######## pwm_gen_robot ########
**pwm_gen_robot: wires at chosen ports, followed through buffers**

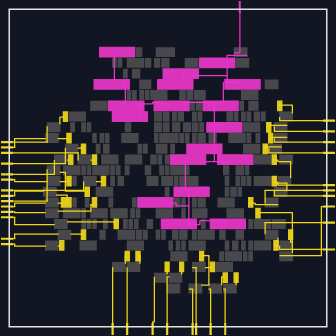
**pwm_gen_robot: signal wires by layer**

Bar = 20 um.
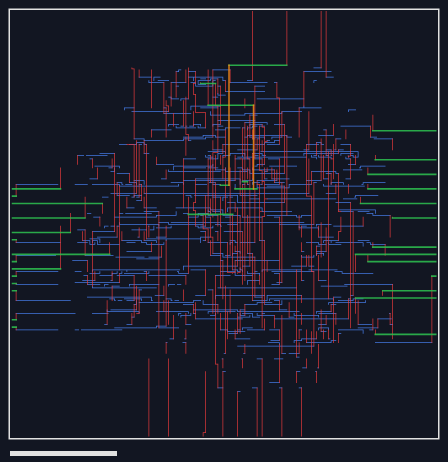
File: src/rtl/pwm_robot_pkg.sv
// Shared types and constants for the robot PWM consumer block.
// Duty fields are packed one byte per channel in the 32-bit PWM register word.
package pwm_robot_pkg;

  localparam int unsigned CNT_W = 8;

  // Period counter runs 0..254 so that duty 255 is a continuous high.
  localparam logic [CNT_W-1:0] CNT_MAX = 8'd254;

  typedef logic [7:0] duty_t;

  function automatic duty_t duty_field(input logic [31:0] word, input int unsigned ch);
    return word[8*ch +: 8];
  endfunction

endpackage

File: src/rtl/pwm_gen_robot_tick.sv
// Clock prescaler for the robot PWM: one tick every PRESCALE enabled cycles.
// The count is held at zero while disabled so each enable starts a full step.
module pwm_tick_gen #(
  parameter int unsigned PRESCALE = 16
) (
  input  logic clk,
  input  logic nrst,
  input  logic i_en,
  output logic o_tick
);

  localparam int unsigned PRE_W = (PRESCALE > 1) ? $clog2(PRESCALE) : 1;
  localparam logic [PRE_W-1:0] PRE_LAST = PRE_W'(PRESCALE - 1);

  logic [PRE_W-1:0] r_pre_cnt;
  logic             w_last;

  assign w_last = (r_pre_cnt == PRE_LAST);

  always_ff @(posedge clk or negedge nrst) begin
    if (!nrst) begin
      r_pre_cnt <= '0;
    end else if (!i_en || w_last) begin
      r_pre_cnt <= '0;
    end else begin
      r_pre_cnt <= r_pre_cnt + 1'b1;
    end
  end

  assign o_tick = w_last && i_en;

endmodule

File: src/rtl/pwm_gen_robot.sv
// Four-channel PWM generator fed by the IO block's 32-bit PWM register word.
// Define PWM_SHADOW_EN to latch duties only at period boundaries (glitch-free).
module pwm_gen_robot
  import pwm_robot_pkg::*;
#(
  parameter int unsigned PRESCALE = 16,
  parameter int unsigned NUM_CH   = 4
) (
  input  logic              clk,
  input  logic              nrst,
  input  logic [31:0]       pwm_word,
  input  logic              en,
  output logic [NUM_CH-1:0] pwm_out,
  output logic              period_start
);

  logic             w_tick;
  logic             w_wrap;
  logic             w_rise;
  logic [CNT_W-1:0] r_cnt;
  logic             r_en_d;
  logic             r_period_start;
  duty_t            w_duty [NUM_CH];

  pwm_tick_gen #(
    .PRESCALE(PRESCALE)
  ) u_tick (
    .clk   (clk),
    .nrst  (nrst),
    .i_en  (en),
    .o_tick(w_tick)
  );

  assign w_wrap = w_tick && (r_cnt == CNT_MAX);
  assign w_rise = en && !r_en_d;

  always_ff @(posedge clk or negedge nrst) begin
    if (!nrst) begin
      r_cnt <= '0;
    end else if (!en || w_wrap) begin
      r_cnt <= '0;
    end else if (w_tick) begin
      r_cnt <= r_cnt + 1'b1;
    end
  end

  always_ff @(posedge clk or negedge nrst) begin
    if (!nrst) begin
      r_en_d         <= 1'b0;
      r_period_start <= 1'b0;
    end else begin
      r_en_d         <= en;
      r_period_start <= w_wrap || w_rise;
    end
  end

  assign period_start = r_period_start;

  for (genvar g = 0; g < NUM_CH; g++) begin : g_ch
    logic r_out;

`ifdef PWM_SHADOW_EN
    duty_t r_shadow;

    // Tracks the register continuously while disabled so enable starts on fresh data.
    always_ff @(posedge clk or negedge nrst) begin
      if (!nrst) begin
        r_shadow <= '0;
      end else if (!en || w_wrap) begin
        r_shadow <= duty_field(pwm_word, g);
      end
    end

    assign w_duty[g] = r_shadow;
`else
    assign w_duty[g] = duty_field(pwm_word, g);
`endif

    always_ff @(posedge clk or negedge nrst) begin
      if (!nrst) begin
        r_out <= 1'b0;
      end else begin
        r_out <= en && (r_cnt < w_duty[g]);
      end
    end

    assign pwm_out[g] = r_out;
  end

endmodule
File: config.mk
export PLATFORM = sky130hd
export DESIGN_NAME = pwm_gen_robot
export DESIGN_NICKNAME = d
export VERILOG_FILES = /design/src/rtl/pwm_robot_pkg.sv /design/src/rtl/pwm_gen_robot_tick.sv /design/src/rtl/pwm_gen_robot.sv
export SDC_FILE = /design/constraint.sdc
export NUM_CORES = 1
export LEC_CHECK = 0
export ABC_AREA = 1
export CAP_MARGIN = 20
export CORE_MARGIN = 8
export CORE_UTILIZATION = 39
export CTS_BUF_LIST = sky130_fd_sc_hd__clkbuf_8
export DETAILED_ROUTE_END_ITERATION = 6
export PLACE_DENSITY = 0.68
export SYNTH_ARGS = -nofsm -noshare
export SYNTH_HDL_FRONTEND = slang
export SYNTH_HIERARCHICAL = 1
export SYNTH_SLANG_ARGS = --single-unit
File: constraint.sdc
create_clock -name clk -period 3.1 [get_ports clk]
set_input_delay 0.62 -clock clk [delete_from_list [all_inputs] [get_ports clk]]
set_output_delay 0.62 -clock clk [all_outputs]
set_load 0.005 [all_outputs]
==> results.sh <==
# implementation run metrics
export IMPL_run_status="completed"
export IMPL_placed_cells=301
export IMPL_yosys_area_share_xor_xnor_pct=2.19
export IMPL_finish_instance_area_mm2=0.00207
export IMPL_cts_hold_buffers=0
export IMPL_largest_register_ffs=8
export IMPL_globalRoute_totalOverflow=0
export IMPL_standby_leakage_power_nw=1.18
export IMPL_delay_heaviest_family_cp="simple AND/OR/NAND/NOR gates"
export IMPL_dpl_worst_slack_ns=0.647
export IMPL_finalHoldWorstSlack_ns=0.456
export IMPL_antenna_violations_before_repair=0
export IMPL_critPathCapture="r_cnt[6]"
export IMPL_arrival_ns=2.38
export IMPL_use_met1_pct=13.0
export IMPL_final_comb_area_um2=927
export IMPL_max_freq_mhz=448
export IMPL_fin_nets=322
## Picture notes: 'wires at chosen ports, followed through buffers' of pwm_gen_robot
legend:
  `nrst`:
    color: magenta
    direction: input
    edge: north
    end_cells: 18
    wire: 139 um
  `pwm_word`:
    color: yellow
    direction: input
    edge: 14 west, 10 east, 8 south
    end_cells: 32
    wire: 582 um
top-level I/O count: 40
total of buffers placed on input and output ports: 39

## Picture notes: 'signal wires by layer' of pwm_gen_robot
legend:
  metal 4:
    color: orange
    wire_length: 38.1 um
  metal 2:
    color: red
    wire_length: 1,560 um
  metal 3:
    color: green
    wire_length: 266 um
  metal 1:
    color: blue
    wire_length: 1,530 um
total via count after detailed routing: 1,392
total global routing track utilization: 11.1%
wire per inst: 11.1 um
wire length after detailed routing: 3.39 mm


######## time_set_ctrl ########
**time_set_ctrl: cells by drive strength**

Bar = 20 um.
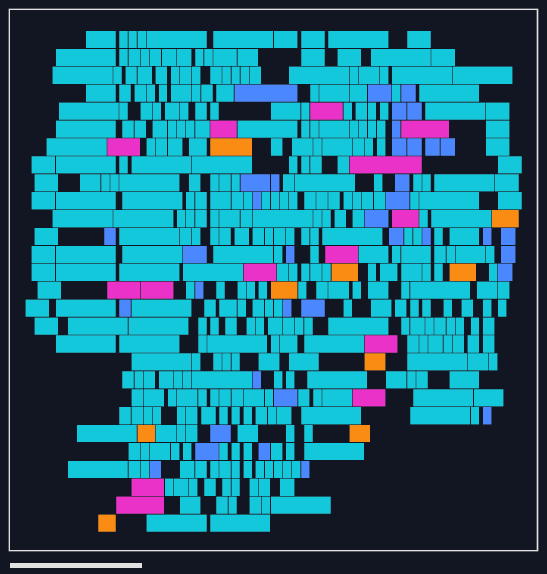
**time_set_ctrl: signal wires by layer**

Bar = 20 um.
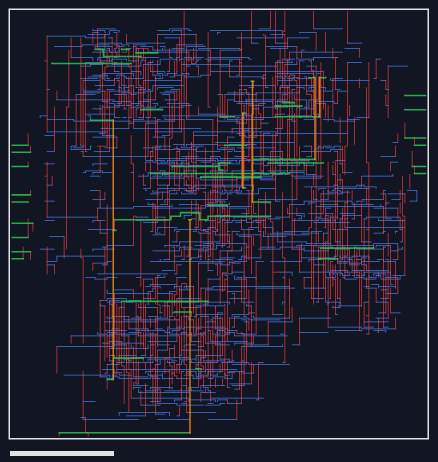
**time_set_ctrl: sequential cells colored by netlist name**

Bar = 20 um. Other sequential cells in the stronger gray, the rest of the logic in the fainter gray.
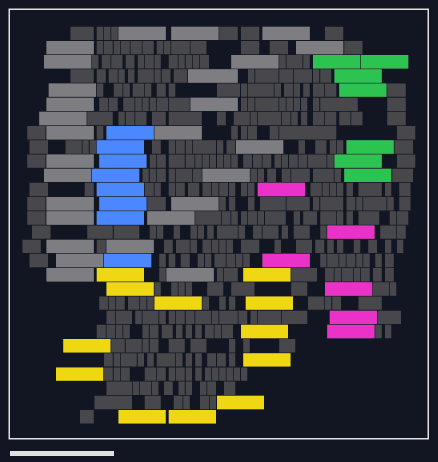
[src/rtl/watch_pkg.sv]
// Shared types and helpers for the watch time-setting path: FSM states,
// display field codes, button indices and the button-to-pulse mapping.
package watch_pkg;

  typedef enum logic [2:0] {
    IDLE   = 3'd0,
    EDIT   = 3'd1,
    HOLD   = 3'd2,
    REPEAT = 3'd3,
    LOCK   = 3'd4
  } state_e;

  localparam logic [2:0] FIELD_NONE = 3'd0;
  localparam logic [2:0] FIELD_AP   = 3'd1;
  localparam logic [2:0] FIELD_HOUR = 3'd2;
  localparam logic [2:0] FIELD_MIN  = 3'd3;
  localparam logic [2:0] FIELD_SEC  = 3'd4;

  localparam logic [2:0] BTN_AP   = 3'd0;
  localparam logic [2:0] BTN_H_UP = 3'd1;
  localparam logic [2:0] BTN_M_UP = 3'd2;
  localparam logic [2:0] BTN_S_UP = 3'd3;
  localparam logic [2:0] BTN_EXIT = 3'd4;
  localparam logic [2:0] BTN_H_DN = 3'd5;
  localparam logic [2:0] BTN_M_DN = 3'd6;
  localparam logic [2:0] BTN_S_DN = 3'd7;

  // Bit positions inside the packed pulse vector.
  localparam int P_IA = 0;
  localparam int P_IH = 1;
  localparam int P_IM = 2;
  localparam int P_IS = 3;
  localparam int P_DH = 4;
  localparam int P_DM = 5;
  localparam int P_DS = 6;

  // Priority pick among the mapped buttons: {valid, index}.
  function automatic logic [3:0] pick_btn(input logic [7:0] b);
    logic [3:0] r;
    if (b[BTN_AP]) begin
      r = {1'b1, BTN_AP};
    end else if (b[BTN_H_UP]) begin
      r = {1'b1, BTN_H_UP};
    end else if (b[BTN_H_DN]) begin
      r = {1'b1, BTN_H_DN};
    end else if (b[BTN_M_UP]) begin
      r = {1'b1, BTN_M_UP};
    end else if (b[BTN_M_DN]) begin
      r = {1'b1, BTN_M_DN};
    end else if (b[BTN_S_UP]) begin
      r = {1'b1, BTN_S_UP};
    end else if (b[BTN_S_DN]) begin
      r = {1'b1, BTN_S_DN};
    end else begin
      r = 4'd0;
    end
    return r;
  endfunction

  function automatic logic [6:0] btn_pulse(input logic [2:0] idx);
    logic [6:0] r;
    r = 7'd0;
    case (idx)
      BTN_AP:   r[P_IA] = 1'b1;
      BTN_H_UP: r[P_IH] = 1'b1;
      BTN_M_UP: r[P_IM] = 1'b1;
      BTN_S_UP: r[P_IS] = 1'b1;
      BTN_H_DN: r[P_DH] = 1'b1;
      BTN_M_DN: r[P_DM] = 1'b1;
      BTN_S_DN: r[P_DS] = 1'b1;
      default:  r = 7'd0;
    endcase
    return r;
  endfunction

  function automatic logic [2:0] btn_field(input logic [2:0] idx);
    logic [2:0] r;
    case (idx)
      BTN_AP:             r = FIELD_AP;
      BTN_H_UP, BTN_H_DN: r = FIELD_HOUR;
      BTN_M_UP, BTN_M_DN: r = FIELD_MIN;
      BTN_S_UP, BTN_S_DN: r = FIELD_SEC;
      default:            r = FIELD_NONE;
    endcase
    return r;
  endfunction

endpackage

[src/rtl/sync2.sv]
// Parameterised-width two-flop synchronizer for asynchronous level inputs.
module sync2 #(
  parameter int W = 1
) (
  input  logic         clk,
  input  logic         rst,
  input  logic [W-1:0] d,
  output logic [W-1:0] q
);

  logic [W-1:0] meta_q;
  logic [W-1:0] sync_q;

  // Two-stage capture of the raw input.
  always_ff @(posedge clk or negedge rst) begin
    if (!rst) begin
      meta_q <= '0;
      sync_q <= '0;
    end else begin
      meta_q <= d;
      sync_q <= meta_q;
    end
  end

  assign q = sync_q;

endmodule

[src/rtl/time_set_ctrl.sv]
// Time-setting controller: button presses become single-cycle inc/dec pulses
// with hold-to-repeat, idle lockout and blink strobe. SET_CTRL_ACCEL_EN adds repeat acceleration.
module time_set_ctrl
  import watch_pkg::*;
#(
  parameter int REPEAT_DELAY = 50,
  parameter int REPEAT_RATE  = 10,
  parameter int IDLE_TIMEOUT = 3000,
  parameter int BLINK_HALF   = 50
) (
  input  logic       clk,
  input  logic       rst,
  input  logic       tick,
  input  logic       edit_sw,
  input  logic [7:0] buttons,
  output logic       i_a,
  output logic       i_h,
  output logic       i_m,
  output logic       i_s,
  output logic       d_h,
  output logic       d_m,
  output logic       d_s,
  output logic       editing,
  output logic [2:0] field,
  output logic       blink
);

  localparam int RW = $clog2(REPEAT_DELAY + REPEAT_RATE + 1);
  localparam int IW = $clog2(IDLE_TIMEOUT + 1);
  localparam int BW = $clog2(BLINK_HALF + 1);

  localparam logic [RW-1:0] DLY_C   = RW'(REPEAT_DELAY);
  localparam logic [RW-1:0] RATE_C  = RW'(REPEAT_RATE);
  localparam logic [IW-1:0] IDLE_C  = IW'(IDLE_TIMEOUT);
  localparam logic [BW-1:0] BLINK_C = BW'(BLINK_HALF);

  logic [7:0]    btn_s;
  logic          edit_s;
  logic [3:0]    pick_s;
  logic          held_s;

  state_e        state_q, state_d;
  logic [2:0]    btn_q, btn_d;
  logic [2:0]    field_q, field_d;
  logic [RW-1:0] rep_q, rep_d;
  logic [IW-1:0] idle_q, idle_d;
  logic [BW-1:0] blk_cnt_q, blk_cnt_d;
  logic          blink_q, blink_d;
  logic          editing_q, editing_d;
  logic [6:0]    pulse_q, pulse_d;

  logic [RW-1:0] rep_rate_s;
  logic [RW-1:0] rep_term_s;
  logic [RW-1:0] rep_inc_s;
  logic [IW-1:0] idle_inc_s;
  logic [BW-1:0] blk_inc_s;

  sync2 #(.W(8)) u_sync_btn (
    .clk (clk),
    .rst (rst),
    .d   (buttons),
    .q   (btn_s)
  );

  sync2 #(.W(1)) u_sync_edit (
    .clk (clk),
    .rst (rst),
    .d   (edit_sw),
    .q   (edit_s)
  );

`ifdef SET_CTRL_ACCEL_EN
  localparam int            FAST_I = (REPEAT_RATE / 4 < 1) ? 1 : REPEAT_RATE / 4;
  localparam logic [RW-1:0] FAST_C = RW'(FAST_I);

  logic [3:0] acc_q, acc_d;

  // Counts auto-repeat pulses within one hold; cleared once the hold ends.
  always_comb begin
    acc_d = acc_q;
    if (state_d != HOLD && state_d != REPEAT) begin
      acc_d = 4'd0;
    end else if ((state_q == HOLD || state_q == REPEAT) && pulse_d != 7'd0 && acc_q != 4'd8) begin
      acc_d = acc_q + 4'd1;
    end else begin
      acc_d = acc_q;
    end
  end

  // Acceleration counter register.
  always_ff @(posedge clk or negedge rst) begin
    if (!rst) begin
      acc_q <= 4'd0;
    end else begin
      acc_q <= acc_d;
    end
  end

  assign rep_rate_s = (acc_q >= 4'd8) ? FAST_C : RATE_C;
`else
  assign rep_rate_s = RATE_C;
`endif

  // Saturating increments and the active repeat terminal value.
  always_comb begin
    pick_s     = pick_btn(btn_s);
    held_s     = btn_s[btn_q];
    rep_term_s = (state_q == HOLD) ? DLY_C : rep_rate_s;
    rep_inc_s  = (rep_q >= rep_term_s) ? rep_q : rep_q + RW'(1);
    idle_inc_s = (idle_q >= IDLE_C) ? idle_q : idle_q + IW'(1);
    blk_inc_s  = (blk_cnt_q >= BLINK_C) ? blk_cnt_q : blk_cnt_q + BW'(1);
  end

  // Next-state, pulse and field logic.
  always_comb begin
    state_d = state_q;
    btn_d   = btn_q;
    field_d = field_q;
    rep_d   = rep_q;
    idle_d  = idle_q;
    pulse_d = 7'd0;
    case (state_q)
      IDLE: begin
        field_d = FIELD_NONE;
        rep_d   = '0;
        idle_d  = '0;
        if (edit_s) begin
          state_d = EDIT;
        end else begin
          state_d = IDLE;
        end
      end
      EDIT: begin
        if (!edit_s) begin
          state_d = IDLE;
          field_d = FIELD_NONE;
        end else if (pick_s[3]) begin
          btn_d   = pick_s[2:0];
          pulse_d = btn_pulse(pick_s[2:0]);
          field_d = btn_field(pick_s[2:0]);
          rep_d   = '0;
          idle_d  = '0;
          state_d = HOLD;
        end else if (btn_s[BTN_EXIT]) begin
          state_d = LOCK;
        end else if (tick) begin
          idle_d = idle_inc_s;
          if (idle_inc_s >= IDLE_C) begin
            state_d = LOCK;
          end else begin
            state_d = EDIT;
          end
        end else begin
          state_d = EDIT;
        end
      end
      HOLD, REPEAT: begin
        if (!edit_s) begin
          state_d = IDLE;
          field_d = FIELD_NONE;
        end else if (!held_s) begin
          state_d = EDIT;
          idle_d  = '0;
        end else if (tick && btn_q != BTN_AP) begin
          // Am/pm toggles once per press; only the other fields auto-repeat.
          if (rep_inc_s >= rep_term_s) begin
            pulse_d = btn_pulse(btn_q);
            rep_d   = '0;
            state_d = REPEAT;
          end else begin
            rep_d = rep_inc_s;
          end
        end else begin
          state_d = state_q;
        end
      end
      LOCK: begin
        field_d = FIELD_NONE;
        if (!edit_s) begin
          state_d = IDLE;
        end else begin
          state_d = LOCK;
        end
      end
      default: begin
        state_d = IDLE;
        field_d = FIELD_NONE;
      end
    endcase
    editing_d = (state_d == EDIT) || (state_d == HOLD) || (state_d == REPEAT);
  end

  // Blink phase: runs only while editing, snaps visible on each pulse.
  always_comb begin
    blk_cnt_d = blk_cnt_q;
    blink_d   = blink_q;
    if (!editing_d || pulse_d != 7'd0) begin
      blk_cnt_d = '0;
      blink_d   = 1'b1;
    end else if (tick) begin
      if (blk_inc_s >= BLINK_C) begin
        blk_cnt_d = '0;
        blink_d   = ~blink_q;
      end else begin
        blk_cnt_d = blk_inc_s;
      end
    end else begin
      blk_cnt_d = blk_cnt_q;
    end
  end

  // State, counter and output registers.
  always_ff @(posedge clk or negedge rst) begin
    if (!rst) begin
      state_q   <= IDLE;
      btn_q     <= 3'd0;
      field_q   <= FIELD_NONE;
      rep_q     <= '0;
      idle_q    <= '0;
      blk_cnt_q <= '0;
      blink_q   <= 1'b1;
      editing_q <= 1'b0;
      pulse_q   <= 7'd0;
    end else begin
      state_q   <= state_d;
      btn_q     <= btn_d;
      field_q   <= field_d;
      rep_q     <= rep_d;
      idle_q    <= idle_d;
      blk_cnt_q <= blk_cnt_d;
      blink_q   <= blink_d;
      editing_q <= editing_d;
      pulse_q   <= pulse_d;
    end
  end

  assign i_a     = pulse_q[P_IA];
  assign i_h     = pulse_q[P_IH];
  assign i_m     = pulse_q[P_IM];
  assign i_s     = pulse_q[P_IS];
  assign d_h     = pulse_q[P_DH];
  assign d_m     = pulse_q[P_DM];
  assign d_s     = pulse_q[P_DS];
  assign editing = editing_q;
  assign field   = field_q;
  assign blink   = blink_q;

endmodule

[config.mk]
export PLATFORM = sky130hd
export DESIGN_NAME = time_set_ctrl
export DESIGN_NICKNAME = d
export VERILOG_FILES = /design/src/rtl/watch_pkg.sv /design/src/rtl/sync2.sv /design/src/rtl/time_set_ctrl.sv
export SDC_FILE = /design/constraint.sdc
export NUM_CORES = 1
export LEC_CHECK = 0
export ABC_AREA = 1
export CORE_AREA = 2 2 78 80
export CTS_CLUSTER_SIZE = 16
export DETAILED_ROUTE_END_ITERATION = 16
export DIE_AREA = 0 0 80 82
export GPL_TIMING_DRIVEN = 0
export PLACE_DENSITY = 0.91
export SLEW_MARGIN = 25
export SYNTH_ARGS = -nofsm -noshare
export SYNTH_HDL_FRONTEND = slang
export SYNTH_SLANG_ARGS = --single-unit
export TNS_END_PERCENT = 50
[constraint.sdc]
create_clock -name clk -period 5.4 [get_ports clk]
set_input_delay 1.08 -clock clk [delete_from_list [all_inputs] [get_ports clk]]
set_output_delay 1.08 -clock clk [all_outputs]
set_load 0.05 [all_outputs]
==> results.sh <==
# implementation run metrics
export IMPL_run_status="completed"
export IMPL_design_die_area_mm2=0.00656
export IMPL_regToRegEndpoint="blk_cnt_q[1]"
export IMPL_worstPathMaxFanout=10
export IMPL_yosys_area_share_adder_pct=5.22
export IMPL_clkbuf_count=10
export IMPL_setup_viol=0
export IMPL_synth_warnings=0
export IMPL_vdd_ir_drop_worst_uv=245
export IMPL_worstSetupStartpointType="register"
export IMPL_final_antenna_net_count=0
export IMPL_cts_resized=0
export IMPL_grt_pass1_vias=2657
export IMPL_final_period_utilization_pct=68.2
export IMPL_route_layer_met1_wl_mm=2.94
export IMPL_log_warning_count=33
export IMPL_clkPwrFrac_pct=26.6
export IMPL_final_comb_area_mm2=0.00158
export IMPL_arrival_ns=3.94
export IMPL_synth_yosys_chip_area_mm2=0.00336
export IMPL_r2r_cells=25
About 'cells by drive strength' of time_set_ctrl:
legend:
  _6 and larger:
    color: magenta
    cells: 14
    share: 3.1%
  _2 cells:
    color: blue
    cells: 37
    share: 8.3%
  _3 and _4 cells:
    color: orange
    cells: 9
    share: 2.0%
  _0 and _1 cells:
    color: cyan
    cells: 385
    share: 87%
Non-CTS buffers: 28
crit path setup slack, layout: 1.72 ns
final non-filler cell area: 0.00389 mm2
post-synthesis to final-layout area growth: 15.9%

About 'signal wires by layer' of time_set_ctrl:
legend:
  metal 2:
    color: red
    wire_length: 3,010 um
  metal 4:
    color: orange
    wire_length: 151 um
  metal 3:
    color: green
    wire_length: 293 um
  metal 1:
    color: blue
    wire_length: 2,940 um
total via count after detailed routing: 2,754
wire per inst: 12.3 um

About 'sequential cells colored by netlist name' of time_set_ctrl:
legend:
  `u_sync_btn.q`:
    color: blue
    sequential_cells: 8
    where: west
  `idle_q`:
    color: yellow
    sequential_cells: 12
  `pulse_q`:
    color: green
    sequential_cells: 7
    where: north-east
  `rep_q`:
    color: magenta
    sequential_cells: 6
not colored: 27
reported sequential group power: 0.000554 W
final core area utilization: 67.7%
area of all sequential standard cells: 0.00150 mm2


######## uart_rx ########
File: src/rtl/uart_pkg.sv
// Shared types and constants for the 16x oversampling UART receiver.
package uart_pkg;

    typedef enum logic [2:0] {
        WAIT_HIGH,
        IDLE,
        START,
        DATA,
        STOP
    } rx_state_t;

    localparam int OVERSAMPLE  = 16;
    localparam int MID_LO      = 7;
    localparam int MID_HI      = 9;
    localparam int LAST_SAMPLE = 15;
    localparam int DATA_BITS   = 8;

    function automatic logic majority3(input logic a, input logic b, input logic c);
        return (a & b) | (a & c) | (b & c);
    endfunction

endpackage

File: src/rtl/uart_baud_tick.sv
// Oversample tick generator: one tick every DIV clocks, re-phased by restart.
module uart_baud_tick #(
    parameter int DIV = 26
) (
    input  logic clk,
    input  logic srst,
    input  logic restart,
    output logic tick
);

    localparam int CW = (DIV > 1) ? $clog2(DIV) : 1;

    logic [CW-1:0] r_cnt;
    logic          w_wrap;

    assign w_wrap = (r_cnt == CW'(DIV - 1));

    always_ff @(posedge clk) begin
        if (srst || restart) begin
            r_cnt <= '0;
        end else if (w_wrap) begin
            r_cnt <= '0;
        end else begin
            r_cnt <= r_cnt + 1'b1;
        end
    end

    assign tick = w_wrap && !restart;

endmodule

File: src/rtl/uart_rx.sv
// 8N1 UART receiver: 2-FF synchronizer, 16x oversampling FSM with 3-sample
// majority vote, and a one-byte holding register with sticky error flags.
module uart_rx
    import uart_pkg::*;
#(
    parameter int CLK_HZ     = 48_000_000,
    parameter int BAUD       = 115200,
    parameter int OVERSAMPLE = 16
) (
    input  logic       clk_48mhz,
    input  logic       reset,
    input  logic       rx_in,
    input  logic       rx_ack,
    output logic [7:0] rx_data,
    output logic       rx_valid,
    output logic       overrun,
    output logic       frame_err,
    output logic       busy
);

    localparam int DIV = CLK_HZ / (BAUD * OVERSAMPLE);

    logic       r_sync1;
    logic       r_sync2;
    logic [1:0] r_primed;
    rx_state_t  r_state;
    logic [3:0] r_sample;
    logic [2:0] r_bit_idx;
    logic [1:0] r_votes;
    logic [7:0] r_shift;
    logic [7:0] r_data;
    logic       r_valid;
    logic       r_overrun;
    logic       r_frame_err;

    rx_state_t  w_state_next;
    logic [3:0] w_sample_next;
    logic [2:0] w_bit_idx_next;
    logic [1:0] w_votes_next;
    logic [7:0] w_shift_next;
    logic       w_restart;
    logic       w_deliver;
    logic       w_frame_set;
    logic       w_tick;
    logic       w_rx;
    logic [3:0] w_cnt_inc;
    logic       w_mid;
    logic       w_bit_end;
    logic       w_maj;

    uart_baud_tick #(
        .DIV(DIV)
    ) u_tick (
        .clk    (clk_48mhz),
        .srst   (reset),
        .restart(w_restart),
        .tick   (w_tick)
    );

    assign w_rx      = r_sync2;
    assign w_cnt_inc = r_sample + 4'd1;
    assign w_mid     = w_tick && (w_cnt_inc == 4'(MID_HI));
    assign w_bit_end = w_tick && (r_sample == 4'(LAST_SAMPLE));
    assign w_maj     = majority3(r_votes[1], r_votes[0], w_rx);

    always_comb begin
        w_state_next   = r_state;
        w_sample_next  = r_sample;
        w_bit_idx_next = r_bit_idx;
        w_votes_next   = r_votes;
        w_shift_next   = r_shift;
        w_restart      = 1'b0;
        w_deliver      = 1'b0;
        w_frame_set    = 1'b0;

        // Count 0 is the bit start; a tick advances to the count it names.
        if (w_tick) begin
            w_sample_next = w_cnt_inc;
            if (w_cnt_inc == 4'(MID_LO)) begin
                w_votes_next[1] = w_rx;
            end
            if (w_cnt_inc == 4'(MID_LO + 1)) begin
                w_votes_next[0] = w_rx;
            end
        end

        unique case (r_state)
            WAIT_HIGH: begin
                // Ignore the synchronizer's reset value until real pin samples arrive.
                if (w_rx && r_primed[1]) begin
                    w_state_next = IDLE;
                end
            end
            IDLE: begin
                if (!w_rx) begin
                    w_state_next  = START;
                    w_sample_next = 4'd0;
                    w_restart     = 1'b1;
                end
            end
            START: begin
                if (w_mid && w_maj) begin
                    w_state_next = IDLE;
                end else if (w_bit_end) begin
                    w_state_next   = DATA;
                    w_bit_idx_next = 3'd0;
                end
            end
            DATA: begin
                if (w_mid) begin
                    w_shift_next = {w_maj, r_shift[7:1]};
                end
                if (w_bit_end) begin
                    if (r_bit_idx == 3'(DATA_BITS - 1)) begin
                        w_state_next = STOP;
                    end else begin
                        w_bit_idx_next = r_bit_idx + 3'd1;
                    end
                end
            end
            STOP: begin
                if (w_mid) begin
                    if (w_maj) begin
                        w_deliver    = 1'b1;
                        w_state_next = IDLE;
                    end else begin
                        w_frame_set  = 1'b1;
                        w_state_next = WAIT_HIGH;
                    end
                end
            end
            default: w_state_next = WAIT_HIGH;
        endcase
    end

    always_ff @(posedge clk_48mhz) begin
        if (reset) begin
            r_sync1     <= 1'b1;
            r_sync2     <= 1'b1;
            r_primed    <= 2'b00;
            r_state     <= WAIT_HIGH;
            r_sample    <= 4'd0;
            r_bit_idx   <= 3'd0;
            r_votes     <= 2'b00;
            r_shift     <= 8'h00;
            r_data      <= 8'h00;
            r_valid     <= 1'b0;
            r_overrun   <= 1'b0;
            r_frame_err <= 1'b0;
        end else begin
            r_sync1   <= rx_in;
            r_sync2   <= r_sync1;
            r_primed  <= {r_primed[0], 1'b1};
            r_state   <= w_state_next;
            r_sample  <= w_sample_next;
            r_bit_idx <= w_bit_idx_next;
            r_votes   <= w_votes_next;
            r_shift   <= w_shift_next;

            if (w_deliver && (!r_valid || rx_ack)) begin
                r_data  <= r_shift;
                r_valid <= 1'b1;
            end else if (rx_ack) begin
                r_valid <= 1'b0;
            end

            if (w_deliver && r_valid && !rx_ack) begin
                r_overrun <= 1'b1;
            end else if (rx_ack) begin
                r_overrun <= 1'b0;
            end

            // A new framing error outranks a simultaneous ack.
            if (w_frame_set) begin
                r_frame_err <= 1'b1;
            end else if (rx_ack) begin
                r_frame_err <= 1'b0;
            end
        end
    end

    assign rx_data   = r_data;
    assign rx_valid  = r_valid;
    assign overrun   = r_overrun;
    assign frame_err = r_frame_err;
    assign busy      = (r_state != IDLE) && (r_state != WAIT_HIGH);

endmodule
File: config.mk
export PLATFORM = sky130hd
export DESIGN_NAME = uart_rx
export DESIGN_NICKNAME = d
export VERILOG_FILES = /design/src/rtl/uart_pkg.sv /design/src/rtl/uart_baud_tick.sv /design/src/rtl/uart_rx.sv
export SDC_FILE = /design/constraint.sdc
export NUM_CORES = 1
export LEC_CHECK = 0
export ABC_CLOCK_PERIOD_IN_PS = 4300
export CORE_ASPECT_RATIO = 1.75
export CORE_UTILIZATION = 60
export CTS_BUF_LIST = sky130_fd_sc_hd__clkbuf_2
export DETAILED_ROUTE_END_ITERATION = 12
export PLACE_DENSITY = 0.8
export SYNTH_ARGS = -nofsm -noshare
export SYNTH_HDL_FRONTEND = slang
export SYNTH_SLANG_ARGS = --single-unit
File: constraint.sdc
create_clock -name clk_48mhz -period 4.3 [get_ports clk_48mhz]
set_clock_uncertainty 0.15 [all_clocks]
set_input_delay 0.43 -clock clk_48mhz [delete_from_list [all_inputs] [get_ports clk_48mhz]]
set_output_delay 0.43 -clock clk_48mhz [all_outputs]
set_load 0.005 [all_outputs]
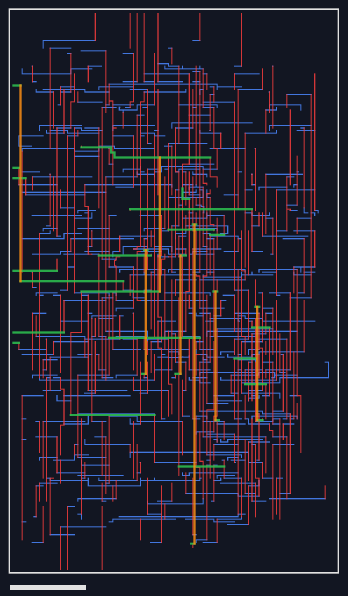
**Above:** uart_rx (signal wires by layer).
Bar = 10 um.
legend:
  metal 2:
    color: red
    wire_length: 2,020 um
  metal 1:
    color: blue
    wire_length: 1,320 um
  metal 4:
    color: orange
    wire_length: 150 um
  metal 3:
    color: green
    wire_length: 132 um
wire per inst: 15.5 um
total global routing track utilization: 25.2%
wire length after detailed routing: 3.62 mm
total via count after detailed routing: 1,404

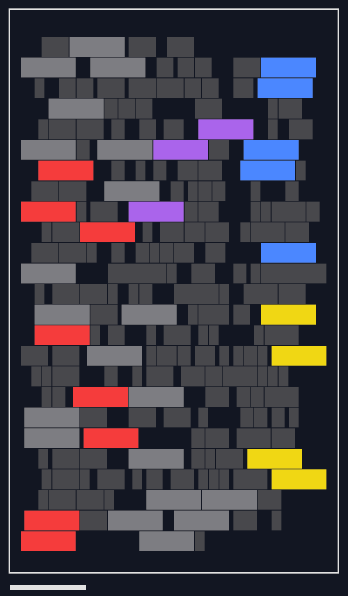
**Above:** uart_rx (sequential cells colored by netlist name).
Bar = 10 um. Other sequential cells in the stronger gray, the rest of the logic in the fainter gray.
legend:
  `rx_data`:
    color: red
    sequential_cells: 8
  `r_state`:
    color: purple
    sequential_cells: 3
  `r_sample`:
    color: yellow
    sequential_cells: 4
  `u_tick.r_cnt`:
    color: blue
    sequential_cells: 5
    where: north-east
reported sequential group power: 0.000392 W
fraction of area in registers: 40.3%
final core area utilization: 72.2%

==> results.sh <==
# implementation run metrics
export IMPL_layout_clock_cell_area_share_pct=2.08
export IMPL_top_level_i_o_count=16
export IMPL_route_met2_wl_mm=2.02
export IMPL_met3_usage_pct=5.34
export IMPL_routed_top_layer="met4"
export IMPL_run_status="completed"
export IMPL_numCtsBuffers=5
export IMPL_max_freq_mhz=383
export IMPL_regToRegEndpoint="rx_data[4]"
export IMPL_globalRoute_totalOverflow=0
export IMPL_yosys_area_share_adder_pct=5.59
export IMPL_critical_path_slowest_cell="nor4_4"
export IMPL_antenna_violations_before_repair=0
export IMPL_dpl_worst_slack_ns=1.71
export IMPL_core_area_mm2=0.00275
export IMPL_cts_post_setup_buffers_inserted=0
export IMPL_final_period_utilization_pct=60.6

######## ahb_burst_write_master ########
**ahb_burst_write_master: signal wires by layer**

Bar = 50 um.
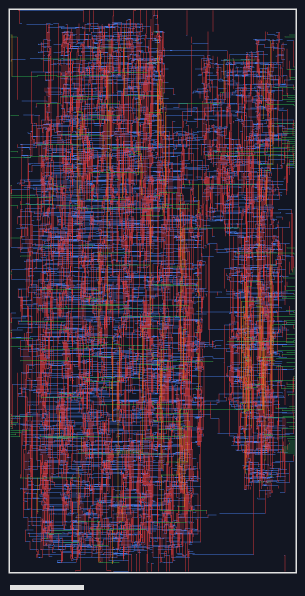
`src/rtl/ahb_burst_write_master.sv`:
```
// AHB-Lite write master with an internal write-data FIFO.
// Issues SINGLE/INCR/WRAP bursts with pipelined address and data phases.
module ahb_burst_write_master #(
  parameter int DATA_W     = 32,
  parameter int ADDR_W     = 32,
  parameter int FIFO_DEPTH = 16
) (
  input  logic                         clk_master,
  input  logic                         rst_master,
  input  logic                         HREADY,
  input  logic                         HRESP,
  input  logic                         push_valid,
  input  logic [DATA_W-1:0]            push_data,
  output logic                         push_ready,
  output logic [$clog2(FIFO_DEPTH):0]  fifo_level,
  input  logic                         start,
  input  logic [ADDR_W-1:0]            start_addr,
  input  logic [1:0]                   burst_len,
  input  logic                         wrap_en,
  output logic                         busy,
  output logic                         done,
  output logic                         error,
  output logic [ADDR_W-1:0]            HADDR,
  output logic                         HWRITE,
  output logic [2:0]                   HSIZE,
  output logic [2:0]                   HBURST,
  output logic [1:0]                   HTRANS,
  output logic [DATA_W-1:0]            HWDATA
);

  localparam int BYTES = DATA_W / 8;
  localparam int PTR_W = $clog2(FIFO_DEPTH);
  localparam int LVL_W = PTR_W + 1;
  localparam logic [ADDR_W-1:0] ALIGN_MASK = ~ADDR_W'(BYTES - 1);
  localparam logic [ADDR_W-1:0] STEP = ADDR_W'(BYTES);

  typedef enum logic [1:0] {S_IDLE, S_ADDR, S_BURST, S_LAST} state_t;
  state_t state;

  logic [DATA_W-1:0] mem [FIFO_DEPTH];
  logic [PTR_W-1:0]  wr_ptr, rd_ptr;
  logic [3:0]        cnt, burst_last, req_last;
  logic [ADDR_W-1:0] wrap_mask, req_mask, start_aligned, next_addr;
  logic [7:0]        req_bytes;
  logic [10:0]       span_end;
  logic [LVL_W-1:0]  req_beats, remaining, discard;
  logic              push_en, pop, err_hit, crosses, req_wrap;

  assign HSIZE      = 3'($clog2(BYTES));
  assign push_ready = fifo_level < LVL_W'(FIFO_DEPTH);
  assign push_en    = push_valid && push_ready;
  assign pop        = HREADY && (HTRANS != 2'b00);
  assign err_hit    = HRESP && !HREADY && (state == S_BURST || state == S_LAST);

  always_comb begin
    req_last = 4'd15;
    case (burst_len)
      2'd0:    req_last = 4'd0;
      2'd1:    req_last = 4'd3;
      2'd2:    req_last = 4'd7;
      default: req_last = 4'd15;
    endcase
  end

  // INCR uses an all-ones mask so the wrap formula degenerates to HADDR+BYTES
  assign req_wrap      = wrap_en && (burst_len != 2'd0);
  assign req_beats     = LVL_W'(req_last) + LVL_W'(1);
  assign req_bytes     = (8'(req_last) + 8'd1) * 8'(BYTES);
  assign start_aligned = start_addr & ALIGN_MASK;
  assign span_end      = {1'b0, start_aligned[9:0]} + 11'(req_bytes);
  assign crosses       = !req_wrap && (span_end > 11'd1024);
  assign req_mask      = req_wrap ? ADDR_W'(req_bytes - 8'd1) : '1;
  assign next_addr     = (HADDR & ~wrap_mask) | ((HADDR + STEP) & wrap_mask);

  // In BURST with counter k, exactly k beats have been popped so far
  assign remaining = (state == S_BURST) ?
                     LVL_W'(burst_last) + LVL_W'(1) - LVL_W'(cnt) : '0;
  assign discard   = err_hit ? remaining : '0;

  always_ff @(posedge clk_master) begin
    if (push_en) mem[wr_ptr] <= push_data;
  end

  always_ff @(posedge clk_master or posedge rst_master) begin
    if (rst_master) begin
      wr_ptr     <= '0;
      rd_ptr     <= '0;
      fifo_level <= '0;
    end else begin
      if (push_en) wr_ptr <= wr_ptr + PTR_W'(1);
      rd_ptr     <= rd_ptr + PTR_W'(pop) + discard[PTR_W-1:0];
      fifo_level <= fifo_level + LVL_W'(push_en) - LVL_W'(pop) - discard;
    end
  end

  always_ff @(posedge clk_master or posedge rst_master) begin
    if (rst_master) begin
      state      <= S_IDLE;
      HTRANS     <= 2'b00;
      HADDR      <= '0;
      HWRITE     <= 1'b0;
      HBURST     <= 3'b000;
      HWDATA     <= '0;
      busy       <= 1'b0;
      done       <= 1'b0;
      error      <= 1'b0;
      cnt        <= '0;
      burst_last <= '0;
      wrap_mask  <= '0;
    end else begin
      done  <= 1'b0;
      error <= 1'b0;
      if (pop) HWDATA <= mem[rd_ptr];
      case (state)
        S_IDLE: begin
          if (start && crosses) begin
            error <= 1'b1;
          end else if (start && fifo_level >= req_beats) begin
            state      <= S_ADDR;
            HTRANS     <= 2'b10;
            HADDR      <= start_aligned;
            HBURST     <= (burst_len == 2'd0) ? 3'b000 : {burst_len, ~wrap_en};
            HWRITE     <= 1'b1;
            busy       <= 1'b1;
            cnt        <= '0;
            burst_last <= req_last;
            wrap_mask  <= req_mask;
          end
        end
        S_ADDR: begin
          if (HREADY) begin
            if (burst_last == 4'd0) begin
              state  <= S_LAST;
              HTRANS <= 2'b00;
            end else begin
              state  <= S_BURST;
              HTRANS <= 2'b11;
              HADDR  <= next_addr;
              cnt    <= 4'd1;
            end
          end
        end
        S_BURST, S_LAST: begin
          if (err_hit) begin
            state  <= S_IDLE;
            HTRANS <= 2'b00;
            HWRITE <= 1'b0;
            busy   <= 1'b0;
            error  <= 1'b1;
          end else if (HREADY && state == S_LAST) begin
            state  <= S_IDLE;
            HWRITE <= 1'b0;
            busy   <= 1'b0;
            done   <= 1'b1;
          end else if (HREADY && cnt == burst_last) begin
            state  <= S_LAST;
            HTRANS <= 2'b00;
          end else if (HREADY) begin
            HADDR <= next_addr;
            cnt   <= cnt + 4'd1;
          end
        end
        default: state <= S_IDLE;
      endcase
    end
  end

endmodule

```
`config.mk`:
```
export PLATFORM = sky130hd
export DESIGN_NAME = ahb_burst_write_master
export DESIGN_NICKNAME = d
export VERILOG_FILES = /design/src/rtl/ahb_burst_write_master.sv
export SDC_FILE = /design/constraint.sdc
export NUM_CORES = 1
export LEC_CHECK = 0
export ABC_AREA = 1
export CAP_MARGIN = 20
export CELL_PAD_IN_SITES_DETAIL_PLACEMENT = 1
export CELL_PAD_IN_SITES_GLOBAL_PLACEMENT = 2
export CORE_ASPECT_RATIO = 2
export CORE_MARGIN = 3
export CORE_UTILIZATION = 37
export CTS_CLUSTER_SIZE = 10
export DETAILED_ROUTE_END_ITERATION = 12
export HOLD_SLACK_MARGIN = 0.06
export PLACE_DENSITY_LB_ADDON = 0.3
export SLEW_MARGIN = 40
export SYNTH_ARGS = -nofsm -noshare
export SYNTH_HDL_FRONTEND = slang
export SYNTH_SLANG_ARGS = --single-unit
```
`constraint.sdc`:
```
create_clock -name clk_master -period 3.2 [get_ports clk_master]
set_clock_uncertainty 0.2 [all_clocks]
set_input_delay 0.64 -clock clk_master [delete_from_list [all_inputs] [get_ports clk_master]]
set_output_delay 0.64 -clock clk_master [all_outputs]
set_load 0.02 [all_outputs]
```
==> results.sh <==
# implementation run metrics
export IMPL_run_status="completed"
export IMPL_finalHoldWorstSlack_ns=0.165
export IMPL_largest_class="sequential cells"
export IMPL_cp_buffers_inverters=2
export IMPL_enable_flop_cells=512
export IMPL_hold_viol_final=0
export IMPL_clkbuf_count=116
export IMPL_die_width_um=193
export IMPL_clock_latency_ns=0.62
export IMPL_worst_setup_path_category="reg -> reg"
export IMPL_grt_max_degree=131
export IMPL_design_seq_count=610
export IMPL_syn_mean_instance_area_um2=11.8
export IMPL_worst_slew_pin_transition_ns=0.784
export IMPL_final_cells=3361
export IMPL_design_die_area_mm2=0.0735
export IMPL_finalMaxSlewViolations=0
export IMPL_synthesis_instances=2204
export IMPL_final_period_utilization_pct=95.0
export IMPL_synth_largest_area_cell="edfxtp_1"
export IMPL_cts_sinks=610
export IMPL_cellPowerDensity_mw_per_mm2=901
export IMPL_grt_first_pass_wirelength_mm=125
export IMPL_worstPathMaxFanout=2
export IMPL_arrival_ns=3.33
export IMPL_seq_cell_share_pct=56.7
export IMPL_vdd_ir_drop_worst_uv=649
export IMPL_layout_clock_cell_area_share_pct=6.57
About 'signal wires by layer' of ahb_burst_write_master:
legend:
  metal 2:
    color: red
    wire_length: 46.0 mm
  metal 3:
    color: green
    wire_length: 3,310 um
  metal 4:
    color: orange
    wire_length: 3,340 um
  metal 1:
    color: blue
    wire_length: 32.0 mm
wire length after detailed routing: 84.6 mm
total via count after detailed routing: 18,700
wire per inst: 25.2 um
total global routing track utilization: 22.8%


######## sort_engine_flat ########
## src/rtl/sort_engine_if.sv

```systemverilog
`default_nettype none
// ---------------------------------------------------------------------------
// Module   : sort_engine_if
// Brief    : Valid/ready input and output streams of the sort engine.
// Revision : 1.0 - initial release
// ---------------------------------------------------------------------------
interface sort_engine_if #(
  parameter int DATA_WIDTH = 8
);
  logic                  in_valid;
  logic                  in_ready;
  logic [DATA_WIDTH-1:0] in_data;
  logic                  out_valid;
  logic                  out_ready;
  logic [DATA_WIDTH-1:0] out_data;
  logic                  out_last;

  // Environment side: produces input words, consumes sorted words
  modport master (
    output in_valid, in_data, out_ready,
    input  in_ready, out_valid, out_data, out_last
  );

  // Sorter side
  modport slave (
    input  in_valid, in_data, out_ready,
    output in_ready, out_valid, out_data, out_last
  );
endinterface
`default_nettype wire

```

## src/rtl/sort_engine.sv

```systemverilog
`default_nettype none
// ---------------------------------------------------------------------------
// Module   : sort_engine
// Brief    : Streaming frame sorter using odd-even transposition. Loads
//            NUM_DATA words, runs NUM_DATA compare/swap phases, then streams
//            the sorted frame out with a last marker.
// Revision : 1.0 - initial release
// ---------------------------------------------------------------------------
module sort_engine #(
  parameter int DATA_WIDTH = 8,
  parameter int NUM_DATA   = 8,
  parameter bit DESCEND    = 1'b0,
  parameter bit SIGNED     = 1'b0
) (
  input  wire logic     clk,
  input  wire logic     rst,   // asynchronous, active low
  sort_engine_if.slave  bus,
  output logic          busy
);

  localparam int IW = $clog2(NUM_DATA);
  localparam int CW = IW + 1;

  localparam logic [CW-1:0] c_last = CW'(NUM_DATA - 1);
  localparam logic [CW-1:0] c_one  = CW'(1);

  localparam logic [1:0] c_st_load   = 2'd0;
  localparam logic [1:0] c_st_sort   = 2'd1;
  localparam logic [1:0] c_st_unload = 2'd2;

  logic [1:0]            r_state;
  logic [CW-1:0]         r_wr_cnt;
  logic [CW-1:0]         r_ph_cnt;
  logic [CW-1:0]         r_rd_cnt;
  logic [DATA_WIDTH-1:0] r_buf  [NUM_DATA];
  logic [DATA_WIDTH-1:0] w_next [NUM_DATA];
  logic [NUM_DATA-2:0]   w_swap;

  // One comparator per adjacent pair; w_swap[i] means pair (i,i+1) is strictly out of order
  for (genvar gi = 0; gi < NUM_DATA - 1; gi++) begin : g_cmp
    logic [DATA_WIDTH-1:0] w_a;
    logic [DATA_WIDTH-1:0] w_b;
    // Descending order is ascending order with the operands exchanged
    assign w_a = DESCEND ? r_buf[gi+1] : r_buf[gi];
    assign w_b = DESCEND ? r_buf[gi]   : r_buf[gi+1];
    if (SIGNED) begin : g_signed
      assign w_swap[gi] = $signed(w_a) > $signed(w_b);
    end else begin : g_unsigned
      assign w_swap[gi] = w_a > w_b;
    end
  end

  // Next buffer contents for the current phase: even phases pair (0,1),(2,3)..,
  // odd phases pair (1,2),(3,4)..; an unpaired end element keeps its value
  always_comb begin
    for (int i = 0; i < NUM_DATA; i++) begin
      w_next[i] = r_buf[i];
    end
    for (int i = 0; i < NUM_DATA - 1; i++) begin
      if ((i[0] == r_ph_cnt[0]) && w_swap[i]) begin
        w_next[i]   = r_buf[i+1];
        w_next[i+1] = r_buf[i];
      end
    end
  end

  // Frame buffer: captured word by word in LOAD, permuted once per SORT phase
  always_ff @(posedge clk) begin
    if ((r_state == c_st_load) && bus.in_valid) begin
      r_buf[r_wr_cnt[IW-1:0]] <= bus.in_data;
    end else if (r_state == c_st_sort) begin
      r_buf <= w_next;
    end
  end

  // Control FSM and its write / phase / read counters
  always_ff @(posedge clk or negedge rst) begin
    if (!rst) begin
      r_state  <= c_st_load;
      r_wr_cnt <= '0;
      r_ph_cnt <= '0;
      r_rd_cnt <= '0;
    end else begin
      case (r_state)
        c_st_load: begin
          if (bus.in_valid) begin
            if (r_wr_cnt == c_last) begin
              r_wr_cnt <= '0;
              r_ph_cnt <= '0;
              r_state  <= c_st_sort;
            end else begin
              r_wr_cnt <= r_wr_cnt + c_one;
            end
          end
        end
        c_st_sort: begin
          if (r_ph_cnt == c_last) begin
            r_ph_cnt <= '0;
            r_rd_cnt <= '0;
            r_state  <= c_st_unload;
          end else begin
            r_ph_cnt <= r_ph_cnt + c_one;
          end
        end
        c_st_unload: begin
          if (bus.out_ready) begin
            if (r_rd_cnt == c_last) begin
              r_rd_cnt <= '0;
              r_state  <= c_st_load;
            end else begin
              r_rd_cnt <= r_rd_cnt + c_one;
            end
          end
        end
        default: begin
          r_state <= c_st_load;
        end
      endcase
    end
  end

  // Handshake and status outputs decode registered state only
  assign bus.in_ready  = (r_state == c_st_load);
  assign bus.out_valid = (r_state == c_st_unload);
  assign bus.out_last  = (r_state == c_st_unload) && (r_rd_cnt == c_last);
  assign bus.out_data  = (r_state == c_st_unload) ? r_buf[r_rd_cnt[IW-1:0]] : '0;
  assign busy          = (r_state == c_st_sort) || (r_state == c_st_unload);

endmodule
`default_nettype wire

```

## src/flat_wrapper.sv

```systemverilog
// flat-port wrapper written by rule: the top's interface ports become plain ports
module sort_engine_flat 
#(
  parameter int DATA_WIDTH = 8,
  parameter int NUM_DATA   = 8,
  parameter bit DESCEND    = 1'b0,
  parameter bit SIGNED     = 1'b0
)
  (clk, rst, busy, bus_in_valid, bus_in_data, bus_out_ready, bus_in_ready, bus_out_valid, bus_out_data, bus_out_last);
  sort_engine_if #(.DATA_WIDTH(DATA_WIDTH)) bus_i ();
  input  wire logic clk;
  input  wire logic rst;
  output logic busy;
  input wire logic [$bits(bus_i.in_valid)-1:0] bus_in_valid;
  input wire logic [$bits(bus_i.in_data)-1:0] bus_in_data;
  input wire logic [$bits(bus_i.out_ready)-1:0] bus_out_ready;
  output wire logic [$bits(bus_i.in_ready)-1:0] bus_in_ready;
  output wire logic [$bits(bus_i.out_valid)-1:0] bus_out_valid;
  output wire logic [$bits(bus_i.out_data)-1:0] bus_out_data;
  output wire logic [$bits(bus_i.out_last)-1:0] bus_out_last;
  assign bus_i.in_valid = bus_in_valid;
  assign bus_i.in_data = bus_in_data;
  assign bus_i.out_ready = bus_out_ready;
  assign bus_in_ready = bus_i.in_ready;
  assign bus_out_valid = bus_i.out_valid;
  assign bus_out_data = bus_i.out_data;
  assign bus_out_last = bus_i.out_last;
  sort_engine #(.DATA_WIDTH(DATA_WIDTH), .NUM_DATA(NUM_DATA), .DESCEND(DESCEND), .SIGNED(SIGNED)) u_core (.clk(clk), .rst(rst), .bus(bus_i), .busy(busy));
endmodule
```

## config.mk

```make
export PLATFORM = sky130hd
export DESIGN_NAME = sort_engine_flat
export DESIGN_NICKNAME = d
export VERILOG_FILES = /design/src/rtl/sort_engine_if.sv /design/src/rtl/sort_engine.sv /design/src/flat_wrapper.sv
export SDC_FILE = /design/constraint.sdc
export NUM_CORES = 1
export LEC_CHECK = 0
export CORE_UTILIZATION = 50
export CTS_BUF_LIST = sky130_fd_sc_hd__clkbuf_4 sky130_fd_sc_hd__clkbuf_8
export CTS_CLUSTER_SIZE = 8
export DETAILED_ROUTE_END_ITERATION = 16
export DONT_BUFFER_PORTS = 1
export GPL_TIMING_DRIVEN = 1
export PLACE_DENSITY = 0.66
export SKIP_LAST_GASP = 1
export SLEW_MARGIN = 5
export SYNTH_ARGS = -nofsm -noshare
export SYNTH_HDL_FRONTEND = slang
export SYNTH_SLANG_ARGS = --single-unit
```

## constraint.sdc

```tcl
create_clock -name clk -period 2.63 [get_ports clk]
set_input_delay 0.526 -clock clk [delete_from_list [all_inputs] [get_ports clk]]
set_output_delay 0.526 -clock clk [all_outputs]
set_load 0.03 [all_outputs]
```

==> results.sh <==
# implementation run metrics
export IMPL_run_status="completed"
export IMPL_synthDominantCellAreaShare_pct=32.0
export IMPL_clock_latency_ns=0.37
export IMPL_port_buffers=0
export IMPL_finalCoreUtilization_pct=59.2
export IMPL_n_fill_cell=960
export IMPL_cts_tree="built"
export IMPL_cts_hold_buffers=1
export IMPL_cts_post_setup_buffers_inserted=4
export IMPL_power_share_sequential_pct=31.3
export IMPL_postRouteWirelength_mm=16.7
export IMPL_final_antenna_net_count=0
export IMPL_detail_route_drc_violations=0
export IMPL_critPathMaxStageDelay_ns=0.50
export IMPL_max_freq_mhz=387
export IMPL_r2r_cells=7
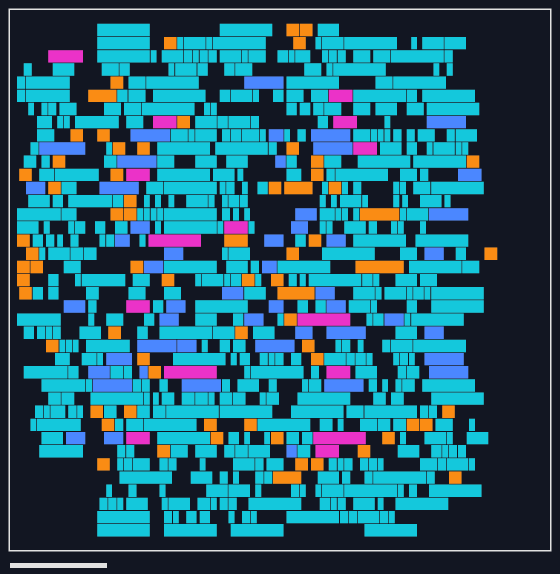
**Above:** sort_engine_flat (cells by drive strength).
Bar = 20 um.
legend:
  _6 and larger:
    color: magenta
    cells: 15
    share: 2.4%
  _2 cells:
    color: blue
    cells: 49
    share: 7.7%
  _0 and _1 cells:
    color: cyan
    cells: 503
    share: 79%
  _3 and _4 cells:
    color: orange
    cells: 68
    share: 11%
post-synthesis to final-layout area growth: 14.0%
Non-CTS buffers: 62

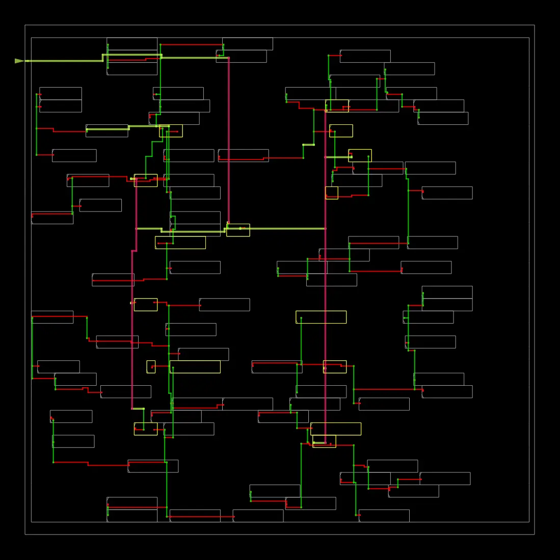
**Above:** sort_engine_flat (clock routing).
Fin Clk Skew: 0.00624 ns
flip-flop and latch count: 78
clock network power consumption: 0.00125 W
clock sink count: 78
CTS buffer count: 9

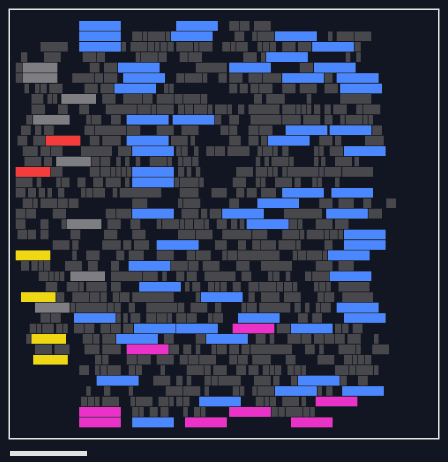
**Above:** sort_engine_flat (sequential cells colored by netlist name).
Bar = 20 um. Other sequential cells in the stronger gray, the rest of the logic in the fainter gray.
legend:
  `u_core.g_cmp.w_a`:
    color: magenta
    sequential_cells: 8
  `u_core.r_state`:
    color: red
    sequential_cells: 2
  `u_core.g_cmp.w_b`:
    color: blue
    sequential_cells: 56
  `u_core.r_ph_cnt`:
    color: yellow
    sequential_cells: 4
    where: south-west
not colored: 8
area of all sequential standard cells: 0.00227 mm2
reported sequential group power: 0.00239 W


######## bash_hash_msg_packer_flat ########
**bash_hash_msg_packer_flat: signal wires by layer**

Bar = 100 um.
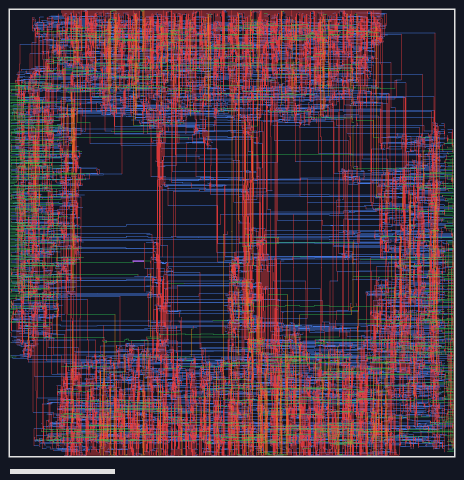
**bash_hash_msg_packer_flat: wires at chosen ports, followed through buffers**

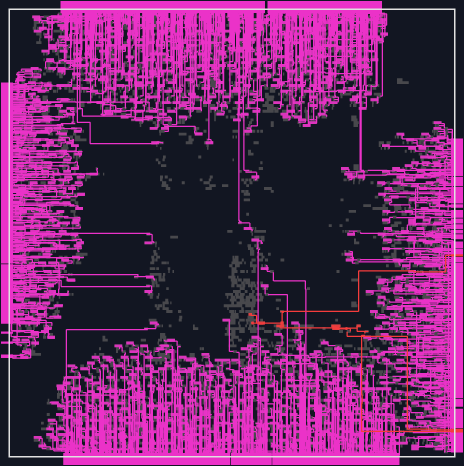
<file path="config.mk">
export PLATFORM = sky130hd
export DESIGN_NAME = bash_hash_msg_packer_flat
export DESIGN_NICKNAME = d
export VERILOG_FILES = /design/src/rtl/bash_hash_msg_packer_if.sv /design/src/rtl/bash_hash_msg_packer.sv /design/src/flat_wrapper.sv
export SDC_FILE = /design/constraint.sdc
export NUM_CORES = 2
export LEC_CHECK = 0
export CORE_AREA = 2 2 420 422
export CTS_BUF_LIST = sky130_fd_sc_hd__clkbuf_2 sky130_fd_sc_hd__clkbuf_4 sky130_fd_sc_hd__clkbuf_8
export DETAILED_ROUTE_END_ITERATION = 8
export DIE_AREA = 0 0 422 424
export HOLD_SLACK_MARGIN = 0.06
export PLACE_DENSITY = 0.5
export SLEW_MARGIN = 5
export SYNTH_ARGS = -nofsm -noshare
export SYNTH_HDL_FRONTEND = slang
export SYNTH_SLANG_ARGS = --single-unit
</file>
<file path="constraint.sdc">
create_clock -name clk_i -period 6.8 [get_ports clk_i]
set_clock_uncertainty 0.05 [all_clocks]
set_input_delay 1.36 -clock clk_i [delete_from_list [all_inputs] [get_ports clk_i]]
set_output_delay 1.36 -clock clk_i [all_outputs]
set_load 0.02 [all_outputs]
</file>
<file path="src/rtl/bash_hash_msg_packer_if.sv">
// Stream-in / block-out bundle for the bash message packer.
// The packer takes the slave view; the word source and block consumer take the master view.
interface bash_hash_msg_packer_if #(
  parameter int XLEN  = 32,
  parameter int WORDS = 32
);
  logic [XLEN-1:0]       s_data;
  logic [2:0]            s_nbytes;
  logic                  s_last;
  logic                  s_valid;
  logic                  s_ready;
  logic [XLEN*WORDS-1:0] block;
  logic                  block_first;
  logic                  block_last;
  logic                  block_valid;
  logic                  block_ready;

  modport master (
    output s_data, s_nbytes, s_last, s_valid, block_ready,
    input  s_ready, block, block_first, block_last, block_valid
  );

  modport slave (
    input  s_data, s_nbytes, s_last, s_valid, block_ready,
    output s_ready, block, block_first, block_last, block_valid
  );
endinterface

</file>
<file path="src/rtl/bash_hash_msg_packer.sv">
// Packs a 32-bit word stream into 1024-bit bash input blocks and applies the
// 0x40-then-zeros padding, adding a pad-only block when the message fills the last block exactly.
module bash_hash_msg_packer #(
  parameter int XLEN  = 32,
  parameter int WORDS = 32
) (
  input logic                   clk_i,
  input logic                   rst_i,
  bash_hash_msg_packer_if.slave bus
);
  localparam int              PW       = $clog2(WORDS);
  localparam logic [PW-1:0]   PTR_MAX  = PW'(WORDS - 1);
  localparam logic [XLEN-1:0] PAD_WORD = XLEN'(32'h40);

  typedef enum logic {FILL, HOLD} state_t;

  state_t                state_q;
  logic [XLEN-1:0]       mem_q [WORDS];
  logic [PW-1:0]         ptr_q;
  logic                  first_q;
  logic                  last_q;
  logic                  pend_pad;
  logic [XLEN*WORDS-1:0] block_d;

  // Keep bytes below n, place the 0x40 marker at byte n, clear everything above.
  function automatic logic [XLEN-1:0] pad_tail(input logic [XLEN-1:0] d, input logic [2:0] n);
    logic [XLEN-1:0] w;
    w = '0;
    for (int b = 0; b < XLEN/8; b++) begin
      if (b < int'(n))       w[8*b +: 8] = d[8*b +: 8];
      else if (b == int'(n)) w[8*b +: 8] = 8'h40;
    end
    return w;
  endfunction

  always_ff @(posedge clk_i) begin
    if (rst_i) begin
      state_q  <= FILL;
      ptr_q    <= '0;
      first_q  <= 1'b1;
      last_q   <= 1'b0;
      pend_pad <= 1'b0;
      for (int k = 0; k < WORDS; k++) mem_q[k] <= '0;
    end else begin
      case (state_q)
        FILL: begin
          if (bus.s_valid) begin
            if (!bus.s_last) begin
              mem_q[ptr_q] <= bus.s_data;
              if (ptr_q == PTR_MAX) begin
                state_q <= HOLD;
                last_q  <= 1'b0;
              end else begin
                ptr_q <= ptr_q + 1'b1;
              end
            end else if (bus.s_nbytes < 3'd4) begin
              mem_q[ptr_q] <= pad_tail(bus.s_data, bus.s_nbytes);
              state_q      <= HOLD;
              last_q       <= 1'b1;
            end else begin
              // Full final word: the marker goes in the next word, or in a whole extra block.
              mem_q[ptr_q] <= bus.s_data;
              state_q      <= HOLD;
              if (ptr_q != PTR_MAX) begin
                mem_q[ptr_q + 1'b1] <= PAD_WORD;
                last_q              <= 1'b1;
              end else begin
                last_q   <= 1'b0;
                pend_pad <= 1'b1;
              end
            end
          end
        end
        HOLD: begin
          if (bus.block_ready) begin
            for (int k = 0; k < WORDS; k++) mem_q[k] <= '0;
            ptr_q   <= '0;
            first_q <= last_q;
            if (pend_pad) begin
              mem_q[0] <= PAD_WORD;
              last_q   <= 1'b1;
              pend_pad <= 1'b0;
            end else begin
              state_q <= FILL;
            end
          end
        end
        default: state_q <= FILL;
      endcase
    end
  end

  always_comb begin
    block_d = '0;
    for (int k = 0; k < WORDS; k++) block_d[XLEN*k +: XLEN] = mem_q[k];
  end

  assign bus.s_ready     = (state_q == FILL) && !rst_i;
  assign bus.block_valid = (state_q == HOLD);
  assign bus.block       = block_d;
  assign bus.block_first = first_q;
  assign bus.block_last  = last_q;
endmodule

</file>
<file path="src/flat_wrapper.sv">
// flat-port wrapper written by rule: the top's interface ports become plain ports
module bash_hash_msg_packer_flat 
#(
  parameter int XLEN  = 32,
  parameter int WORDS = 32
)
  (clk_i, rst_i, bus_s_data, bus_s_nbytes, bus_s_last, bus_s_valid, bus_block_ready, bus_s_ready, bus_block, bus_block_first, bus_block_last, bus_block_valid);
  bash_hash_msg_packer_if #(.XLEN(XLEN), .WORDS(WORDS)) bus_i ();
  input logic clk_i;
  input logic rst_i;
  input wire logic [$bits(bus_i.s_data)-1:0] bus_s_data;
  input wire logic [$bits(bus_i.s_nbytes)-1:0] bus_s_nbytes;
  input wire logic [$bits(bus_i.s_last)-1:0] bus_s_last;
  input wire logic [$bits(bus_i.s_valid)-1:0] bus_s_valid;
  input wire logic [$bits(bus_i.block_ready)-1:0] bus_block_ready;
  output wire logic [$bits(bus_i.s_ready)-1:0] bus_s_ready;
  output wire logic [$bits(bus_i.block)-1:0] bus_block;
  output wire logic [$bits(bus_i.block_first)-1:0] bus_block_first;
  output wire logic [$bits(bus_i.block_last)-1:0] bus_block_last;
  output wire logic [$bits(bus_i.block_valid)-1:0] bus_block_valid;
  assign bus_i.s_data = bus_s_data;
  assign bus_i.s_nbytes = bus_s_nbytes;
  assign bus_i.s_last = bus_s_last;
  assign bus_i.s_valid = bus_s_valid;
  assign bus_i.block_ready = bus_block_ready;
  assign bus_s_ready = bus_i.s_ready;
  assign bus_block = bus_i.block;
  assign bus_block_first = bus_i.block_first;
  assign bus_block_last = bus_i.block_last;
  assign bus_block_valid = bus_i.block_valid;
  bash_hash_msg_packer #(.XLEN(XLEN), .WORDS(WORDS)) u_core (.clk_i(clk_i), .rst_i(rst_i), .bus(bus_i));
endmodule
</file>
==> results.sh <==
# implementation run metrics
export IMPL_run_status="completed"
export IMPL_cts_root_to_sink_buffers=3
export IMPL_final_antenna_net_count=0
export IMPL_crit_start="rst_i"
export IMPL_grt_busiest_layer="met2"
export IMPL_pg_clk_w=0.00641
export IMPL_synthFlopType="dfxtp_1"
export IMPL_gp_routability_congestion=0.819
export IMPL_cts_resized=0
export IMPL_synth_yosys_chip_area_mm2=0.0387
export IMPL_worst_endpoint_required_ns=5.39
export IMPL_max_flop_register="u_core.mem_q"
export IMPL_worst_path_stages=3
export IMPL_detail_route_drc_violations=0
export IMPL_layout_clock_cell_area_share_pct=7.10
export IMPL_comb_area_share_pct=29.7
export IMPL_final_comb_area_mm2=0.0166
export IMPL_top_cell="dfxtp_1"
export IMPL_power_total_w=0.0132
export IMPL_clkbuf_count=284
export IMPL_die_width_um=422
export IMPL_log_warning_count=56
export IMPL_r2r_setup_slack_ns=2.94
## Picture notes: 'signal wires by layer' of bash_hash_msg_packer_flat
legend:
  metal 3:
    color: green
    wire_length: 16,900 um
  metal 5:
    color: purple
    wire_length: 9.20 um
  metal 1:
    color: blue
    wire_length: 89.1 mm
  metal 4:
    color: orange
    wire_length: 10,700 um
  metal 2:
    color: red
    wire_length: 109 mm
wire length after detailed routing: 225 mm
total global routing track utilization: 23.7%
total via count after detailed routing: 40,600
wire per inst: 27.4 um

## Picture notes: 'wires at chosen ports, followed through buffers' of bash_hash_msg_packer_flat
legend:
  `bus_block`:
    color: magenta
    direction: output
    edge: 330 south, 325 north, 198 east, 171 west
    end_cells: 1,024
    wire: 59.7 mm
  `bus_s_nbytes`:
    color: red
    direction: input
    edge: east
    end_cells: 9
    wire: 772 um
total of buffers placed on input and output ports: 1,067
top-level I/O count: 1,068


######## benes_ctrl_loader_flat ########
**benes_ctrl_loader_flat: sequential cells colored by netlist name**

Bar = 50 um. Other sequential cells in the stronger gray, the rest of the logic in the fainter gray.
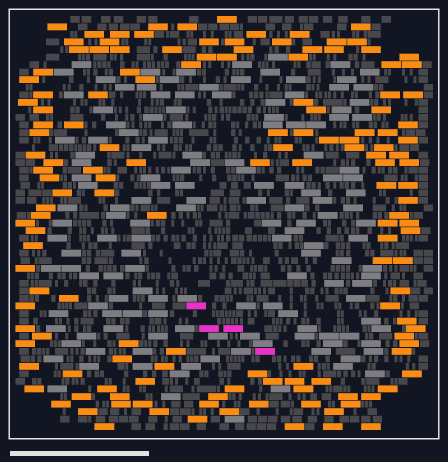
**benes_ctrl_loader_flat: clock routing**

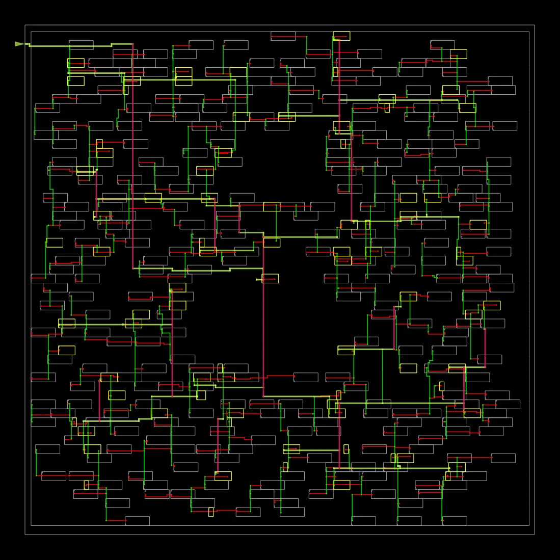
==> src/rtl/benes_ctrl_loader_if.sv <==
// rtl/benes_ctrl_loader_if.sv - control-word stream bundle for the Benes control loader
interface benes_ctrl_loader_if #(
  parameter int SWITCH_NUM = 16
) ();
  logic                  cfg_valid;
  logic                  cfg_ready;
  logic [SWITCH_NUM-1:0] cfg_data;
  logic                  cfg_last;

  modport master (
    output cfg_valid,
    output cfg_data,
    output cfg_last,
    input  cfg_ready
  );

  modport slave (
    input  cfg_valid,
    input  cfg_data,
    input  cfg_last,
    output cfg_ready
  );
endinterface

==> src/rtl/benes_ctrl_loader.sv <==
// rtl/benes_ctrl_loader.sv - double-buffered Benes switch-control loader; BENES_CTRL_IDENTITY_INIT_EN marks the reset bank valid
module benes_ctrl_loader #(
  parameter  int SIZE       = 32,
  localparam int SWITCH_NUM = SIZE / 2,
  localparam int STAGE_NUM  = 2 * $clog2(SIZE) - 1
) (
  input  logic                             clk,
  input  logic                             rst,
  benes_ctrl_loader_if.slave               cfg,
  input  logic                             net_swap_ok,
  output logic [STAGE_NUM*SWITCH_NUM-1:0]  ctrl_bits,
  output logic                             ctrl_valid,
  output logic                             cfg_err
);

  localparam int              TOTAL      = STAGE_NUM * SWITCH_NUM;
  localparam int              CNT_W      = $clog2(STAGE_NUM);
  localparam logic [CNT_W-1:0] LAST_STAGE = CNT_W'(STAGE_NUM - 1);

`ifdef BENES_CTRL_IDENTITY_INIT_EN
  localparam logic INIT_VALID = 1'b1;
`else
  localparam logic INIT_VALID = 1'b0;
`endif

  typedef enum logic {
    LOAD = 1'b0,
    PEND = 1'b1
  } state_t;

  state_t           state_q, state_d;
  logic [CNT_W-1:0] stage_cnt_q, stage_cnt_d;
  logic [TOTAL-1:0] shadow_q, shadow_d;
  logic [TOTAL-1:0] active_q, active_d;
  logic             ctrl_valid_q, ctrl_valid_d;
  logic             cfg_err_q, cfg_err_d;
  logic             cfg_ready_q, cfg_ready_d;

  logic accept;
  logic at_last;

  assign accept  = cfg.cfg_valid && cfg_ready_q;
  assign at_last = (stage_cnt_q == LAST_STAGE);

  always_comb begin
    state_d      = state_q;
    stage_cnt_d  = stage_cnt_q;
    shadow_d     = shadow_q;
    active_d     = active_q;
    ctrl_valid_d = ctrl_valid_q;
    cfg_err_d    = 1'b0;

    case (state_q)
      LOAD: begin
        if (accept) begin
          shadow_d[stage_cnt_q*SWITCH_NUM +: SWITCH_NUM] = cfg.cfg_data;
          // cfg_last must coincide exactly with the final stage; anything else restarts framing
          if (cfg.cfg_last != at_last) begin
            cfg_err_d   = 1'b1;
            stage_cnt_d = '0;
          end else if (at_last) begin
            stage_cnt_d = '0;
            state_d     = PEND;
          end else begin
            stage_cnt_d = stage_cnt_q + CNT_W'(1);
          end
        end
      end
      PEND: begin
        if (net_swap_ok) begin
          active_d     = shadow_q;
          ctrl_valid_d = 1'b1;
          state_d      = LOAD;
        end
      end
      default: state_d = LOAD;
    endcase

    cfg_ready_d = (state_d == LOAD);
  end

  always_ff @(posedge clk) begin
    if (rst) begin
      state_q      <= LOAD;
      stage_cnt_q  <= '0;
      shadow_q     <= '0;
      active_q     <= '0;
      ctrl_valid_q <= INIT_VALID;
      cfg_err_q    <= 1'b0;
      cfg_ready_q  <= 1'b0;
    end else begin
      state_q      <= state_d;
      stage_cnt_q  <= stage_cnt_d;
      shadow_q     <= shadow_d;
      active_q     <= active_d;
      ctrl_valid_q <= ctrl_valid_d;
      cfg_err_q    <= cfg_err_d;
      cfg_ready_q  <= cfg_ready_d;
    end
  end

  assign cfg.cfg_ready = cfg_ready_q;
  assign ctrl_bits     = active_q;
  assign ctrl_valid    = ctrl_valid_q;
  assign cfg_err       = cfg_err_q;

endmodule

==> src/flat_wrapper.sv <==
// flat-port wrapper written by rule: the top's interface ports become plain ports
module benes_ctrl_loader_flat 
#(
  parameter  int SIZE       = 32,
  localparam int SWITCH_NUM = SIZE / 2,
  localparam int STAGE_NUM  = 2 * $clog2(SIZE) - 1
)
  (clk, rst, net_swap_ok, ctrl_bits, ctrl_valid, cfg_err, cfg_cfg_valid, cfg_cfg_data, cfg_cfg_last, cfg_cfg_ready);
  benes_ctrl_loader_if #(.SWITCH_NUM((16))) cfg_i ();
  input  logic clk;
  input  logic rst;
  input  logic net_swap_ok;
  output logic [STAGE_NUM*SWITCH_NUM-1:0] ctrl_bits;
  output logic ctrl_valid;
  output logic cfg_err;
  input wire logic [$bits(cfg_i.cfg_valid)-1:0] cfg_cfg_valid;
  input wire logic [$bits(cfg_i.cfg_data)-1:0] cfg_cfg_data;
  input wire logic [$bits(cfg_i.cfg_last)-1:0] cfg_cfg_last;
  output wire logic [$bits(cfg_i.cfg_ready)-1:0] cfg_cfg_ready;
  assign cfg_i.cfg_valid = cfg_cfg_valid;
  assign cfg_i.cfg_data = cfg_cfg_data;
  assign cfg_i.cfg_last = cfg_cfg_last;
  assign cfg_cfg_ready = cfg_i.cfg_ready;
  benes_ctrl_loader #(.SIZE(SIZE)) u_core (.clk(clk), .rst(rst), .cfg(cfg_i), .net_swap_ok(net_swap_ok), .ctrl_bits(ctrl_bits), .ctrl_valid(ctrl_valid), .cfg_err(cfg_err));
endmodule
==> config.mk <==
export PLATFORM = sky130hd
export DESIGN_NAME = benes_ctrl_loader_flat
export DESIGN_NICKNAME = d
export VERILOG_FILES = /design/src/rtl/benes_ctrl_loader_if.sv /design/src/rtl/benes_ctrl_loader.sv /design/src/flat_wrapper.sv
export SDC_FILE = /design/constraint.sdc
export NUM_CORES = 1
export LEC_CHECK = 0
export ABC_AREA = 1
export CAP_MARGIN = 10
export CORE_MARGIN = 1.5
export CORE_UTILIZATION = 50
export CTS_BUF_LIST = sky130_fd_sc_hd__clkbuf_8
export DETAILED_ROUTE_END_ITERATION = 6
export PLACE_DENSITY_LB_ADDON = 0.08
export RECOVER_POWER = 50
export SETUP_SLACK_MARGIN = 0.15
export SYNTH_ARGS = -nofsm -noshare
export SYNTH_HDL_FRONTEND = slang
export SYNTH_SLANG_ARGS = --single-unit
==> constraint.sdc <==
create_clock -name clk -period 3 [get_ports clk]
set_input_delay 0.9 -clock clk [delete_from_list [all_inputs] [get_ports clk]]
set_output_delay 0.9 -clock clk [all_outputs]
set_load 0.03 [all_outputs]
==> results.sh <==
# implementation run metrics
export IMPL_cellPowerDensity_mw_per_mm2=541
export IMPL_cts_post_setup_buffers_inserted=0
export IMPL_detail_route_drc_violations=0
export IMPL_standby_leakage_power_nw=5.39
export IMPL_setup_viol=0
export IMPL_synth_mux_area_fraction_pct=0
export IMPL_num_vias=10600
export IMPL_dpl_worst_slack_ns=0.233
export IMPL_run_status="completed"
export IMPL_vdd_ir_drop_worst_uv=311
export IMPL_core_area_mm2=0.0226
export IMPL_cts_resized=0
export IMPL_cts_tree="built"
export IMPL_inv_count=62
export IMPL_power_total_w=0.00770
export IMPL_worst_slew_margin_rel_pct=9.11
export IMPL_yosysUniqueCellTypes=27
export IMPL_use_met1_pct=35.3
export IMPL_route_layer_met1_wl_mm=13.8
export IMPL_finalHoldWorstSlack_ns=0.460
export IMPL_detailedPlacementHpwl_mm=21.6
export IMPL_synthArstFlopShare_pct=0
export IMPL_die_width_um=154
export IMPL_cts_root_buffer_cell="clkbuf_8"
export IMPL_worst_setup_path_category="reg -> reg"
About 'sequential cells colored by netlist name' of benes_ctrl_loader_flat:
legend:
  `u_core.stage_cnt_q`:
    color: magenta
    sequential_cells: 4
    where: south
  `u_core.ctrl_bits`:
    color: orange
    sequential_cells: 144
    where: spread over the die
not colored: 148
fraction of area in registers: 41.6%
reported sequential group power: 0.00395 W
area of all sequential standard cells: 0.00593 mm2
final core area utilization: 63.1%

About 'clock routing' of benes_ctrl_loader_flat:
flip-flop and latch count: 296
CTS buffer count: 47
# clk buffers: 63


######## jk_command_sequencer ########
<file path="src/rtl/jk_command_sequencer_pkg.sv">
// rtl/jk_command_sequencer_pkg.sv - J-K command codes, sequencer states and flop model helper
package jk_command_sequencer_pkg;

  localparam logic [1:0] CMD_HOLD   = 2'b00;
  localparam logic [1:0] CMD_RESET  = 2'b01;
  localparam logic [1:0] CMD_SET    = 2'b10;
  localparam logic [1:0] CMD_TOGGLE = 2'b11;

  typedef enum logic [1:0] {
    ST_IDLE   = 2'd0,
    ST_ISSUE  = 2'd1,
    ST_SETTLE = 2'd2
  } seq_state_t;

  // Returns {known, expected} after the flop has sampled cmd.
  function automatic logic [1:0] model_step(input logic [1:0] cmd, input logic known,
                                            input logic expected);
    case (cmd)
      CMD_SET:    model_step = 2'b11;
      CMD_RESET:  model_step = 2'b10;
      CMD_TOGGLE: model_step = {known, ~expected};
      default:    model_step = {known, expected};
    endcase
  endfunction

endpackage

</file>
<file path="src/rtl/jk_cmd_fifo.sv">
// rtl/jk_cmd_fifo.sv - DEPTH x WIDTH synchronous command FIFO with occupancy count
module jk_cmd_fifo #(
  parameter int DEPTH = 4,
  parameter int WIDTH = 2
) (
  input  logic                     clock,
  input  logic                     reset_n,
  input  logic                     push,
  input  logic [WIDTH-1:0]         push_data,
  input  logic                     pop,
  output logic [WIDTH-1:0]         pop_data,
  output logic [$clog2(DEPTH):0]   count,
  output logic                     full,
  output logic                     empty
);

  localparam int AW = $clog2(DEPTH);

  logic [AW-1:0]    wr_ptr;
  logic [AW-1:0]    rd_ptr;
  logic [WIDTH-1:0] mem [DEPTH];
  logic             do_push;
  logic             do_pop;

  assign full     = (count == (AW+1)'(DEPTH));
  assign empty    = (count == '0);
  assign do_push  = push & ~full;
  assign do_pop   = pop & ~empty;
  assign pop_data = mem[rd_ptr];

  // Power-of-two depth lets the pointers wrap by plain overflow.
  always_ff @(posedge clock or negedge reset_n) begin
    if (!reset_n) begin
      wr_ptr <= '0;
      rd_ptr <= '0;
      count  <= '0;
    end else begin
      if (do_push) wr_ptr <= wr_ptr + AW'(1);
      if (do_pop)  rd_ptr <= rd_ptr + AW'(1);
      case ({do_push, do_pop})
        2'b10:   count <= count + (AW+1)'(1);
        2'b01:   count <= count - (AW+1)'(1);
        default: count <= count;
      endcase
    end
  end

  always_ff @(posedge clock) begin
    if (do_push) mem[wr_ptr] <= push_data;
  end

endmodule

</file>
<file path="src/rtl/jk_command_sequencer.sv">
// rtl/jk_command_sequencer.sv - replays buffered J-K commands one per TICK_DIV cycles and checks q
module jk_command_sequencer #(
  parameter int DEPTH    = 4,
  parameter int TICK_DIV = 4
) (
  input  logic                   clock,
  input  logic                   reset_n,
  input  logic                   cmd_valid,
  input  logic [1:0]             cmd_code,
  output logic                   cmd_ready,
  output logic                   j,
  output logic                   k,
  output logic                   jk_strobe,
  input  logic                   q_fb,
  output logic                   q_expected,
  output logic                   q_known,
  output logic                   mismatch,
  output logic                   busy,
  output logic [$clog2(DEPTH):0] fifo_count
);

  import jk_command_sequencer_pkg::*;

  localparam int CW = $clog2(TICK_DIV);

  seq_state_t state_q, state_d;
  logic [CW-1:0] cnt_q, cnt_d;
  logic j_d, k_d, strobe_d, exp_d, known_d, mism_d;
  logic fifo_full, fifo_empty, fifo_pop;
  logic [1:0] head;

  jk_cmd_fifo #(.DEPTH(DEPTH), .WIDTH(2)) u_fifo (
    .clock     (clock),
    .reset_n   (reset_n),
    .push      (cmd_valid),
    .push_data (cmd_code),
    .pop       (fifo_pop),
    .pop_data  (head),
    .count     (fifo_count),
    .full      (fifo_full),
    .empty     (fifo_empty)
  );

  assign cmd_ready = ~fifo_full;
  assign busy      = (state_q != ST_IDLE) | ~fifo_empty;

  always_comb begin
    state_d  = state_q;
    cnt_d    = cnt_q;
    j_d      = 1'b0;
    k_d      = 1'b0;
    strobe_d = 1'b0;
    exp_d    = q_expected;
    known_d  = q_known;
    mism_d   = mismatch;
    fifo_pop = 1'b0;
    case (state_q)
      ST_IDLE: begin
        if (!fifo_empty) begin
          fifo_pop   = 1'b1;
          {j_d, k_d} = head;
          strobe_d   = 1'b1;
          state_d    = ST_ISSUE;
        end
      end
      ST_ISSUE: begin
        {known_d, exp_d} = model_step({j, k}, q_known, q_expected);
        cnt_d            = CW'(TICK_DIV - 2);
        state_d          = ST_SETTLE;
      end
      ST_SETTLE: begin
        cnt_d = cnt_q - CW'(1);
        if (cnt_q == '0) begin
          if (q_known && (q_fb !== q_expected)) mism_d = 1'b1;
          // Issuing straight from the last settle cycle keeps one command per TICK_DIV.
          if (!fifo_empty) begin
            fifo_pop   = 1'b1;
            {j_d, k_d} = head;
            strobe_d   = 1'b1;
            state_d    = ST_ISSUE;
          end else begin
            state_d = ST_IDLE;
          end
        end
      end
      default: state_d = ST_IDLE;
    endcase
  end

  always_ff @(posedge clock or negedge reset_n) begin
    if (!reset_n) begin
      state_q    <= ST_IDLE;
      cnt_q      <= '0;
      j          <= 1'b0;
      k          <= 1'b0;
      jk_strobe  <= 1'b0;
      q_expected <= 1'b0;
      q_known    <= 1'b0;
      mismatch   <= 1'b0;
    end else begin
      state_q    <= state_d;
      cnt_q      <= cnt_d;
      j          <= j_d;
      k          <= k_d;
      jk_strobe  <= strobe_d;
      q_expected <= exp_d;
      q_known    <= known_d;
      mismatch   <= mism_d;
    end
  end

endmodule

</file>
<file path="config.mk">
export PLATFORM = sky130hd
export DESIGN_NAME = jk_command_sequencer
export DESIGN_NICKNAME = d
export VERILOG_FILES = /design/src/rtl/jk_command_sequencer_pkg.sv /design/src/rtl/jk_cmd_fifo.sv /design/src/rtl/jk_command_sequencer.sv
export SDC_FILE = /design/constraint.sdc
export NUM_CORES = 1
export LEC_CHECK = 0
export CORE_MARGIN = 5
export CORE_UTILIZATION = 39
export DETAILED_ROUTE_END_ITERATION = 8
export PLACE_DENSITY_LB_ADDON = 0.2
export REMOVE_ABC_BUFFERS = 1
export SETUP_SLACK_MARGIN = 0.3
export SYNTH_ARGS = -nofsm -noshare
export SYNTH_HDL_FRONTEND = slang
export SYNTH_SLANG_ARGS = --single-unit
</file>
<file path="constraint.sdc">
create_clock -name clock -period 3.7 [get_ports clock]
set_clock_uncertainty 0.1 [all_clocks]
set_input_delay 0.37 -clock clock [delete_from_list [all_inputs] [get_ports clock]]
set_output_delay 0.37 -clock clock [all_outputs]
set_load 0.005 [all_outputs]
</file>
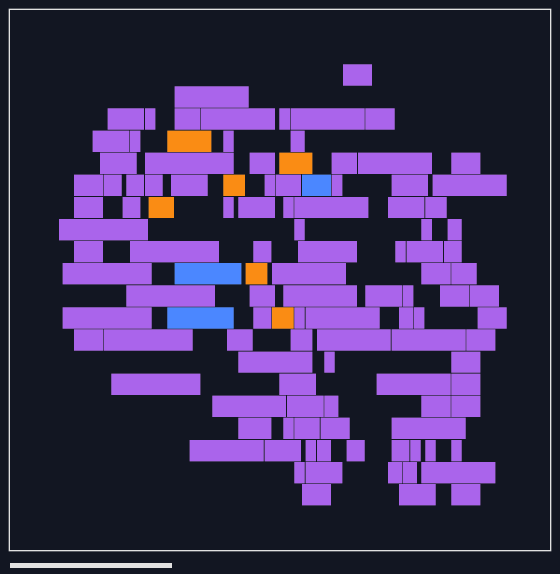
**Above:** jk_command_sequencer (cells by drive strength).
Bar = 20 um.
legend:
  _3 and _4 cells:
    color: orange
    cells: 6
    share: 5.2%
  _0 and _1 cells:
    color: purple
    cells: 107
    share: 92%
  _2 cells:
    color: blue
    cells: 3
    share: 2.6%
Non-CTS buffers: 16
post-synthesis to final-layout area growth: 19.4%
crit path setup slack, layout: 1.28 ns

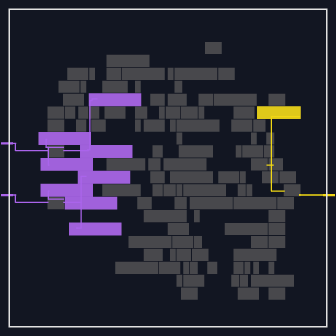
**Above:** jk_command_sequencer (wires at chosen ports, followed through buffers).
legend:
  `q_expected`:
    color: yellow
    direction: output
    edge: east
    end_cells: 1
    wire: 30.8 um
  `cmd_code`:
    color: purple
    direction: input
    edge: west
    end_cells: 8
    wire: 68.1 um
top-level I/O count: 17
total of buffers placed on input and output ports: 16

==> results.sh <==
# implementation run metrics
export IMPL_lay_top_count="dfrtp_1"
export IMPL_ys_seq_share_pct=53.5
export IMPL_inv_count=12
export IMPL_run_status="completed"
export IMPL_pg_clk_w=0.000118
export IMPL_synth_cell_area_mm2=0.00124
export IMPL_reg_to_reg_critical_path_startpoint="state_q[0]"
export IMPL_detailedPlacementHpwl_mm=1.51
export IMPL_cts_tree="built"
export IMPL_grt_max_degree=18
export IMPL_clkPwrFrac_pct=10.1
export IMPL_synthAoiAreaFrac_pct=5.03
export IMPL_n_fill_cell=291
export IMPL_power_switching_share_pct=35.7
export IMPL_max_flop_register="u_fifo.mem"
export IMPL_final_cells=160

######## instruction_fetch_unit ########
**instruction_fetch_unit: signal wires by layer**

Bar = 20 um.
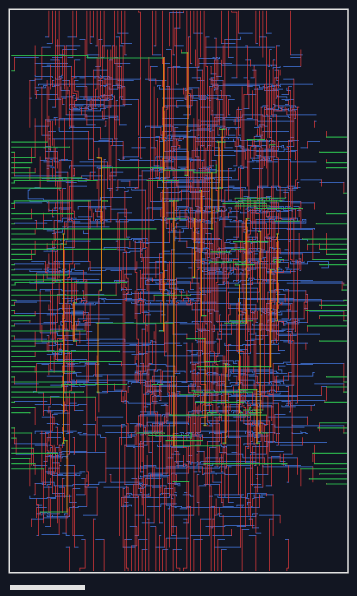
===== src/rtl/instruction_fetch_unit.sv =====
// Fetch stage: owns the PC, drives the instruction memory address and fills the IF/ID register.
// Optional performance counters are built when FETCH_PERF_CNT_EN is defined.
module instruction_fetch_unit #(
    parameter logic [31:0] RESET_VEC  = 32'h0000_0000,
    parameter int unsigned IMEM_WORDS = 1024,
    parameter logic [31:0] HALT_INS   = 32'h0010_0073
) (
    input  logic        clk,
    input  logic        rst,
    output logic [31:0] PCAddr,
    input  logic [31:0] Ins,
    input  logic        Stall,
    input  logic        Redirect,
    input  logic [31:0] RedirectPC,
    output logic [31:0] IFID_PC,
    output logic [31:0] IFID_Ins,
    output logic        IFID_Valid,
    output logic        Halted,
    output logic        FetchErr
`ifdef FETCH_PERF_CNT_EN
    ,
    output logic [31:0] FetchCount,
    output logic [31:0] StallCount
`endif
);

    localparam logic [31:0] NOP_INS = 32'h0000_0013;

    typedef enum logic [0:0] {
        RUN  = 1'b0,
        HALT = 1'b1
    } state_t;

    state_t      state;
    state_t      state_next;
    logic [31:0] pc;
    logic [31:0] pc_next;
    logic [31:0] ifid_pc_next;
    logic [31:0] ifid_ins_next;
    logic        ifid_valid_next;
    logic        fetch_err_next;
    logic        in_range;
    logic        fetch_load;
    logic        stall_tick;

    assign in_range = {2'b00, pc[31:2]} < 32'(IMEM_WORDS);

    // State register
    always_ff @(posedge clk) begin
        if (rst) begin
            state <= RUN;
        end else begin
            state <= state_next;
        end
    end

    // Next-state logic: a redirect always resumes fetch, an in-range EBREAK stops it
    always_comb begin
        state_next = state;
        if (Redirect) begin
            state_next = RUN;
        end else if (state == RUN && !Stall && in_range && Ins == HALT_INS) begin
            state_next = HALT;
        end
    end

    // Datapath next values; holding is the default
    always_comb begin
        pc_next         = pc;
        ifid_pc_next    = IFID_PC;
        ifid_ins_next   = IFID_Ins;
        ifid_valid_next = IFID_Valid;
        fetch_err_next  = FetchErr;
        fetch_load      = 1'b0;
        stall_tick      = 1'b0;
        if (Redirect) begin
            pc_next         = {RedirectPC[31:2], 2'b00};
            ifid_valid_next = 1'b0;
            ifid_ins_next   = NOP_INS;
            if (RedirectPC[1:0] != 2'b00) begin
                fetch_err_next = 1'b1;
            end
        end else if (state == RUN) begin
            if (Stall) begin
                stall_tick = 1'b1;
            end else begin
                ifid_pc_next    = pc;
                ifid_ins_next   = Ins;
                ifid_valid_next = in_range;
                fetch_load      = in_range;
                pc_next         = pc + 32'd4;
                if (!in_range) begin
                    fetch_err_next = 1'b1;
                end
            end
        end else if (!Stall) begin
            // HALT drains the captured EBREAK on the first unstalled edge
            ifid_valid_next = 1'b0;
            ifid_ins_next   = NOP_INS;
        end
    end

    // Datapath registers
    always_ff @(posedge clk) begin
        if (rst) begin
            pc         <= RESET_VEC;
            IFID_PC    <= 32'h0000_0000;
            IFID_Ins   <= NOP_INS;
            IFID_Valid <= 1'b0;
            FetchErr   <= 1'b0;
        end else begin
            pc         <= pc_next;
            IFID_PC    <= ifid_pc_next;
            IFID_Ins   <= ifid_ins_next;
            IFID_Valid <= ifid_valid_next;
            FetchErr   <= fetch_err_next;
        end
    end

    assign PCAddr = pc;
    assign Halted = (state == HALT);

`ifdef FETCH_PERF_CNT_EN
    // Free-running event counters, wrapping naturally
    always_ff @(posedge clk) begin
        if (rst) begin
            FetchCount <= 32'h0000_0000;
            StallCount <= 32'h0000_0000;
        end else begin
            if (fetch_load) begin
                FetchCount <= FetchCount + 32'd1;
            end
            if (stall_tick) begin
                StallCount <= StallCount + 32'd1;
            end
        end
    end
`else
    logic unused_perf;
    assign unused_perf = fetch_load ^ stall_tick;
`endif

endmodule


===== config.mk =====
export PLATFORM = sky130hd
export DESIGN_NAME = instruction_fetch_unit
export DESIGN_NICKNAME = d
export VERILOG_FILES = /design/src/rtl/instruction_fetch_unit.sv
export SDC_FILE = /design/constraint.sdc
export NUM_CORES = 1
export LEC_CHECK = 0
export ABC_AREA = 1
export CAP_MARGIN = 20
export CORE_ASPECT_RATIO = 1.75
export CORE_MARGIN = 5
export CORE_UTILIZATION = 40
export CTS_BUF_LIST = sky130_fd_sc_hd__clkbuf_16
export CTS_CLUSTER_SIZE = 28
export DETAILED_ROUTE_END_ITERATION = 10
export GPL_ROUTABILITY_DRIVEN = 0
export PLACE_DENSITY_LB_ADDON = 0.08
export REMOVE_ABC_BUFFERS = 1
export SYNTH_ARGS = -nofsm -noshare
export SYNTH_HDL_FRONTEND = slang
export SYNTH_SLANG_ARGS = --single-unit

===== constraint.sdc =====
create_clock -name clk -period 2.45 [get_ports clk]
set_clock_uncertainty 0.15 [all_clocks]
set_input_delay 0.735 -clock clk [delete_from_list [all_inputs] [get_ports clk]]
set_output_delay 0.735 -clock clk [all_outputs]
set_load 0.02 [all_outputs]

==> results.sh <==
# implementation run metrics
export IMPL_sequentialPower_w=0.00170
export IMPL_power_share_sequential_pct=44.4
export IMPL_clkPwrFrac_pct=36.5
export IMPL_hold_path_endpoint="IFID_Ins[8]"
export IMPL_standby_leakage_power_nw=2.51
export IMPL_worstSetupStartpointType="register"
export IMPL_finalMaxSlewViolations=0
export IMPL_share_of_layout_cells_above_drive_strength_1_pct=7.62
export IMPL_max_freq_mhz=410
export IMPL_detail_route_drc_violations=0
export IMPL_hold_viol_final=0
export IMPL_yosys_stat_cells=661
export IMPL_final_period_utilization_pct=99.4
export IMPL_run_status="completed"
export IMPL_buffers_excl_clock=196
export IMPL_cellPowerDensity_mw_per_mm2=573
export IMPL_clkbuf_count=9
export IMPL_seq_cell_share_pct=28.5
export IMPL_cp_buffers_inverters=1
export IMPL_yosys_register_bits=95
export IMPL_port_buffers=162
export IMPL_met3RoutedLength_mm=1.32
export IMPL_ys_seq_share_pct=42.6
export IMPL_detail_route_iter0_violations=258
export IMPL_route_met2_wl_mm=8.11
export IMPL_netlist_top_cells_area="dfxtp_1 (43%), nand2_1 (14%), nor2_1 (9.2%), a21oi_1 (6.9%), nand3_1 (4.0%)"
## Picture notes: 'signal wires by layer' of instruction_fetch_unit
legend:
  metal 3:
    color: green
    wire_length: 1,320 um
  metal 1:
    color: blue
    wire_length: 5,630 um
  metal 2:
    color: red
    wire_length: 8,110 um
  metal 4:
    color: orange
    wire_length: 631 um
wire length after detailed routing: 15.7 mm
wire per inst: 16.1 um
total via count after detailed routing: 5,131
total global routing track utilization: 22.6%


######## dequantizer_flat ########
**dequantizer_flat: signal wires by layer**

Bar = 50 um.
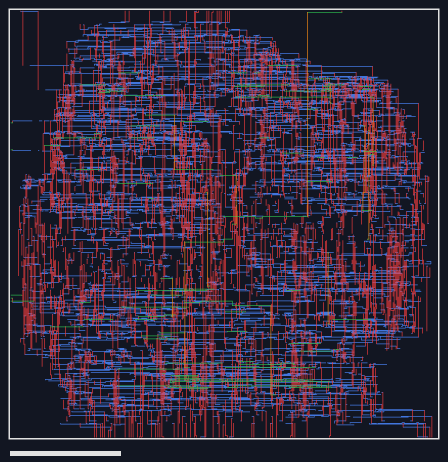
<file path="src/rtl/dequantizer_if.sv">
// Handshake/payload bundle between the int8 operand buffers and the dequantizer,
// plus the dequantizer's result stream towards accumulator-precision consumers.
`ifndef DATA_WIDTH
`define DATA_WIDTH 8
`endif
`ifndef ACC_WIDTH
`define ACC_WIDTH 16
`endif

interface dequantizer_if #(
    parameter int unsigned N           = 4,
    parameter int unsigned DATA_WIDTH  = `DATA_WIDTH,
    parameter int unsigned ACC_WIDTH   = `ACC_WIDTH,
    parameter int unsigned SCALE_WIDTH = 8,
    parameter int unsigned SHIFT_WIDTH = $clog2(ACC_WIDTH)
);
    logic                      in_valid;
    logic                      in_ready;
    logic [N*DATA_WIDTH-1:0]   in_data;
    logic [SCALE_WIDTH-1:0]    in_scale;
    logic [DATA_WIDTH-1:0]     in_zero;
    logic [SHIFT_WIDTH-1:0]    in_shift;
    logic                      out_valid;
    logic                      out_ready;
    logic [ACC_WIDTH-1:0]      out_data;
    logic                      out_last;
    logic                      out_sat;

    modport slave (
        input  in_valid, in_data, in_scale, in_zero, in_shift, out_ready,
        output in_ready, out_valid, out_data, out_last, out_sat
    );

    modport master (
        output in_valid, in_data, in_scale, in_zero, in_shift, out_ready,
        input  in_ready, out_valid, out_data, out_last, out_sat
    );
endinterface

</file>
<file path="src/rtl/dequantizer.sv">
// Streaming int8 -> accumulator-precision dequantizer: (q - zero) * scale, rounded
// arithmetic right shift, saturate; one lane per cycle, lane 0 first.
`ifndef DATA_WIDTH
`define DATA_WIDTH 8
`endif
`ifndef ACC_WIDTH
`define ACC_WIDTH 16
`endif

module dequantizer #(
    parameter int unsigned N           = 4,
    parameter int unsigned DATA_WIDTH  = `DATA_WIDTH,
    parameter int unsigned ACC_WIDTH   = `ACC_WIDTH,
    parameter int unsigned SCALE_WIDTH = 8,
    parameter int unsigned SHIFT_WIDTH = $clog2(ACC_WIDTH)
) (
    input logic         clk,
    input logic         rst_n,
    dequantizer_if.slave bus
);
    localparam int unsigned DW1   = DATA_WIDTH + 1;
    localparam int unsigned PW    = DW1 + SCALE_WIDTH + 1;
    localparam int unsigned RW    = (PW + 1 > ACC_WIDTH + 1) ? PW + 1 : ACC_WIDTH + 1;
    localparam int unsigned PTR_W = $clog2(N + 1);

    localparam logic signed [RW-1:0] ACC_MAX = {{(RW-ACC_WIDTH+1){1'b0}}, {(ACC_WIDTH-1){1'b1}}};
    localparam logic signed [RW-1:0] ACC_MIN = {{(RW-ACC_WIDTH+1){1'b1}}, {(ACC_WIDTH-1){1'b0}}};

    typedef enum logic {IDLE, BUSY} state_t;

    // Full-precision lane result; returns {sat, value}. Wide enough that no shift amount loses sign.
    function automatic logic [ACC_WIDTH:0] lane_calc(
        input logic [DATA_WIDTH-1:0]  q,
        input logic [DATA_WIDTH-1:0]  zero,
        input logic [SCALE_WIDTH-1:0] scale,
        input logic [SHIFT_WIDTH-1:0] shift
    );
        logic signed [DW1-1:0] d;
        logic signed [PW-1:0]  p;
        logic signed [RW-1:0]  rnd;
        logic signed [RW-1:0]  r;
        d   = $signed({q[DATA_WIDTH-1], q}) - $signed({zero[DATA_WIDTH-1], zero});
        p   = PW'(d) * $signed(PW'({1'b0, scale}));
        rnd = '0;
        if (shift != '0)
            rnd = RW'(1) << (shift - SHIFT_WIDTH'(1));
        r   = (RW'(p) + rnd) >>> shift;
        if (r > ACC_MAX)
            return {1'b1, ACC_MAX[ACC_WIDTH-1:0]};
        if (r < ACC_MIN)
            return {1'b1, ACC_MIN[ACC_WIDTH-1:0]};
        return {1'b0, r[ACC_WIDTH-1:0]};
    endfunction

    state_t                  state;
    logic [PTR_W-1:0]        ptr;
    logic [N*DATA_WIDTH-1:0] word_q;
    logic [SCALE_WIDTH-1:0]  scale_q;
    logic [DATA_WIDTH-1:0]   zero_q;
    logic [SHIFT_WIDTH-1:0]  shift_q;
    logic                    valid_q;
    logic [ACC_WIDTH-1:0]    data_q;
    logic                    last_q;
    logic                    sat_q;

    logic [DATA_WIDTH-1:0]   lane_c;
    logic [ACC_WIDTH:0]      first_res_c;
    logic [ACC_WIDTH:0]      next_res_c;
    logic                    xfer_c;
    logic                    ready_c;
    logic                    accept_c;

    always_comb begin
        lane_c = '0;
        for (int i = 0; i < N; i++)
            if (ptr == PTR_W'(i))
                lane_c = word_q[i*DATA_WIDTH +: DATA_WIDTH];
    end

    assign first_res_c = lane_calc(bus.in_data[DATA_WIDTH-1:0], bus.in_zero, bus.in_scale, bus.in_shift);
    assign next_res_c  = lane_calc(lane_c, zero_q, scale_q, shift_q);
    assign xfer_c      = valid_q && bus.out_ready;
    // Ready is combinational from out_ready so a new word lands on the last-lane edge.
    assign ready_c     = (state == IDLE) || (xfer_c && last_q);
    assign accept_c    = bus.in_valid && ready_c;

    always_ff @(posedge clk or negedge rst_n) begin
        if (!rst_n) begin
            state   <= IDLE;
            ptr     <= '0;
            word_q  <= '0;
            scale_q <= '0;
            zero_q  <= '0;
            shift_q <= '0;
            valid_q <= 1'b0;
            data_q  <= '0;
            last_q  <= 1'b0;
            sat_q   <= 1'b0;
        end else if (accept_c) begin
            state   <= BUSY;
            word_q  <= bus.in_data;
            scale_q <= bus.in_scale;
            zero_q  <= bus.in_zero;
            shift_q <= bus.in_shift;
            valid_q <= 1'b1;
            data_q  <= first_res_c[ACC_WIDTH-1:0];
            sat_q   <= first_res_c[ACC_WIDTH];
            last_q  <= (N == 1);
            ptr     <= PTR_W'(1);
        end else if (state == BUSY && xfer_c) begin
            if (last_q) begin
                state   <= IDLE;
                valid_q <= 1'b0;
                last_q  <= 1'b0;
                ptr     <= '0;
            end else begin
                data_q  <= next_res_c[ACC_WIDTH-1:0];
                sat_q   <= next_res_c[ACC_WIDTH];
                last_q  <= (ptr == PTR_W'(N - 1));
                ptr     <= ptr + PTR_W'(1);
            end
        end
    end

    assign bus.in_ready  = ready_c;
    assign bus.out_valid = valid_q;
    assign bus.out_data  = data_q;
    assign bus.out_last  = last_q;
    assign bus.out_sat   = sat_q;
endmodule
</file>
<file path="src/flat_wrapper.sv">
// flat-port wrapper written by rule: the top's interface ports become plain ports
module dequantizer_flat 
#(
    parameter int unsigned N           = 4,
    parameter int unsigned DATA_WIDTH  = `DATA_WIDTH,
    parameter int unsigned ACC_WIDTH   = `ACC_WIDTH,
    parameter int unsigned SCALE_WIDTH = 8,
    parameter int unsigned SHIFT_WIDTH = $clog2(ACC_WIDTH)
)
  (clk, rst_n, bus_in_valid, bus_in_data, bus_in_scale, bus_in_zero, bus_in_shift, bus_out_ready, bus_in_ready, bus_out_valid, bus_out_data, bus_out_last, bus_out_sat);
  dequantizer_if #(.N(N), .DATA_WIDTH(DATA_WIDTH), .ACC_WIDTH(ACC_WIDTH), .SCALE_WIDTH(SCALE_WIDTH), .SHIFT_WIDTH(SHIFT_WIDTH)) bus_i ();
  input logic clk;
  input logic rst_n;
  input wire logic [$bits(bus_i.in_valid)-1:0] bus_in_valid;
  input wire logic [$bits(bus_i.in_data)-1:0] bus_in_data;
  input wire logic [$bits(bus_i.in_scale)-1:0] bus_in_scale;
  input wire logic [$bits(bus_i.in_zero)-1:0] bus_in_zero;
  input wire logic [$bits(bus_i.in_shift)-1:0] bus_in_shift;
  input wire logic [$bits(bus_i.out_ready)-1:0] bus_out_ready;
  output wire logic [$bits(bus_i.in_ready)-1:0] bus_in_ready;
  output wire logic [$bits(bus_i.out_valid)-1:0] bus_out_valid;
  output wire logic [$bits(bus_i.out_data)-1:0] bus_out_data;
  output wire logic [$bits(bus_i.out_last)-1:0] bus_out_last;
  output wire logic [$bits(bus_i.out_sat)-1:0] bus_out_sat;
  assign bus_i.in_valid = bus_in_valid;
  assign bus_i.in_data = bus_in_data;
  assign bus_i.in_scale = bus_in_scale;
  assign bus_i.in_zero = bus_in_zero;
  assign bus_i.in_shift = bus_in_shift;
  assign bus_i.out_ready = bus_out_ready;
  assign bus_in_ready = bus_i.in_ready;
  assign bus_out_valid = bus_i.out_valid;
  assign bus_out_data = bus_i.out_data;
  assign bus_out_last = bus_i.out_last;
  assign bus_out_sat = bus_i.out_sat;
  dequantizer #(.N(N), .DATA_WIDTH(DATA_WIDTH), .ACC_WIDTH(ACC_WIDTH), .SCALE_WIDTH(SCALE_WIDTH), .SHIFT_WIDTH(SHIFT_WIDTH)) u_core (.clk(clk), .rst_n(rst_n), .bus(bus_i));
endmodule
</file>
<file path="config.mk">
export PLATFORM = sky130hd
export DESIGN_NAME = dequantizer_flat
export DESIGN_NICKNAME = d
export VERILOG_FILES = /design/src/rtl/dequantizer_if.sv /design/src/rtl/dequantizer.sv /design/src/flat_wrapper.sv
export SDC_FILE = /design/constraint.sdc
export NUM_CORES = 1
export LEC_CHECK = 0
export ABC_AREA = 1
export CAP_MARGIN = 20
export CORE_MARGIN = 3
export CORE_UTILIZATION = 40
export DETAILED_ROUTE_END_ITERATION = 7
export PLACE_DENSITY = 0.55
export SETUP_SLACK_MARGIN = 0.3
export SLEW_MARGIN = 20
export SYNTH_ARGS = -nofsm -noshare
export SYNTH_HDL_FRONTEND = slang
export SYNTH_SLANG_ARGS = --single-unit
</file>
<file path="constraint.sdc">
create_clock -name clk -period 14 [get_ports clk]
set_clock_uncertainty 0.05 [all_clocks]
set_input_delay 2.8 -clock clk [delete_from_list [all_inputs] [get_ports clk]]
set_output_delay 2.8 -clock clk [all_outputs]
set_load 0.01 [all_outputs]
</file>
==> results.sh <==
# implementation run metrics
export IMPL_run_status="completed"
export IMPL_placed_cells=2586
export IMPL_r2r_setup_slack_ns=4.53
export IMPL_rsz_0062_raised_after_global_routing="no"
export IMPL_critical_path_slowest_cell="fa_1"
export IMPL_gp_routability_congestion=0.894
export IMPL_simple_gate_share_pct=35.1
export IMPL_drtPass1Iterations=5
export IMPL_synth_mux_area_fraction_pct=0.297
export IMPL_critPathCapture="u_core.bus.out_data[2]"
export IMPL_logic_gates=1585
export IMPL_setup_ws_ns=3.62
export IMPL_finalMaxSlewViolations=0
export IMPL_cts_htree_levels=3
export IMPL_yosys_register_bits=74
export IMPL_log_warning_count=33
export IMPL_detail_route_drc_violations=0
export IMPL_tns_ns=0
export IMPL_met3RoutedLength_mm=1.25
export IMPL_grt_max_degree=77
export IMPL_gr_usage_met2_pct=35.9
export IMPL_synth_warnings=0
export IMPL_die_width_um=193
export IMPL_globalRoute_totalOverflow=0
export IMPL_arrival_ns=10.62
export IMPL_crit_start="bus_in_zero[2]"
export IMPL_grt_first_pass_wirelength_mm=63.8
## Picture notes: 'signal wires by layer' of dequantizer_flat
legend:
  metal 2:
    color: red
    wire_length: 17,400 um
  metal 4:
    color: orange
    wire_length: 452 um
  metal 3:
    color: green
    wire_length: 1,250 um
  metal 1:
    color: blue
    wire_length: 18,000 um
total global routing track utilization: 21.3%
wire per inst: 14.3 um
wire length after detailed routing: 37.1 mm
total via count after detailed routing: 12,800


######## i2c_cfg_seq ########
$ cat src/rtl/i2c_cfg_seq_pkg.sv
// Shared definitions for the codec configuration sequencer: FSM state encodings,
// codec register addresses and the {reg, value} word layout handed to the I2C master.
package i2c_cfg_seq_pkg;

    localparam logic [2:0] S_IDLE        = 3'd0;
    localparam logic [2:0] S_ISSUE       = 3'd1;
    localparam logic [2:0] S_WAIT_ACCEPT = 3'd2;
    localparam logic [2:0] S_WAIT_DONE   = 3'd3;
    localparam logic [2:0] S_GAP         = 3'd4;
    localparam logic [2:0] S_DONE        = 3'd5;
    localparam logic [2:0] S_ERROR       = 3'd6;

    localparam logic [6:0] REG_LINE_IN      = 7'h00;
    localparam logic [6:0] REG_HP_OUT       = 7'h02;
    localparam logic [6:0] REG_ANALOG_PATH  = 7'h04;
    localparam logic [6:0] REG_DIGITAL_PATH = 7'h05;
    localparam logic [6:0] REG_POWER        = 7'h06;
    localparam logic [6:0] REG_FORMAT       = 7'h07;
    localparam logic [6:0] REG_SAMPLING     = 7'h08;
    localparam logic [6:0] REG_ACTIVE       = 7'h09;
    localparam logic [6:0] REG_RESET        = 7'h0F;

    typedef struct packed {
        logic [6:0] addr;
        logic [8:0] val;
    } cfg_word_t;

    function automatic cfg_word_t cfg_word(input logic [6:0] addr, input logic [8:0] val);
        cfg_word_t w;
        w.addr = addr;
        w.val  = val;
        return w;
    endfunction

endpackage

$ cat src/rtl/i2c_cfg_rom.sv
// Codec register table: word_index -> {reg[6:0], val[8:0]}, reset first, activate last.
// Latency: combinational, no registers.
// Backpressure: none; entries at or beyond NUM_WORDS read as zero.
module i2c_cfg_rom
    import i2c_cfg_seq_pkg::*;
#(
    parameter int NUM_WORDS = 10
) (
    input  logic [3:0]  word_index,
    output logic [15:0] word
);

    cfg_word_t entry;

    always_comb begin
        entry = '0;
        case (word_index)
            4'd0:    entry = cfg_word(REG_RESET,        9'h000);
            4'd1:    entry = cfg_word(REG_POWER,        9'h010);
            4'd2:    entry = cfg_word(REG_LINE_IN,      9'h017);
            4'd3:    entry = cfg_word(REG_HP_OUT,       9'h079);
            4'd4:    entry = cfg_word(REG_ANALOG_PATH,  9'h012);
            4'd5:    entry = cfg_word(REG_DIGITAL_PATH, 9'h000);
            4'd6:    entry = cfg_word(REG_FORMAT,       9'h042);
            4'd7:    entry = cfg_word(REG_SAMPLING,     9'h000);
            4'd8:    entry = cfg_word(REG_POWER,        9'h000);
            4'd9:    entry = cfg_word(REG_ACTIVE,       9'h001);
            default: entry = '0;
        endcase
        // Shorter configurations truncate the table rather than reindex it.
        if (32'(word_index) >= NUM_WORDS)
            entry = '0;
    end

    assign word = entry;

endmodule

$ cat src/rtl/i2c_cfg_seq.sv
// Walks the codec register table, handing one word at a time to the I2C master with NACK/timeout retry.
// Latency: ts one clock after start is sampled; outcome evaluated on the first busy-low clock, gap follows.
// Backpressure: waits on xfer_busy; start is ignored while cfg_busy, timeout bounds a silent master.
module i2c_cfg_seq
    import i2c_cfg_seq_pkg::*;
#(
    parameter int NUM_WORDS      = 10,
    parameter int MAX_RETRY      = 3,
    parameter int GAP_CYCLES     = 1000,
    parameter int ACCEPT_TIMEOUT = 64
) (
    input  logic        clk,
    input  logic        reset_n,
    input  logic        start,
    input  logic        xfer_busy,
    input  logic        xfer_nack,
    output logic        ts,
    output logic [15:0] data,
    output logic [3:0]  word_index,
    output logic        cfg_busy,
    output logic        cfg_done,
    output logic        cfg_error
);

    localparam int TW = (ACCEPT_TIMEOUT < 2) ? 1 : $clog2(ACCEPT_TIMEOUT);
    localparam int GW = (GAP_CYCLES < 2) ? 1 : $clog2(GAP_CYCLES);
    localparam int RW = (MAX_RETRY < 1) ? 1 : $clog2(MAX_RETRY + 1);

    // The ts clock counts toward the timeout, so WAIT_ACCEPT gets ACCEPT_TIMEOUT-1 clocks.
    localparam logic [TW-1:0] TMO_LAST = TW'((ACCEPT_TIMEOUT < 2) ? 0 : ACCEPT_TIMEOUT - 2);
    localparam logic [GW-1:0] GAP_LAST = GW'(GAP_CYCLES - 1);

    logic [2:0]    state;
    logic [RW-1:0] retry_cnt;
    logic [TW-1:0] tmo_cnt;
    logic [GW-1:0] gap_cnt;
    logic [3:0]    rom_addr;
    logic [15:0]   rom_word;
    logic          accept_expired;
    logic          attempt_ok;
    logic          attempt_fail;
    logic          last_word;
    logic          can_start;

    // Only GAP re-issues the current index; every other ISSUE entry is a fresh start at word 0.
    assign rom_addr = (state == S_GAP) ? word_index : 4'd0;

    i2c_cfg_rom #(
        .NUM_WORDS (NUM_WORDS)
    ) u_rom (
        .word_index (rom_addr),
        .word       (rom_word)
    );

    assign accept_expired = (state == S_WAIT_ACCEPT) && !xfer_busy && (tmo_cnt == TMO_LAST);
    assign attempt_ok     = (state == S_WAIT_DONE) && !xfer_busy && !xfer_nack;
    assign attempt_fail   = accept_expired || ((state == S_WAIT_DONE) && !xfer_busy && xfer_nack);
    assign last_word      = (word_index == 4'(NUM_WORDS - 1));
    assign can_start      = start && ((state == S_IDLE) || (state == S_DONE) || (state == S_ERROR));

    always_ff @(posedge clk or negedge reset_n) begin
        if (!reset_n) begin
            state      <= S_IDLE;
            ts         <= 1'b0;
            data       <= '0;
            word_index <= '0;
            cfg_busy   <= 1'b0;
            cfg_done   <= 1'b0;
            cfg_error  <= 1'b0;
            retry_cnt  <= '0;
            tmo_cnt    <= '0;
            gap_cnt    <= '0;
        end else begin
            ts <= 1'b0;
            if (can_start) begin
                state      <= S_ISSUE;
                ts         <= 1'b1;
                data       <= rom_word;
                word_index <= '0;
                retry_cnt  <= '0;
                cfg_busy   <= 1'b1;
                cfg_done   <= 1'b0;
                cfg_error  <= 1'b0;
            end else if (attempt_ok) begin
                if (last_word) begin
                    state    <= S_DONE;
                    cfg_busy <= 1'b0;
                    cfg_done <= 1'b1;
                end else begin
                    state      <= S_GAP;
                    word_index <= word_index + 4'd1;
                    retry_cnt  <= '0;
                    gap_cnt    <= '0;
                end
            end else if (attempt_fail) begin
                if (retry_cnt < RW'(MAX_RETRY)) begin
                    state     <= S_GAP;
                    retry_cnt <= retry_cnt + RW'(1);
                    gap_cnt   <= '0;
                end else begin
                    state     <= S_ERROR;
                    cfg_busy  <= 1'b0;
                    cfg_error <= 1'b1;
                end
            end else begin
                case (state)
                    S_ISSUE: begin
                        state   <= S_WAIT_ACCEPT;
                        tmo_cnt <= '0;
                    end
                    S_WAIT_ACCEPT: begin
                        if (xfer_busy)
                            state <= S_WAIT_DONE;
                        else if (tmo_cnt != '1)
                            tmo_cnt <= tmo_cnt + TW'(1);
                    end
                    S_GAP: begin
                        if (gap_cnt == GAP_LAST) begin
                            state <= S_ISSUE;
                            ts    <= 1'b1;
                            data  <= rom_word;
                        end else begin
                            gap_cnt <= gap_cnt + GW'(1);
                        end
                    end
                    default: ;
                endcase
            end
        end
    end

endmodule

$ cat config.mk
export PLATFORM = sky130hd
export DESIGN_NAME = i2c_cfg_seq
export DESIGN_NICKNAME = d
export VERILOG_FILES = /design/src/rtl/i2c_cfg_seq_pkg.sv /design/src/rtl/i2c_cfg_rom.sv /design/src/rtl/i2c_cfg_seq.sv
export SDC_FILE = /design/constraint.sdc
export NUM_CORES = 1
export LEC_CHECK = 0
export CORE_MARGIN = 4
export CORE_UTILIZATION = 51
export CTS_CLUSTER_DIAMETER = 200
export DETAILED_ROUTE_END_ITERATION = 12
export HOLD_SLACK_MARGIN = 0.03
export PLACE_DENSITY = 0.78
export SLEW_MARGIN = 30
export SYNTH_ARGS = -nofsm -noshare
export SYNTH_HDL_FRONTEND = slang
export SYNTH_SLANG_ARGS = --single-unit
$ cat constraint.sdc
create_clock -name clk -period 2.15 [get_ports clk]
set_input_delay 0.3225 -clock clk [delete_from_list [all_inputs] [get_ports clk]]
set_output_delay 0.3225 -clock clk [all_outputs]
set_load 0.05 [all_outputs]
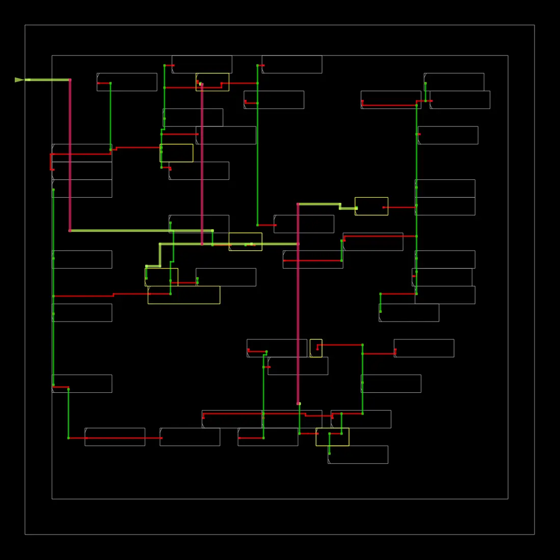
**Above:** i2c_cfg_seq (clock routing).
latest clock arrival within the worst-skew pair: 0.30 ns
clock network power consumption: 0.000640 W

==> results.sh <==
# implementation run metrics
export IMPL_run_status="completed"
export IMPL_bufAreaShareNonClock_pct=12.0
export IMPL_synthFlopType="dfrtp_1"
export IMPL_route_met2_wl_mm=2.51
export IMPL_r2r_cells=8
export IMPL_finalCoreUtilization_pct=63.0
export IMPL_synthDominantCellAreaShare_pct=38.9
export IMPL_design_seq_count=39
export IMPL_lay_top_count="dfrtp_1"
export IMPL_worst_slew_pin_transition_ns=0.845
export IMPL_dpl_worst_slack_ns=-0.00670
export IMPL_power_switching_share_pct=21.2
export IMPL_standby_leakage_power_nw=1.30
export IMPL_core_area_mm2=0.00475
export IMPL_internal_power_summed_over_all_cells_w=0.00112
export IMPL_worstSetupStartpointType="register"
export IMPL_gp_routability_congestion=0.852
export IMPL_synth_warnings=0
export IMPL_crit_start="state[0]"
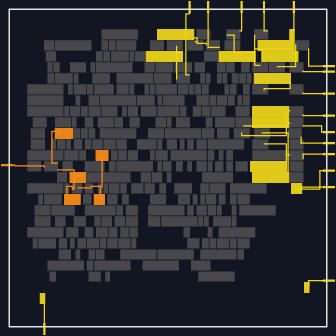
**Above:** i2c_cfg_seq (wires at chosen ports, followed through buffers).
legend:
  `data`:
    color: yellow
    direction: output
    edge: 10 east, 5 north, 1 south
    end_cells: 15
    wire: 242 um
  `xfer_busy`:
    color: orange
    direction: input
    edge: west
    end_cells: 5
    wire: 55.8 um
total of buffers placed on input and output ports: 23
top-level I/O count: 29


######## instr_decode ########
**instr_decode: sequential cells colored by netlist name**

Bar = 100 um. Other sequential cells in the stronger gray, the rest of the logic in the fainter gray.
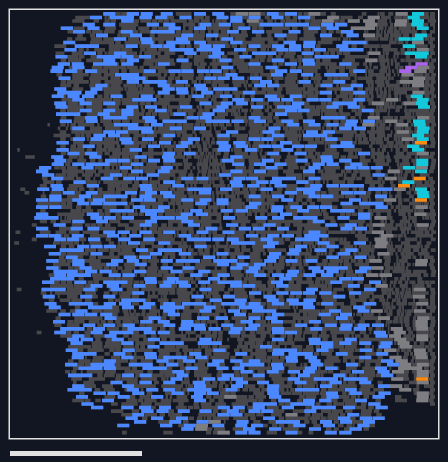
**instr_decode: signal wires by layer**

Bar = 100 um.
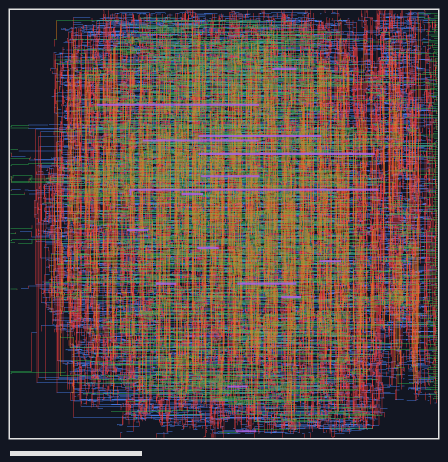
### src/rtl/instr_decode_pkg.sv
`default_nettype none
// ============================================================================
//  Module      : instr_decode_pkg
//  Description : Shared MIPS-subset definitions for the decode stage:
//                opcode/funct codes, ALU operation encodings, immediate
//                extension kinds, register index width and the r0 constant.
//  Revision    : 1.0 - initial release
// ============================================================================
package instr_decode_pkg;

    // Register index width and the hardwired-zero register
    localparam int                   REG_IDX_W = 5;
    localparam logic [REG_IDX_W-1:0] R0        = 5'd0;

    // Primary opcodes
    localparam logic [5:0] OP_RTYPE = 6'h00;
    localparam logic [5:0] OP_J     = 6'h02;
    localparam logic [5:0] OP_BEQ   = 6'h04;
    localparam logic [5:0] OP_BNE   = 6'h05;
    localparam logic [5:0] OP_ADDIU = 6'h09;
    localparam logic [5:0] OP_SLTI  = 6'h0A;
    localparam logic [5:0] OP_ANDI  = 6'h0C;
    localparam logic [5:0] OP_ORI   = 6'h0D;
    localparam logic [5:0] OP_LUI   = 6'h0F;
    localparam logic [5:0] OP_LW    = 6'h23;
    localparam logic [5:0] OP_SW    = 6'h2B;

    // R-type function codes
    localparam logic [5:0] FN_SLL  = 6'h00;
    localparam logic [5:0] FN_SRL  = 6'h02;
    localparam logic [5:0] FN_JR   = 6'h08;
    localparam logic [5:0] FN_ADDU = 6'h21;
    localparam logic [5:0] FN_SUBU = 6'h23;
    localparam logic [5:0] FN_AND  = 6'h24;
    localparam logic [5:0] FN_OR   = 6'h25;
    localparam logic [5:0] FN_SLT  = 6'h2A;

    // ALU operation encodings carried to EX
    typedef enum logic [3:0] {
        ALU_ADD = 4'd0,
        ALU_SUB = 4'd1,
        ALU_AND = 4'd2,
        ALU_OR  = 4'd3,
        ALU_SLT = 4'd4,
        ALU_SLL = 4'd5,
        ALU_SRL = 4'd6,
        ALU_LUI = 4'd7
    } alu_op_e;

    // How the 16-bit immediate field is widened
    typedef enum logic [1:0] {
        IMM_SEXT = 2'd0,
        IMM_ZEXT = 2'd1,
        IMM_LUI  = 2'd2
    } imm_kind_e;

endpackage : instr_decode_pkg
`default_nettype wire

### src/rtl/instr_decode_reg_file.sv
`default_nettype none
// ============================================================================
//  Module      : reg_file
//  Description : 32-entry register file, two combinational read ports and
//                one clocked write port. r0 always reads zero and ignores
//                writes. Contents clear on asynchronous reset.
//                With WB_BYPASS_EN defined, a read of the register being
//                written this cycle returns the write data (write-through).
//  Revision    : 1.0 - initial release
// ============================================================================
module reg_file
    import instr_decode_pkg::*;
#(
    parameter int DATA_W     = 32,
    parameter int REG_ADDR_W = REG_IDX_W
) (
    input  logic                  clk,
    input  logic                  rst,
    input  logic                  wr_en,
    input  logic [REG_ADDR_W-1:0] wr_addr,
    input  logic [DATA_W-1:0]     wr_data,
    input  logic [REG_ADDR_W-1:0] rd_addr_a,
    output logic [DATA_W-1:0]     rd_data_a,
    input  logic [REG_ADDR_W-1:0] rd_addr_b,
    output logic [DATA_W-1:0]     rd_data_b
);

    localparam int DEPTH = 2 ** REG_ADDR_W;

    logic [DATA_W-1:0] regs [DEPTH];

    // Array storage: cleared on reset, r0 is never written so it stays zero
    always_ff @(posedge clk or posedge rst) begin
        if (rst) begin
            for (int i = 0; i < DEPTH; i++) begin
                regs[i] <= '0;
            end
        end else if (wr_en && (wr_addr != '0)) begin
            regs[wr_addr] <= wr_data;
        end
    end

    // Read port A, with optional same-cycle write-through
    always_comb begin
        rd_data_a = '0;
        if (rd_addr_a != '0) begin
            rd_data_a = regs[rd_addr_a];
`ifdef WB_BYPASS_EN
            if (wr_en && (wr_addr == rd_addr_a)) begin
                rd_data_a = wr_data;
            end
`endif
        end
    end

    // Read port B, with optional same-cycle write-through
    always_comb begin
        rd_data_b = '0;
        if (rd_addr_b != '0) begin
            rd_data_b = regs[rd_addr_b];
`ifdef WB_BYPASS_EN
            if (wr_en && (wr_addr == rd_addr_b)) begin
                rd_data_b = wr_data;
            end
`endif
        end
    end

endmodule : reg_file
`default_nettype wire

### src/rtl/instr_decode.sv
`default_nettype none
// ============================================================================
//  Module      : instr_decode
//  Description : MIPS-subset ID stage. Decodes the fetched word, reads the
//                register file, resolves branches/jumps (one delay slot, no
//                flush), detects load-use and branch-operand hazards and
//                registers the ID/EX bundle.
//                Optional macro WB_BYPASS_EN: WB write-through on register
//                reads; when undefined, a WB/read collision stalls one cycle.
//  Revision    : 1.0 - initial release
// ============================================================================
module instr_decode
    import instr_decode_pkg::*;
#(
    parameter int DATA_W     = 32,
    parameter int REG_ADDR_W = REG_IDX_W
) (
    input  logic                  clk_87,
    input  logic                  rst_87,
    input  logic [31:0]           instr_87,
    input  logic [DATA_W-1:0]     npc_87,
    input  logic                  wb_en_87,
    input  logic [REG_ADDR_W-1:0] wb_addr_87,
    input  logic [DATA_W-1:0]     wb_data_87,
    input  logic                  mem_reg_wr_87,
    input  logic [REG_ADDR_W-1:0] mem_dst_87,
    output logic [DATA_W-1:0]     pc_87,
    output logic                  sel_87,
    output logic                  stall_87,
    output logic [DATA_W-1:0]     ex_rs_val_87,
    output logic [DATA_W-1:0]     ex_rt_val_87,
    output logic [DATA_W-1:0]     ex_imm_87,
    output logic [4:0]            ex_shamt_87,
    output logic [REG_ADDR_W-1:0] ex_dst_87,
    output logic [3:0]            ex_alu_op_87,
    output logic                  ex_alu_src_87,
    output logic                  ex_mem_rd_87,
    output logic                  ex_mem_wr_87,
    output logic                  ex_reg_wr_87,
    output logic                  ex_mem_to_reg_87,
    output logic [DATA_W-1:0]     ex_npc_87,
    output logic                  ill_87
);

    // Instruction fields
    logic [5:0]            opcode;
    logic [5:0]            funct;
    logic [REG_ADDR_W-1:0] rs;
    logic [REG_ADDR_W-1:0] rt;
    logic [REG_ADDR_W-1:0] rd;
    logic [4:0]            shamt;
    logic [15:0]           imm16;
    logic [25:0]           target;

    assign opcode = instr_87[31:26];
    assign rs     = instr_87[25:21];
    assign rt     = instr_87[20:16];
    assign rd     = instr_87[15:11];
    assign shamt  = instr_87[10:6];
    assign funct  = instr_87[5:0];
    assign imm16  = instr_87[15:0];
    assign target = instr_87[25:0];

    // Decoded controls
    logic                  legal;
    logic                  uses_rs;
    logic                  uses_rt;
    logic                  is_beq;
    logic                  is_bne;
    logic                  is_j;
    logic                  is_jr;
    alu_op_e               alu_op;
    imm_kind_e             imm_kind;
    logic                  alu_src;
    logic                  mem_rd;
    logic                  mem_wr;
    logic                  reg_wr;
    logic                  mem_to_reg;
    logic [REG_ADDR_W-1:0] dst;
    logic [DATA_W-1:0]     imm_ext;
    logic [DATA_W-1:0]     imm_sext;

    // Register file read data
    logic [DATA_W-1:0]     rs_val;
    logic [DATA_W-1:0]     rt_val;

    // Branch / hazard terms
    logic                  taken;
    logic [DATA_W-1:0]     redirect_pc;
    logic                  load_use;
    logic                  branch_haz;
    logic                  wb_haz;
    logic                  stall_req;

    reg_file #(
        .DATA_W     (DATA_W),
        .REG_ADDR_W (REG_ADDR_W)
    ) u_reg_file (
        .clk       (clk_87),
        .rst       (rst_87),
        .wr_en     (wb_en_87),
        .wr_addr   (wb_addr_87),
        .wr_data   (wb_data_87),
        .rd_addr_a (rs),
        .rd_data_a (rs_val),
        .rd_addr_b (rt),
        .rd_data_b (rt_val)
    );

    // Opcode/funct decode into control bits and source-usage flags
    always_comb begin
        legal      = 1'b0;
        uses_rs    = 1'b0;
        uses_rt    = 1'b0;
        is_beq     = 1'b0;
        is_bne     = 1'b0;
        is_j       = 1'b0;
        is_jr      = 1'b0;
        alu_op     = ALU_ADD;
        imm_kind   = IMM_SEXT;
        alu_src    = 1'b0;
        mem_rd     = 1'b0;
        mem_wr     = 1'b0;
        reg_wr     = 1'b0;
        mem_to_reg = 1'b0;
        dst        = rt;
        case (opcode)
            OP_RTYPE: begin
                dst = rd;
                case (funct)
                    FN_ADDU: begin legal = 1'b1; uses_rs = 1'b1; uses_rt = 1'b1; alu_op = ALU_ADD; reg_wr = 1'b1; end
                    FN_SUBU: begin legal = 1'b1; uses_rs = 1'b1; uses_rt = 1'b1; alu_op = ALU_SUB; reg_wr = 1'b1; end
                    FN_AND:  begin legal = 1'b1; uses_rs = 1'b1; uses_rt = 1'b1; alu_op = ALU_AND; reg_wr = 1'b1; end
                    FN_OR:   begin legal = 1'b1; uses_rs = 1'b1; uses_rt = 1'b1; alu_op = ALU_OR;  reg_wr = 1'b1; end
                    FN_SLT:  begin legal = 1'b1; uses_rs = 1'b1; uses_rt = 1'b1; alu_op = ALU_SLT; reg_wr = 1'b1; end
                    FN_SLL:  begin legal = 1'b1; uses_rt = 1'b1; alu_op = ALU_SLL; reg_wr = 1'b1; end
                    FN_SRL:  begin legal = 1'b1; uses_rt = 1'b1; alu_op = ALU_SRL; reg_wr = 1'b1; end
                    FN_JR:   begin legal = 1'b1; uses_rs = 1'b1; is_jr = 1'b1; end
                    default: legal = 1'b0;
                endcase
            end
            OP_ADDIU: begin legal = 1'b1; uses_rs = 1'b1; alu_op = ALU_ADD; alu_src = 1'b1; reg_wr = 1'b1; end
            OP_SLTI:  begin legal = 1'b1; uses_rs = 1'b1; alu_op = ALU_SLT; alu_src = 1'b1; reg_wr = 1'b1; end
            OP_ANDI:  begin legal = 1'b1; uses_rs = 1'b1; alu_op = ALU_AND; alu_src = 1'b1; reg_wr = 1'b1; imm_kind = IMM_ZEXT; end
            OP_ORI:   begin legal = 1'b1; uses_rs = 1'b1; alu_op = ALU_OR;  alu_src = 1'b1; reg_wr = 1'b1; imm_kind = IMM_ZEXT; end
            OP_LUI:   begin legal = 1'b1; alu_op = ALU_LUI; alu_src = 1'b1; reg_wr = 1'b1; imm_kind = IMM_LUI; end
            OP_LW: begin
                legal = 1'b1; uses_rs = 1'b1; alu_op = ALU_ADD; alu_src = 1'b1;
                mem_rd = 1'b1; reg_wr = 1'b1; mem_to_reg = 1'b1;
            end
            OP_SW:  begin legal = 1'b1; uses_rs = 1'b1; uses_rt = 1'b1; alu_op = ALU_ADD; alu_src = 1'b1; mem_wr = 1'b1; end
            OP_BEQ: begin legal = 1'b1; uses_rs = 1'b1; uses_rt = 1'b1; alu_op = ALU_SUB; is_beq = 1'b1; end
            OP_BNE: begin legal = 1'b1; uses_rs = 1'b1; uses_rt = 1'b1; alu_op = ALU_SUB; is_bne = 1'b1; end
            OP_J:   begin legal = 1'b1; is_j = 1'b1; end
            default: legal = 1'b0;
        endcase
        // Writes to r0 are architecturally discarded; drop them here so
        // downstream hazard/forwarding logic never sees them.
        if (dst == R0) begin
            reg_wr = 1'b0;
        end
    end

    assign imm_sext = {{(DATA_W-16){imm16[15]}}, imm16};

    // Immediate widening
    always_comb begin
        imm_ext = imm_sext;
        case (imm_kind)
            IMM_ZEXT: imm_ext = {{(DATA_W-16){1'b0}}, imm16};
            IMM_LUI:  imm_ext = {imm16, {(DATA_W-16){1'b0}}};
            default:  imm_ext = imm_sext;
        endcase
    end

    // Branch/jump resolution and redirect target selection
    always_comb begin
        taken       = 1'b0;
        redirect_pc = '0;
        if (is_beq || is_bne) begin
            taken       = is_beq ? (rs_val == rt_val) : (rs_val != rt_val);
            redirect_pc = npc_87 + {imm_sext[DATA_W-3:0], 2'b00};
        end else if (is_j) begin
            taken       = 1'b1;
            redirect_pc = {npc_87[DATA_W-1:DATA_W-4], target, 2'b00};
        end else if (is_jr) begin
            taken       = 1'b1;
            redirect_pc = rs_val;
        end
    end

    // Hazard detection; only sources the instruction actually consumes count
    always_comb begin
        load_use = ex_mem_rd_87 && (ex_dst_87 != R0) &&
                   ((uses_rs && (rs == ex_dst_87)) || (uses_rt && (rt == ex_dst_87)));

        branch_haz = (is_beq || is_bne || is_jr) && (
            (uses_rs && (rs != R0) &&
             ((ex_reg_wr_87 && (rs == ex_dst_87)) || (mem_reg_wr_87 && (rs == mem_dst_87)))) ||
            (uses_rt && (rt != R0) &&
             ((ex_reg_wr_87 && (rt == ex_dst_87)) || (mem_reg_wr_87 && (rt == mem_dst_87)))));

`ifdef WB_BYPASS_EN
        wb_haz = 1'b0;
`else
        // Without write-through, wait one cycle so the array holds the value
        wb_haz = wb_en_87 && (wb_addr_87 != R0) &&
                 ((uses_rs && (rs == wb_addr_87)) || (uses_rt && (rt == wb_addr_87)));
`endif

        // Illegal words become a bubble directly and never hold fetch
        stall_req = legal && (load_use || branch_haz || wb_haz);
    end

    assign stall_87 = !rst_87 && stall_req;
    assign sel_87   = !rst_87 && legal && !stall_req && taken;
    assign pc_87    = sel_87 ? redirect_pc : '0;

    // ID/EX pipeline register: bubble on stall or illegal, else the decode
    always_ff @(posedge clk_87 or posedge rst_87) begin
        if (rst_87) begin
            ex_rs_val_87     <= '0;
            ex_rt_val_87     <= '0;
            ex_imm_87        <= '0;
            ex_shamt_87      <= '0;
            ex_dst_87        <= '0;
            ex_alu_op_87     <= '0;
            ex_alu_src_87    <= 1'b0;
            ex_mem_rd_87     <= 1'b0;
            ex_mem_wr_87     <= 1'b0;
            ex_reg_wr_87     <= 1'b0;
            ex_mem_to_reg_87 <= 1'b0;
            ex_npc_87        <= '0;
            ill_87           <= 1'b0;
        end else if (!legal || stall_req) begin
            ex_rs_val_87     <= '0;
            ex_rt_val_87     <= '0;
            ex_imm_87        <= '0;
            ex_shamt_87      <= '0;
            ex_dst_87        <= '0;
            ex_alu_op_87     <= '0;
            ex_alu_src_87    <= 1'b0;
            ex_mem_rd_87     <= 1'b0;
            ex_mem_wr_87     <= 1'b0;
            ex_reg_wr_87     <= 1'b0;
            ex_mem_to_reg_87 <= 1'b0;
            ex_npc_87        <= '0;
            ill_87           <= !legal;
        end else begin
            ex_rs_val_87     <= rs_val;
            ex_rt_val_87     <= rt_val;
            ex_imm_87        <= imm_ext;
            ex_shamt_87      <= shamt;
            ex_dst_87        <= dst;
            ex_alu_op_87     <= alu_op;
            ex_alu_src_87    <= alu_src;
            ex_mem_rd_87     <= mem_rd;
            ex_mem_wr_87     <= mem_wr;
            ex_reg_wr_87     <= reg_wr;
            ex_mem_to_reg_87 <= mem_to_reg;
            ex_npc_87        <= npc_87;
            ill_87           <= 1'b0;
        end
    end

endmodule : instr_decode
`default_nettype wire

### config.mk
export PLATFORM = sky130hd
export DESIGN_NAME = instr_decode
export DESIGN_NICKNAME = d
export VERILOG_FILES = /design/src/rtl/instr_decode_pkg.sv /design/src/rtl/instr_decode_reg_file.sv /design/src/rtl/instr_decode.sv
export SDC_FILE = /design/constraint.sdc
export NUM_CORES = 2
export LEC_CHECK = 0
export CORE_UTILIZATION = 59
export DETAILED_ROUTE_END_ITERATION = 10
export GPL_ROUTABILITY_DRIVEN = 0
export GPL_TIMING_DRIVEN = 0
export PLACE_DENSITY = 0.78
export SLEW_MARGIN = 40
export SYNTH_ARGS = -nofsm -noshare
export SYNTH_HDL_FRONTEND = slang
export SYNTH_SLANG_ARGS = --single-unit
### constraint.sdc
create_clock -name clk_87 -period 53.3 [get_ports clk_87]
set_input_delay 15.99 -clock clk_87 [delete_from_list [all_inputs] [get_ports clk_87]]
set_output_delay 15.99 -clock clk_87 [all_outputs]
set_load 0.05 [all_outputs]
==> results.sh <==
# implementation run metrics
export IMPL_logic_gates=2615
export IMPL_detail_route_drc_violations=25
export IMPL_finish_instance_area_mm2=0.0719
export IMPL_max_flop_register="u_reg_file.regs"
export IMPL_cts_resized=0
export IMPL_final_cells=6207
export IMPL_power_share_sequential_pct=43.1
export IMPL_lay_top_count="dfrtp_1"
export IMPL_clock_latency_ns=0.76
export IMPL_run_status="finished, violations left"
export IMPL_final_period_utilization_pct=73.6
export IMPL_failed_checks="DRC"
export IMPL_critical_path_slowest_cell="nor4_1"
export IMPL_synthAoiAreaFrac_pct=3.79
export IMPL_numCtsBuffers=118
export IMPL_placed_cells=5958
export IMPL_power_net_switching_w=0.000820
export IMPL_final_antenna_net_count=0
export IMPL_clock_skew_final_ns=0.0350
Notes on 'sequential cells colored by netlist name' of instr_decode above:
legend:
  `ex_alu_op_87`:
    color: purple
    sequential_cells: 3
  `ex_shamt_87`:
    color: orange
    sequential_cells: 5
  `u_reg_file.regs`:
    color: blue
    sequential_cells: 1,024
    where: spread over the die
  `ex_imm_87`:
    color: cyan
    sequential_cells: 32
not colored: 106
reported sequential group power: 0.00116 W
final core area utilization: 69.5%
area of all sequential standard cells: 0.0293 mm2

Notes on 'signal wires by layer' of instr_decode above:
legend:
  metal 3:
    color: green
    wire_length: 49.4 mm
  metal 1:
    color: blue
    wire_length: 81.5 mm
  metal 2:
    color: red
    wire_length: 103 mm
  metal 5:
    color: purple
    wire_length: 840 um
  metal 4:
    color: orange
    wire_length: 29.1 mm
wire length after detailed routing: 264 mm
total global routing track utilization: 50.1%


######## sched_axis_out_mux_flat ########
**sched_axis_out_mux_flat: cells by drive strength**

Bar = 100 um.
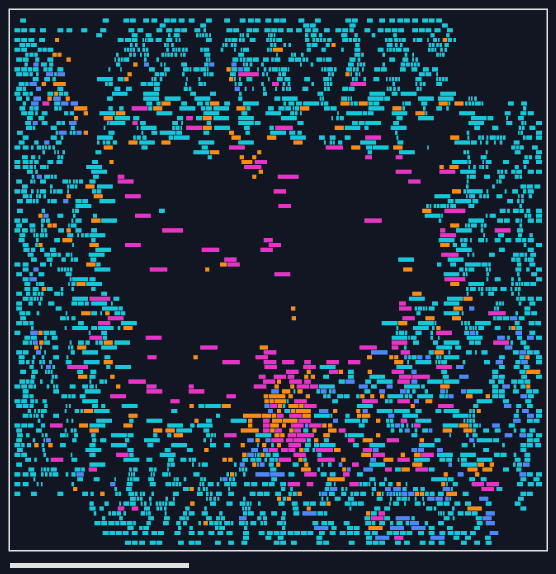
**sched_axis_out_mux_flat: sequential cells colored by netlist name**

Bar = 100 um. Other sequential cells in the stronger gray, the rest of the logic in the fainter gray.
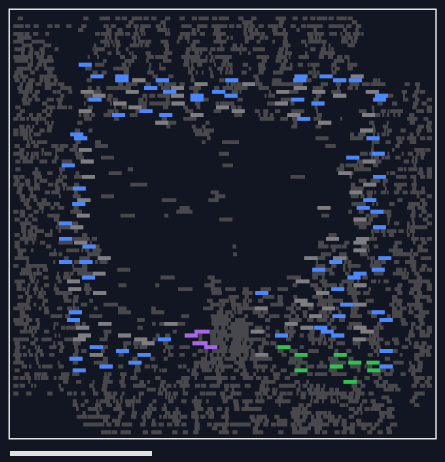
**sched_axis_out_mux_flat: signal wires by layer**

Bar = 100 um.
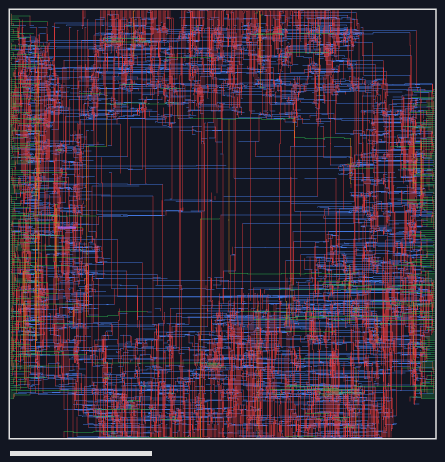
<file path="config.mk">
export PLATFORM = sky130hd
export DESIGN_NAME = sched_axis_out_mux_flat
export DESIGN_NICKNAME = d
export VERILOG_FILES = /design/src/rtl/sched_pkg.sv /design/src/rtl/sched_axis_out_mux_if.sv /design/src/rtl/sched_axis_skid.sv /design/src/rtl/sched_axis_out_mux.sv /design/src/flat_wrapper.sv
export SDC_FILE = /design/constraint.sdc
export NUM_CORES = 1
export LEC_CHECK = 0
export CORE_AREA = 2 2 297 299
export DETAILED_ROUTE_END_ITERATION = 10
export DIE_AREA = 0 0 299 301
export PLACE_DENSITY = 0.4
export SYNTH_ARGS = -nofsm -noshare
export SYNTH_HDL_FRONTEND = slang
export SYNTH_SLANG_ARGS = --single-unit
</file>
<file path="constraint.sdc">
create_clock -name clk -period 2.25 [get_ports clk]
set_input_delay 0.3375 -clock clk [delete_from_list [all_inputs] [get_ports clk]]
set_output_delay 0.3375 -clock clk [all_outputs]
set_load 0.05 [all_outputs]
</file>
<file path="src/rtl/sched_pkg.sv">
// Shared scheduler definitions: FSM state encoding and the selector-width helper.
// Latency: none, types and constants only.
// Backpressure: none.
package sched_pkg;

  typedef enum logic [0:0] {
    IDLE = 1'b0,
    XFER = 1'b1
  } state_e;

  // Plain-vector aliases so state registers stay ordinary logic.
  localparam logic [0:0] ST_IDLE = IDLE;
  localparam logic [0:0] ST_XFER = XFER;

  // Selector width for n FIFOs. It never returns 0, so a single FIFO still gets a 1-bit index.
  function automatic int sel_w(input int n);
    return (n > 1) ? $clog2(n) : 1;
  endfunction

endpackage

</file>
<file path="src/rtl/sched_axis_out_mux_if.sv">
// Bundle between the scheduler/FIFO side, the output mux and the egress port.
// Latency: none, wires only.
// Backpressure: carries per-FIFO tready and egress tready; the slave is the mux.
interface sched_axis_out_mux_if
  import sched_pkg::*;
#(
  parameter int NUM_FIFO   = 9,
  parameter int DATA_WIDTH = 64,
  parameter int KEEP_WIDTH = DATA_WIDTH / 8,
  parameter int SEL_WIDTH  = sel_w(NUM_FIFO)
);
  logic [SEL_WIDTH-1:0]             sel_in;
  logic                             en_in;
  logic [NUM_FIFO*DATA_WIDTH-1:0]   s_axis_tdata;
  logic [NUM_FIFO*KEEP_WIDTH-1:0]   s_axis_tkeep;
  logic [NUM_FIFO-1:0]              s_axis_tvalid;
  logic [NUM_FIFO-1:0]              s_axis_tlast;
  logic [NUM_FIFO-1:0]              s_axis_tready;
  logic [DATA_WIDTH-1:0]            m_axis_tdata;
  logic [KEEP_WIDTH-1:0]            m_axis_tkeep;
  logic                             m_axis_tvalid;
  logic                             m_axis_tlast;
  logic                             m_axis_tready;
  logic [NUM_FIFO-1:0]              pe_tlast;
  logic                             busy;

  modport slave (
    input  sel_in, en_in, s_axis_tdata, s_axis_tkeep, s_axis_tvalid, s_axis_tlast, m_axis_tready,
    output s_axis_tready, m_axis_tdata, m_axis_tkeep, m_axis_tvalid, m_axis_tlast, pe_tlast, busy
  );

  modport master (
    output sel_in, en_in, s_axis_tdata, s_axis_tkeep, s_axis_tvalid, s_axis_tlast, m_axis_tready,
    input  s_axis_tready, m_axis_tdata, m_axis_tkeep, m_axis_tvalid, m_axis_tlast, pe_tlast, busy
  );
endinterface

</file>
<file path="src/rtl/sched_axis_skid.sv">
// Two-entry registered AXIS skid buffer (main output register plus one skid entry).
// Latency: 1 cycle from input handshake to output valid.
// Backpressure: in_rdy is a flop (skid entry empty), so out_rdy has no combinational path to in_rdy.
module sched_axis_skid #(
  parameter int DATA_WIDTH = 64,
  parameter int KEEP_WIDTH = DATA_WIDTH / 8
) (
  input  logic                  clk,
  input  logic                  rst_n,
  input  logic [DATA_WIDTH-1:0] in_dat,
  input  logic [KEEP_WIDTH-1:0] in_keep,
  input  logic                  in_last,
  input  logic                  in_vld,
  output logic                  in_rdy,
  output logic [DATA_WIDTH-1:0] out_dat,
  output logic [KEEP_WIDTH-1:0] out_keep,
  output logic                  out_last,
  output logic                  out_vld,
  input  logic                  out_rdy
);
  localparam int W = DATA_WIDTH + KEEP_WIDTH + 1;

  logic [W-1:0] main_q, main_d, skid_q, skid_d, in_pay;
  logic         main_vld_q, main_vld_d, skid_vld_q, skid_vld_d;
  logic         in_fire, main_free;

  assign in_pay    = {in_last, in_keep, in_dat};
  assign in_rdy    = ~skid_vld_q;
  assign in_fire   = in_vld & ~skid_vld_q;
  assign main_free = ~main_vld_q | out_rdy;

  // The skid entry fills only while main is held. It drains into main before new input is taken, which preserves order.
  always_comb begin
    main_d     = main_q;
    main_vld_d = main_vld_q;
    skid_d     = skid_q;
    skid_vld_d = skid_vld_q;
    if (main_free) begin
      if (skid_vld_q) begin
        main_d     = skid_q;
        main_vld_d = 1'b1;
        skid_vld_d = 1'b0;
      end else begin
        main_vld_d = in_fire;
        if (in_fire) main_d = in_pay;
      end
    end else if (in_fire) begin
      skid_d     = in_pay;
      skid_vld_d = 1'b1;
    end
  end

  // Both entries clear on reset, so any buffered beats are dropped.
  always_ff @(posedge clk or negedge rst_n) begin
    if (!rst_n) begin
      main_q     <= '0;
      main_vld_q <= 1'b0;
      skid_q     <= '0;
      skid_vld_q <= 1'b0;
    end else begin
      main_q     <= main_d;
      main_vld_q <= main_vld_d;
      skid_q     <= skid_d;
      skid_vld_q <= skid_vld_d;
    end
  end

  assign out_dat  = main_q[DATA_WIDTH-1:0];
  assign out_keep = main_q[DATA_WIDTH +: KEEP_WIDTH];
  assign out_last = main_q[W-1];
  assign out_vld  = main_vld_q;
endmodule

</file>
<file path="src/rtl/sched_axis_out_mux.sv">
// Packet-granular output mux: locks onto the scheduler-selected FIFO for one packet and pulses pe_tlast at the end.
// Latency: selection in cycle N gives ready in N+1 and egress valid in N+2; one forced IDLE cycle after each packet.
// Backpressure: egress stalls fill the 2-entry skid, then the locked s_axis_tready drops (registered, no comb path).
module sched_axis_out_mux
  import sched_pkg::*;
#(
  parameter int NUM_FIFO   = 9,
  parameter int DATA_WIDTH = 64,
  parameter int KEEP_WIDTH = DATA_WIDTH / 8,
  parameter int SEL_WIDTH  = sel_w(NUM_FIFO)
) (
  input logic                 clk,
  input logic                 rst_n,
  sched_axis_out_mux_if.slave bus
);
  logic [0:0]            state_q, state_d;
  logic [SEL_WIDTH-1:0]  lock_sel_q, lock_sel_d;
  logic [NUM_FIFO-1:0]   pe_tlast_q, pe_tlast_d;
  logic [NUM_FIFO-1:0]   s_rdy;
  logic                  sel_hit, lk_vld, lk_last, xfer, skid_in_rdy, in_fire;
  logic [DATA_WIDTH-1:0] lk_dat;
  logic [KEEP_WIDTH-1:0] lk_keep;

  assign xfer    = (state_q == ST_XFER);
  assign in_fire = xfer & lk_vld & skid_in_rdy;

  // Route the locked FIFO to the skid input and test the selection. An out-of-range index matches no FIFO.
  always_comb begin
    sel_hit = 1'b0;
    lk_vld  = 1'b0;
    lk_last = 1'b0;
    lk_dat  = '0;
    lk_keep = '0;
    s_rdy   = '0;
    for (int i = 0; i < NUM_FIFO; i++) begin
      if (bus.sel_in == SEL_WIDTH'(i)) sel_hit = bus.s_axis_tvalid[i];
      if (lock_sel_q == SEL_WIDTH'(i)) begin
        lk_vld  = bus.s_axis_tvalid[i];
        lk_last = bus.s_axis_tlast[i];
        lk_dat  = bus.s_axis_tdata[i*DATA_WIDTH +: DATA_WIDTH];
        lk_keep = bus.s_axis_tkeep[i*KEEP_WIDTH +: KEEP_WIDTH];
        s_rdy[i] = xfer & skid_in_rdy;
      end
    end
    sel_hit = sel_hit & bus.en_in;
  end

  // The last beat always returns to IDLE, so the scheduler sees pe_tlast before any new lock.
  always_comb begin
    state_d    = state_q;
    lock_sel_d = lock_sel_q;
    pe_tlast_d = '0;
    case (state_q)
      ST_IDLE: begin
        if (sel_hit) begin
          state_d    = ST_XFER;
          lock_sel_d = bus.sel_in;
        end
      end
      default: begin
        if (in_fire && lk_last) begin
          state_d = ST_IDLE;
          for (int i = 0; i < NUM_FIFO; i++) pe_tlast_d[i] = (lock_sel_q == SEL_WIDTH'(i));
        end
      end
    endcase
  end

  // Reset abandons any partial packet; no pe_tlast is generated for it.
  always_ff @(posedge clk or negedge rst_n) begin
    if (!rst_n) begin
      state_q    <= ST_IDLE;
      lock_sel_q <= '0;
      pe_tlast_q <= '0;
    end else begin
      state_q    <= state_d;
      lock_sel_q <= lock_sel_d;
      pe_tlast_q <= pe_tlast_d;
    end
  end

  sched_axis_skid #(
    .DATA_WIDTH (DATA_WIDTH),
    .KEEP_WIDTH (KEEP_WIDTH)
  ) u_skid (
    .clk      (clk),
    .rst_n    (rst_n),
    .in_dat   (lk_dat),
    .in_keep  (lk_keep),
    .in_last  (lk_last),
    .in_vld   (xfer & lk_vld),
    .in_rdy   (skid_in_rdy),
    .out_dat  (bus.m_axis_tdata),
    .out_keep (bus.m_axis_tkeep),
    .out_last (bus.m_axis_tlast),
    .out_vld  (bus.m_axis_tvalid),
    .out_rdy  (bus.m_axis_tready)
  );

  assign bus.s_axis_tready = s_rdy;
  assign bus.pe_tlast      = pe_tlast_q;
  assign bus.busy          = xfer;
endmodule

</file>
<file path="src/flat_wrapper.sv">
// flat-port wrapper written by rule: the top's interface ports become plain ports
module sched_axis_out_mux_flat import sched_pkg::*;
#(
  parameter int NUM_FIFO   = 9,
  parameter int DATA_WIDTH = 64,
  parameter int KEEP_WIDTH = DATA_WIDTH / 8,
  parameter int SEL_WIDTH  = sel_w(NUM_FIFO)
)
  (clk, rst_n, bus_sel_in, bus_en_in, bus_s_axis_tdata, bus_s_axis_tkeep, bus_s_axis_tvalid, bus_s_axis_tlast, bus_m_axis_tready, bus_s_axis_tready, bus_m_axis_tdata, bus_m_axis_tkeep, bus_m_axis_tvalid, bus_m_axis_tlast, bus_pe_tlast, bus_busy);
  sched_axis_out_mux_if #(.NUM_FIFO(NUM_FIFO), .DATA_WIDTH(DATA_WIDTH), .KEEP_WIDTH(KEEP_WIDTH), .SEL_WIDTH(SEL_WIDTH)) bus_i ();
  input logic clk;
  input logic rst_n;
  input wire logic [$bits(bus_i.sel_in)-1:0] bus_sel_in;
  input wire logic [$bits(bus_i.en_in)-1:0] bus_en_in;
  input wire logic [$bits(bus_i.s_axis_tdata)-1:0] bus_s_axis_tdata;
  input wire logic [$bits(bus_i.s_axis_tkeep)-1:0] bus_s_axis_tkeep;
  input wire logic [$bits(bus_i.s_axis_tvalid)-1:0] bus_s_axis_tvalid;
  input wire logic [$bits(bus_i.s_axis_tlast)-1:0] bus_s_axis_tlast;
  input wire logic [$bits(bus_i.m_axis_tready)-1:0] bus_m_axis_tready;
  output wire logic [$bits(bus_i.s_axis_tready)-1:0] bus_s_axis_tready;
  output wire logic [$bits(bus_i.m_axis_tdata)-1:0] bus_m_axis_tdata;
  output wire logic [$bits(bus_i.m_axis_tkeep)-1:0] bus_m_axis_tkeep;
  output wire logic [$bits(bus_i.m_axis_tvalid)-1:0] bus_m_axis_tvalid;
  output wire logic [$bits(bus_i.m_axis_tlast)-1:0] bus_m_axis_tlast;
  output wire logic [$bits(bus_i.pe_tlast)-1:0] bus_pe_tlast;
  output wire logic [$bits(bus_i.busy)-1:0] bus_busy;
  assign bus_i.sel_in = bus_sel_in;
  assign bus_i.en_in = bus_en_in;
  assign bus_i.s_axis_tdata = bus_s_axis_tdata;
  assign bus_i.s_axis_tkeep = bus_s_axis_tkeep;
  assign bus_i.s_axis_tvalid = bus_s_axis_tvalid;
  assign bus_i.s_axis_tlast = bus_s_axis_tlast;
  assign bus_i.m_axis_tready = bus_m_axis_tready;
  assign bus_s_axis_tready = bus_i.s_axis_tready;
  assign bus_m_axis_tdata = bus_i.m_axis_tdata;
  assign bus_m_axis_tkeep = bus_i.m_axis_tkeep;
  assign bus_m_axis_tvalid = bus_i.m_axis_tvalid;
  assign bus_m_axis_tlast = bus_i.m_axis_tlast;
  assign bus_pe_tlast = bus_i.pe_tlast;
  assign bus_busy = bus_i.busy;
  sched_axis_out_mux #(.NUM_FIFO(NUM_FIFO), .DATA_WIDTH(DATA_WIDTH), .KEEP_WIDTH(KEEP_WIDTH), .SEL_WIDTH(SEL_WIDTH)) u_core (.clk(clk), .rst_n(rst_n), .bus(bus_i));
endmodule
</file>
==> results.sh <==
# implementation run metrics
export IMPL_synthesis_instances=1745
export IMPL_run_status="finished, violations left"
export IMPL_setup_ws_ns=-0.279
export IMPL_cts_sinks=162
export IMPL_syn_nets=2419
export IMPL_crit_start="u_core.lock_sel_q[1]"
export IMPL_netlist_top_cells_area="dfrtp_1 (30%), o21ai_0 (8.0%), a21oi_1 (8.0%), mux2_2 (6.1%), nand2_1 (4.3%)"
export IMPL_failed_checks="setup timing"
export IMPL_setup_viol=147
export IMPL_drtPass1Iterations=5
export IMPL_synth_yosys_chip_area_mm2=0.0136
export IMPL_power_total_w=0.0386
export IMPL_r2r_setup_slack_ns=-0.28
export IMPL_cts_hold_buffers=1
export IMPL_r2r_cells=9
export IMPL_comb_power_share_pct=79.2
export IMPL_finalHoldWorstSlack_ns=0.423
export IMPL_globalRoute_totalOverflow=0
## Picture notes: 'cells by drive strength' of sched_axis_out_mux_flat
legend:
  _3 and _4 cells:
    color: orange
    cells: 240
    share: 9.3%
  _2 cells:
    color: blue
    cells: 129
    share: 5.0%
  _0 and _1 cells:
    color: cyan
    cells: 2,070
    share: 80%
  _6 and larger:
    color: magenta
    cells: 154
    share: 5.9%
final non-filler cell area: 0.0268 mm2
crit path setup slack, layout: -0.279 ns
post-synthesis to final-layout area growth: 97.7%
Non-CTS buffers: 1,004

## Picture notes: 'sequential cells colored by netlist name' of sched_axis_out_mux_flat
legend:
  `u_core.bus.pe_tlast`:
    color: green
    sequential_cells: 9
    where: south-east
  `u_core.u_skid.main_q`:
    color: blue
    sequential_cells: 73
    where: spread over the die
  `u_core.lock_sel_q`:
    color: purple
    sequential_cells: 4
    where: south
area of all sequential standard cells: 0.00406 mm2
final core area utilization: 31.0%
fraction of area in registers: 15.2%
reported sequential group power: 0.00506 W

## Picture notes: 'signal wires by layer' of sched_axis_out_mux_flat
legend:
  metal 4:
    color: orange
    wire_length: 1,730 um
  metal 2:
    color: red
    wire_length: 49.9 mm
  metal 3:
    color: green
    wire_length: 5,300 um
  metal 1:
    color: blue
    wire_length: 38.4 mm
  metal 5:
    color: purple
    wire_length: 11.0 um
total global routing track utilization: 20.1%
wire length after detailed routing: 95.4 mm
total via count after detailed routing: 17,700


######## univ_shift_reg_flat ########
### src/rtl/univ_shift_reg_pkg.sv
// Shared types for the universal shift register: operation modes and the
// shift-counter state encoding.
package univ_shift_reg_pkg;

  localparam int MODE_W = 3;

  typedef enum logic [MODE_W-1:0] {
    MODE_HOLD   = 3'd0,
    MODE_LOAD   = 3'd1,
    MODE_TOGGLE = 3'd2,
    MODE_SHL    = 3'd3,
    MODE_SHR    = 3'd4,
    MODE_ROTL   = 3'd5,
    MODE_ROTR   = 3'd6,
    MODE_CLEAR  = 3'd7
  } mode_e;

  typedef enum logic [0:0] {
    ST_FILL = 1'b0,
    ST_FULL = 1'b1
  } cnt_state_e;

endpackage

### src/rtl/univ_shift_reg_if.sv
// Control/data bundle for univ_shift_reg; the parity output exists only when
// UNIV_SHIFT_REG_PARITY_EN is defined.
interface univ_shift_reg_if
  import univ_shift_reg_pkg::*;
#(
  parameter int WIDTH = 8
);
  localparam int CNT_W = $clog2(WIDTH + 1);

  logic             en;
  mode_e            mode;
  logic [WIDTH-1:0] d;
  logic [WIDTH-1:0] t;
  logic             sin;
  logic [WIDTH-1:0] q;
  logic             sout;
  logic [CNT_W-1:0] shift_cnt;
  logic             word_done;
`ifdef UNIV_SHIFT_REG_PARITY_EN
  logic             parity;
`endif

  modport master (
    output en, mode, d, t, sin,
`ifdef UNIV_SHIFT_REG_PARITY_EN
    input  parity,
`endif
    input  q, sout, shift_cnt, word_done
  );

  modport slave (
    input  en, mode, d, t, sin,
`ifdef UNIV_SHIFT_REG_PARITY_EN
    output parity,
`endif
    output q, sout, shift_cnt, word_done
  );

endinterface

### src/rtl/univ_shift_reg_shift_word_counter.sv
// Saturating shift counter: counts shifts up to WIDTH, pulses word_done once
// on reaching WIDTH, restarts on clear.
module shift_word_counter
  import univ_shift_reg_pkg::*;
#(
  parameter int WIDTH = 8,
  localparam int CNT_W = $clog2(WIDTH + 1)
) (
  input  logic             clk,
  input  logic             reset,
  input  logic             i_clear,
  input  logic             i_inc,
  output logic [CNT_W-1:0] o_cnt,
  output logic             o_word_done
);

  cnt_state_e       r_state, w_state_nxt;
  logic [CNT_W-1:0] r_cnt, w_cnt_nxt;
  logic             r_done, w_done_nxt;

  always_ff @(posedge clk) begin
    if (reset) begin
      r_state <= ST_FILL;
      r_cnt   <= '0;
      r_done  <= 1'b0;
    end else begin
      r_state <= w_state_nxt;
      r_cnt   <= w_cnt_nxt;
      r_done  <= w_done_nxt;
    end
  end

  // Clear wins over inc; in FULL the count is saturated and inc is ignored.
  always_comb begin
    w_state_nxt = r_state;
    w_cnt_nxt   = r_cnt;
    w_done_nxt  = 1'b0;
    if (i_clear) begin
      w_state_nxt = ST_FILL;
      w_cnt_nxt   = '0;
    end else if (i_inc) begin
      case (r_state)
        ST_FILL: begin
          w_cnt_nxt = r_cnt + 1'b1;
          if (r_cnt == CNT_W'(WIDTH - 1)) begin
            w_state_nxt = ST_FULL;
            w_done_nxt  = 1'b1;
          end
        end
        default: ;
      endcase
    end
  end

  assign o_cnt       = r_cnt;
  assign o_word_done = r_done;

endmodule

### src/rtl/univ_shift_reg.sv
// N-bit universal register: hold/load/toggle/shift/rotate/clear with a
// saturating shift counter. Optional parity output: UNIV_SHIFT_REG_PARITY_EN.
module univ_shift_reg
  import univ_shift_reg_pkg::*;
#(
  parameter int WIDTH = 8
) (
  input  logic           clk,
  input  logic           reset,
  univ_shift_reg_if.slave bus
);

  localparam int CNT_W = $clog2(WIDTH + 1);

  logic [WIDTH-1:0] r_q, w_q_nxt;
  logic             r_sout, w_sout_nxt;
  logic             w_is_shift;
  logic             w_restart;
  logic [CNT_W-1:0] w_cnt;
  logic             w_word_done;

  assign w_is_shift = bus.en && (bus.mode inside {MODE_SHL, MODE_SHR, MODE_ROTL, MODE_ROTR});
  assign w_restart  = bus.en && (bus.mode inside {MODE_LOAD, MODE_CLEAR});

  always_comb begin
    w_q_nxt    = r_q;
    w_sout_nxt = r_sout;
    if (bus.en) begin
      case (bus.mode)
        MODE_LOAD:   w_q_nxt = bus.d;
        MODE_TOGGLE: w_q_nxt = r_q ^ bus.t;
        MODE_SHL: begin
          w_q_nxt    = {r_q[WIDTH-2:0], bus.sin};
          w_sout_nxt = r_q[WIDTH-1];
        end
        MODE_SHR: begin
          w_q_nxt    = {bus.sin, r_q[WIDTH-1:1]};
          w_sout_nxt = r_q[0];
        end
        MODE_ROTL: begin
          w_q_nxt    = {r_q[WIDTH-2:0], r_q[WIDTH-1]};
          w_sout_nxt = r_q[WIDTH-1];
        end
        MODE_ROTR: begin
          w_q_nxt    = {r_q[0], r_q[WIDTH-1:1]};
          w_sout_nxt = r_q[0];
        end
        MODE_CLEAR:  w_q_nxt = '0;
        default: ;
      endcase
    end
  end

  always_ff @(posedge clk) begin
    if (reset) begin
      r_q    <= '0;
      r_sout <= 1'b0;
    end else begin
      r_q    <= w_q_nxt;
      r_sout <= w_sout_nxt;
    end
  end

`ifdef UNIV_SHIFT_REG_PARITY_EN
  // Parity is computed from the next q so it never lags the register.
  logic r_parity;
  always_ff @(posedge clk) begin
    if (reset) r_parity <= 1'b0;
    else       r_parity <= ^w_q_nxt;
  end
  assign bus.parity = r_parity;
`endif

  shift_word_counter #(.WIDTH(WIDTH)) u_cnt (
    .clk         (clk),
    .reset       (reset),
    .i_clear     (w_restart),
    .i_inc       (w_is_shift),
    .o_cnt       (w_cnt),
    .o_word_done (w_word_done)
  );

  assign bus.q         = r_q;
  assign bus.sout      = r_sout;
  assign bus.shift_cnt = w_cnt;
  assign bus.word_done = w_word_done;

endmodule

### src/flat_wrapper.sv
// flat-port wrapper written by rule: the top's interface ports become plain ports
module univ_shift_reg_flat import univ_shift_reg_pkg::*;
#(
  parameter int WIDTH = 8
)
  (clk, reset, bus_en, bus_mode, bus_d, bus_t, bus_sin, bus_q, bus_sout, bus_shift_cnt, bus_word_done);
  univ_shift_reg_if #(.WIDTH(WIDTH)) bus_i ();
  input  logic clk;
  input  logic reset;
  input wire logic [$bits(bus_i.en)-1:0] bus_en;
  input wire logic [$bits(bus_i.mode)-1:0] bus_mode;
  input wire logic [$bits(bus_i.d)-1:0] bus_d;
  input wire logic [$bits(bus_i.t)-1:0] bus_t;
  input wire logic [$bits(bus_i.sin)-1:0] bus_sin;
  output wire logic [$bits(bus_i.q)-1:0] bus_q;
  output wire logic [$bits(bus_i.sout)-1:0] bus_sout;
  output wire logic [$bits(bus_i.shift_cnt)-1:0] bus_shift_cnt;
  output wire logic [$bits(bus_i.word_done)-1:0] bus_word_done;
  assign bus_i.en = bus_en;
  assign bus_i.mode = bus_mode;
  assign bus_i.d = bus_d;
  assign bus_i.t = bus_t;
  assign bus_i.sin = bus_sin;
  assign bus_q = bus_i.q;
  assign bus_sout = bus_i.sout;
  assign bus_shift_cnt = bus_i.shift_cnt;
  assign bus_word_done = bus_i.word_done;
  univ_shift_reg #(.WIDTH(WIDTH)) u_core (.clk(clk), .reset(reset), .bus(bus_i));
endmodule
### config.mk
export PLATFORM = sky130hd
export DESIGN_NAME = univ_shift_reg_flat
export DESIGN_NICKNAME = d
export VERILOG_FILES = /design/src/rtl/univ_shift_reg_pkg.sv /design/src/rtl/univ_shift_reg_if.sv /design/src/rtl/univ_shift_reg_shift_word_counter.sv /design/src/rtl/univ_shift_reg.sv /design/src/flat_wrapper.sv
export SDC_FILE = /design/constraint.sdc
export NUM_CORES = 1
export LEC_CHECK = 0
export CORE_ASPECT_RATIO = 0.8
export CORE_UTILIZATION = 47
export DETAILED_ROUTE_END_ITERATION = 8
export MAX_ROUTING_LAYER = met4
export PLACE_DENSITY = 0.82
export SETUP_SLACK_MARGIN = 0.2
export SLEW_MARGIN = 20
export SYNTH_ARGS = -nofsm -noshare
export SYNTH_HDL_FRONTEND = slang
export SYNTH_SLANG_ARGS = --single-unit
### constraint.sdc
create_clock -name clk -period 1.98 [get_ports clk]
set_input_delay 0.297 -clock clk [delete_from_list [all_inputs] [get_ports clk]]
set_output_delay 0.297 -clock clk [all_outputs]
set_load 0.05 [all_outputs]
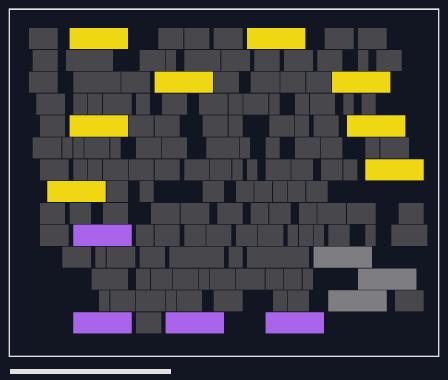
**Above:** univ_shift_reg_flat (sequential cells colored by netlist name).
Bar = 20 um. Other sequential cells in the stronger gray, the rest of the logic in the fainter gray.
legend:
  `u_core.u_cnt.o_cnt`:
    color: purple
    sequential_cells: 4
  `u_core.bus.q`:
    color: yellow
    sequential_cells: 8
not colored: 3
fraction of area in registers: 21.6%
final core area utilization: 72.1%

==> results.sh <==
# implementation run metrics
export IMPL_run_status="completed"
export IMPL_worstSetupStartpointType="register"
export IMPL_pg_clk_w=0.000182
export IMPL_delay_heaviest_family_cp="buffers and inverters"
export IMPL_critPathCapture="bus_word_done"
export IMPL_route_layer_met1_wl_mm=1.12
export IMPL_top_cells_by_count="dfxtp_1 (15), a21oi_1 (10), a221oi_1 (8), inv_1 (8), xnor2_1 (8)"
export IMPL_synth_largest_area_cell="dfxtp_1"
export IMPL_numCtsBuffers=3
export IMPL_log_warning_count=26
export IMPL_final_antenna_net_count=0
export IMPL_top_cell="dfxtp_1"
export IMPL_final_comb_area_um2=602
export IMPL_yosys_area_share_adder_pct=1.27
export IMPL_sequentialPower_w=0.000338
export IMPL_postRouteWirelength_mm=2.53
export IMPL_cts_resized=12
export IMPL_synth_warnings=0
export IMPL_nWellTaps=24
export IMPL_grt_busiest_layer="met2"
export IMPL_grt_first_pass_wirelength_mm=4.09
export IMPL_routed_top_layer="met4"
export IMPL_detail_route_drc_violations=0
export IMPL_r2r_cells=4
export IMPL_setup_ws_ns=0.295
export IMPL_regToRegEndpoint="u_core.bus.q[0]"
export IMPL_power_total_w=0.000780

######## ysyx_25020047_lsu ########
==> config.mk <==
export PLATFORM = sky130hd
export DESIGN_NAME = ysyx_25020047_lsu
export DESIGN_NICKNAME = d
export VERILOG_FILES = /design/src/rtl/ysyx_25020047_lsu_pkg.sv /design/src/rtl/ysyx_25020047_lsu_align.sv /design/src/rtl/ysyx_25020047_lsu.sv
export SDC_FILE = /design/constraint.sdc
export NUM_CORES = 1
export LEC_CHECK = 0
export ABC_CLOCK_PERIOD_IN_PS = 3100
export CAP_MARGIN = 40
export CORE_MARGIN = 5
export CORE_UTILIZATION = 30
export CTS_CLUSTER_DIAMETER = 60
export DETAILED_ROUTE_END_ITERATION = 7
export SLEW_MARGIN = 20
export SYNTH_ARGS = -nofsm -noshare
export SYNTH_HDL_FRONTEND = slang
export SYNTH_SLANG_ARGS = --single-unit
==> constraint.sdc <==
create_clock -name clk -period 3.1 [get_ports clk]
set_input_delay 0.62 -clock clk [delete_from_list [all_inputs] [get_ports clk]]
set_output_delay 0.62 -clock clk [all_outputs]
set_load 0.05 [all_outputs]
==> src/rtl/ysyx_25020047_lsu_pkg.sv <==
// Shared definitions for the load/store unit: size encodings, FSM states
// and the address-alignment check used when a request is accepted.
package ysyx_25020047_lsu_pkg;

    localparam logic [1:0] SZ_B = 2'd0;
    localparam logic [1:0] SZ_H = 2'd1;
    localparam logic [1:0] SZ_W = 2'd2;

    typedef enum logic [1:0] {
        IDLE = 2'd0,
        REQ  = 2'd1,
        WAIT = 2'd2,
        RESP = 2'd3
    } lsu_state_t;

    // Half accesses need an even address, word accesses a multiple of four.
    function automatic logic lsu_misaligned(input logic [1:0] size, input logic [1:0] lsb);
        case (size)
            SZ_H:    return lsb[0];
            SZ_W:    return (lsb != 2'b00);
            default: return 1'b0;
        endcase
    endfunction

endpackage

==> src/rtl/ysyx_25020047_lsu_align.sv <==
// Byte-lane steering for a 32-bit word port: replicates store data into the
// target lanes with matching strobes, and extracts/extends load data.
// Purely combinational so it can be shared with a future cache.
module ysyx_25020047_lsu_align
    import ysyx_25020047_lsu_pkg::*;
(
    input  logic [1:0]  i_size,
    input  logic [1:0]  i_lsb,
    input  logic        i_wen,
    input  logic        i_unsigned,
    input  logic [31:0] i_wdata,
    input  logic [31:0] i_rdata,
    output logic [31:0] o_wdata,
    output logic [3:0]  o_wstrb,
    output logic [31:0] o_rdata
);

    logic [7:0]  w_byte;
    logic [15:0] w_half;

    assign w_byte = i_rdata[{i_lsb, 3'b000} +: 8];
    assign w_half = i_rdata[{i_lsb[1], 4'b0000} +: 16];

    // Store path: replicate the datum across the word and enable only its lanes.
    always_comb begin
        o_wdata = 32'd0;
        o_wstrb = 4'd0;
        if (i_wen) begin
            case (i_size)
                SZ_B: begin
                    o_wdata = {4{i_wdata[7:0]}};
                    o_wstrb = 4'b0001 << i_lsb;
                end
                SZ_H: begin
                    o_wdata = {2{i_wdata[15:0]}};
                    o_wstrb = 4'b0011 << i_lsb;
                end
                SZ_W: begin
                    o_wdata = i_wdata;
                    o_wstrb = 4'hF;
                end
                default: ;
            endcase
        end
    end

    // Load path: pick the addressed lane(s) and sign- or zero-extend.
    always_comb begin
        o_rdata = 32'd0;
        if (!i_wen) begin
            case (i_size)
                SZ_B:    o_rdata = i_unsigned ? {24'd0, w_byte} : {{24{w_byte[7]}}, w_byte};
                SZ_H:    o_rdata = i_unsigned ? {16'd0, w_half} : {{16{w_half[15]}}, w_half};
                SZ_W:    o_rdata = i_rdata;
                default: ;
            endcase
        end
    end

endmodule

==> src/rtl/ysyx_25020047_lsu.sv <==
// Load/store unit: accepts one EXU memory request at a time and turns it into
// a single word-aligned valid/ready transaction, returning extended load data.
// Optional watchdog: define YSYX_25020047_LSU_TIMEOUT_EN to abort a request
// that sits in REQ or WAIT for TIMEOUT_CYCLES cycles (reported as an error).
module ysyx_25020047_lsu
    import ysyx_25020047_lsu_pkg::*;
#(
    parameter int ADDR_W         = 32,
    parameter int DATA_W         = 32,
    parameter int TIMEOUT_CYCLES = 255
)(
    input  logic                clk,
    input  logic                rst,
    input  logic                req_valid,
    output logic                req_ready,
    input  logic                req_wen,
    input  logic [ADDR_W-1:0]   req_addr,
    input  logic [DATA_W-1:0]   req_wdata,
    input  logic [1:0]          req_size,
    input  logic                req_unsigned,
    output logic                resp_valid,
    output logic [DATA_W-1:0]   resp_rdata,
    output logic                resp_err,
    output logic                mem_valid,
    input  logic                mem_ready,
    output logic                mem_wen,
    output logic [ADDR_W-1:0]   mem_addr,
    output logic [DATA_W-1:0]   mem_wdata,
    output logic [DATA_W/8-1:0] mem_wstrb,
    input  logic                mem_rvalid,
    input  logic [DATA_W-1:0]   mem_rdata
);

    lsu_state_t          r_state;
    lsu_state_t          w_next;
    logic                r_wen;
    logic                r_unsigned;
    logic                r_err;
    logic [1:0]          r_size;
    logic [ADDR_W-1:0]   r_addr;
    logic [DATA_W-1:0]   r_wdata;
    logic [DATA_W-1:0]   r_rdata;
    logic                w_bad;
    logic                w_capture;
    logic                w_tmo_err;
    logic                w_timeout;
    logic [DATA_W-1:0]   w_st_wdata;
    logic [DATA_W/8-1:0] w_st_wstrb;
    logic [DATA_W-1:0]   w_ld_rdata;

    // Reserved size or misaligned address never reaches the memory port.
    assign w_bad = (req_size == 2'd3) || lsu_misaligned(req_size, req_addr[1:0]);

`ifdef YSYX_25020047_LSU_TIMEOUT_EN
    localparam int CNT_W = ($clog2(TIMEOUT_CYCLES + 1) > 8) ? $clog2(TIMEOUT_CYCLES + 1) : 8;
    logic [CNT_W-1:0] r_cnt;

    // Cycles spent in the current REQ/WAIT visit; any state change restarts it.
    always_ff @(posedge clk or posedge rst) begin
        if (rst)
            r_cnt <= '0;
        else if (w_next != r_state)
            r_cnt <= '0;
        else if (r_state == REQ || r_state == WAIT)
            r_cnt <= r_cnt + 1'b1;
    end

    // Fires on the TIMEOUT_CYCLES-th cycle of a visit.
    assign w_timeout = (r_state == REQ || r_state == WAIT) &&
                       (r_cnt == CNT_W'(TIMEOUT_CYCLES - 1));
`else
    logic w_unused_tmo;
    assign w_unused_tmo = |TIMEOUT_CYCLES;
    assign w_timeout    = 1'b0;
`endif

    // State register.
    always_ff @(posedge clk or posedge rst) begin
        if (rst)
            r_state <= IDLE;
        else
            r_state <= w_next;
    end

    // Next-state and handshake outputs; a same-cycle rvalid on the request
    // handshake skips WAIT, and a real response always beats the watchdog.
    always_comb begin
        w_next     = r_state;
        w_capture  = 1'b0;
        w_tmo_err  = 1'b0;
        req_ready  = 1'b0;
        mem_valid  = 1'b0;
        resp_valid = 1'b0;
        case (r_state)
            IDLE: begin
                req_ready = 1'b1;
                if (req_valid)
                    w_next = w_bad ? RESP : REQ;
            end
            REQ: begin
                mem_valid = 1'b1;
                if (mem_ready) begin
                    if (mem_rvalid) begin
                        w_next    = RESP;
                        w_capture = 1'b1;
                    end else begin
                        w_next = WAIT;
                    end
                end else if (w_timeout) begin
                    w_next    = RESP;
                    w_tmo_err = 1'b1;
                end
            end
            WAIT: begin
                if (mem_rvalid) begin
                    w_next    = RESP;
                    w_capture = 1'b1;
                end else if (w_timeout) begin
                    w_next    = RESP;
                    w_tmo_err = 1'b1;
                end
            end
            RESP: begin
                resp_valid = 1'b1;
                w_next     = IDLE;
            end
            default: w_next = IDLE;
        endcase
    end

    // Request capture on acceptance, raw read word capture on rvalid.
    always_ff @(posedge clk or posedge rst) begin
        if (rst) begin
            r_wen      <= 1'b0;
            r_unsigned <= 1'b0;
            r_err      <= 1'b0;
            r_size     <= 2'd0;
            r_addr     <= '0;
            r_wdata    <= '0;
            r_rdata    <= '0;
        end else begin
            if (r_state == IDLE && req_valid) begin
                r_wen      <= req_wen;
                r_unsigned <= req_unsigned;
                r_err      <= w_bad;
                r_size     <= req_size;
                r_addr     <= req_addr;
                r_wdata    <= req_wdata;
                r_rdata    <= '0;
            end
            if (w_capture)
                r_rdata <= mem_rdata;
            if (w_tmo_err)
                r_err <= 1'b1;
        end
    end

    ysyx_25020047_lsu_align u_align (
        .i_size     (r_size),
        .i_lsb      (r_addr[1:0]),
        .i_wen      (r_wen),
        .i_unsigned (r_unsigned),
        .i_wdata    (r_wdata),
        .i_rdata    (r_rdata),
        .o_wdata    (w_st_wdata),
        .o_wstrb    (w_st_wstrb),
        .o_rdata    (w_ld_rdata)
    );

    // Memory-side fields are only driven while the request is presented.
    assign mem_addr   = mem_valid ? {r_addr[ADDR_W-1:2], 2'b00} : '0;
    assign mem_wen    = mem_valid & r_wen;
    assign mem_wdata  = mem_valid ? w_st_wdata : '0;
    assign mem_wstrb  = mem_valid ? w_st_wstrb : '0;

    // Response fields are zero outside the response pulse; errors carry no data.
    assign resp_err   = resp_valid & r_err;
    assign resp_rdata = (resp_valid && !r_err) ? w_ld_rdata : '0;

endmodule

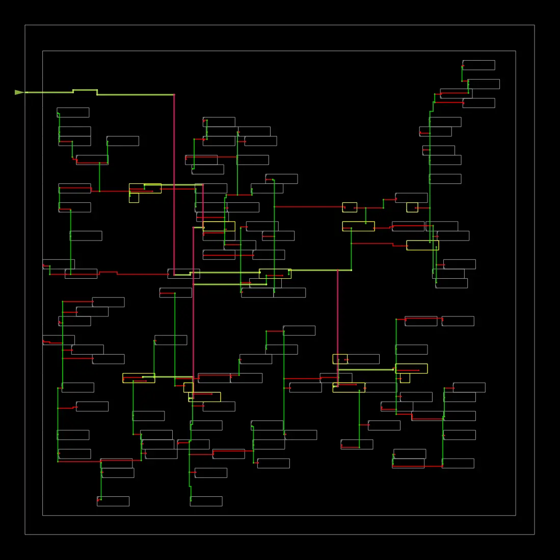
**Above:** ysyx_25020047_lsu (clock routing).
flip-flop and latch count: 103
CTS buffer count: 9
clock sink count: 103
Fin Clk Skew: 0.00934 ns
clock network power consumption: 0.00109 W

==> results.sh <==
# implementation run metrics
export IMPL_yosys_area_share_adder_pct=1.57
export IMPL_die_width_um=146
export IMPL_period_needed_ns=3.06
export IMPL_cts_tree="built"
export IMPL_yosys_register_bits=103
export IMPL_grt_busiest_layer="met2"
export IMPL_postRouteWirelength_mm=18.2
export IMPL_hp_class="in -> async"
export IMPL_worstSetupStartpointType="register"
export IMPL_power_switching_share_pct=45.8
export IMPL_logic_gates=413
export IMPL_flop_area_mm2=0.00258
export IMPL_synthesis_instances=570
export IMPL_grt_max_degree=65
export IMPL_cts_post_setup_buffers_inserted=1
export IMPL_run_status="completed"
export IMPL_detailedPlacementHpwl_mm=14.0
export IMPL_power_total_w=0.00902
export IMPL_arrival_ns=2.44
export IMPL_detail_route_drc_violations=0
export IMPL_comb_cell_power_w=0.00532
export IMPL_worst_endpoint_required_ns=2.48
export IMPL_crit_start="r_state[0]"
export IMPL_maxPowerGroup="combinational logic"
export IMPL_synthDominantCellAreaShare_pct=46.3
export IMPL_antenna_violations_before_repair=1
export IMPL_layout_clock_cell_area_share_pct=3.13
export IMPL_clkSlewWorstSetupHoldPaths_ns=0.07
export IMPL_max_cap_viol_count=0
export IMPL_yosys_stat_cells=570

######## clock_timekeeper ########
`src/rtl/clock_timekeeper_pkg.sv`:
```
// clock_timekeeper_pkg
// Shared definitions for the BCD timekeeper:
//   - set-request field encodings
//   - BCD range limits for seconds, minutes and hours
//   - 16-entry hex glyph table for a 7-segment display (bit0 = a .. bit6 = g)
//   - BCD increment helpers used by the carry chain
package clock_timekeeper_pkg;

    typedef enum logic [1:0] {
        FIELD_SEC   = 2'd0,
        FIELD_MIN   = 2'd1,
        FIELD_HOUR  = 2'd2,
        FIELD_ALARM = 2'd3
    } field_e;

    localparam logic [7:0] SEC_MAX    = 8'h59;
    localparam logic [7:0] MIN_MAX    = 8'h59;
    localparam logic [7:0] HOUR24_MAX = 8'h23;
    localparam logic [7:0] HOUR12_MIN = 8'h01;
    localparam logic [7:0] HOUR12_MAX = 8'h12;

    // Entry n sits at bits [7n+6:7n]; listed from F down to 0.
    localparam logic [15:0][6:0] SEG_LUT = {
        7'h71, 7'h79, 7'h5E, 7'h39,   // F E d C
        7'h7C, 7'h77, 7'h6F, 7'h7F,   // b A 9 8
        7'h07, 7'h7D, 7'h6D, 7'h66,   // 7 6 5 4
        7'h4F, 7'h5B, 7'h06, 7'h3F    // 3 2 1 0
    };

    // Both nibbles must be decimal digits.
    function automatic logic bcd_digits_ok(input logic [7:0] v);
        return (v[7:4] <= 4'd9) && (v[3:0] <= 4'd9);
    endfunction

    function automatic logic hour_in_range(input logic [7:0] v, input logic h24);
        if (h24)
            return v <= HOUR24_MAX;
        return (v >= HOUR12_MIN) && (v <= HOUR12_MAX);
    endfunction

    // Plain BCD +1 with no upper limit.
    function automatic logic [7:0] bcd_step(input logic [7:0] v);
        if (v[3:0] == 4'd9)
            return {v[7:4] + 4'd1, 4'd0};
        return {v[7:4], v[3:0] + 4'd1};
    endfunction

    // Returns {carry, next}; wraps to 00 and carries when v equals lim.
    function automatic logic [8:0] bcd_inc(input logic [7:0] v, input logic [7:0] lim);
        if (v == lim)
            return {1'b1, 8'h00};
        return {1'b0, bcd_step(v)};
    endfunction

    // Hours never carry further; 12h mode runs 12 -> 01 -> ... -> 11 -> 12.
    function automatic logic [7:0] hour_next(input logic [7:0] v, input logic h24);
        if (h24)
            return (v == HOUR24_MAX) ? 8'h00 : bcd_step(v);
        return (v == HOUR12_MAX) ? HOUR12_MIN : bcd_step(v);
    endfunction

endpackage

```
`src/rtl/clock_timekeeper_seg7_decode.sv`:
```
// seg7_decode
// Combinational hex nibble to 7-segment decoder, active-high segments.
// Ports:
//   nibble_i  [3:0]  value to show (0..F)
//   segment_o [6:0]  segment drive, bit0 = a .. bit6 = g
module seg7_decode
    import clock_timekeeper_pkg::*;
(
    input  logic [3:0] nibble_i,
    output logic [6:0] segment_o
);

    assign segment_o = SEG_LUT[nibble_i];

endmodule

```
`src/rtl/clock_timekeeper.sv`:
```
// clock_timekeeper
// Prescaled 1 Hz tick, BCD seconds/minutes/hours with single-cycle carry
// chaining (24h or 12h), synchronous time-set with range checking, and a
// multiplexed 7-segment scan of 4 (HH:MM) or 6 (HH:MM:SS) digits.
// Optional alarm compare when CLOCK_TIMEKEEPER_ALARM_EN is defined.
// Ports:
//   clock, reset              rising-edge clock, async active-high reset
//   set_valid/field/value     one-cycle set request (BCD value)
//   set_err                   one-cycle pulse on a rejected request
//   sec_pulse                 one-cycle pulse on each seconds increment
//   sec_bcd/min_bcd/hour_bcd  current time in BCD
//   segment, digit_sel        display scan outputs (digit_sel one-hot)
//   alarm_hit                 (alarm build only) alarm match pulse
module clock_timekeeper
    import clock_timekeeper_pkg::*;
#(
    parameter int TICK_DIV = 65536,
    parameter int SCAN_DIV = 1024,
    parameter int DIGITS   = 4,
    parameter int HOUR_24  = 1
) (
    input  logic              clock,
    input  logic              reset,
    input  logic              set_valid,
    input  logic [1:0]        set_field,
    input  logic [7:0]        set_value,
    output logic              set_err,
    output logic              sec_pulse,
    output logic [7:0]        sec_bcd,
    output logic [7:0]        min_bcd,
    output logic [7:0]        hour_bcd,
    output logic [6:0]        segment,
    output logic [DIGITS-1:0] digit_sel
`ifdef CLOCK_TIMEKEEPER_ALARM_EN
    ,
    output logic              alarm_hit
`endif
);

    localparam int TW = (TICK_DIV > 2) ? $clog2(TICK_DIV) : 1;
    localparam int SW = (SCAN_DIV > 2) ? $clog2(SCAN_DIV) : 1;
    localparam logic [TW-1:0] TICK_LAST = TW'(TICK_DIV - 1);
    localparam logic [SW-1:0] SCAN_LAST = SW'(SCAN_DIV - 1);
    localparam logic          H24       = (HOUR_24 != 0);
    localparam logic [7:0]    HOUR_RST  = H24 ? 8'h00 : 8'h12;

    logic [TW-1:0]     presc_q, presc_d;
    logic [SW-1:0]     scan_q, scan_d;
    logic [DIGITS-1:0] digit_sel_q, digit_sel_d;
    logic [7:0]        sec_q, sec_d;
    logic [7:0]        min_q, min_d;
    logic [7:0]        hour_q, hour_d;
    logic              sec_pulse_q, set_err_q;

    logic       tick;
    logic       set_ok;
    logic       sec_cy, min_cy;
    logic [7:0] sec_inc, min_inc, hour_inc;
    logic [3:0] digit_nib;
    logic [3:0] nib [6];

    assign tick = (presc_q == TICK_LAST);

    always_comb begin
        set_ok = 1'b0;
        if (set_valid && bcd_digits_ok(set_value)) begin
            case (field_e'(set_field))
                FIELD_SEC:   set_ok = (set_value <= SEC_MAX);
                FIELD_MIN:   set_ok = (set_value <= MIN_MAX);
                FIELD_HOUR:  set_ok = hour_in_range(set_value, H24);
`ifdef CLOCK_TIMEKEEPER_ALARM_EN
                FIELD_ALARM: set_ok = hour_in_range(set_value, H24);
`else
                FIELD_ALARM: set_ok = 1'b0;
`endif
                default:     set_ok = 1'b0;
            endcase
        end
    end

    assign {sec_cy, sec_inc} = bcd_inc(sec_q, SEC_MAX);
    assign {min_cy, min_inc} = bcd_inc(min_q, MIN_MAX);
    assign hour_inc          = hour_next(hour_q, H24);

    // A set overrides its own field and blocks the carry out of it, while
    // lower fields still advance on a coincident tick.
    always_comb begin
        sec_d  = sec_q;
        min_d  = min_q;
        hour_d = hour_q;
        if (tick) begin
            sec_d = sec_inc;
            if (sec_cy) begin
                min_d = min_inc;
                if (min_cy)
                    hour_d = hour_inc;
            end
        end
        if (set_ok) begin
            case (field_e'(set_field))
                FIELD_SEC: begin
                    sec_d  = set_value;
                    min_d  = min_q;
                    hour_d = hour_q;
                end
                FIELD_MIN: begin
                    min_d  = set_value;
                    hour_d = hour_q;
                end
                FIELD_HOUR: hour_d = set_value;
                default: ;
            endcase
        end
    end

    // Loading seconds restarts the second so the next tick is a full period away.
    always_comb begin
        presc_d = tick ? '0 : presc_q + 1'b1;
        if (set_ok && (field_e'(set_field) == FIELD_SEC))
            presc_d = '0;
    end

    always_comb begin
        scan_d      = (scan_q == SCAN_LAST) ? '0 : scan_q + 1'b1;
        digit_sel_d = digit_sel_q;
        if (scan_q == SCAN_LAST)
            digit_sel_d = {digit_sel_q[DIGITS-2:0], digit_sel_q[DIGITS-1]};
    end

    always_ff @(posedge clock or posedge reset) begin
        if (reset) begin
            presc_q     <= '0;
            scan_q      <= '0;
            digit_sel_q <= DIGITS'(1);
            sec_q       <= 8'h00;
            min_q       <= 8'h00;
            hour_q      <= HOUR_RST;
            sec_pulse_q <= 1'b0;
            set_err_q   <= 1'b0;
        end else begin
            presc_q     <= presc_d;
            scan_q      <= scan_d;
            digit_sel_q <= digit_sel_d;
            sec_q       <= sec_d;
            min_q       <= min_d;
            hour_q      <= hour_d;
            sec_pulse_q <= tick;
            set_err_q   <= set_valid && !set_ok;
        end
    end

`ifdef CLOCK_TIMEKEEPER_ALARM_EN
    logic [15:0] alarm_q, alarm_d;
    logic        alarm_hit_q, alarm_hit_d;

    // Alarm hours come from the request; minutes are captured from the live clock.
    always_comb begin
        alarm_d = alarm_q;
        if (set_ok && (field_e'(set_field) == FIELD_ALARM))
            alarm_d = {set_value, min_q};
        alarm_hit_d = tick && (sec_d == 8'h00) && ({hour_d, min_d} == alarm_q);
    end

    always_ff @(posedge clock or posedge reset) begin
        if (reset) begin
            alarm_q     <= {HOUR_RST, 8'h00};
            alarm_hit_q <= 1'b0;
        end else begin
            alarm_q     <= alarm_d;
            alarm_hit_q <= alarm_hit_d;
        end
    end

    assign alarm_hit = alarm_hit_q;
`endif

    // Digit 0 is the rightmost position; 6-digit builds add seconds on the right.
    always_comb begin
        if (DIGITS == 6) begin
            nib[0] = sec_q[3:0];
            nib[1] = sec_q[7:4];
            nib[2] = min_q[3:0];
            nib[3] = min_q[7:4];
            nib[4] = hour_q[3:0];
            nib[5] = hour_q[7:4];
        end else begin
            nib[0] = min_q[3:0];
            nib[1] = min_q[7:4];
            nib[2] = hour_q[3:0];
            nib[3] = hour_q[7:4];
            nib[4] = 4'h0;
            nib[5] = 4'h0;
        end
        digit_nib = 4'h0;
        for (int i = 0; i < DIGITS; i++) begin
            if (digit_sel_q[i])
                digit_nib = digit_nib | nib[i];
        end
    end

    seg7_decode u_seg7_decode (
        .nibble_i  (digit_nib),
        .segment_o (segment)
    );

    assign sec_bcd   = sec_q;
    assign min_bcd   = min_q;
    assign hour_bcd  = hour_q;
    assign sec_pulse = sec_pulse_q;
    assign set_err   = set_err_q;
    assign digit_sel = digit_sel_q;

endmodule

```
`config.mk`:
```
export PLATFORM = sky130hd
export DESIGN_NAME = clock_timekeeper
export DESIGN_NICKNAME = d
export VERILOG_FILES = /design/src/rtl/clock_timekeeper_pkg.sv /design/src/rtl/clock_timekeeper_seg7_decode.sv /design/src/rtl/clock_timekeeper.sv
export SDC_FILE = /design/constraint.sdc
export NUM_CORES = 1
export LEC_CHECK = 0
export CAP_MARGIN = 20
export CORE_MARGIN = 2
export CORE_UTILIZATION = 37
export CTS_CLUSTER_DIAMETER = 80
export DETAILED_ROUTE_END_ITERATION = 10
export GPL_TIMING_DRIVEN = 0
export RECOVER_POWER = 50
export SLEW_MARGIN = 20
export SYNTH_ARGS = -nofsm -noshare
export SYNTH_HDL_FRONTEND = slang
export SYNTH_HIERARCHICAL = 1
export SYNTH_SLANG_ARGS = --single-unit
```
`constraint.sdc`:
```
create_clock -name clock -period 2 [get_ports clock]
set_clock_uncertainty 0.15 [all_clocks]
set_input_delay 0.4 -clock clock [delete_from_list [all_inputs] [get_ports clock]]
set_output_delay 0.4 -clock clock [all_outputs]
set_load 0.01 [all_outputs]
```
==> results.sh <==
# implementation run metrics
export IMPL_run_status="finished, violations left"
export IMPL_failed_checks="setup timing"
export IMPL_syn_mean_instance_area_um2=9.45
export IMPL_synth_comb_largest_family="simple AND/OR/NAND/NOR gates"
export IMPL_grt_pass1_vias=3173
export IMPL_detail_route_drc_violations=0
export IMPL_final_layout_top_logic_cells="buf_4 (49), dfrtp_1 (38), nor2_1 (37)"
export IMPL_ys_seq_share_pct=39.9
export IMPL_nWellTaps=129
export IMPL_final_antenna_net_count=0
export IMPL_setup_viol=29
export IMPL_hold_viol_final=0
export IMPL_worstPathMaxFanout=5
export IMPL_finalHoldWorstSlack_ns=0.322
export IMPL_logic_gates=291
export IMPL_worst_endpoint_required_ns=1.45
export IMPL_fp_utilization_pct=38.0
export IMPL_routed_top_layer="met4"
export IMPL_power_total_w=0.00341
export IMPL_dpl_cell_area_mm2=0.00424
export IMPL_cp_buffers_inverters=3
export IMPL_placed_cells=550
export IMPL_setup_ws_ns=-0.567
export IMPL_grt_busiest_layer="met2"
export IMPL_layout_top_registers="presc_q (16), scan_q (10)"
export IMPL_die_height_um=101
export IMPL_hold_path_endpoint="scan_q[6]"
export IMPL_syn_nets=406
export IMPL_gp_routability_congestion=0.836
export IMPL_share_of_layout_cells_above_drive_strength_1_pct=35.7
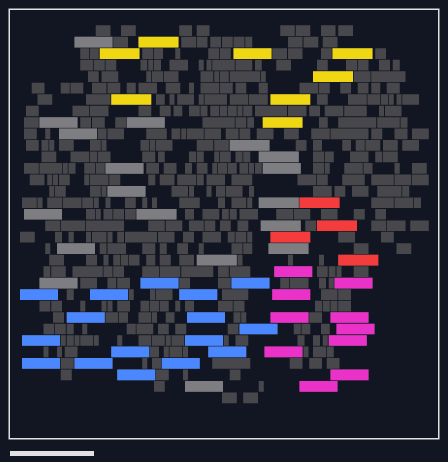
**Above:** clock_timekeeper (sequential cells colored by netlist name).
Bar = 20 um. Other sequential cells in the stronger gray, the rest of the logic in the fainter gray.
legend:
  `hour_bcd`:
    color: yellow
    sequential_cells: 8
  `digit_sel`:
    color: red
    sequential_cells: 4
    where: east
  `scan_q`:
    color: magenta
    sequential_cells: 10
    where: south-east
  `presc_q`:
    color: blue
    sequential_cells: 16
fraction of area in registers: 28.2%
area of all sequential standard cells: 0.00142 mm2
final core area utilization: 54.6%
reported sequential group power: 0.00158 W

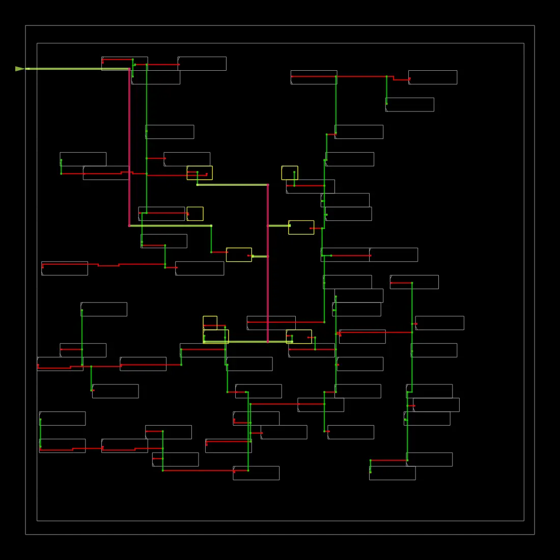
**Above:** clock_timekeeper (clock routing).
latest clock arrival within the worst-skew pair: 0.32 ns
flip-flop and latch count: 56
clock network power consumption: 0.000672 W
clock sink count: 56


######## wrptr_ctrl ########
**wrptr_ctrl: signal wires by layer**

Bar = 20 um.
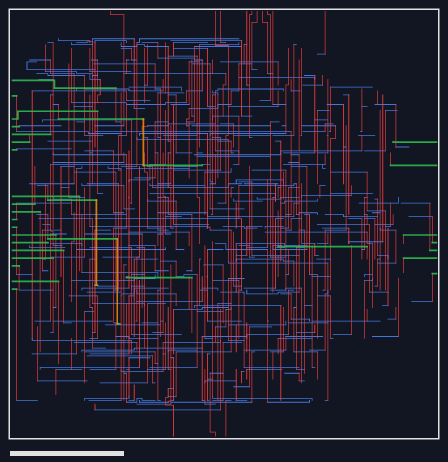
**wrptr_ctrl: cells by drive strength**

Bar = 20 um.
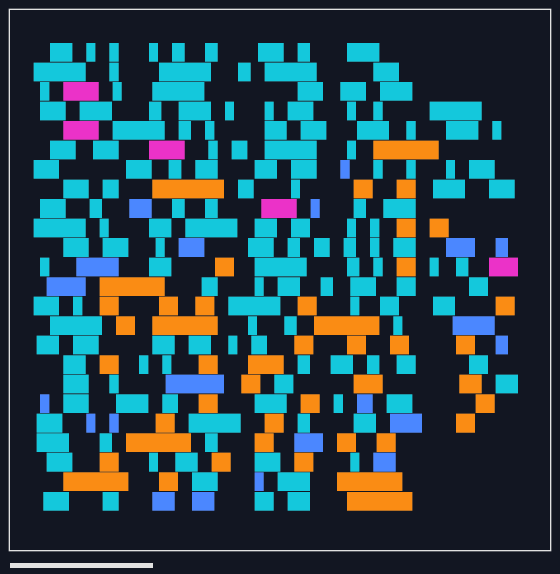
<file path="src/rtl/async_fifo_pkg.sv">
// ============================================================================
// Module      : async_fifo_pkg
// Description : Shared pointer helpers for the async FIFO write/read sides.
// Revision    : 1.0 - initial release
// ============================================================================
`default_nettype none

package async_fifo_pkg;

    localparam int DEF_PTR_W = 8;
    localparam int WRAP_BIT  = DEF_PTR_W - 1;

    function automatic logic ptr_wrap(input logic [31:0] p, input int n);
        return p[n-1];
    endfunction

    function automatic logic [31:0] ptr_idx(input logic [31:0] p, input int n);
        logic [31:0] mask;
        mask = (32'd1 << (n - 1)) - 32'd1;
        return p & mask;
    endfunction

    // Index space is 0..depth-1 per lap, so a lap difference adds depth, not 2**(n-1).
    function automatic logic [31:0] ptr_level(input logic [31:0] wp, input logic [31:0] rp,
                                              input int depth, input int n);
        logic [31:0] wi;
        logic [31:0] ri;
        wi = ptr_idx(wp, n);
        ri = ptr_idx(rp, n);
        if (ptr_wrap(wp, n) == ptr_wrap(rp, n))
            return wi - ri;
        else
            return 32'(depth) - ri + wi;
    endfunction

endpackage

`default_nettype wire

</file>
<file path="src/rtl/fifo_level_calc.sv">
// ============================================================================
// Module      : fifo_level_calc
// Description : Combinational fill level and full detection from two pointers.
// Revision    : 1.0 - initial release
// ============================================================================
`default_nettype none

module fifo_level_calc
    import async_fifo_pkg::*;
#(
    parameter int N     = 8,
    parameter int DEPTH = 90
) (
    input  logic [N-1:0] i_wr_ptr,
    input  logic [N-1:0] i_rd_ptr,
    output logic [N-1:0] o_fill_level,
    output logic         o_full
);

    always_comb begin
        o_fill_level = N'(ptr_level(32'(i_wr_ptr), 32'(i_rd_ptr), DEPTH, N));
        o_full       = (i_wr_ptr[N-1] != i_rd_ptr[N-1]) &&
                       (i_wr_ptr[N-2:0] == i_rd_ptr[N-2:0]);
    end

endmodule

`default_nettype wire

</file>
<file path="src/rtl/wrptr_ctrl.sv">
// ============================================================================
// Module      : wrptr_ctrl
// Description : Async FIFO write-pointer controller with full/level/ack/overflow.
//               Optional WR_OVERFLOW_CNT_EN adds a saturating ovf_count output.
// Revision    : 1.0 - initial release
// ============================================================================
`default_nettype none

module wrptr_ctrl
    import async_fifo_pkg::*;
#(
    parameter int N         = 8,
    parameter int DEPTH     = 90,
    parameter int AF_THRESH = 80
) (
    input  logic         wr_clk,
    input  logic         wr_rst,
    input  logic         wr_en,
    input  logic [N-1:0] rd_ptr,
    output logic [N-1:0] wr_ptr,
    output logic [N-2:0] wr_addr,
    output logic         wr_mem_en,
    output logic         fifo_Full,
    output logic         almost_full,
    output logic [N-1:0] fill_level,
    output logic         wr_ack,
    output logic         overflow
`ifdef WR_OVERFLOW_CNT_EN
    ,
    output logic [15:0]  ovf_count
`endif
);

    localparam logic [N-2:0] c_LAST_IDX = (N-1)'(DEPTH - 1);
    localparam logic [N-1:0] c_AF_LVL   = N'(AF_THRESH);

    logic [N-1:0] r_ptr;
    logic         r_ack;
    logic         r_ovf;
    logic         w_full;
    logic [N-1:0] w_level;
    logic         w_accept;
    logic         w_reject;

    fifo_level_calc #(
        .N     (N),
        .DEPTH (DEPTH)
    ) u_level (
        .i_wr_ptr     (r_ptr),
        .i_rd_ptr     (rd_ptr),
        .o_fill_level (w_level),
        .o_full       (w_full)
    );

    assign w_accept = wr_en & ~w_full;
    assign w_reject = wr_en & w_full;

    always_ff @(posedge wr_clk) begin
        if (wr_rst) begin
            r_ptr <= '0;
            r_ack <= 1'b0;
            r_ovf <= 1'b0;
        end else begin
            r_ack <= w_accept;
            if (w_reject)
                r_ovf <= 1'b1;
            // Non-power-of-two depth: index wraps at DEPTH-1, toggling the lap bit.
            if (w_accept) begin
                if (r_ptr[N-2:0] == c_LAST_IDX)
                    r_ptr <= {~r_ptr[N-1], {(N-1){1'b0}}};
                else
                    r_ptr <= {r_ptr[N-1], r_ptr[N-2:0] + {{(N-2){1'b0}}, 1'b1}};
            end
        end
    end

`ifdef WR_OVERFLOW_CNT_EN
    logic [15:0] r_ovf_cnt;

    always_ff @(posedge wr_clk) begin
        if (wr_rst)
            r_ovf_cnt <= '0;
        else if (w_reject && (r_ovf_cnt != 16'hFFFF))
            r_ovf_cnt <= r_ovf_cnt + 16'd1;
    end

    assign ovf_count = r_ovf_cnt;
`endif

    assign wr_ptr      = r_ptr;
    assign wr_addr     = r_ptr[N-2:0];
    assign wr_mem_en   = w_accept;
    assign fifo_Full   = w_full;
    assign fill_level  = w_level;
    assign almost_full = (w_level >= c_AF_LVL);
    assign wr_ack      = r_ack;
    assign overflow    = r_ovf;

endmodule

`default_nettype wire

</file>
<file path="config.mk">
export PLATFORM = sky130hd
export DESIGN_NAME = wrptr_ctrl
export DESIGN_NICKNAME = d
export VERILOG_FILES = /design/src/rtl/async_fifo_pkg.sv /design/src/rtl/fifo_level_calc.sv /design/src/rtl/wrptr_ctrl.sv
export SDC_FILE = /design/constraint.sdc
export NUM_CORES = 1
export LEC_CHECK = 0
export ABC_AREA = 0
export CELL_PAD_IN_SITES_DETAIL_PLACEMENT = 2
export CELL_PAD_IN_SITES_GLOBAL_PLACEMENT = 2
export CORE_MARGIN = 3
export CORE_UTILIZATION = 26
export CTS_CLUSTER_SIZE = 8
export DETAILED_ROUTE_END_ITERATION = 6
export PLACE_DENSITY = 0.82
export SYNTH_ARGS = -nofsm -noshare
export SYNTH_HDL_FRONTEND = slang
export SYNTH_SLANG_ARGS = --single-unit
</file>
<file path="constraint.sdc">
create_clock -name wr_clk -period 5.8 [get_ports wr_clk]
set_input_delay 1.74 -clock wr_clk [delete_from_list [all_inputs] [get_ports wr_clk]]
set_output_delay 1.74 -clock wr_clk [all_outputs]
set_load 0.02 [all_outputs]
</file>
==> results.sh <==
# implementation run metrics
export IMPL_cts_post_setup_buffers_inserted=3
export IMPL_finalMaxSlewViolations=0
export IMPL_hold_viol_final=0
export IMPL_top_cells_by_count="inv_1 (25), ha_1 (19), nor2_1 (17)"
export IMPL_standby_leakage_power_nw=0.912
export IMPL_power_share_sequential_pct=22.1
export IMPL_met3_usage_pct=4.41
export IMPL_grt_max_degree=11
export IMPL_final_period_utilization_pct=98.4
export IMPL_globalRoute_totalOverflow=0
export IMPL_finalHoldWorstSlack_ns=0.603
export IMPL_internal_power_summed_over_all_cells_w=0.000214
export IMPL_top_cell="inv_1"
export IMPL_use_met1_pct=22.9
export IMPL_top_level_i_o_count=39
export IMPL_gr_usage_met2_pct=44.1
export IMPL_run_status="completed"
export IMPL_comb_power_share_pct=50.7
export IMPL_synthFlopType="dfxtp_1"
export IMPL_detailedPlacementHpwl_mm=3.72
export IMPL_grt_pass1_vias=1622
About 'signal wires by layer' of wrptr_ctrl:
legend:
  metal 3:
    color: green
    wire_length: 213 um
  metal 2:
    color: red
    wire_length: 3,230 um
  metal 4:
    color: orange
    wire_length: 38.1 um
  metal 1:
    color: blue
    wire_length: 2,140 um
wire per inst: 20.6 um
wire length after detailed routing: 5.61 mm
total via count after detailed routing: 1,338
total global routing track utilization: 21.6%

About 'cells by drive strength' of wrptr_ctrl:
legend:
  _0 and _1 cells:
    color: cyan
    cells: 151
    share: 68%
  _3 and _4 cells:
    color: orange
    cells: 44
    share: 20%
  _2 cells:
    color: blue
    cells: 21
    share: 9.5%
  _6 and larger:
    color: magenta
    cells: 5
    share: 2.3%
final non-filler cell area: 0.00207 mm2
post-synthesis to final-layout area growth: 65.6%
crit path setup slack, layout: 0.0954 ns
Non-CTS buffers: 69


######## apu_reg_file ########
**apu_reg_file: wires at chosen ports, followed through buffers**

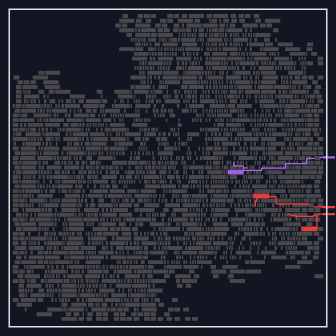
### src/rtl/apu_reg_pkg.sv
// APU register window constants: register addresses, read-back masks and the
// bit positions shared by the trigger/length-enable registers.
package apu_reg_pkg;

    localparam logic [7:0] NR10 = 8'h10;
    localparam logic [7:0] NR11 = 8'h11;
    localparam logic [7:0] NR12 = 8'h12;
    localparam logic [7:0] NR13 = 8'h13;
    localparam logic [7:0] NR14 = 8'h14;
    localparam logic [7:0] NR21 = 8'h16;
    localparam logic [7:0] NR22 = 8'h17;
    localparam logic [7:0] NR23 = 8'h18;
    localparam logic [7:0] NR24 = 8'h19;
    localparam logic [7:0] NR30 = 8'h1A;
    localparam logic [7:0] NR31 = 8'h1B;
    localparam logic [7:0] NR32 = 8'h1C;
    localparam logic [7:0] NR33 = 8'h1D;
    localparam logic [7:0] NR34 = 8'h1E;
    localparam logic [7:0] NR41 = 8'h20;
    localparam logic [7:0] NR42 = 8'h21;
    localparam logic [7:0] NR43 = 8'h22;
    localparam logic [7:0] NR44 = 8'h23;
    localparam logic [7:0] NR50 = 8'h24;
    localparam logic [7:0] NR51 = 8'h25;
    localparam logic [7:0] NR52 = 8'h26;
    localparam logic [7:0] WAVE_BASE = 8'h30;

    localparam logic [7:0] REG_LO = NR10;
    localparam logic [7:0] REG_HI = NR51;
    localparam int NUM_REGS = 22;

    localparam int TRIG_BIT   = 7;
    localparam int LEN_EN_BIT = 6;

    localparam logic [7:0] MASK_NR10 = 8'h80;
    localparam logic [7:0] MASK_NR11 = 8'h3F;
    localparam logic [7:0] MASK_NR12 = 8'h00;
    localparam logic [7:0] MASK_NR13 = 8'hFF;
    localparam logic [7:0] MASK_NR14 = 8'hBF;
    localparam logic [7:0] MASK_NR21 = 8'h3F;
    localparam logic [7:0] MASK_NR22 = 8'h00;
    localparam logic [7:0] MASK_NR23 = 8'hFF;
    localparam logic [7:0] MASK_NR24 = 8'hBF;
    localparam logic [7:0] MASK_NR30 = 8'h7F;
    localparam logic [7:0] MASK_NR31 = 8'hFF;
    localparam logic [7:0] MASK_NR32 = 8'h9F;
    localparam logic [7:0] MASK_NR33 = 8'hFF;
    localparam logic [7:0] MASK_NR34 = 8'hBF;
    localparam logic [7:0] MASK_NR41 = 8'hFF;
    localparam logic [7:0] MASK_NR42 = 8'h00;
    localparam logic [7:0] MASK_NR43 = 8'h00;
    localparam logic [7:0] MASK_NR44 = 8'hBF;
    localparam logic [7:0] MASK_NR50 = 8'h00;
    localparam logic [7:0] MASK_NR51 = 8'h00;

    // Unmapped holes inside the window read back as all ones.
    function automatic logic [7:0] read_mask(input logic [7:0] a);
        case (a)
            NR10:    return MASK_NR10;
            NR11:    return MASK_NR11;
            NR12:    return MASK_NR12;
            NR13:    return MASK_NR13;
            NR14:    return MASK_NR14;
            NR21:    return MASK_NR21;
            NR22:    return MASK_NR22;
            NR23:    return MASK_NR23;
            NR24:    return MASK_NR24;
            NR30:    return MASK_NR30;
            NR31:    return MASK_NR31;
            NR32:    return MASK_NR32;
            NR33:    return MASK_NR33;
            NR34:    return MASK_NR34;
            NR41:    return MASK_NR41;
            NR42:    return MASK_NR42;
            NR43:    return MASK_NR43;
            NR44:    return MASK_NR44;
            NR50:    return MASK_NR50;
            NR51:    return MASK_NR51;
            default: return 8'hFF;
        endcase
    endfunction

    function automatic logic is_reg_addr(input logic [7:0] a);
        return (a >= REG_LO) && (a <= REG_HI) && (a != 8'h15) && (a != 8'h1F);
    endfunction

    function automatic logic [4:0] reg_index(input logic [7:0] a);
        return 5'(a - REG_LO);
    endfunction

endpackage

### src/rtl/apu_wave_ram.sv
// 16x8 wave sample RAM: one write port, one registered read port and the full
// 32-sample table flattened for the wave channel (sample i at [4i+3:4i]).
module apu_wave_ram (
    input  logic         clk,
    input  logic         rst_n,
    input  logic         wr_en,
    input  logic [3:0]   wr_addr,
    input  logic [7:0]   wr_data,
    input  logic         rd_en,
    input  logic [3:0]   rd_addr,
    output logic [7:0]   rd_data,
    output logic [127:0] samples
);

    logic [7:0] mem [16];

    // NOTE: the RAM is built from flops and the wave channel sees every entry,
    // so it is cleared on reset rather than left undefined like a macro RAM.
    always_ff @(posedge clk or negedge rst_n) begin
        if (!rst_n) begin
            for (int i = 0; i < 16; i++) mem[i] <= '0;
            rd_data <= '0;
        end else begin
            if (rd_en) rd_data <= mem[rd_addr];
            if (wr_en) mem[wr_addr] <= wr_data;
        end
    end

    // Byte k holds sample 2k in its high nibble, so the nibbles swap on the way out.
    for (genvar k = 0; k < 16; k++) begin : g_samples
        assign samples[8*k +: 8] = {mem[k][3:0], mem[k][7:4]};
    end

endmodule

### src/rtl/apu_reg_file.sv
// CPU-side APU register front end: decodes 0xFF10-0xFF3F byte writes into the
// channel/mixer control fields, trigger pulses and masked registered read-back.
// Optional: APU_LEN_WRITE_WHEN_OFF_EN keeps length fields writable while powered off.
module apu_reg_file
    import apu_reg_pkg::*;
#(
    parameter int   ADDR_W  = 8,
    parameter logic PWR_RST = 1'b1
) (
    input  logic              clk,
    input  logic              rst_n,
    input  logic [ADDR_W-1:0] addr,
    input  logic              wr_en,
    input  logic [7:0]        wr_data,
    input  logic              rd_en,
    output logic [7:0]        rd_data,
    output logic              rd_valid,
    input  logic [3:0]        ch_on,
    output logic [2:0]        sq1_swpPd,
    output logic              sq1_negate,
    output logic [2:0]        sq1_shift,
    output logic [1:0]        sq1_duty,
    output logic [5:0]        sq1_lenLoad,
    output logic [3:0]        sq1_startVol,
    output logic              sq1_envAdd,
    output logic [2:0]        sq1_period,
    output logic [10:0]       sq1_freq,
    output logic              sq1_lenEnable,
    output logic              sq1_trig,
    output logic [1:0]        sq2_duty,
    output logic [5:0]        sq2_lenLoad,
    output logic [3:0]        sq2_startVol,
    output logic              sq2_envAdd,
    output logic [2:0]        sq2_period,
    output logic [10:0]       sq2_freq,
    output logic              sq2_lenEnable,
    output logic              sq2_trig,
    output logic              w_enable,
    output logic [1:0]        w_vol,
    output logic [5:0]        w_lenLoad,
    output logic [10:0]       w_freq,
    output logic              w_lenEnable,
    output logic              w_trig,
    output logic [127:0]      waveTable,
    output logic [5:0]        n_lenLoad,
    output logic [3:0]        n_startVol,
    output logic              n_envAdd,
    output logic [2:0]        n_period,
    output logic [3:0]        n_clkShift,
    output logic              n_widthMode,
    output logic [2:0]        n_divisor,
    output logic              n_lenEnable,
    output logic              n_trig,
    output logic [2:0]        volL,
    output logic [2:0]        volR,
    output logic [7:0]        pan
);

    logic [7:0] a8;
    logic [7:0] regs [NUM_REGS];
    logic       power;
    logic [3:0] trig_q;          // {noise, wave, sq2, sq1}
    logic [3:0] trig_sel;
    logic [4:0] idx;
    logic       reg_hit;
    logic       wave_hit;
    logic [7:0] store_data;

    assign a8       = addr[7:0];
    assign idx      = reg_index(a8);
    assign reg_hit  = is_reg_addr(a8);
    assign wave_hit = (a8[7:4] == WAVE_BASE[7:4]);

    // NOTE: every always_comb output gets a default first so no path infers a latch.
    always_comb begin
        trig_sel = '0;
        case (a8)
            NR14:    trig_sel = 4'b0001;
            NR24:    trig_sel = 4'b0010;
            NR34:    trig_sel = 4'b0100;
            NR44:    trig_sel = 4'b1000;
            default: trig_sel = '0;
        endcase
    end

    assign store_data = (|trig_sel) ? {1'b0, wr_data[6:0]} : wr_data;

`ifdef APU_LEN_WRITE_WHEN_OFF_EN
    logic [7:0] len_mask;

    always_comb begin
        len_mask = '0;
        case (a8)
            NR11, NR21, NR41: len_mask = 8'h3F;
            NR31:             len_mask = 8'hFF;
            default:          len_mask = '0;
        endcase
    end
`endif

    // NOTE: sequential state uses non-blocking assignments only, so every flop
    // samples the pre-edge values regardless of statement order.
    always_ff @(posedge clk or negedge rst_n) begin
        if (!rst_n) begin
            for (int i = 0; i < NUM_REGS; i++) regs[i] <= '0;
            power  <= PWR_RST;
            trig_q <= '0;
        end else begin
            trig_q <= (wr_en && power && reg_hit && wr_data[TRIG_BIT]) ? trig_sel : '0;
            if (wr_en) begin
                if (a8 == NR52) begin
                    power <= wr_data[7];
                    if (!wr_data[7]) begin
                        for (int i = 0; i < NUM_REGS; i++) regs[i] <= '0;
                    end
                end else if (reg_hit) begin
                    if (power) begin
                        regs[idx] <= store_data;
                    end
`ifdef APU_LEN_WRITE_WHEN_OFF_EN
                    else begin
                        regs[idx] <= (regs[idx] & ~len_mask) | (wr_data & len_mask);
                    end
`endif
                end
            end
        end
    end

    // Read path: register value captured before any same-edge write lands.
    logic [7:0] reg_rd_d;
    logic [7:0] reg_rd_q;
    logic [7:0] wave_rd;
    logic       rd_wave_sel;

    always_comb begin
        reg_rd_d = 8'hFF;
        if (reg_hit) begin
            reg_rd_d = regs[idx] | read_mask(a8);
        end else if (a8 == NR52) begin
            reg_rd_d = {power, 3'b111, ch_on};
        end
    end

    always_ff @(posedge clk or negedge rst_n) begin
        if (!rst_n) begin
            reg_rd_q    <= '0;
            rd_wave_sel <= 1'b0;
            rd_valid    <= 1'b0;
        end else begin
            rd_valid <= rd_en;
            if (rd_en) begin
                reg_rd_q    <= reg_rd_d;
                rd_wave_sel <= wave_hit;
            end
        end
    end

    assign rd_data = rd_wave_sel ? wave_rd : reg_rd_q;

    apu_wave_ram u_wave_ram (
        .clk     (clk),
        .rst_n   (rst_n),
        .wr_en   (wr_en && wave_hit),
        .wr_addr (a8[3:0]),
        .wr_data (wr_data),
        .rd_en   (rd_en && wave_hit),
        .rd_addr (a8[3:0]),
        .rd_data (wave_rd),
        .samples (waveTable)
    );

    assign sq1_swpPd     = regs[0][6:4];
    assign sq1_negate    = regs[0][3];
    assign sq1_shift     = regs[0][2:0];
    assign sq1_duty      = regs[1][7:6];
    assign sq1_lenLoad   = regs[1][5:0];
    assign sq1_startVol  = regs[2][7:4];
    assign sq1_envAdd    = regs[2][3];
    assign sq1_period    = regs[2][2:0];
    assign sq1_freq      = {regs[4][2:0], regs[3]};
    assign sq1_lenEnable = regs[4][LEN_EN_BIT];
    assign sq1_trig      = trig_q[0];

    assign sq2_duty      = regs[6][7:6];
    assign sq2_lenLoad   = regs[6][5:0];
    assign sq2_startVol  = regs[7][7:4];
    assign sq2_envAdd    = regs[7][3];
    assign sq2_period    = regs[7][2:0];
    assign sq2_freq      = {regs[9][2:0], regs[8]};
    assign sq2_lenEnable = regs[9][LEN_EN_BIT];
    assign sq2_trig      = trig_q[1];

    assign w_enable      = regs[10][7];
    assign w_lenLoad     = regs[11][5:0];
    assign w_vol         = regs[12][6:5];
    assign w_freq        = {regs[14][2:0], regs[13]};
    assign w_lenEnable   = regs[14][LEN_EN_BIT];
    assign w_trig        = trig_q[2];

    assign n_lenLoad     = regs[16][5:0];
    assign n_startVol    = regs[17][7:4];
    assign n_envAdd      = regs[17][3];
    assign n_period      = regs[17][2:0];
    assign n_clkShift    = regs[18][7:4];
    assign n_widthMode   = regs[18][3];
    assign n_divisor     = regs[18][2:0];
    assign n_lenEnable   = regs[19][LEN_EN_BIT];
    assign n_trig        = trig_q[3];

    assign volL          = regs[20][6:4];
    assign volR          = regs[20][2:0];
    assign pan           = regs[21];

endmodule
### config.mk
export PLATFORM = sky130hd
export DESIGN_NAME = apu_reg_file
export DESIGN_NICKNAME = d
export VERILOG_FILES = /design/src/rtl/apu_reg_pkg.sv /design/src/rtl/apu_wave_ram.sv /design/src/rtl/apu_reg_file.sv
export SDC_FILE = /design/constraint.sdc
export NUM_CORES = 1
export LEC_CHECK = 0
export ABC_AREA = 1
export ABC_CLOCK_PERIOD_IN_PS = 4200
export CORE_UTILIZATION = 54
export DETAILED_ROUTE_END_ITERATION = 7
export PLACE_DENSITY = 0.92
export SKIP_CTS_REPAIR_TIMING = 1
export SLEW_MARGIN = 5
export SYNTH_ARGS = -nofsm -noshare
export SYNTH_HDL_FRONTEND = slang
export SYNTH_SLANG_ARGS = --single-unit
### constraint.sdc
create_clock -name clk -period 4.2 [get_ports clk]
set_input_delay 0.63 -clock clk [delete_from_list [all_inputs] [get_ports clk]]
set_output_delay 0.63 -clock clk [all_outputs]
set_load 0.01 [all_outputs]
==> results.sh <==
# implementation run metrics
export IMPL_run_status="completed"
export IMPL_clock_latency_ns=0.53
export IMPL_worst_setup_path_category="in -> reg"
export IMPL_critical_path_cell_chain="clkdlybuf4s50_1 > nand3_1 > inv_2 > nand2_1 > nand2_1 > nand3_1 > o21ai_4 > buf_12 > nand3_1 > nand2_1"
export IMPL_max_freq_mhz=319
export IMPL_comb_area_share_pct=34.2
export IMPL_vdd_ir_drop_worst_uv=318
export IMPL_top_cell="nand2_1"
export IMPL_gp_routability_congestion=0.956
export IMPL_die_width_um=182
export IMPL_power_switching_share_pct=27.3
export IMPL_critical_path_slowest_cell="clkdlybuf4s50_1"
export IMPL_logic_gates=1578
export IMPL_setup_ws_ns=1.06
export IMPL_synth_mux_area_fraction_pct=0
export IMPL_simple_gate_share_pct=31.2
export IMPL_r2r_setup_slack_ns=2.13
export IMPL_synthAoiAreaFrac_pct=9.04
export IMPL_sequentialPower_w=0.00337
export IMPL_clkbuf_count=50
export IMPL_final_cells=2859
export IMPL_worstPathMaxFanout=62
export IMPL_regToRegEndpoint="sq1_envAdd"
export IMPL_yosys_area_share_adder_pct=0.359
export IMPL_global_route_usage_total_pct=35.7
export IMPL_route_layer_met1_wl_mm=20.9
export IMPL_endpoint_kind="register"
export IMPL_synthesis_instances=2317
export IMPL_largest_register_ffs=128
export IMPL_globalRoute_totalOverflow=0
## Picture notes: 'wires at chosen ports, followed through buffers' of apu_reg_file
legend:
  `sq2_duty`:
    color: red
    direction: output
    edge: east
    end_cells: 2
    wire: 81.9 um
  `w_enable`:
    color: purple
    direction: output
    edge: east
    end_cells: 1
    wire: 63.7 um
total of buffers placed on input and output ports: 285
top-level I/O count: 286


######## xbar_serial_tx_flat ########
==> config.mk <==
export PLATFORM = sky130hd
export DESIGN_NAME = xbar_serial_tx_flat
export DESIGN_NICKNAME = d
export VERILOG_FILES = /design/src/rtl/xbar_pkg.sv /design/src/rtl/xbar_serial_tx_if.sv /design/src/rtl/xbar_tx_ctrl.sv /design/src/rtl/xbar_serial_tx.sv /design/src/flat_wrapper.sv
export SDC_FILE = /design/constraint.sdc
export NUM_CORES = 1
export LEC_CHECK = 0
export CAP_MARGIN = 25
export CORE_UTILIZATION = 30
export CTS_CLUSTER_SIZE = 25
export DETAILED_ROUTE_END_ITERATION = 6
export HOLD_SLACK_MARGIN = 0.15
export PLACE_DENSITY = 0.58
export SLEW_MARGIN = 30
export SYNTH_ARGS = -nofsm -noshare
export SYNTH_HDL_FRONTEND = slang
export SYNTH_SLANG_ARGS = --single-unit
==> constraint.sdc <==
create_clock -name clk -period 1.54 [get_ports clk]
set_input_delay 0.154 -clock clk [delete_from_list [all_inputs] [get_ports clk]]
set_output_delay 0.154 -clock clk [all_outputs]
set_load 0.02 [all_outputs]
==> src/rtl/xbar_pkg.sv <==
// Shared crossbar constants and types.
// Lane count, frame length, transmit FSM states and bit-plane words.
package xbar_pkg;
   localparam int ports = 8;
   localparam int slots = 8;

   typedef enum logic {
      TX_IDLE,
      TX_SHIFT
   } tx_state_e;

   typedef logic [7:0][ports-1:0] plane_word_t;
endpackage

==> src/rtl/xbar_serial_tx_if.sv <==
// Parallel word handshake into the serial transmitter.
// The master offers bit-plane words; the slave accepts them.
interface xbar_serial_tx_if
   import xbar_pkg::*;
#(
   parameter int PORTS = ports,
   parameter int WIDTH = 8
);
   logic                        par_valid;
   logic                        par_ready;
   logic [WIDTH-1:0][PORTS-1:0] par_data;

   modport master (
      output par_valid,
      output par_data,
      input  par_ready
   );

   modport slave (
      input  par_valid,
      input  par_data,
      output par_ready
   );
endinterface

==> src/rtl/xbar_tx_ctrl.sv <==
// Transmit control: FSM, shared bit counter, slot tracking,
// underrun flag and the holding-register handshake.
module xbar_tx_ctrl
   import xbar_pkg::*;
#(
   parameter  int WIDTH = 8,
   parameter  int SLOTS = slots,
   localparam int CW    = $clog2(WIDTH),
   localparam int SW    = $clog2(SLOTS)
) (
   input  logic          clk,
   input  logic          rst,
   input  logic          bit_en,
   input  logic          par_valid,
   input  logic          underrun_clr,
   output logic          par_ready,
   output logic          accept,
   output logic          load,
   output logic          shift,
   output logic          idle,
   output logic          tx_active,
   output logic          word_start,
   output logic          frame_start,
   output logic [SW-1:0] tx_slot,
   output logic          underrun
);
   tx_state_e     state_q, state_d;
   logic [CW-1:0] cnt_q, cnt_d;
   logic [SW-1:0] nslot_q, nslot_d;
   logic [SW-1:0] slot_q, slot_d;
   logic          hold_q;
   logic          ws_q, fs_q, ur_q;
   logic          set_ur;

   assign par_ready   = !hold_q;
   assign accept      = par_valid && !hold_q;
   assign tx_active   = state_q == TX_SHIFT;
   assign word_start  = ws_q;
   assign frame_start = fs_q;
   assign tx_slot     = slot_q;
   assign underrun    = ur_q;

   always_comb begin
      state_d = state_q;
      cnt_d   = cnt_q;
      nslot_d = nslot_q;
      slot_d  = slot_q;
      load    = 1'b0;
      shift   = 1'b0;
      idle    = 1'b0;
      set_ur  = 1'b0;
      if (bit_en) begin
         unique case (state_q)
            TX_IDLE: begin
               if (hold_q) load = 1'b1;
               else        idle = 1'b1;
            end
            TX_SHIFT: begin
               if (cnt_q != '0) begin
                  shift = 1'b1;
                  cnt_d = cnt_q - CW'(1);
               end else if (hold_q) begin
                  load = 1'b1;
               end else begin
                  idle    = 1'b1;
                  state_d = TX_IDLE;
                  // a gap mid-frame restarts framing at slot 0
                  if (nslot_q != '0) begin
                     set_ur  = 1'b1;
                     nslot_d = '0;
                  end
               end
            end
            default: ;
         endcase
         if (load) begin
            state_d = TX_SHIFT;
            cnt_d   = CW'(WIDTH - 1);
            slot_d  = nslot_q;
            nslot_d = (nslot_q == SW'(SLOTS - 1))
                    ? '0 : nslot_q + SW'(1);
         end
      end
   end

   always_ff @(posedge clk) begin
      if (rst) begin
         state_q <= TX_IDLE;
         cnt_q   <= '0;
         nslot_q <= '0;
         slot_q  <= '0;
         hold_q  <= 1'b0;
         ws_q    <= 1'b0;
         fs_q    <= 1'b0;
         ur_q    <= 1'b0;
      end else begin
         state_q <= state_d;
         cnt_q   <= cnt_d;
         nslot_q <= nslot_d;
         slot_q  <= slot_d;
         if (load)        hold_q <= 1'b0;
         else if (accept) hold_q <= 1'b1;
         ws_q <= load;
         fs_q <= load && (nslot_q == '0);
         if (set_ur)            ur_q <= 1'b1;
         else if (underrun_clr) ur_q <= 1'b0;
      end
   end
endmodule

==> src/rtl/xbar_serial_tx.sv <==
// Serial transmit end of the per-port link: bit-plane words
// out MSB first on PORTS lockstep lanes, one bit per bit_en.
module xbar_serial_tx
   import xbar_pkg::*;
#(
   parameter  int   PORTS    = ports,
   parameter  int   WIDTH    = 8,
   parameter  int   SLOTS    = slots,
   parameter  logic IDLE_BIT = 1'b0,
   localparam int   SW       = $clog2(SLOTS)
) (
   input  logic             clk,
   input  logic             rst,
   input  logic             bit_en,
   xbar_serial_tx_if.slave  par,
   output logic [PORTS-1:0] serial_out,
   output logic             tx_active,
   output logic             word_start,
   output logic             frame_start,
   output logic [SW-1:0]    tx_slot,
   output logic             underrun,
   input  logic             underrun_clr
);
   logic [WIDTH-1:0][PORTS-1:0] hold_q, shift_q;
   logic accept, load, shift, idle;

   xbar_tx_ctrl #(
      .WIDTH (WIDTH),
      .SLOTS (SLOTS)
   ) u_ctrl (
      .clk          (clk),
      .rst          (rst),
      .bit_en       (bit_en),
      .par_valid    (par.par_valid),
      .underrun_clr (underrun_clr),
      .par_ready    (par.par_ready),
      .accept       (accept),
      .load         (load),
      .shift        (shift),
      .idle         (idle),
      .tx_active    (tx_active),
      .word_start   (word_start),
      .frame_start  (frame_start),
      .tx_slot      (tx_slot),
      .underrun     (underrun)
   );

   // shifter moves whole planes up; plane WIDTH-1 is next on the line
   always_ff @(posedge clk) begin
      if (rst) begin
         serial_out <= {PORTS{IDLE_BIT}};
         hold_q     <= '0;
         shift_q    <= '0;
      end else begin
         if (accept) hold_q <= par.par_data;
         if (load) begin
            serial_out <= hold_q[WIDTH-1];
            shift_q    <= {hold_q[WIDTH-2:0], {PORTS{1'b0}}};
         end else if (shift) begin
            serial_out <= shift_q[WIDTH-1];
            shift_q    <= {shift_q[WIDTH-2:0], {PORTS{1'b0}}};
         end else if (idle) begin
            serial_out <= {PORTS{IDLE_BIT}};
         end
      end
   end
endmodule

==> src/flat_wrapper.sv <==
// flat-port wrapper written by rule: the top's interface ports become plain ports
module xbar_serial_tx_flat import xbar_pkg::*;
#(
   parameter  int   PORTS    = ports,
   parameter  int   WIDTH    = 8,
   parameter  int   SLOTS    = slots,
   parameter  logic IDLE_BIT = 1'b0,
   localparam int   SW       = $clog2(SLOTS)
)
  (clk, rst, bit_en, serial_out, tx_active, word_start, frame_start, tx_slot, underrun, underrun_clr, par_par_valid, par_par_data, par_par_ready);
  xbar_serial_tx_if #(.PORTS(PORTS), .WIDTH(WIDTH)) par_i ();
  input  logic clk;
  input  logic rst;
  input  logic bit_en;
  output logic [PORTS-1:0] serial_out;
  output logic tx_active;
  output logic word_start;
  output logic frame_start;
  output logic [SW-1:0] tx_slot;
  output logic underrun;
  input  logic underrun_clr;
  input wire logic [$bits(par_i.par_valid)-1:0] par_par_valid;
  input wire logic [$bits(par_i.par_data)-1:0] par_par_data;
  output wire logic [$bits(par_i.par_ready)-1:0] par_par_ready;
  assign par_i.par_valid = par_par_valid;
  assign par_i.par_data = par_par_data;
  assign par_par_ready = par_i.par_ready;
  xbar_serial_tx #(.PORTS(PORTS), .WIDTH(WIDTH), .SLOTS(SLOTS), .IDLE_BIT(IDLE_BIT)) u_core (.clk(clk), .rst(rst), .bit_en(bit_en), .par(par_i), .serial_out(serial_out), .tx_active(tx_active), .word_start(word_start), .frame_start(frame_start), .tx_slot(tx_slot), .underrun(underrun), .underrun_clr(underrun_clr));
endmodule
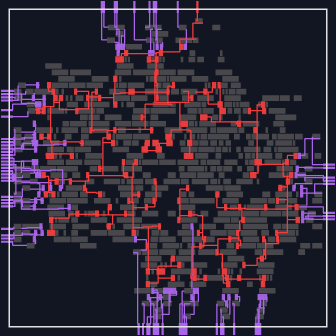
**Above:** xbar_serial_tx_flat (wires at chosen ports, followed through buffers).
legend:
  `par_par_data`:
    color: purple
    direction: input
    edge: 28 west, 19 south, 9 north, 8 east
    end_cells: 64
    wire: 1,070 um
  `rst`:
    color: red
    direction: input
    edge: north
    end_cells: 135
    wire: 1,080 um
total of buffers placed on input and output ports: 84
top-level I/O count: 85

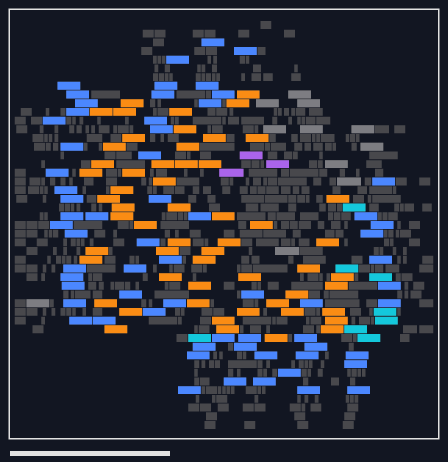
**Above:** xbar_serial_tx_flat (sequential cells colored by netlist name).
Bar = 50 um. Other sequential cells in the stronger gray, the rest of the logic in the fainter gray.
legend:
  `u_core.shift_q`:
    color: orange
    sequential_cells: 56
  `u_core.u_ctrl.cnt_q`:
    color: purple
    sequential_cells: 3
  `u_core.hold_q`:
    color: blue
    sequential_cells: 64
    where: spread over the die
  `u_core.serial_out`:
    color: cyan
    sequential_cells: 8
not colored: 11
final core area utilization: 42.9%
fraction of area in registers: 39.6%

==> results.sh <==
# implementation run metrics
export IMPL_run_status="finished, violations left"
export IMPL_gr_usage_met2_pct=26.0
export IMPL_setup_ws_ns=-0.0849
export IMPL_worst_path_stages=9
export IMPL_finalHoldWorstSlack_ns=0.286
export IMPL_detail_route_drc_violations=2
export IMPL_top_cells_by_count="dfxtp_1 (142), nand2_1 (141), a21oi_1 (70)"
export IMPL_largest_class="sequential cells"
export IMPL_setup_viol=15
export IMPL_finish_instance_area_mm2=0.00719
export IMPL_yosys_area_share_xor_xnor_pct=0
export IMPL_dpl_worst_slack_ns=-0.209
export IMPL_r2r_cells=9
export IMPL_failed_checks="DRC, setup timing"
export IMPL_row_count=47
export IMPL_final_layout_top_logic_cells="nand2_1 (139), dfxtp_1 (139), a21oi_1 (70)"
export IMPL_clkbuf_count=22

######## lc_request_sequencer ########
==> src/rtl/lc_request_sequencer.sv <==
// Host-side front-end for the MCSE lifecycle inputs: assembles the transition ID and
// the authentication ID from a 32-bit word/command stream and sequences request/strobe.
module lc_request_sequencer #(
    parameter int WORD_W         = 32,
    parameter int ID_W           = 256,
    parameter int TIMEOUT_CYCLES = 1024
) (
    input  logic              clk,
    input  logic              rst,
    input  logic              host_valid,
    output logic              host_ready,
    input  logic [1:0]        host_cmd,
    input  logic [WORD_W-1:0] host_data,
    output logic [ID_W-1:0]   lc_transition_id,
    output logic              lc_transition_request_in,
    output logic [ID_W-1:0]   lc_authentication_id,
    output logic              lc_authentication_valid,
    output logic              seq_busy,
    output logic              seq_error,
    output logic [2:0]        seq_state
);

    localparam int WORDS = ID_W / WORD_W;
    localparam int CNT_W = $clog2(WORDS);
    localparam int TMR_W = $clog2(TIMEOUT_CYCLES);

    localparam logic [1:0] CMD_DATA  = 2'b00;
    localparam logic [1:0] CMD_START = 2'b01;
    localparam logic [1:0] CMD_ABORT = 2'b11;

    typedef enum logic [2:0] {
        IDLE     = 3'd0,
        LOAD_TID = 3'd1,
        ARMED    = 3'd2,
        AUTH     = 3'd3
    } state_t;

    state_t            state_r;
    state_t            state_s;
    logic [ID_W-1:0]   tid_r;
    logic [ID_W-1:0]   aid_r;
    logic [CNT_W-1:0]  cnt_r;
    logic [TMR_W-1:0]  timer_r;
    logic              err_r;

    logic fire_s;
    logic last_word_s;
    logic timer_exp_s;
    logic clr_tid_s;
    logic clr_aid_s;
    logic shift_tid_s;
    logic shift_aid_s;
    logic cnt_inc_s;
    logic cnt_clr_s;
    logic tmr_inc_s;
    logic tmr_clr_s;
    logic set_err_s;
    logic clr_err_s;

    // Handshake and status are pure decodes of the state register (plus rst gating ready).
    assign host_ready               = !rst && (state_r != AUTH);
    assign lc_transition_request_in = (state_r == ARMED) || (state_r == AUTH);
    assign lc_authentication_valid  = (state_r == AUTH);
    assign seq_busy                 = (state_r != IDLE);
    assign seq_state                = state_r;
    assign seq_error                = err_r;
    assign lc_transition_id         = tid_r;
    assign lc_authentication_id     = aid_r;

    assign fire_s      = host_valid && host_ready;
    assign last_word_s = (cnt_r == CNT_W'(WORDS - 1));
    assign timer_exp_s = (timer_r == TMR_W'(TIMEOUT_CYCLES - 1));

    // State register.
    always_ff @(posedge clk) begin
        if (rst) begin
            state_r <= IDLE;
        end else begin
            state_r <= state_s;
        end
    end

    // Next-state and datapath control decode.
    always_comb begin
        state_s     = state_r;
        clr_tid_s   = 1'b0;
        clr_aid_s   = 1'b0;
        shift_tid_s = 1'b0;
        shift_aid_s = 1'b0;
        cnt_inc_s   = 1'b0;
        cnt_clr_s   = 1'b0;
        tmr_inc_s   = 1'b0;
        tmr_clr_s   = 1'b0;
        set_err_s   = 1'b0;
        clr_err_s   = 1'b0;
        case (state_r)
            IDLE: begin
                if (fire_s) begin
                    case (host_cmd)
                        CMD_START: begin
                            state_s   = LOAD_TID;
                            clr_tid_s = 1'b1;
                            clr_aid_s = 1'b1;
                            cnt_clr_s = 1'b1;
                            clr_err_s = 1'b1;
                        end
                        CMD_ABORT: state_s = IDLE;
                        default:   set_err_s = 1'b1;
                    endcase
                end else begin
                    state_s = IDLE;
                end
            end
            LOAD_TID: begin
                if (fire_s) begin
                    case (host_cmd)
                        CMD_DATA: begin
                            shift_tid_s = 1'b1;
                            if (last_word_s) begin
                                state_s   = ARMED;
                                cnt_clr_s = 1'b1;
                                tmr_clr_s = 1'b1;
                            end else begin
                                cnt_inc_s = 1'b1;
                            end
                        end
                        CMD_START: begin
                            clr_tid_s = 1'b1;
                            cnt_clr_s = 1'b1;
                            clr_err_s = 1'b1;
                        end
                        CMD_ABORT: state_s = IDLE;
                        default: begin
                            set_err_s = 1'b1;
                            state_s   = IDLE;
                        end
                    endcase
                end else begin
                    state_s = LOAD_TID;
                end
            end
            ARMED: begin
                // An accepted word in the expiry cycle takes priority over the timeout.
                if (fire_s) begin
                    case (host_cmd)
                        CMD_DATA: begin
                            shift_aid_s = 1'b1;
                            tmr_clr_s   = 1'b1;
                            if (last_word_s) begin
                                state_s   = AUTH;
                                cnt_clr_s = 1'b1;
                            end else begin
                                cnt_inc_s = 1'b1;
                            end
                        end
                        CMD_ABORT: state_s = IDLE;
                        default: begin
                            set_err_s = 1'b1;
                            state_s   = IDLE;
                        end
                    endcase
                end else if (timer_exp_s) begin
                    set_err_s = 1'b1;
                    state_s   = IDLE;
                end else begin
                    tmr_inc_s = 1'b1;
                end
            end
            AUTH:    state_s = IDLE;
            default: state_s = IDLE;
        endcase
    end

    // ID registers, word counter, inter-word timer and sticky error.
    always_ff @(posedge clk) begin
        if (rst) begin
            tid_r   <= '0;
            aid_r   <= '0;
            cnt_r   <= '0;
            timer_r <= '0;
            err_r   <= 1'b0;
        end else begin
            if (clr_tid_s) begin
                tid_r <= '0;
            end else if (shift_tid_s) begin
                tid_r <= {tid_r[ID_W-WORD_W-1:0], host_data};
            end else begin
                tid_r <= tid_r;
            end
            if (clr_aid_s) begin
                aid_r <= '0;
            end else if (shift_aid_s) begin
                aid_r <= {aid_r[ID_W-WORD_W-1:0], host_data};
            end else begin
                aid_r <= aid_r;
            end
            if (cnt_clr_s) begin
                cnt_r <= '0;
            end else if (cnt_inc_s) begin
                cnt_r <= cnt_r + CNT_W'(1);
            end else begin
                cnt_r <= cnt_r;
            end
            if (tmr_clr_s) begin
                timer_r <= '0;
            end else if (tmr_inc_s) begin
                timer_r <= timer_r + TMR_W'(1);
            end else begin
                timer_r <= timer_r;
            end
            if (set_err_s) begin
                err_r <= 1'b1;
            end else if (clr_err_s) begin
                err_r <= 1'b0;
            end else begin
                err_r <= err_r;
            end
        end
    end

endmodule

==> config.mk <==
export PLATFORM = sky130hd
export DESIGN_NAME = lc_request_sequencer
export DESIGN_NICKNAME = d
export VERILOG_FILES = /design/src/rtl/lc_request_sequencer.sv
export SDC_FILE = /design/constraint.sdc
export NUM_CORES = 1
export LEC_CHECK = 0
export CAP_MARGIN = 20
export CORE_ASPECT_RATIO = 0.8
export CORE_UTILIZATION = 32
export CTS_BUF_LIST = sky130_fd_sc_hd__clkbuf_8
export CTS_CLUSTER_DIAMETER = 50
export DETAILED_ROUTE_END_ITERATION = 6
export PLACE_DENSITY = 0.69
export REMOVE_ABC_BUFFERS = 1
export SYNTH_ARGS = -nofsm -noshare
export SYNTH_HDL_FRONTEND = slang
export SYNTH_SLANG_ARGS = --single-unit
==> constraint.sdc <==
create_clock -name clk -period 3.1 [get_ports clk]
set_input_delay 0.93 -clock clk [delete_from_list [all_inputs] [get_ports clk]]
set_output_delay 0.93 -clock clk [all_outputs]
set_load 0.1 [all_outputs]
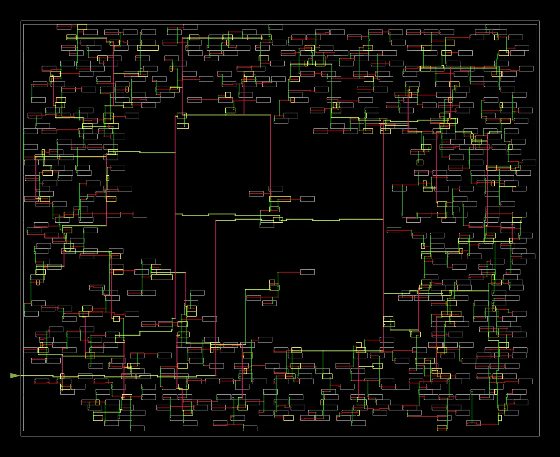
**Above:** lc_request_sequencer (clock routing).
clock sink count: 528
flip-flop and latch count: 528

==> results.sh <==
# implementation run metrics
export IMPL_run_status="completed"
export IMPL_grt_max_degree=149
export IMPL_maxPowerGroup="sequential cells"
export IMPL_ys_seq_share_pct=57.3
export IMPL_n_fill_cell=5723
export IMPL_cts_htree_levels=3
export IMPL_arrival_ns=1.98
export IMPL_hp_class="reg -> reg"
export IMPL_dpl_cell_area_mm2=0.0240
export IMPL_worst_slew_margin_rel_pct=51.7
export IMPL_clkSlewWorstSetupHoldPaths_ns=0.06
export IMPL_top_level_i_o_count=557
export IMPL_postRouteWirelength_mm=60.6
export IMPL_largest_class="sequential cells"
export IMPL_finalMaxSlewViolations=0
export IMPL_bufAreaShareNonClock_pct=20.3
export IMPL_hold_path_endpoint="lc_transition_id[75]"
export IMPL_synthDominantCellAreaShare_pct=57.3
export IMPL_cts_post_setup_buffers_inserted=0
export IMPL_seq_cell_share_pct=40.8
export IMPL_use_met1_pct=25.0
export IMPL_drtPass1Iterations=5
export IMPL_syn_mean_instance_area_um2=7.86
export IMPL_final_antenna_net_count=0
export IMPL_cts_tree="built"
export IMPL_max_freq_mhz=343

######## dadda_8b_inv_div ########
$ cat src/rtl/dadda_8b_inv_div.sv
// rtl/dadda_8b_inv_div.sv - sequential unsigned restoring divider, inverse of the 8x8 Dadda multiplier.
// Define APPROX_DIV_TRUNC_EN to zero the TRUNC dividend LSBs at accept (truncated-multiplier match).
module dadda_8b_inv_div #(
  parameter int WIDTH_N = 16,
  parameter int WIDTH_D = 8,
  parameter int TRUNC   = 6
) (
  input  logic               clk,
  input  logic               rst_n,
  input  logic               in_valid,
  output logic               in_ready,
  input  logic [WIDTH_N-1:0] dividend,
  input  logic [WIDTH_D-1:0] divisor,
  output logic               out_valid,
  input  logic               out_ready,
  output logic [WIDTH_N-1:0] quotient,
  output logic [WIDTH_D-1:0] remainder,
  output logic               div_by_zero
);

  localparam int CNT_W = (WIDTH_N > 1) ? $clog2(WIDTH_N) : 1;

`ifdef APPROX_DIV_TRUNC_EN
  localparam int TRUNC_EN = 1;
`else
  localparam int TRUNC_EN = 0;
`endif

  localparam int TRUNC_BITS = TRUNC_EN * TRUNC;
  localparam logic [WIDTH_N-1:0] DVD_MASK =
    ~((WIDTH_N'(1) << TRUNC_BITS) - WIDTH_N'(1));

  localparam logic [1:0] S_IDLE = 2'd0;
  localparam logic [1:0] S_BUSY = 2'd1;
  localparam logic [1:0] S_DONE = 2'd2;

  logic [1:0]         r_state;
  logic [WIDTH_N-1:0] r_q;
  logic [WIDTH_D-1:0] r_rem;
  logic [WIDTH_D-1:0] r_div;
  logic [CNT_W-1:0]   r_cnt;
  logic [WIDTH_N-1:0] r_quotient;
  logic [WIDTH_D-1:0] r_remainder;
  logic               r_dbz;

  logic [WIDTH_N-1:0] w_dividend_eff;
  logic               w_accept;
  logic               w_consume;
  logic [WIDTH_D:0]   w_t;
  logic               w_ge;
  logic [WIDTH_D-1:0] w_rem_next;
  logic [WIDTH_N-1:0] w_q_next;

  assign w_dividend_eff = dividend & DVD_MASK;
  assign w_accept       = in_valid && (r_state == S_IDLE);
  assign w_consume      = out_ready && (r_state == S_DONE);

  // Partial remainder stays below the divisor, so only the trial value needs the extra bit.
  assign w_t        = {r_rem, r_q[WIDTH_N-1]};
  assign w_ge       = (w_t >= {1'b0, r_div});
  assign w_rem_next = w_ge ? WIDTH_D'(w_t - {1'b0, r_div}) : w_t[WIDTH_D-1:0];
  assign w_q_next   = {r_q[WIDTH_N-2:0], w_ge};

  always_ff @(posedge clk or negedge rst_n) begin
    if (!rst_n) begin
      r_state     <= S_IDLE;
      r_q         <= '0;
      r_rem       <= '0;
      r_div       <= '0;
      r_cnt       <= '0;
      r_quotient  <= '0;
      r_remainder <= '0;
      r_dbz       <= 1'b0;
    end else begin
      case (r_state)
        S_IDLE: begin
          if (w_accept) begin
            r_q   <= w_dividend_eff;
            r_div <= divisor;
            r_rem <= '0;
            r_cnt <= CNT_W'(WIDTH_N - 1);
            if (divisor == '0) begin
              r_state     <= S_DONE;
              r_quotient  <= '1;
              r_remainder <= w_dividend_eff[WIDTH_D-1:0];
              r_dbz       <= 1'b1;
            end else begin
              r_state <= S_BUSY;
            end
          end
        end
        S_BUSY: begin
          r_q   <= w_q_next;
          r_rem <= w_rem_next;
          r_cnt <= r_cnt - CNT_W'(1);
          if (r_cnt == '0) begin
            r_state     <= S_DONE;
            r_quotient  <= w_q_next;
            r_remainder <= w_rem_next;
            r_dbz       <= 1'b0;
          end
        end
        S_DONE: begin
          if (w_consume) begin
            r_state <= S_IDLE;
          end
        end
        default: r_state <= S_IDLE;
      endcase
    end
  end

  assign in_ready    = (r_state == S_IDLE);
  assign out_valid   = (r_state == S_DONE);
  assign quotient    = r_quotient;
  assign remainder   = r_remainder;
  assign div_by_zero = r_dbz;

endmodule
$ cat config.mk
export PLATFORM = sky130hd
export DESIGN_NAME = dadda_8b_inv_div
export DESIGN_NICKNAME = d
export VERILOG_FILES = /design/src/rtl/dadda_8b_inv_div.sv
export SDC_FILE = /design/constraint.sdc
export NUM_CORES = 1
export LEC_CHECK = 0
export CAP_MARGIN = 20
export CORE_MARGIN = 4
export CORE_UTILIZATION = 52
export CTS_CLUSTER_DIAMETER = 200
export DETAILED_ROUTE_END_ITERATION = 10
export PLACE_DENSITY = 0.78
export REMOVE_ABC_BUFFERS = 1
export SYNTH_ARGS = -nofsm -noshare
export SYNTH_HDL_FRONTEND = slang
export SYNTH_SLANG_ARGS = --single-unit
$ cat constraint.sdc
create_clock -name clk -period 2.7 [get_ports clk]
set_input_delay 0.54 -clock clk [delete_from_list [all_inputs] [get_ports clk]]
set_output_delay 0.54 -clock clk [all_outputs]
set_load 0.01 [all_outputs]
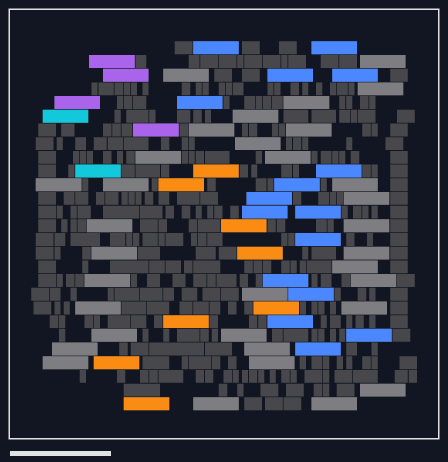
**Above:** dadda_8b_inv_div (sequential cells colored by netlist name).
Bar = 20 um. Other sequential cells in the stronger gray, the rest of the logic in the fainter gray.
legend:
  `r_rem`:
    color: orange
    sequential_cells: 8
  `r_state`:
    color: cyan
    sequential_cells: 2
  `r_cnt`:
    color: purple
    sequential_cells: 4
    where: north-west
  `r_q`:
    color: blue
    sequential_cells: 16
not colored: 33
fraction of area in registers: 40.3%
final core area utilization: 69.3%

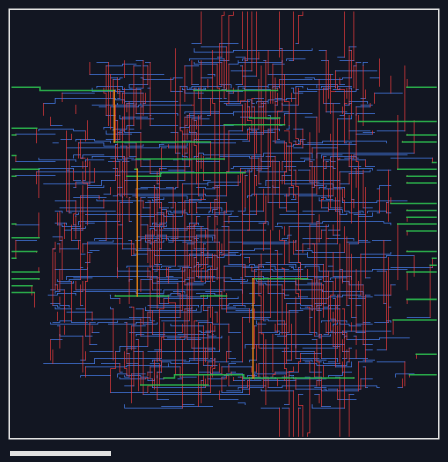
**Above:** dadda_8b_inv_div (signal wires by layer).
Bar = 20 um.
legend:
  metal 1:
    color: blue
    wire_length: 3,260 um
  metal 4:
    color: orange
    wire_length: 55.1 um
  metal 3:
    color: green
    wire_length: 362 um
  metal 2:
    color: red
    wire_length: 3,270 um
wire length after detailed routing: 6.94 mm
total via count after detailed routing: 2,575
wire per inst: 14.7 um

==> results.sh <==
# implementation run metrics
export IMPL_run_status="completed"
export IMPL_regToRegEndpoint="r_rem[2]"
export IMPL_r2r_cells=6
export IMPL_final_comb_area_mm2=0.00138
export IMPL_synth_comb_largest_family="simple AND/OR/NAND/NOR gates"
export IMPL_final_antenna_net_count=0
export IMPL_yosys_area_share_adder_pct=4.30
export IMPL_detail_route_iter0_violations=155
export IMPL_r2r_setup_slack_ns=0.51
export IMPL_nWellTaps=72
export IMPL_final_cells=473
export IMPL_dpl_cell_area_mm2=0.00370
export IMPL_vdd_ir_drop_worst_uv=607
export IMPL_met3_usage_pct=6.02
export IMPL_route_layer_met1_wl_mm=3.26
export IMPL_synth_largest_area_cell="dfrtp_1"
export IMPL_reg_to_reg_critical_path_startpoint="r_rem[5]"
export IMPL_share_of_layout_cells_above_drive_strength_1_pct=8.23
export IMPL_antenna_diode_count=0
export IMPL_finalMaxSlewViolations=0
export IMPL_die_height_um=85.0
export IMPL_yosysUniqueCellTypes=41
export IMPL_ys_seq_share_pct=51.1
export IMPL_standby_leakage_power_nw=1.67

######## hilo_div ########
**hilo_div: cells by drive strength**

Bar = 50 um.
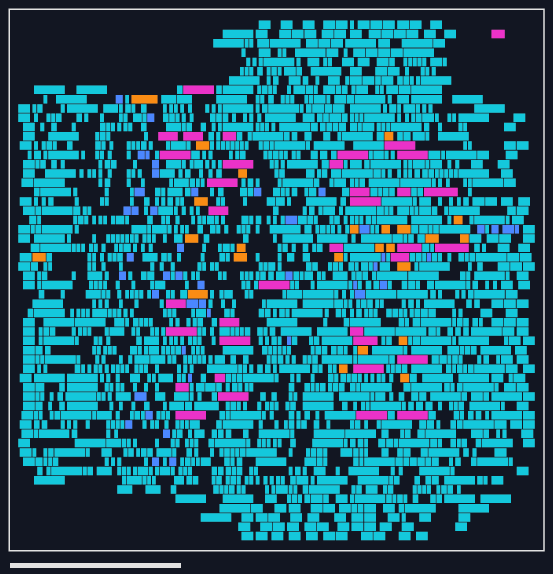
**hilo_div: signal wires by layer**

Bar = 50 um.
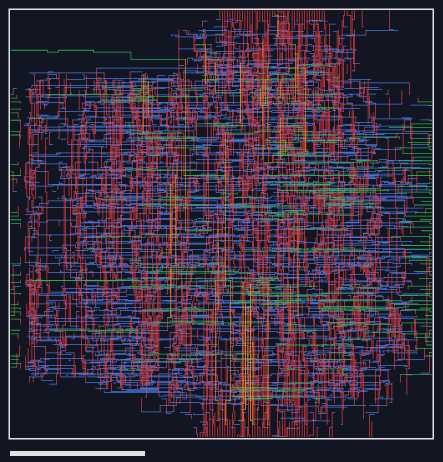
**hilo_div: clock routing**

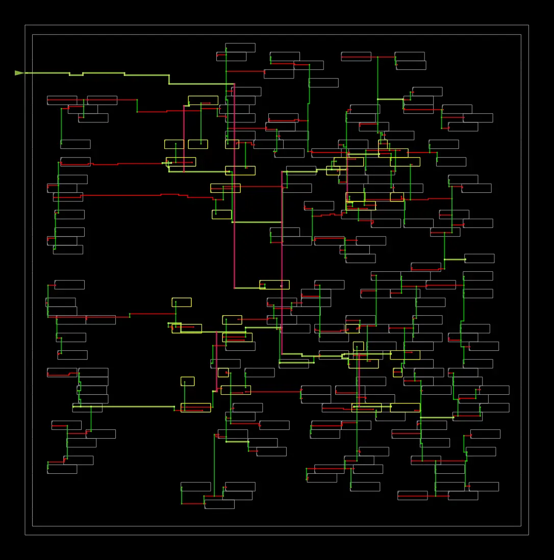
### config.mk
export PLATFORM = sky130hd
export DESIGN_NAME = hilo_div
export DESIGN_NICKNAME = d
export VERILOG_FILES = /design/src/rtl/hilo_div.sv
export SDC_FILE = /design/constraint.sdc
export NUM_CORES = 1
export LEC_CHECK = 0
export ABC_AREA = 1
export ABC_CLOCK_PERIOD_IN_PS = 5600
export CAP_MARGIN = 40
export CORE_AREA = 2 2 154 156
export CTS_CLUSTER_DIAMETER = 200
export DETAILED_ROUTE_END_ITERATION = 8
export DIE_AREA = 0 0 156 158
export PLACE_DENSITY = 0.87
export SLEW_MARGIN = 20
export SYNTH_ARGS = -nofsm -noshare
export SYNTH_HDL_FRONTEND = slang
export SYNTH_SLANG_ARGS = --single-unit
### constraint.sdc
create_clock -name clk -period 5.6 [get_ports clk]
set_input_delay 1.68 -clock clk [delete_from_list [all_inputs] [get_ports clk]]
set_output_delay 1.68 -clock clk [all_outputs]
set_load 0.02 [all_outputs]
### src/rtl/hilo_div.sv
// rtl/hilo_div.sv - HI/LO register unit with iterative 32-bit restoring divider (option: HILO_SIGNED_DIV_EN)
module hilo_div (
    input  logic        clk,
    input  logic        rst_n,
    input  logic        valid,
    input  logic [2:0]  op,
    input  logic [31:0] a,
    input  logic [31:0] b,
    input  logic [63:0] mul_result,
    output logic        busy,
    output logic        done,
    output logic [31:0] hi,
    output logic [31:0] lo,
    output logic        div_zero
);

    localparam logic [2:0] OP_MULWB = 3'd1;
    localparam logic [2:0] OP_MTHI  = 3'd2;
    localparam logic [2:0] OP_MTLO  = 3'd3;
    localparam logic [2:0] OP_DIVU  = 3'd4;
    localparam logic [2:0] OP_DIV   = 3'd5;

`ifdef HILO_SIGNED_DIV_EN
    typedef enum logic [1:0] {S_IDLE, S_ITER, S_FIX, S_FIN} state_t;
`else
    typedef enum logic [1:0] {S_IDLE, S_ITER, S_FIN} state_t;
`endif

    state_t      state_q, state_d;
    logic [63:0] rq_q, rq_d;        // {remainder, quotient} shift register
    logic [31:0] dvs_q, dvs_d;      // divisor magnitude
    logic [4:0]  cnt_q, cnt_d;
    logic [31:0] hi_q, hi_d;
    logic [31:0] lo_q, lo_d;
    logic        busy_q, busy_d;
    logic        done_q, done_d;
    logic        dz_q, dz_d;
`ifdef HILO_SIGNED_DIV_EN
    logic        sgn_q, sgn_d;      // current divide is signed and needs FIX
    logic        negq_q, negq_d;    // operand signs differ
    logic        negr_q, negr_d;    // dividend was negative
    logic        is_sdiv;
`endif

    logic [32:0] tmp;
    logic        ge;
    logic [31:0] diff;
    logic [63:0] step;
    logic [31:0] mag_a;
    logic [31:0] mag_b;

    assign busy     = busy_q;
    assign done     = done_q;
    assign hi       = hi_q;
    assign lo       = lo_q;
    assign div_zero = dz_q;

    // One restoring step: shift in next dividend bit, subtract divisor when it fits
    always_comb begin
        tmp  = {rq_q[63:32], rq_q[31]};
        ge   = (tmp >= {1'b0, dvs_q});
        diff = tmp[31:0] - dvs_q;
        step = ge ? {diff, rq_q[30:0], 1'b1} : {tmp[31:0], rq_q[30:0], 1'b0};
    end

    // Operand magnitudes; the most negative value maps onto itself as unsigned
    always_comb begin
`ifdef HILO_SIGNED_DIV_EN
        is_sdiv = (op == OP_DIV);
        mag_a   = (is_sdiv && a[31]) ? (32'd0 - a) : a;
        mag_b   = (is_sdiv && b[31]) ? (32'd0 - b) : b;
`else
        mag_a   = a;
        mag_b   = b;
`endif
    end

    // Next-state and datapath updates for register writes and the divide FSM
    always_comb begin
        state_d = state_q;
        rq_d    = rq_q;
        dvs_d   = dvs_q;
        cnt_d   = cnt_q;
        hi_d    = hi_q;
        lo_d    = lo_q;
        dz_d    = dz_q;
`ifdef HILO_SIGNED_DIV_EN
        sgn_d   = sgn_q;
        negq_d  = negq_q;
        negr_d  = negr_q;
`endif
        case (state_q)
            S_IDLE: begin
                if (valid) begin
                    case (op)
                        OP_MULWB: begin
                            hi_d = mul_result[63:32];
                            lo_d = mul_result[31:0];
                        end
                        OP_MTHI: hi_d = a;
                        OP_MTLO: lo_d = a;
                        OP_DIVU, OP_DIV: begin
                            dz_d = (b == 32'd0);
`ifdef HILO_SIGNED_DIV_EN
                            sgn_d  = is_sdiv;
                            negq_d = is_sdiv && (a[31] ^ b[31]);
                            negr_d = is_sdiv && a[31];
`endif
                            if (b == 32'd0) begin
                                rq_d    = {a, 32'hFFFF_FFFF};
                                state_d = S_FIN;
                            end else begin
                                rq_d    = {32'd0, mag_a};
                                dvs_d   = mag_b;
                                cnt_d   = 5'd31;
                                state_d = S_ITER;
                            end
                        end
                        default: ;
                    endcase
                end
            end
            S_ITER: begin
                rq_d = step;
                if (cnt_q == 5'd0) begin
`ifdef HILO_SIGNED_DIV_EN
                    state_d = sgn_q ? S_FIX : S_FIN;
`else
                    state_d = S_FIN;
`endif
                end else begin
                    cnt_d = cnt_q - 5'd1;
                end
            end
`ifdef HILO_SIGNED_DIV_EN
            S_FIX: begin
                if (negq_q) rq_d[31:0]  = 32'd0 - rq_q[31:0];
                if (negr_q) rq_d[63:32] = 32'd0 - rq_q[63:32];
                state_d = S_FIN;
            end
`endif
            S_FIN: begin
                hi_d    = rq_q[63:32];
                lo_d    = rq_q[31:0];
                state_d = S_IDLE;
            end
            default: state_d = S_IDLE;
        endcase
        busy_d = (state_d != S_IDLE);
        done_d = (state_d == S_FIN);
    end

    // State and output registers; reset discards any divide in flight
    always_ff @(posedge clk or negedge rst_n) begin
        if (!rst_n) begin
            state_q <= S_IDLE;
            rq_q    <= 64'd0;
            dvs_q   <= 32'd0;
            cnt_q   <= 5'd0;
            hi_q    <= 32'd0;
            lo_q    <= 32'd0;
            busy_q  <= 1'b0;
            done_q  <= 1'b0;
            dz_q    <= 1'b0;
`ifdef HILO_SIGNED_DIV_EN
            sgn_q   <= 1'b0;
            negq_q  <= 1'b0;
            negr_q  <= 1'b0;
`endif
        end else begin
            state_q <= state_d;
            rq_q    <= rq_d;
            dvs_q   <= dvs_d;
            cnt_q   <= cnt_d;
            hi_q    <= hi_d;
            lo_q    <= lo_d;
            busy_q  <= busy_d;
            done_q  <= done_d;
            dz_q    <= dz_d;
`ifdef HILO_SIGNED_DIV_EN
            sgn_q   <= sgn_d;
            negq_q  <= negq_d;
            negr_q  <= negr_d;
`endif
        end
    end

endmodule

==> results.sh <==
# implementation run metrics
export IMPL_power_net_switching_w=0.00472
export IMPL_comb_cell_power_w=0.00577
export IMPL_maxPowerGroup="combinational logic"
export IMPL_setup_viol=0
export IMPL_final_cells=2126
export IMPL_cts_resized=0
export IMPL_finalMaxSlewViolations=0
export IMPL_run_status="completed"
export IMPL_design_die_area_mm2=0.0246
export IMPL_arrival_ns=3.90
export IMPL_reg_to_reg_critical_path_startpoint="rq_q[49]"
export IMPL_dpl_cell_area_mm2=0.0135
export IMPL_design_seq_count=170
export IMPL_synth_largest_area_cell="dfrtp_1"
export IMPL_hold_path_endpoint="lo[15]"
export IMPL_worst_slew_pin_transition_ns=0.772
export IMPL_finalCoreUtilization_pct=61.5
export IMPL_cts_post_setup_buffers_inserted=0
export IMPL_rsz_0062_raised_after_global_routing="no"
export IMPL_endpoint_kind="register"
export IMPL_critical_path_slowest_cell="clkdlybuf4s50_1"
export IMPL_internal_power_summed_over_all_cells_w=0.00458
export IMPL_cellPowerDensity_mw_per_mm2=656
export IMPL_lay_top_count="nand2_1"
export IMPL_grt_pass1_vias=10800
export IMPL_synthesis_instances=1660
export IMPL_detail_route_drc_violations=0
Notes on 'cells by drive strength' of hilo_div above:
legend:
  _2 cells:
    color: blue
    cells: 45
    share: 2.5%
  _3 and _4 cells:
    color: orange
    cells: 24
    share: 1.3%
  _6 and larger:
    color: magenta
    cells: 36
    share: 2.0%
  _0 and _1 cells:
    color: cyan
    cells: 1,731
    share: 94%
post-synthesis to final-layout area growth: 25.1%
crit path setup slack, layout: 2.01 ns

Notes on 'signal wires by layer' of hilo_div above:
legend:
  metal 4:
    color: orange
    wire_length: 902 um
  metal 3:
    color: green
    wire_length: 2,920 um
  metal 1:
    color: blue
    wire_length: 15,400 um
  metal 2:
    color: red
    wire_length: 16,000 um
total global routing track utilization: 28.9%
wire length after detailed routing: 35.3 mm
wire per inst: 16.6 um
total via count after detailed routing: 11,700

Notes on 'clock routing' of hilo_div above:
# clk buffers: 17
clock sink count: 170
clock network power consumption: 0.00122 W


######## jtyiear_vlm_if ########
===== config.mk =====
export PLATFORM = sky130hd
export DESIGN_NAME = jtyiear_vlm_if
export DESIGN_NICKNAME = d
export VERILOG_FILES = /design/src/rtl/jtyiear_vlm_if.sv
export SDC_FILE = /design/constraint.sdc
export NUM_CORES = 1
export LEC_CHECK = 0
export ABC_AREA = 1
export CAP_MARGIN = 20
export CORE_ASPECT_RATIO = 1.75
export CORE_MARGIN = 1.5
export CORE_UTILIZATION = 45
export CTS_BUF_LIST = sky130_fd_sc_hd__clkbuf_4 sky130_fd_sc_hd__clkbuf_8 sky130_fd_sc_hd__clkbuf_16
export CTS_CLUSTER_DIAMETER = 80
export DETAILED_ROUTE_END_ITERATION = 10
export GPL_ROUTABILITY_DRIVEN = 0
export PLACE_DENSITY = 0.79
export SYNTH_ARGS = -nofsm -noshare
export SYNTH_HDL_FRONTEND = slang
export SYNTH_SLANG_ARGS = --single-unit

===== constraint.sdc =====
create_clock -name clk -period 2 [get_ports clk]
set_clock_uncertainty 0.1 [all_clocks]
set_input_delay 0.3 -clock clk [delete_from_list [all_inputs] [get_ports clk]]
set_output_delay 0.3 -clock clk [all_outputs]
set_load 0.005 [all_outputs]

===== src/rtl/jtyiear_vlm_if.sv =====
// VLM5030 speech chip glue: CPU data latch and control register, start-pulse
// stretcher, speech ROM fetch with a one-byte buffer, and busy synchroniser.
//
// Start FSM
//   state    | meaning
//   ST_IDLE  | vlm_st low, waiting for a rising edge of st_req
//   ST_PULSE | vlm_st high, counting vlm_cen ticks up to ST_MIN
//   ST_HOLD  | vlm_st high, minimum width met, held until st_req clears
module jtyiear_vlm_if #(
    parameter int ST_MIN = 4,
    parameter int AW     = 16
) (
    input  logic          clk,
    input  logic          rst_n,
    input  logic          cpu_cen,
    input  logic          vlm_cen,
    input  logic          cpu_rnw,
    input  logic [7:0]    cpu_dout,
    input  logic          data_cs,
    input  logic          ctrl_cs,
    input  logic [AW-1:0] vlm_a,
    input  logic          vlm_me_l,
    input  logic          vlm_bsy,
    output logic [AW-1:0] rom_addr,
    output logic          rom_cs,
    input  logic [7:0]    rom_data,
    input  logic          rom_ok,
    output logic [7:0]    vlm_din,
    output logic          vlm_st,
    output logic          vlm_rst,
    output logic          vlm_vcu,
    output logic          bsy_rd,
    output logic          miss
);

    localparam int CW = $clog2(ST_MIN + 1);

    typedef enum logic [1:0] {
        ST_IDLE  = 2'd0,
        ST_PULSE = 2'd1,
        ST_HOLD  = 2'd2
    } st_t;

    st_t           state, state_nx;
    logic [CW-1:0] cnt, cnt_nx, cnt_inc;
    logic [7:0]    data_q;
    logic          st_req, st_req_d;
    logic          cpu_wr, data_wr, ctrl_wr;
    logic          rst_eff, req_rise;
    logic          init_q, a_chg, valid;
    logic [7:0]    buf_q;
    logic          bsy_s1;

    assign cpu_wr   = cpu_cen & ~cpu_rnw;
    assign data_wr  = cpu_wr & data_cs;
    assign ctrl_wr  = cpu_wr & ctrl_cs;
    // A write that sets the reset bit kills the start pulse on that same edge
    assign rst_eff  = vlm_rst | (ctrl_wr & cpu_dout[0]);
    assign req_rise = st_req & ~st_req_d;
    assign cnt_inc  = cnt + 1'b1;
    // The first clock after reset always counts as an address change so a
    // fetch starts for whatever vlm_a is present at release
    assign a_chg    = ~init_q | (vlm_a != rom_addr);
    assign vlm_din  = vlm_me_l ? data_q : buf_q;

    // CPU-visible data latch and control register
    always_ff @(posedge clk or negedge rst_n) begin
        if (!rst_n) begin
            data_q   <= 8'h00;
            vlm_rst  <= 1'b0;
            st_req   <= 1'b0;
            vlm_vcu  <= 1'b0;
            st_req_d <= 1'b0;
        end else begin
            st_req_d <= st_req;
            if (data_wr) data_q <= cpu_dout;
            if (ctrl_wr) begin
                vlm_rst <= cpu_dout[0];
                st_req  <= cpu_dout[1];
                vlm_vcu <= cpu_dout[2];
            end
        end
    end

    // Start FSM state, counter and registered vlm_st
    always_ff @(posedge clk or negedge rst_n) begin
        if (!rst_n) begin
            state  <= ST_IDLE;
            cnt    <= '0;
            vlm_st <= 1'b0;
        end else begin
            state  <= state_nx;
            cnt    <= cnt_nx;
            vlm_st <= (state_nx != ST_IDLE);
        end
    end

    // Start FSM next state; the reset bit overrides every transition
    always_comb begin
        state_nx = state;
        cnt_nx   = cnt;
        if (rst_eff) begin
            state_nx = ST_IDLE;
            cnt_nx   = '0;
        end else begin
            case (state)
                ST_IDLE: begin
                    if (req_rise) begin
                        state_nx = ST_PULSE;
                        cnt_nx   = '0;
                    end
                end
                ST_PULSE: begin
                    if (vlm_cen) begin
                        cnt_nx = cnt_inc;
                        if (cnt_inc == CW'(ST_MIN))
                            state_nx = st_req ? ST_HOLD : ST_IDLE;
                    end
                end
                ST_HOLD: begin
                    if (!st_req) state_nx = ST_IDLE;
                end
                default: begin
                    state_nx = ST_IDLE;
                    cnt_nx   = '0;
                end
            endcase
        end
    end

    // ROM fetch: track vlm_a, request on change, capture matching data
    always_ff @(posedge clk or negedge rst_n) begin
        if (!rst_n) begin
            rom_addr <= '0;
            init_q   <= 1'b0;
            rom_cs   <= 1'b0;
            valid    <= 1'b0;
            buf_q    <= 8'h00;
        end else begin
            rom_addr <= vlm_a;
            init_q   <= 1'b1;
            if (a_chg) begin
                rom_cs <= 1'b1;
                valid  <= 1'b0;
            end else if (rom_ok && rom_cs) begin
                buf_q  <= rom_data;
                valid  <= 1'b1;
                rom_cs <= 1'b0;
            end
        end
    end

    // Sticky miss flag: the chip sampled the bus before the buffer was ready
    always_ff @(posedge clk or negedge rst_n) begin
        if (!rst_n) begin
            miss <= 1'b0;
        end else begin
            if (ctrl_wr) miss <= 1'b0;
            if (vlm_cen && !vlm_me_l && !valid) miss <= 1'b1;
        end
    end

    // Two-flop synchroniser for the busy line
    always_ff @(posedge clk or negedge rst_n) begin
        if (!rst_n) begin
            bsy_s1 <= 1'b0;
            bsy_rd <= 1'b0;
        end else begin
            bsy_s1 <= vlm_bsy;
            bsy_rd <= bsy_s1;
        end
    end

endmodule


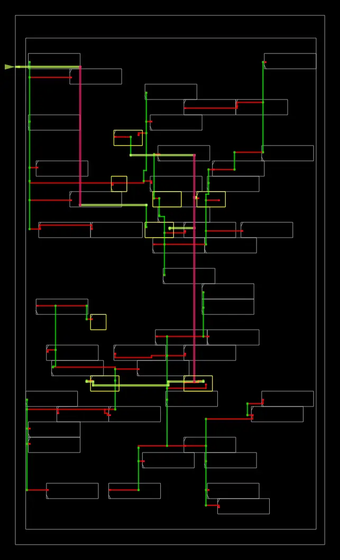
**Above:** jtyiear_vlm_if (clock routing).
flip-flop and latch count: 48
latest clock arrival within the worst-skew pair: 0.30 ns
clock sink count: 48

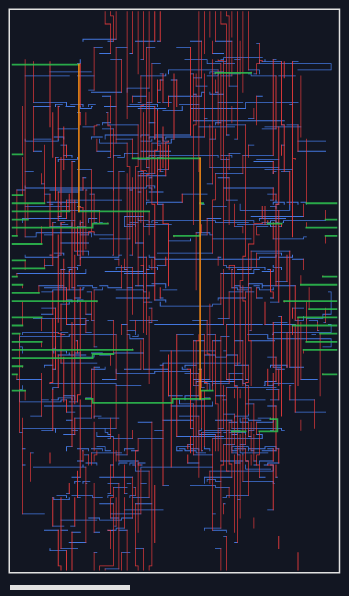
**Above:** jtyiear_vlm_if (signal wires by layer).
Bar = 20 um.
legend:
  metal 3:
    color: green
    wire_length: 269 um
  metal 1:
    color: blue
    wire_length: 1,720 um
  metal 2:
    color: red
    wire_length: 2,700 um
  metal 4:
    color: orange
    wire_length: 64.6 um
wire length after detailed routing: 4.75 mm
wire per inst: 12.3 um
total global routing track utilization: 20.8%
total via count after detailed routing: 1,816

==> results.sh <==
# implementation run metrics
export IMPL_crit_start="vlm_a[9]"
export IMPL_yosys_register_bits=48
export IMPL_met3_usage_pct=5.73
export IMPL_clkSlewWorstSetupHoldPaths_ns=0.09
export IMPL_clkbuf_count=6
export IMPL_routed_top_layer="met4"
export IMPL_dpl_worst_slack_ns=-0.0704
export IMPL_period_needed_ns=1.70
export IMPL_synth_mux_area_fraction_pct=3.19
export IMPL_core_area_mm2=0.00448
export IMPL_run_status="completed"
export IMPL_inv_count=41
export IMPL_final_comb_area_um2=754
export IMPL_comb_area_share_pct=24.8
export IMPL_lay_top_count="nand2_1"
export IMPL_comb_power_share_pct=19.6
export IMPL_syn_nets=295
export IMPL_enable_flop_cells=0
export IMPL_met3RoutedLength_um=268
export IMPL_yosys_area_share_adder_pct=1.18
export IMPL_clkPwrFrac_pct=28.5
export IMPL_detail_route_drc_violations=0
export IMPL_ys_seq_share_pct=56.7
export IMPL_layout_clock_cell_area_share_pct=3.20
export IMPL_cts_tree="built"
export IMPL_maxPowerGroup="sequential cells"
export IMPL_log_warning_count=27
export IMPL_reg_to_reg_critical_path_startpoint="cnt[0]"
export IMPL_row_count=32
export IMPL_placed_cells=378


==> layout pictures side by side <==
Clock routing.
picture 1
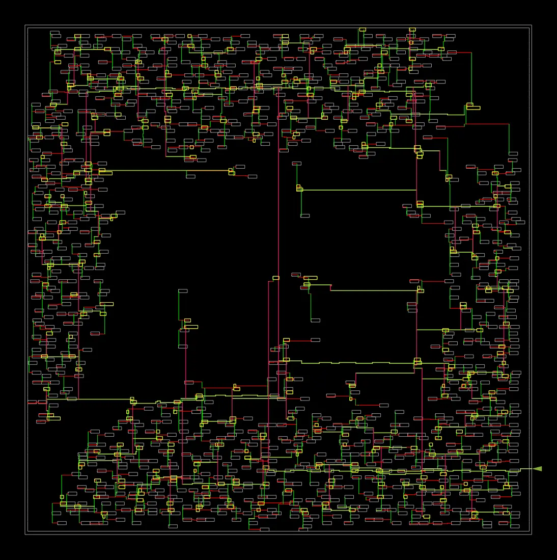
picture 2
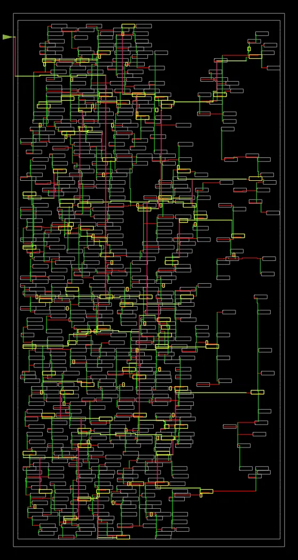
picture 3
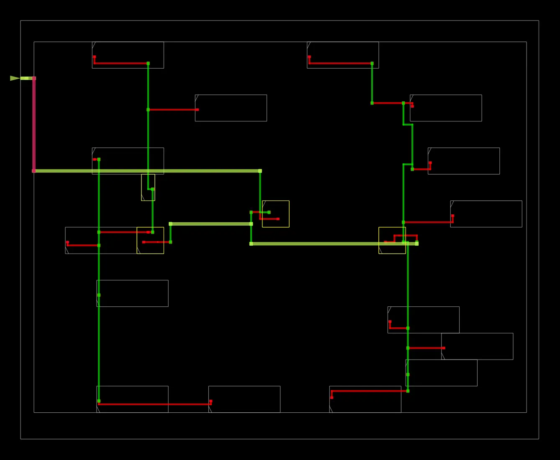
picture 4
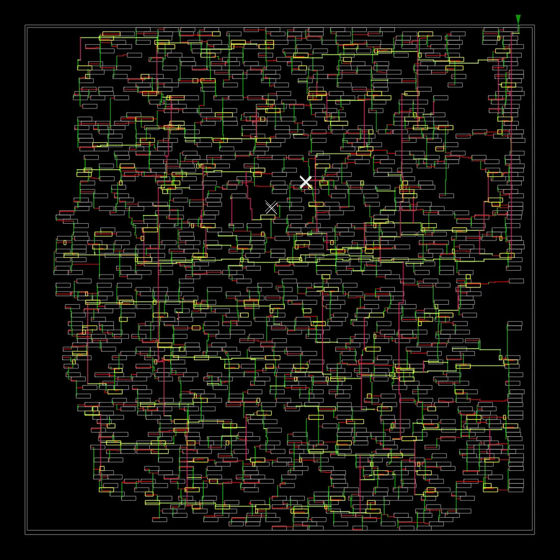
picture 5
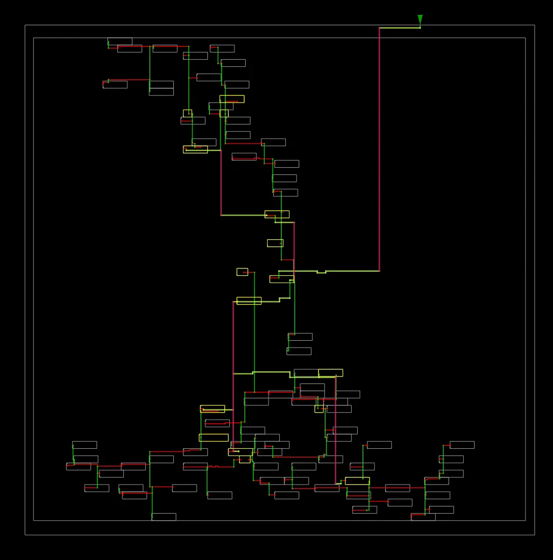
picture 6
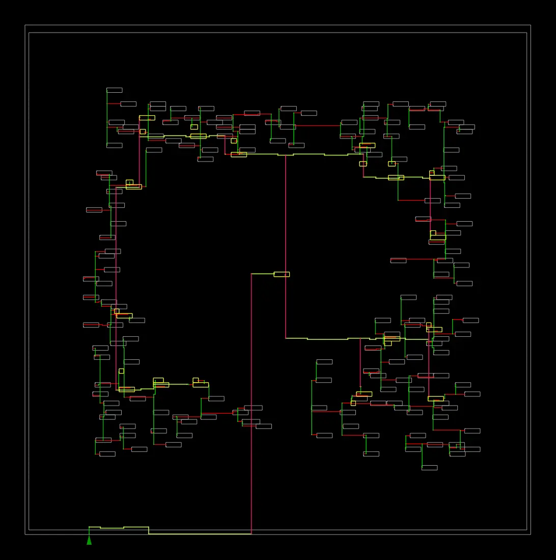
picture 6: sched_axis_out_mux_flat
picture 5: dequantizer_flat
picture 1: bash_hash_msg_packer_flat
picture 4: instr_decode
picture 2: ahb_burst_write_master
picture 3: univ_shift_reg_flat
The one with the fewest clock buffers is picture 3.
The one with the most clock buffers is picture 1.


## Gallery

Clock routing.
panel A
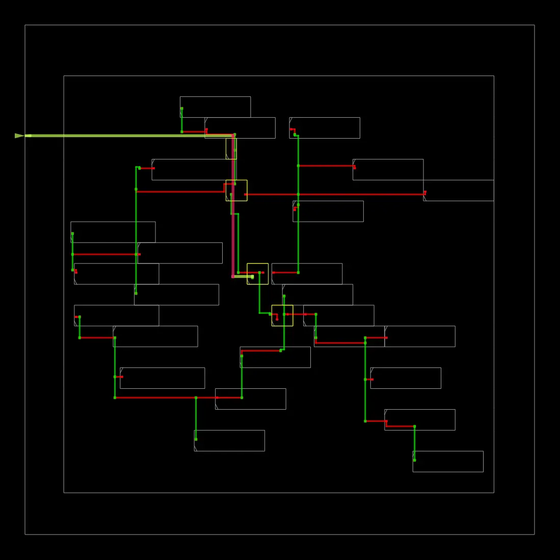
panel B
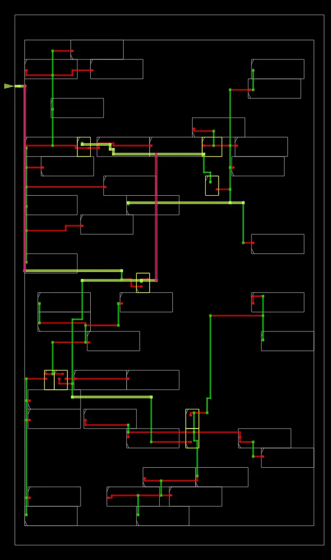
panel C
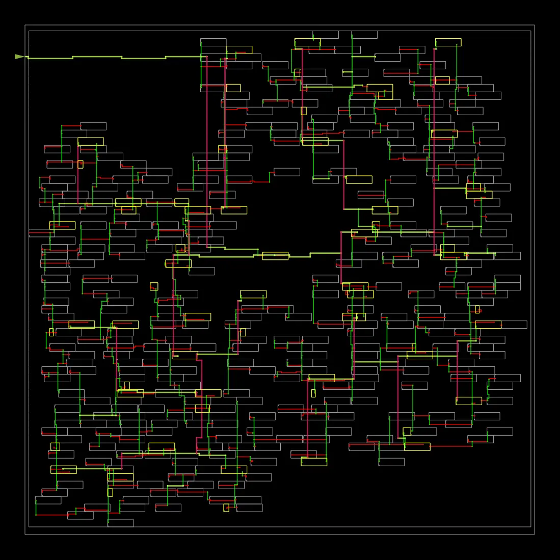
panel D
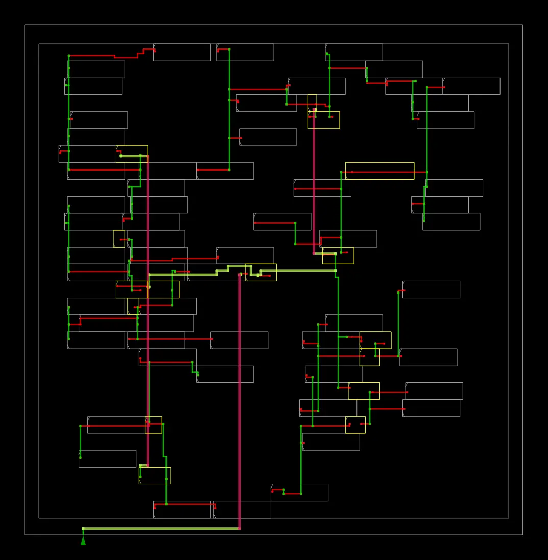
panel E
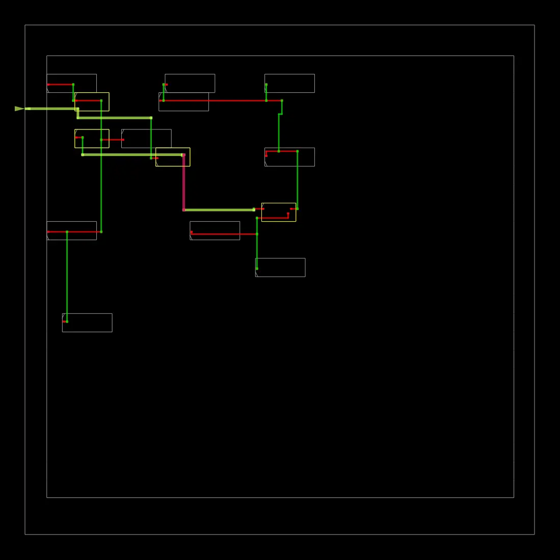
panel F
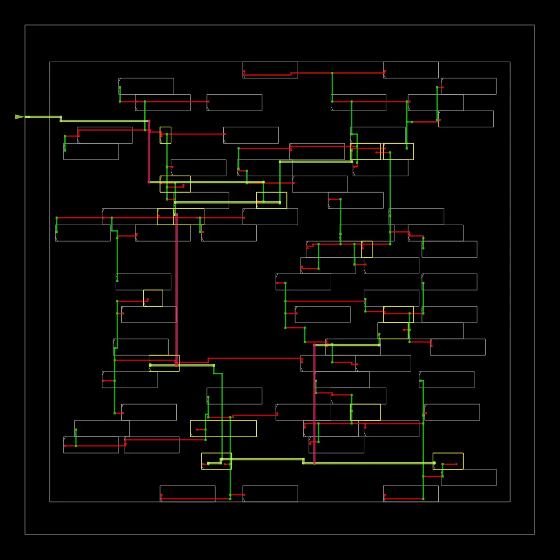
- panel C = apu_reg_file
- panel B = uart_rx
- panel D = time_set_ctrl
- panel E = wrptr_ctrl
- panel A = jk_command_sequencer
- panel F = dadda_8b_inv_div
Of these, most clock buffers: panel C

Power and IR drop assume default switching activity.
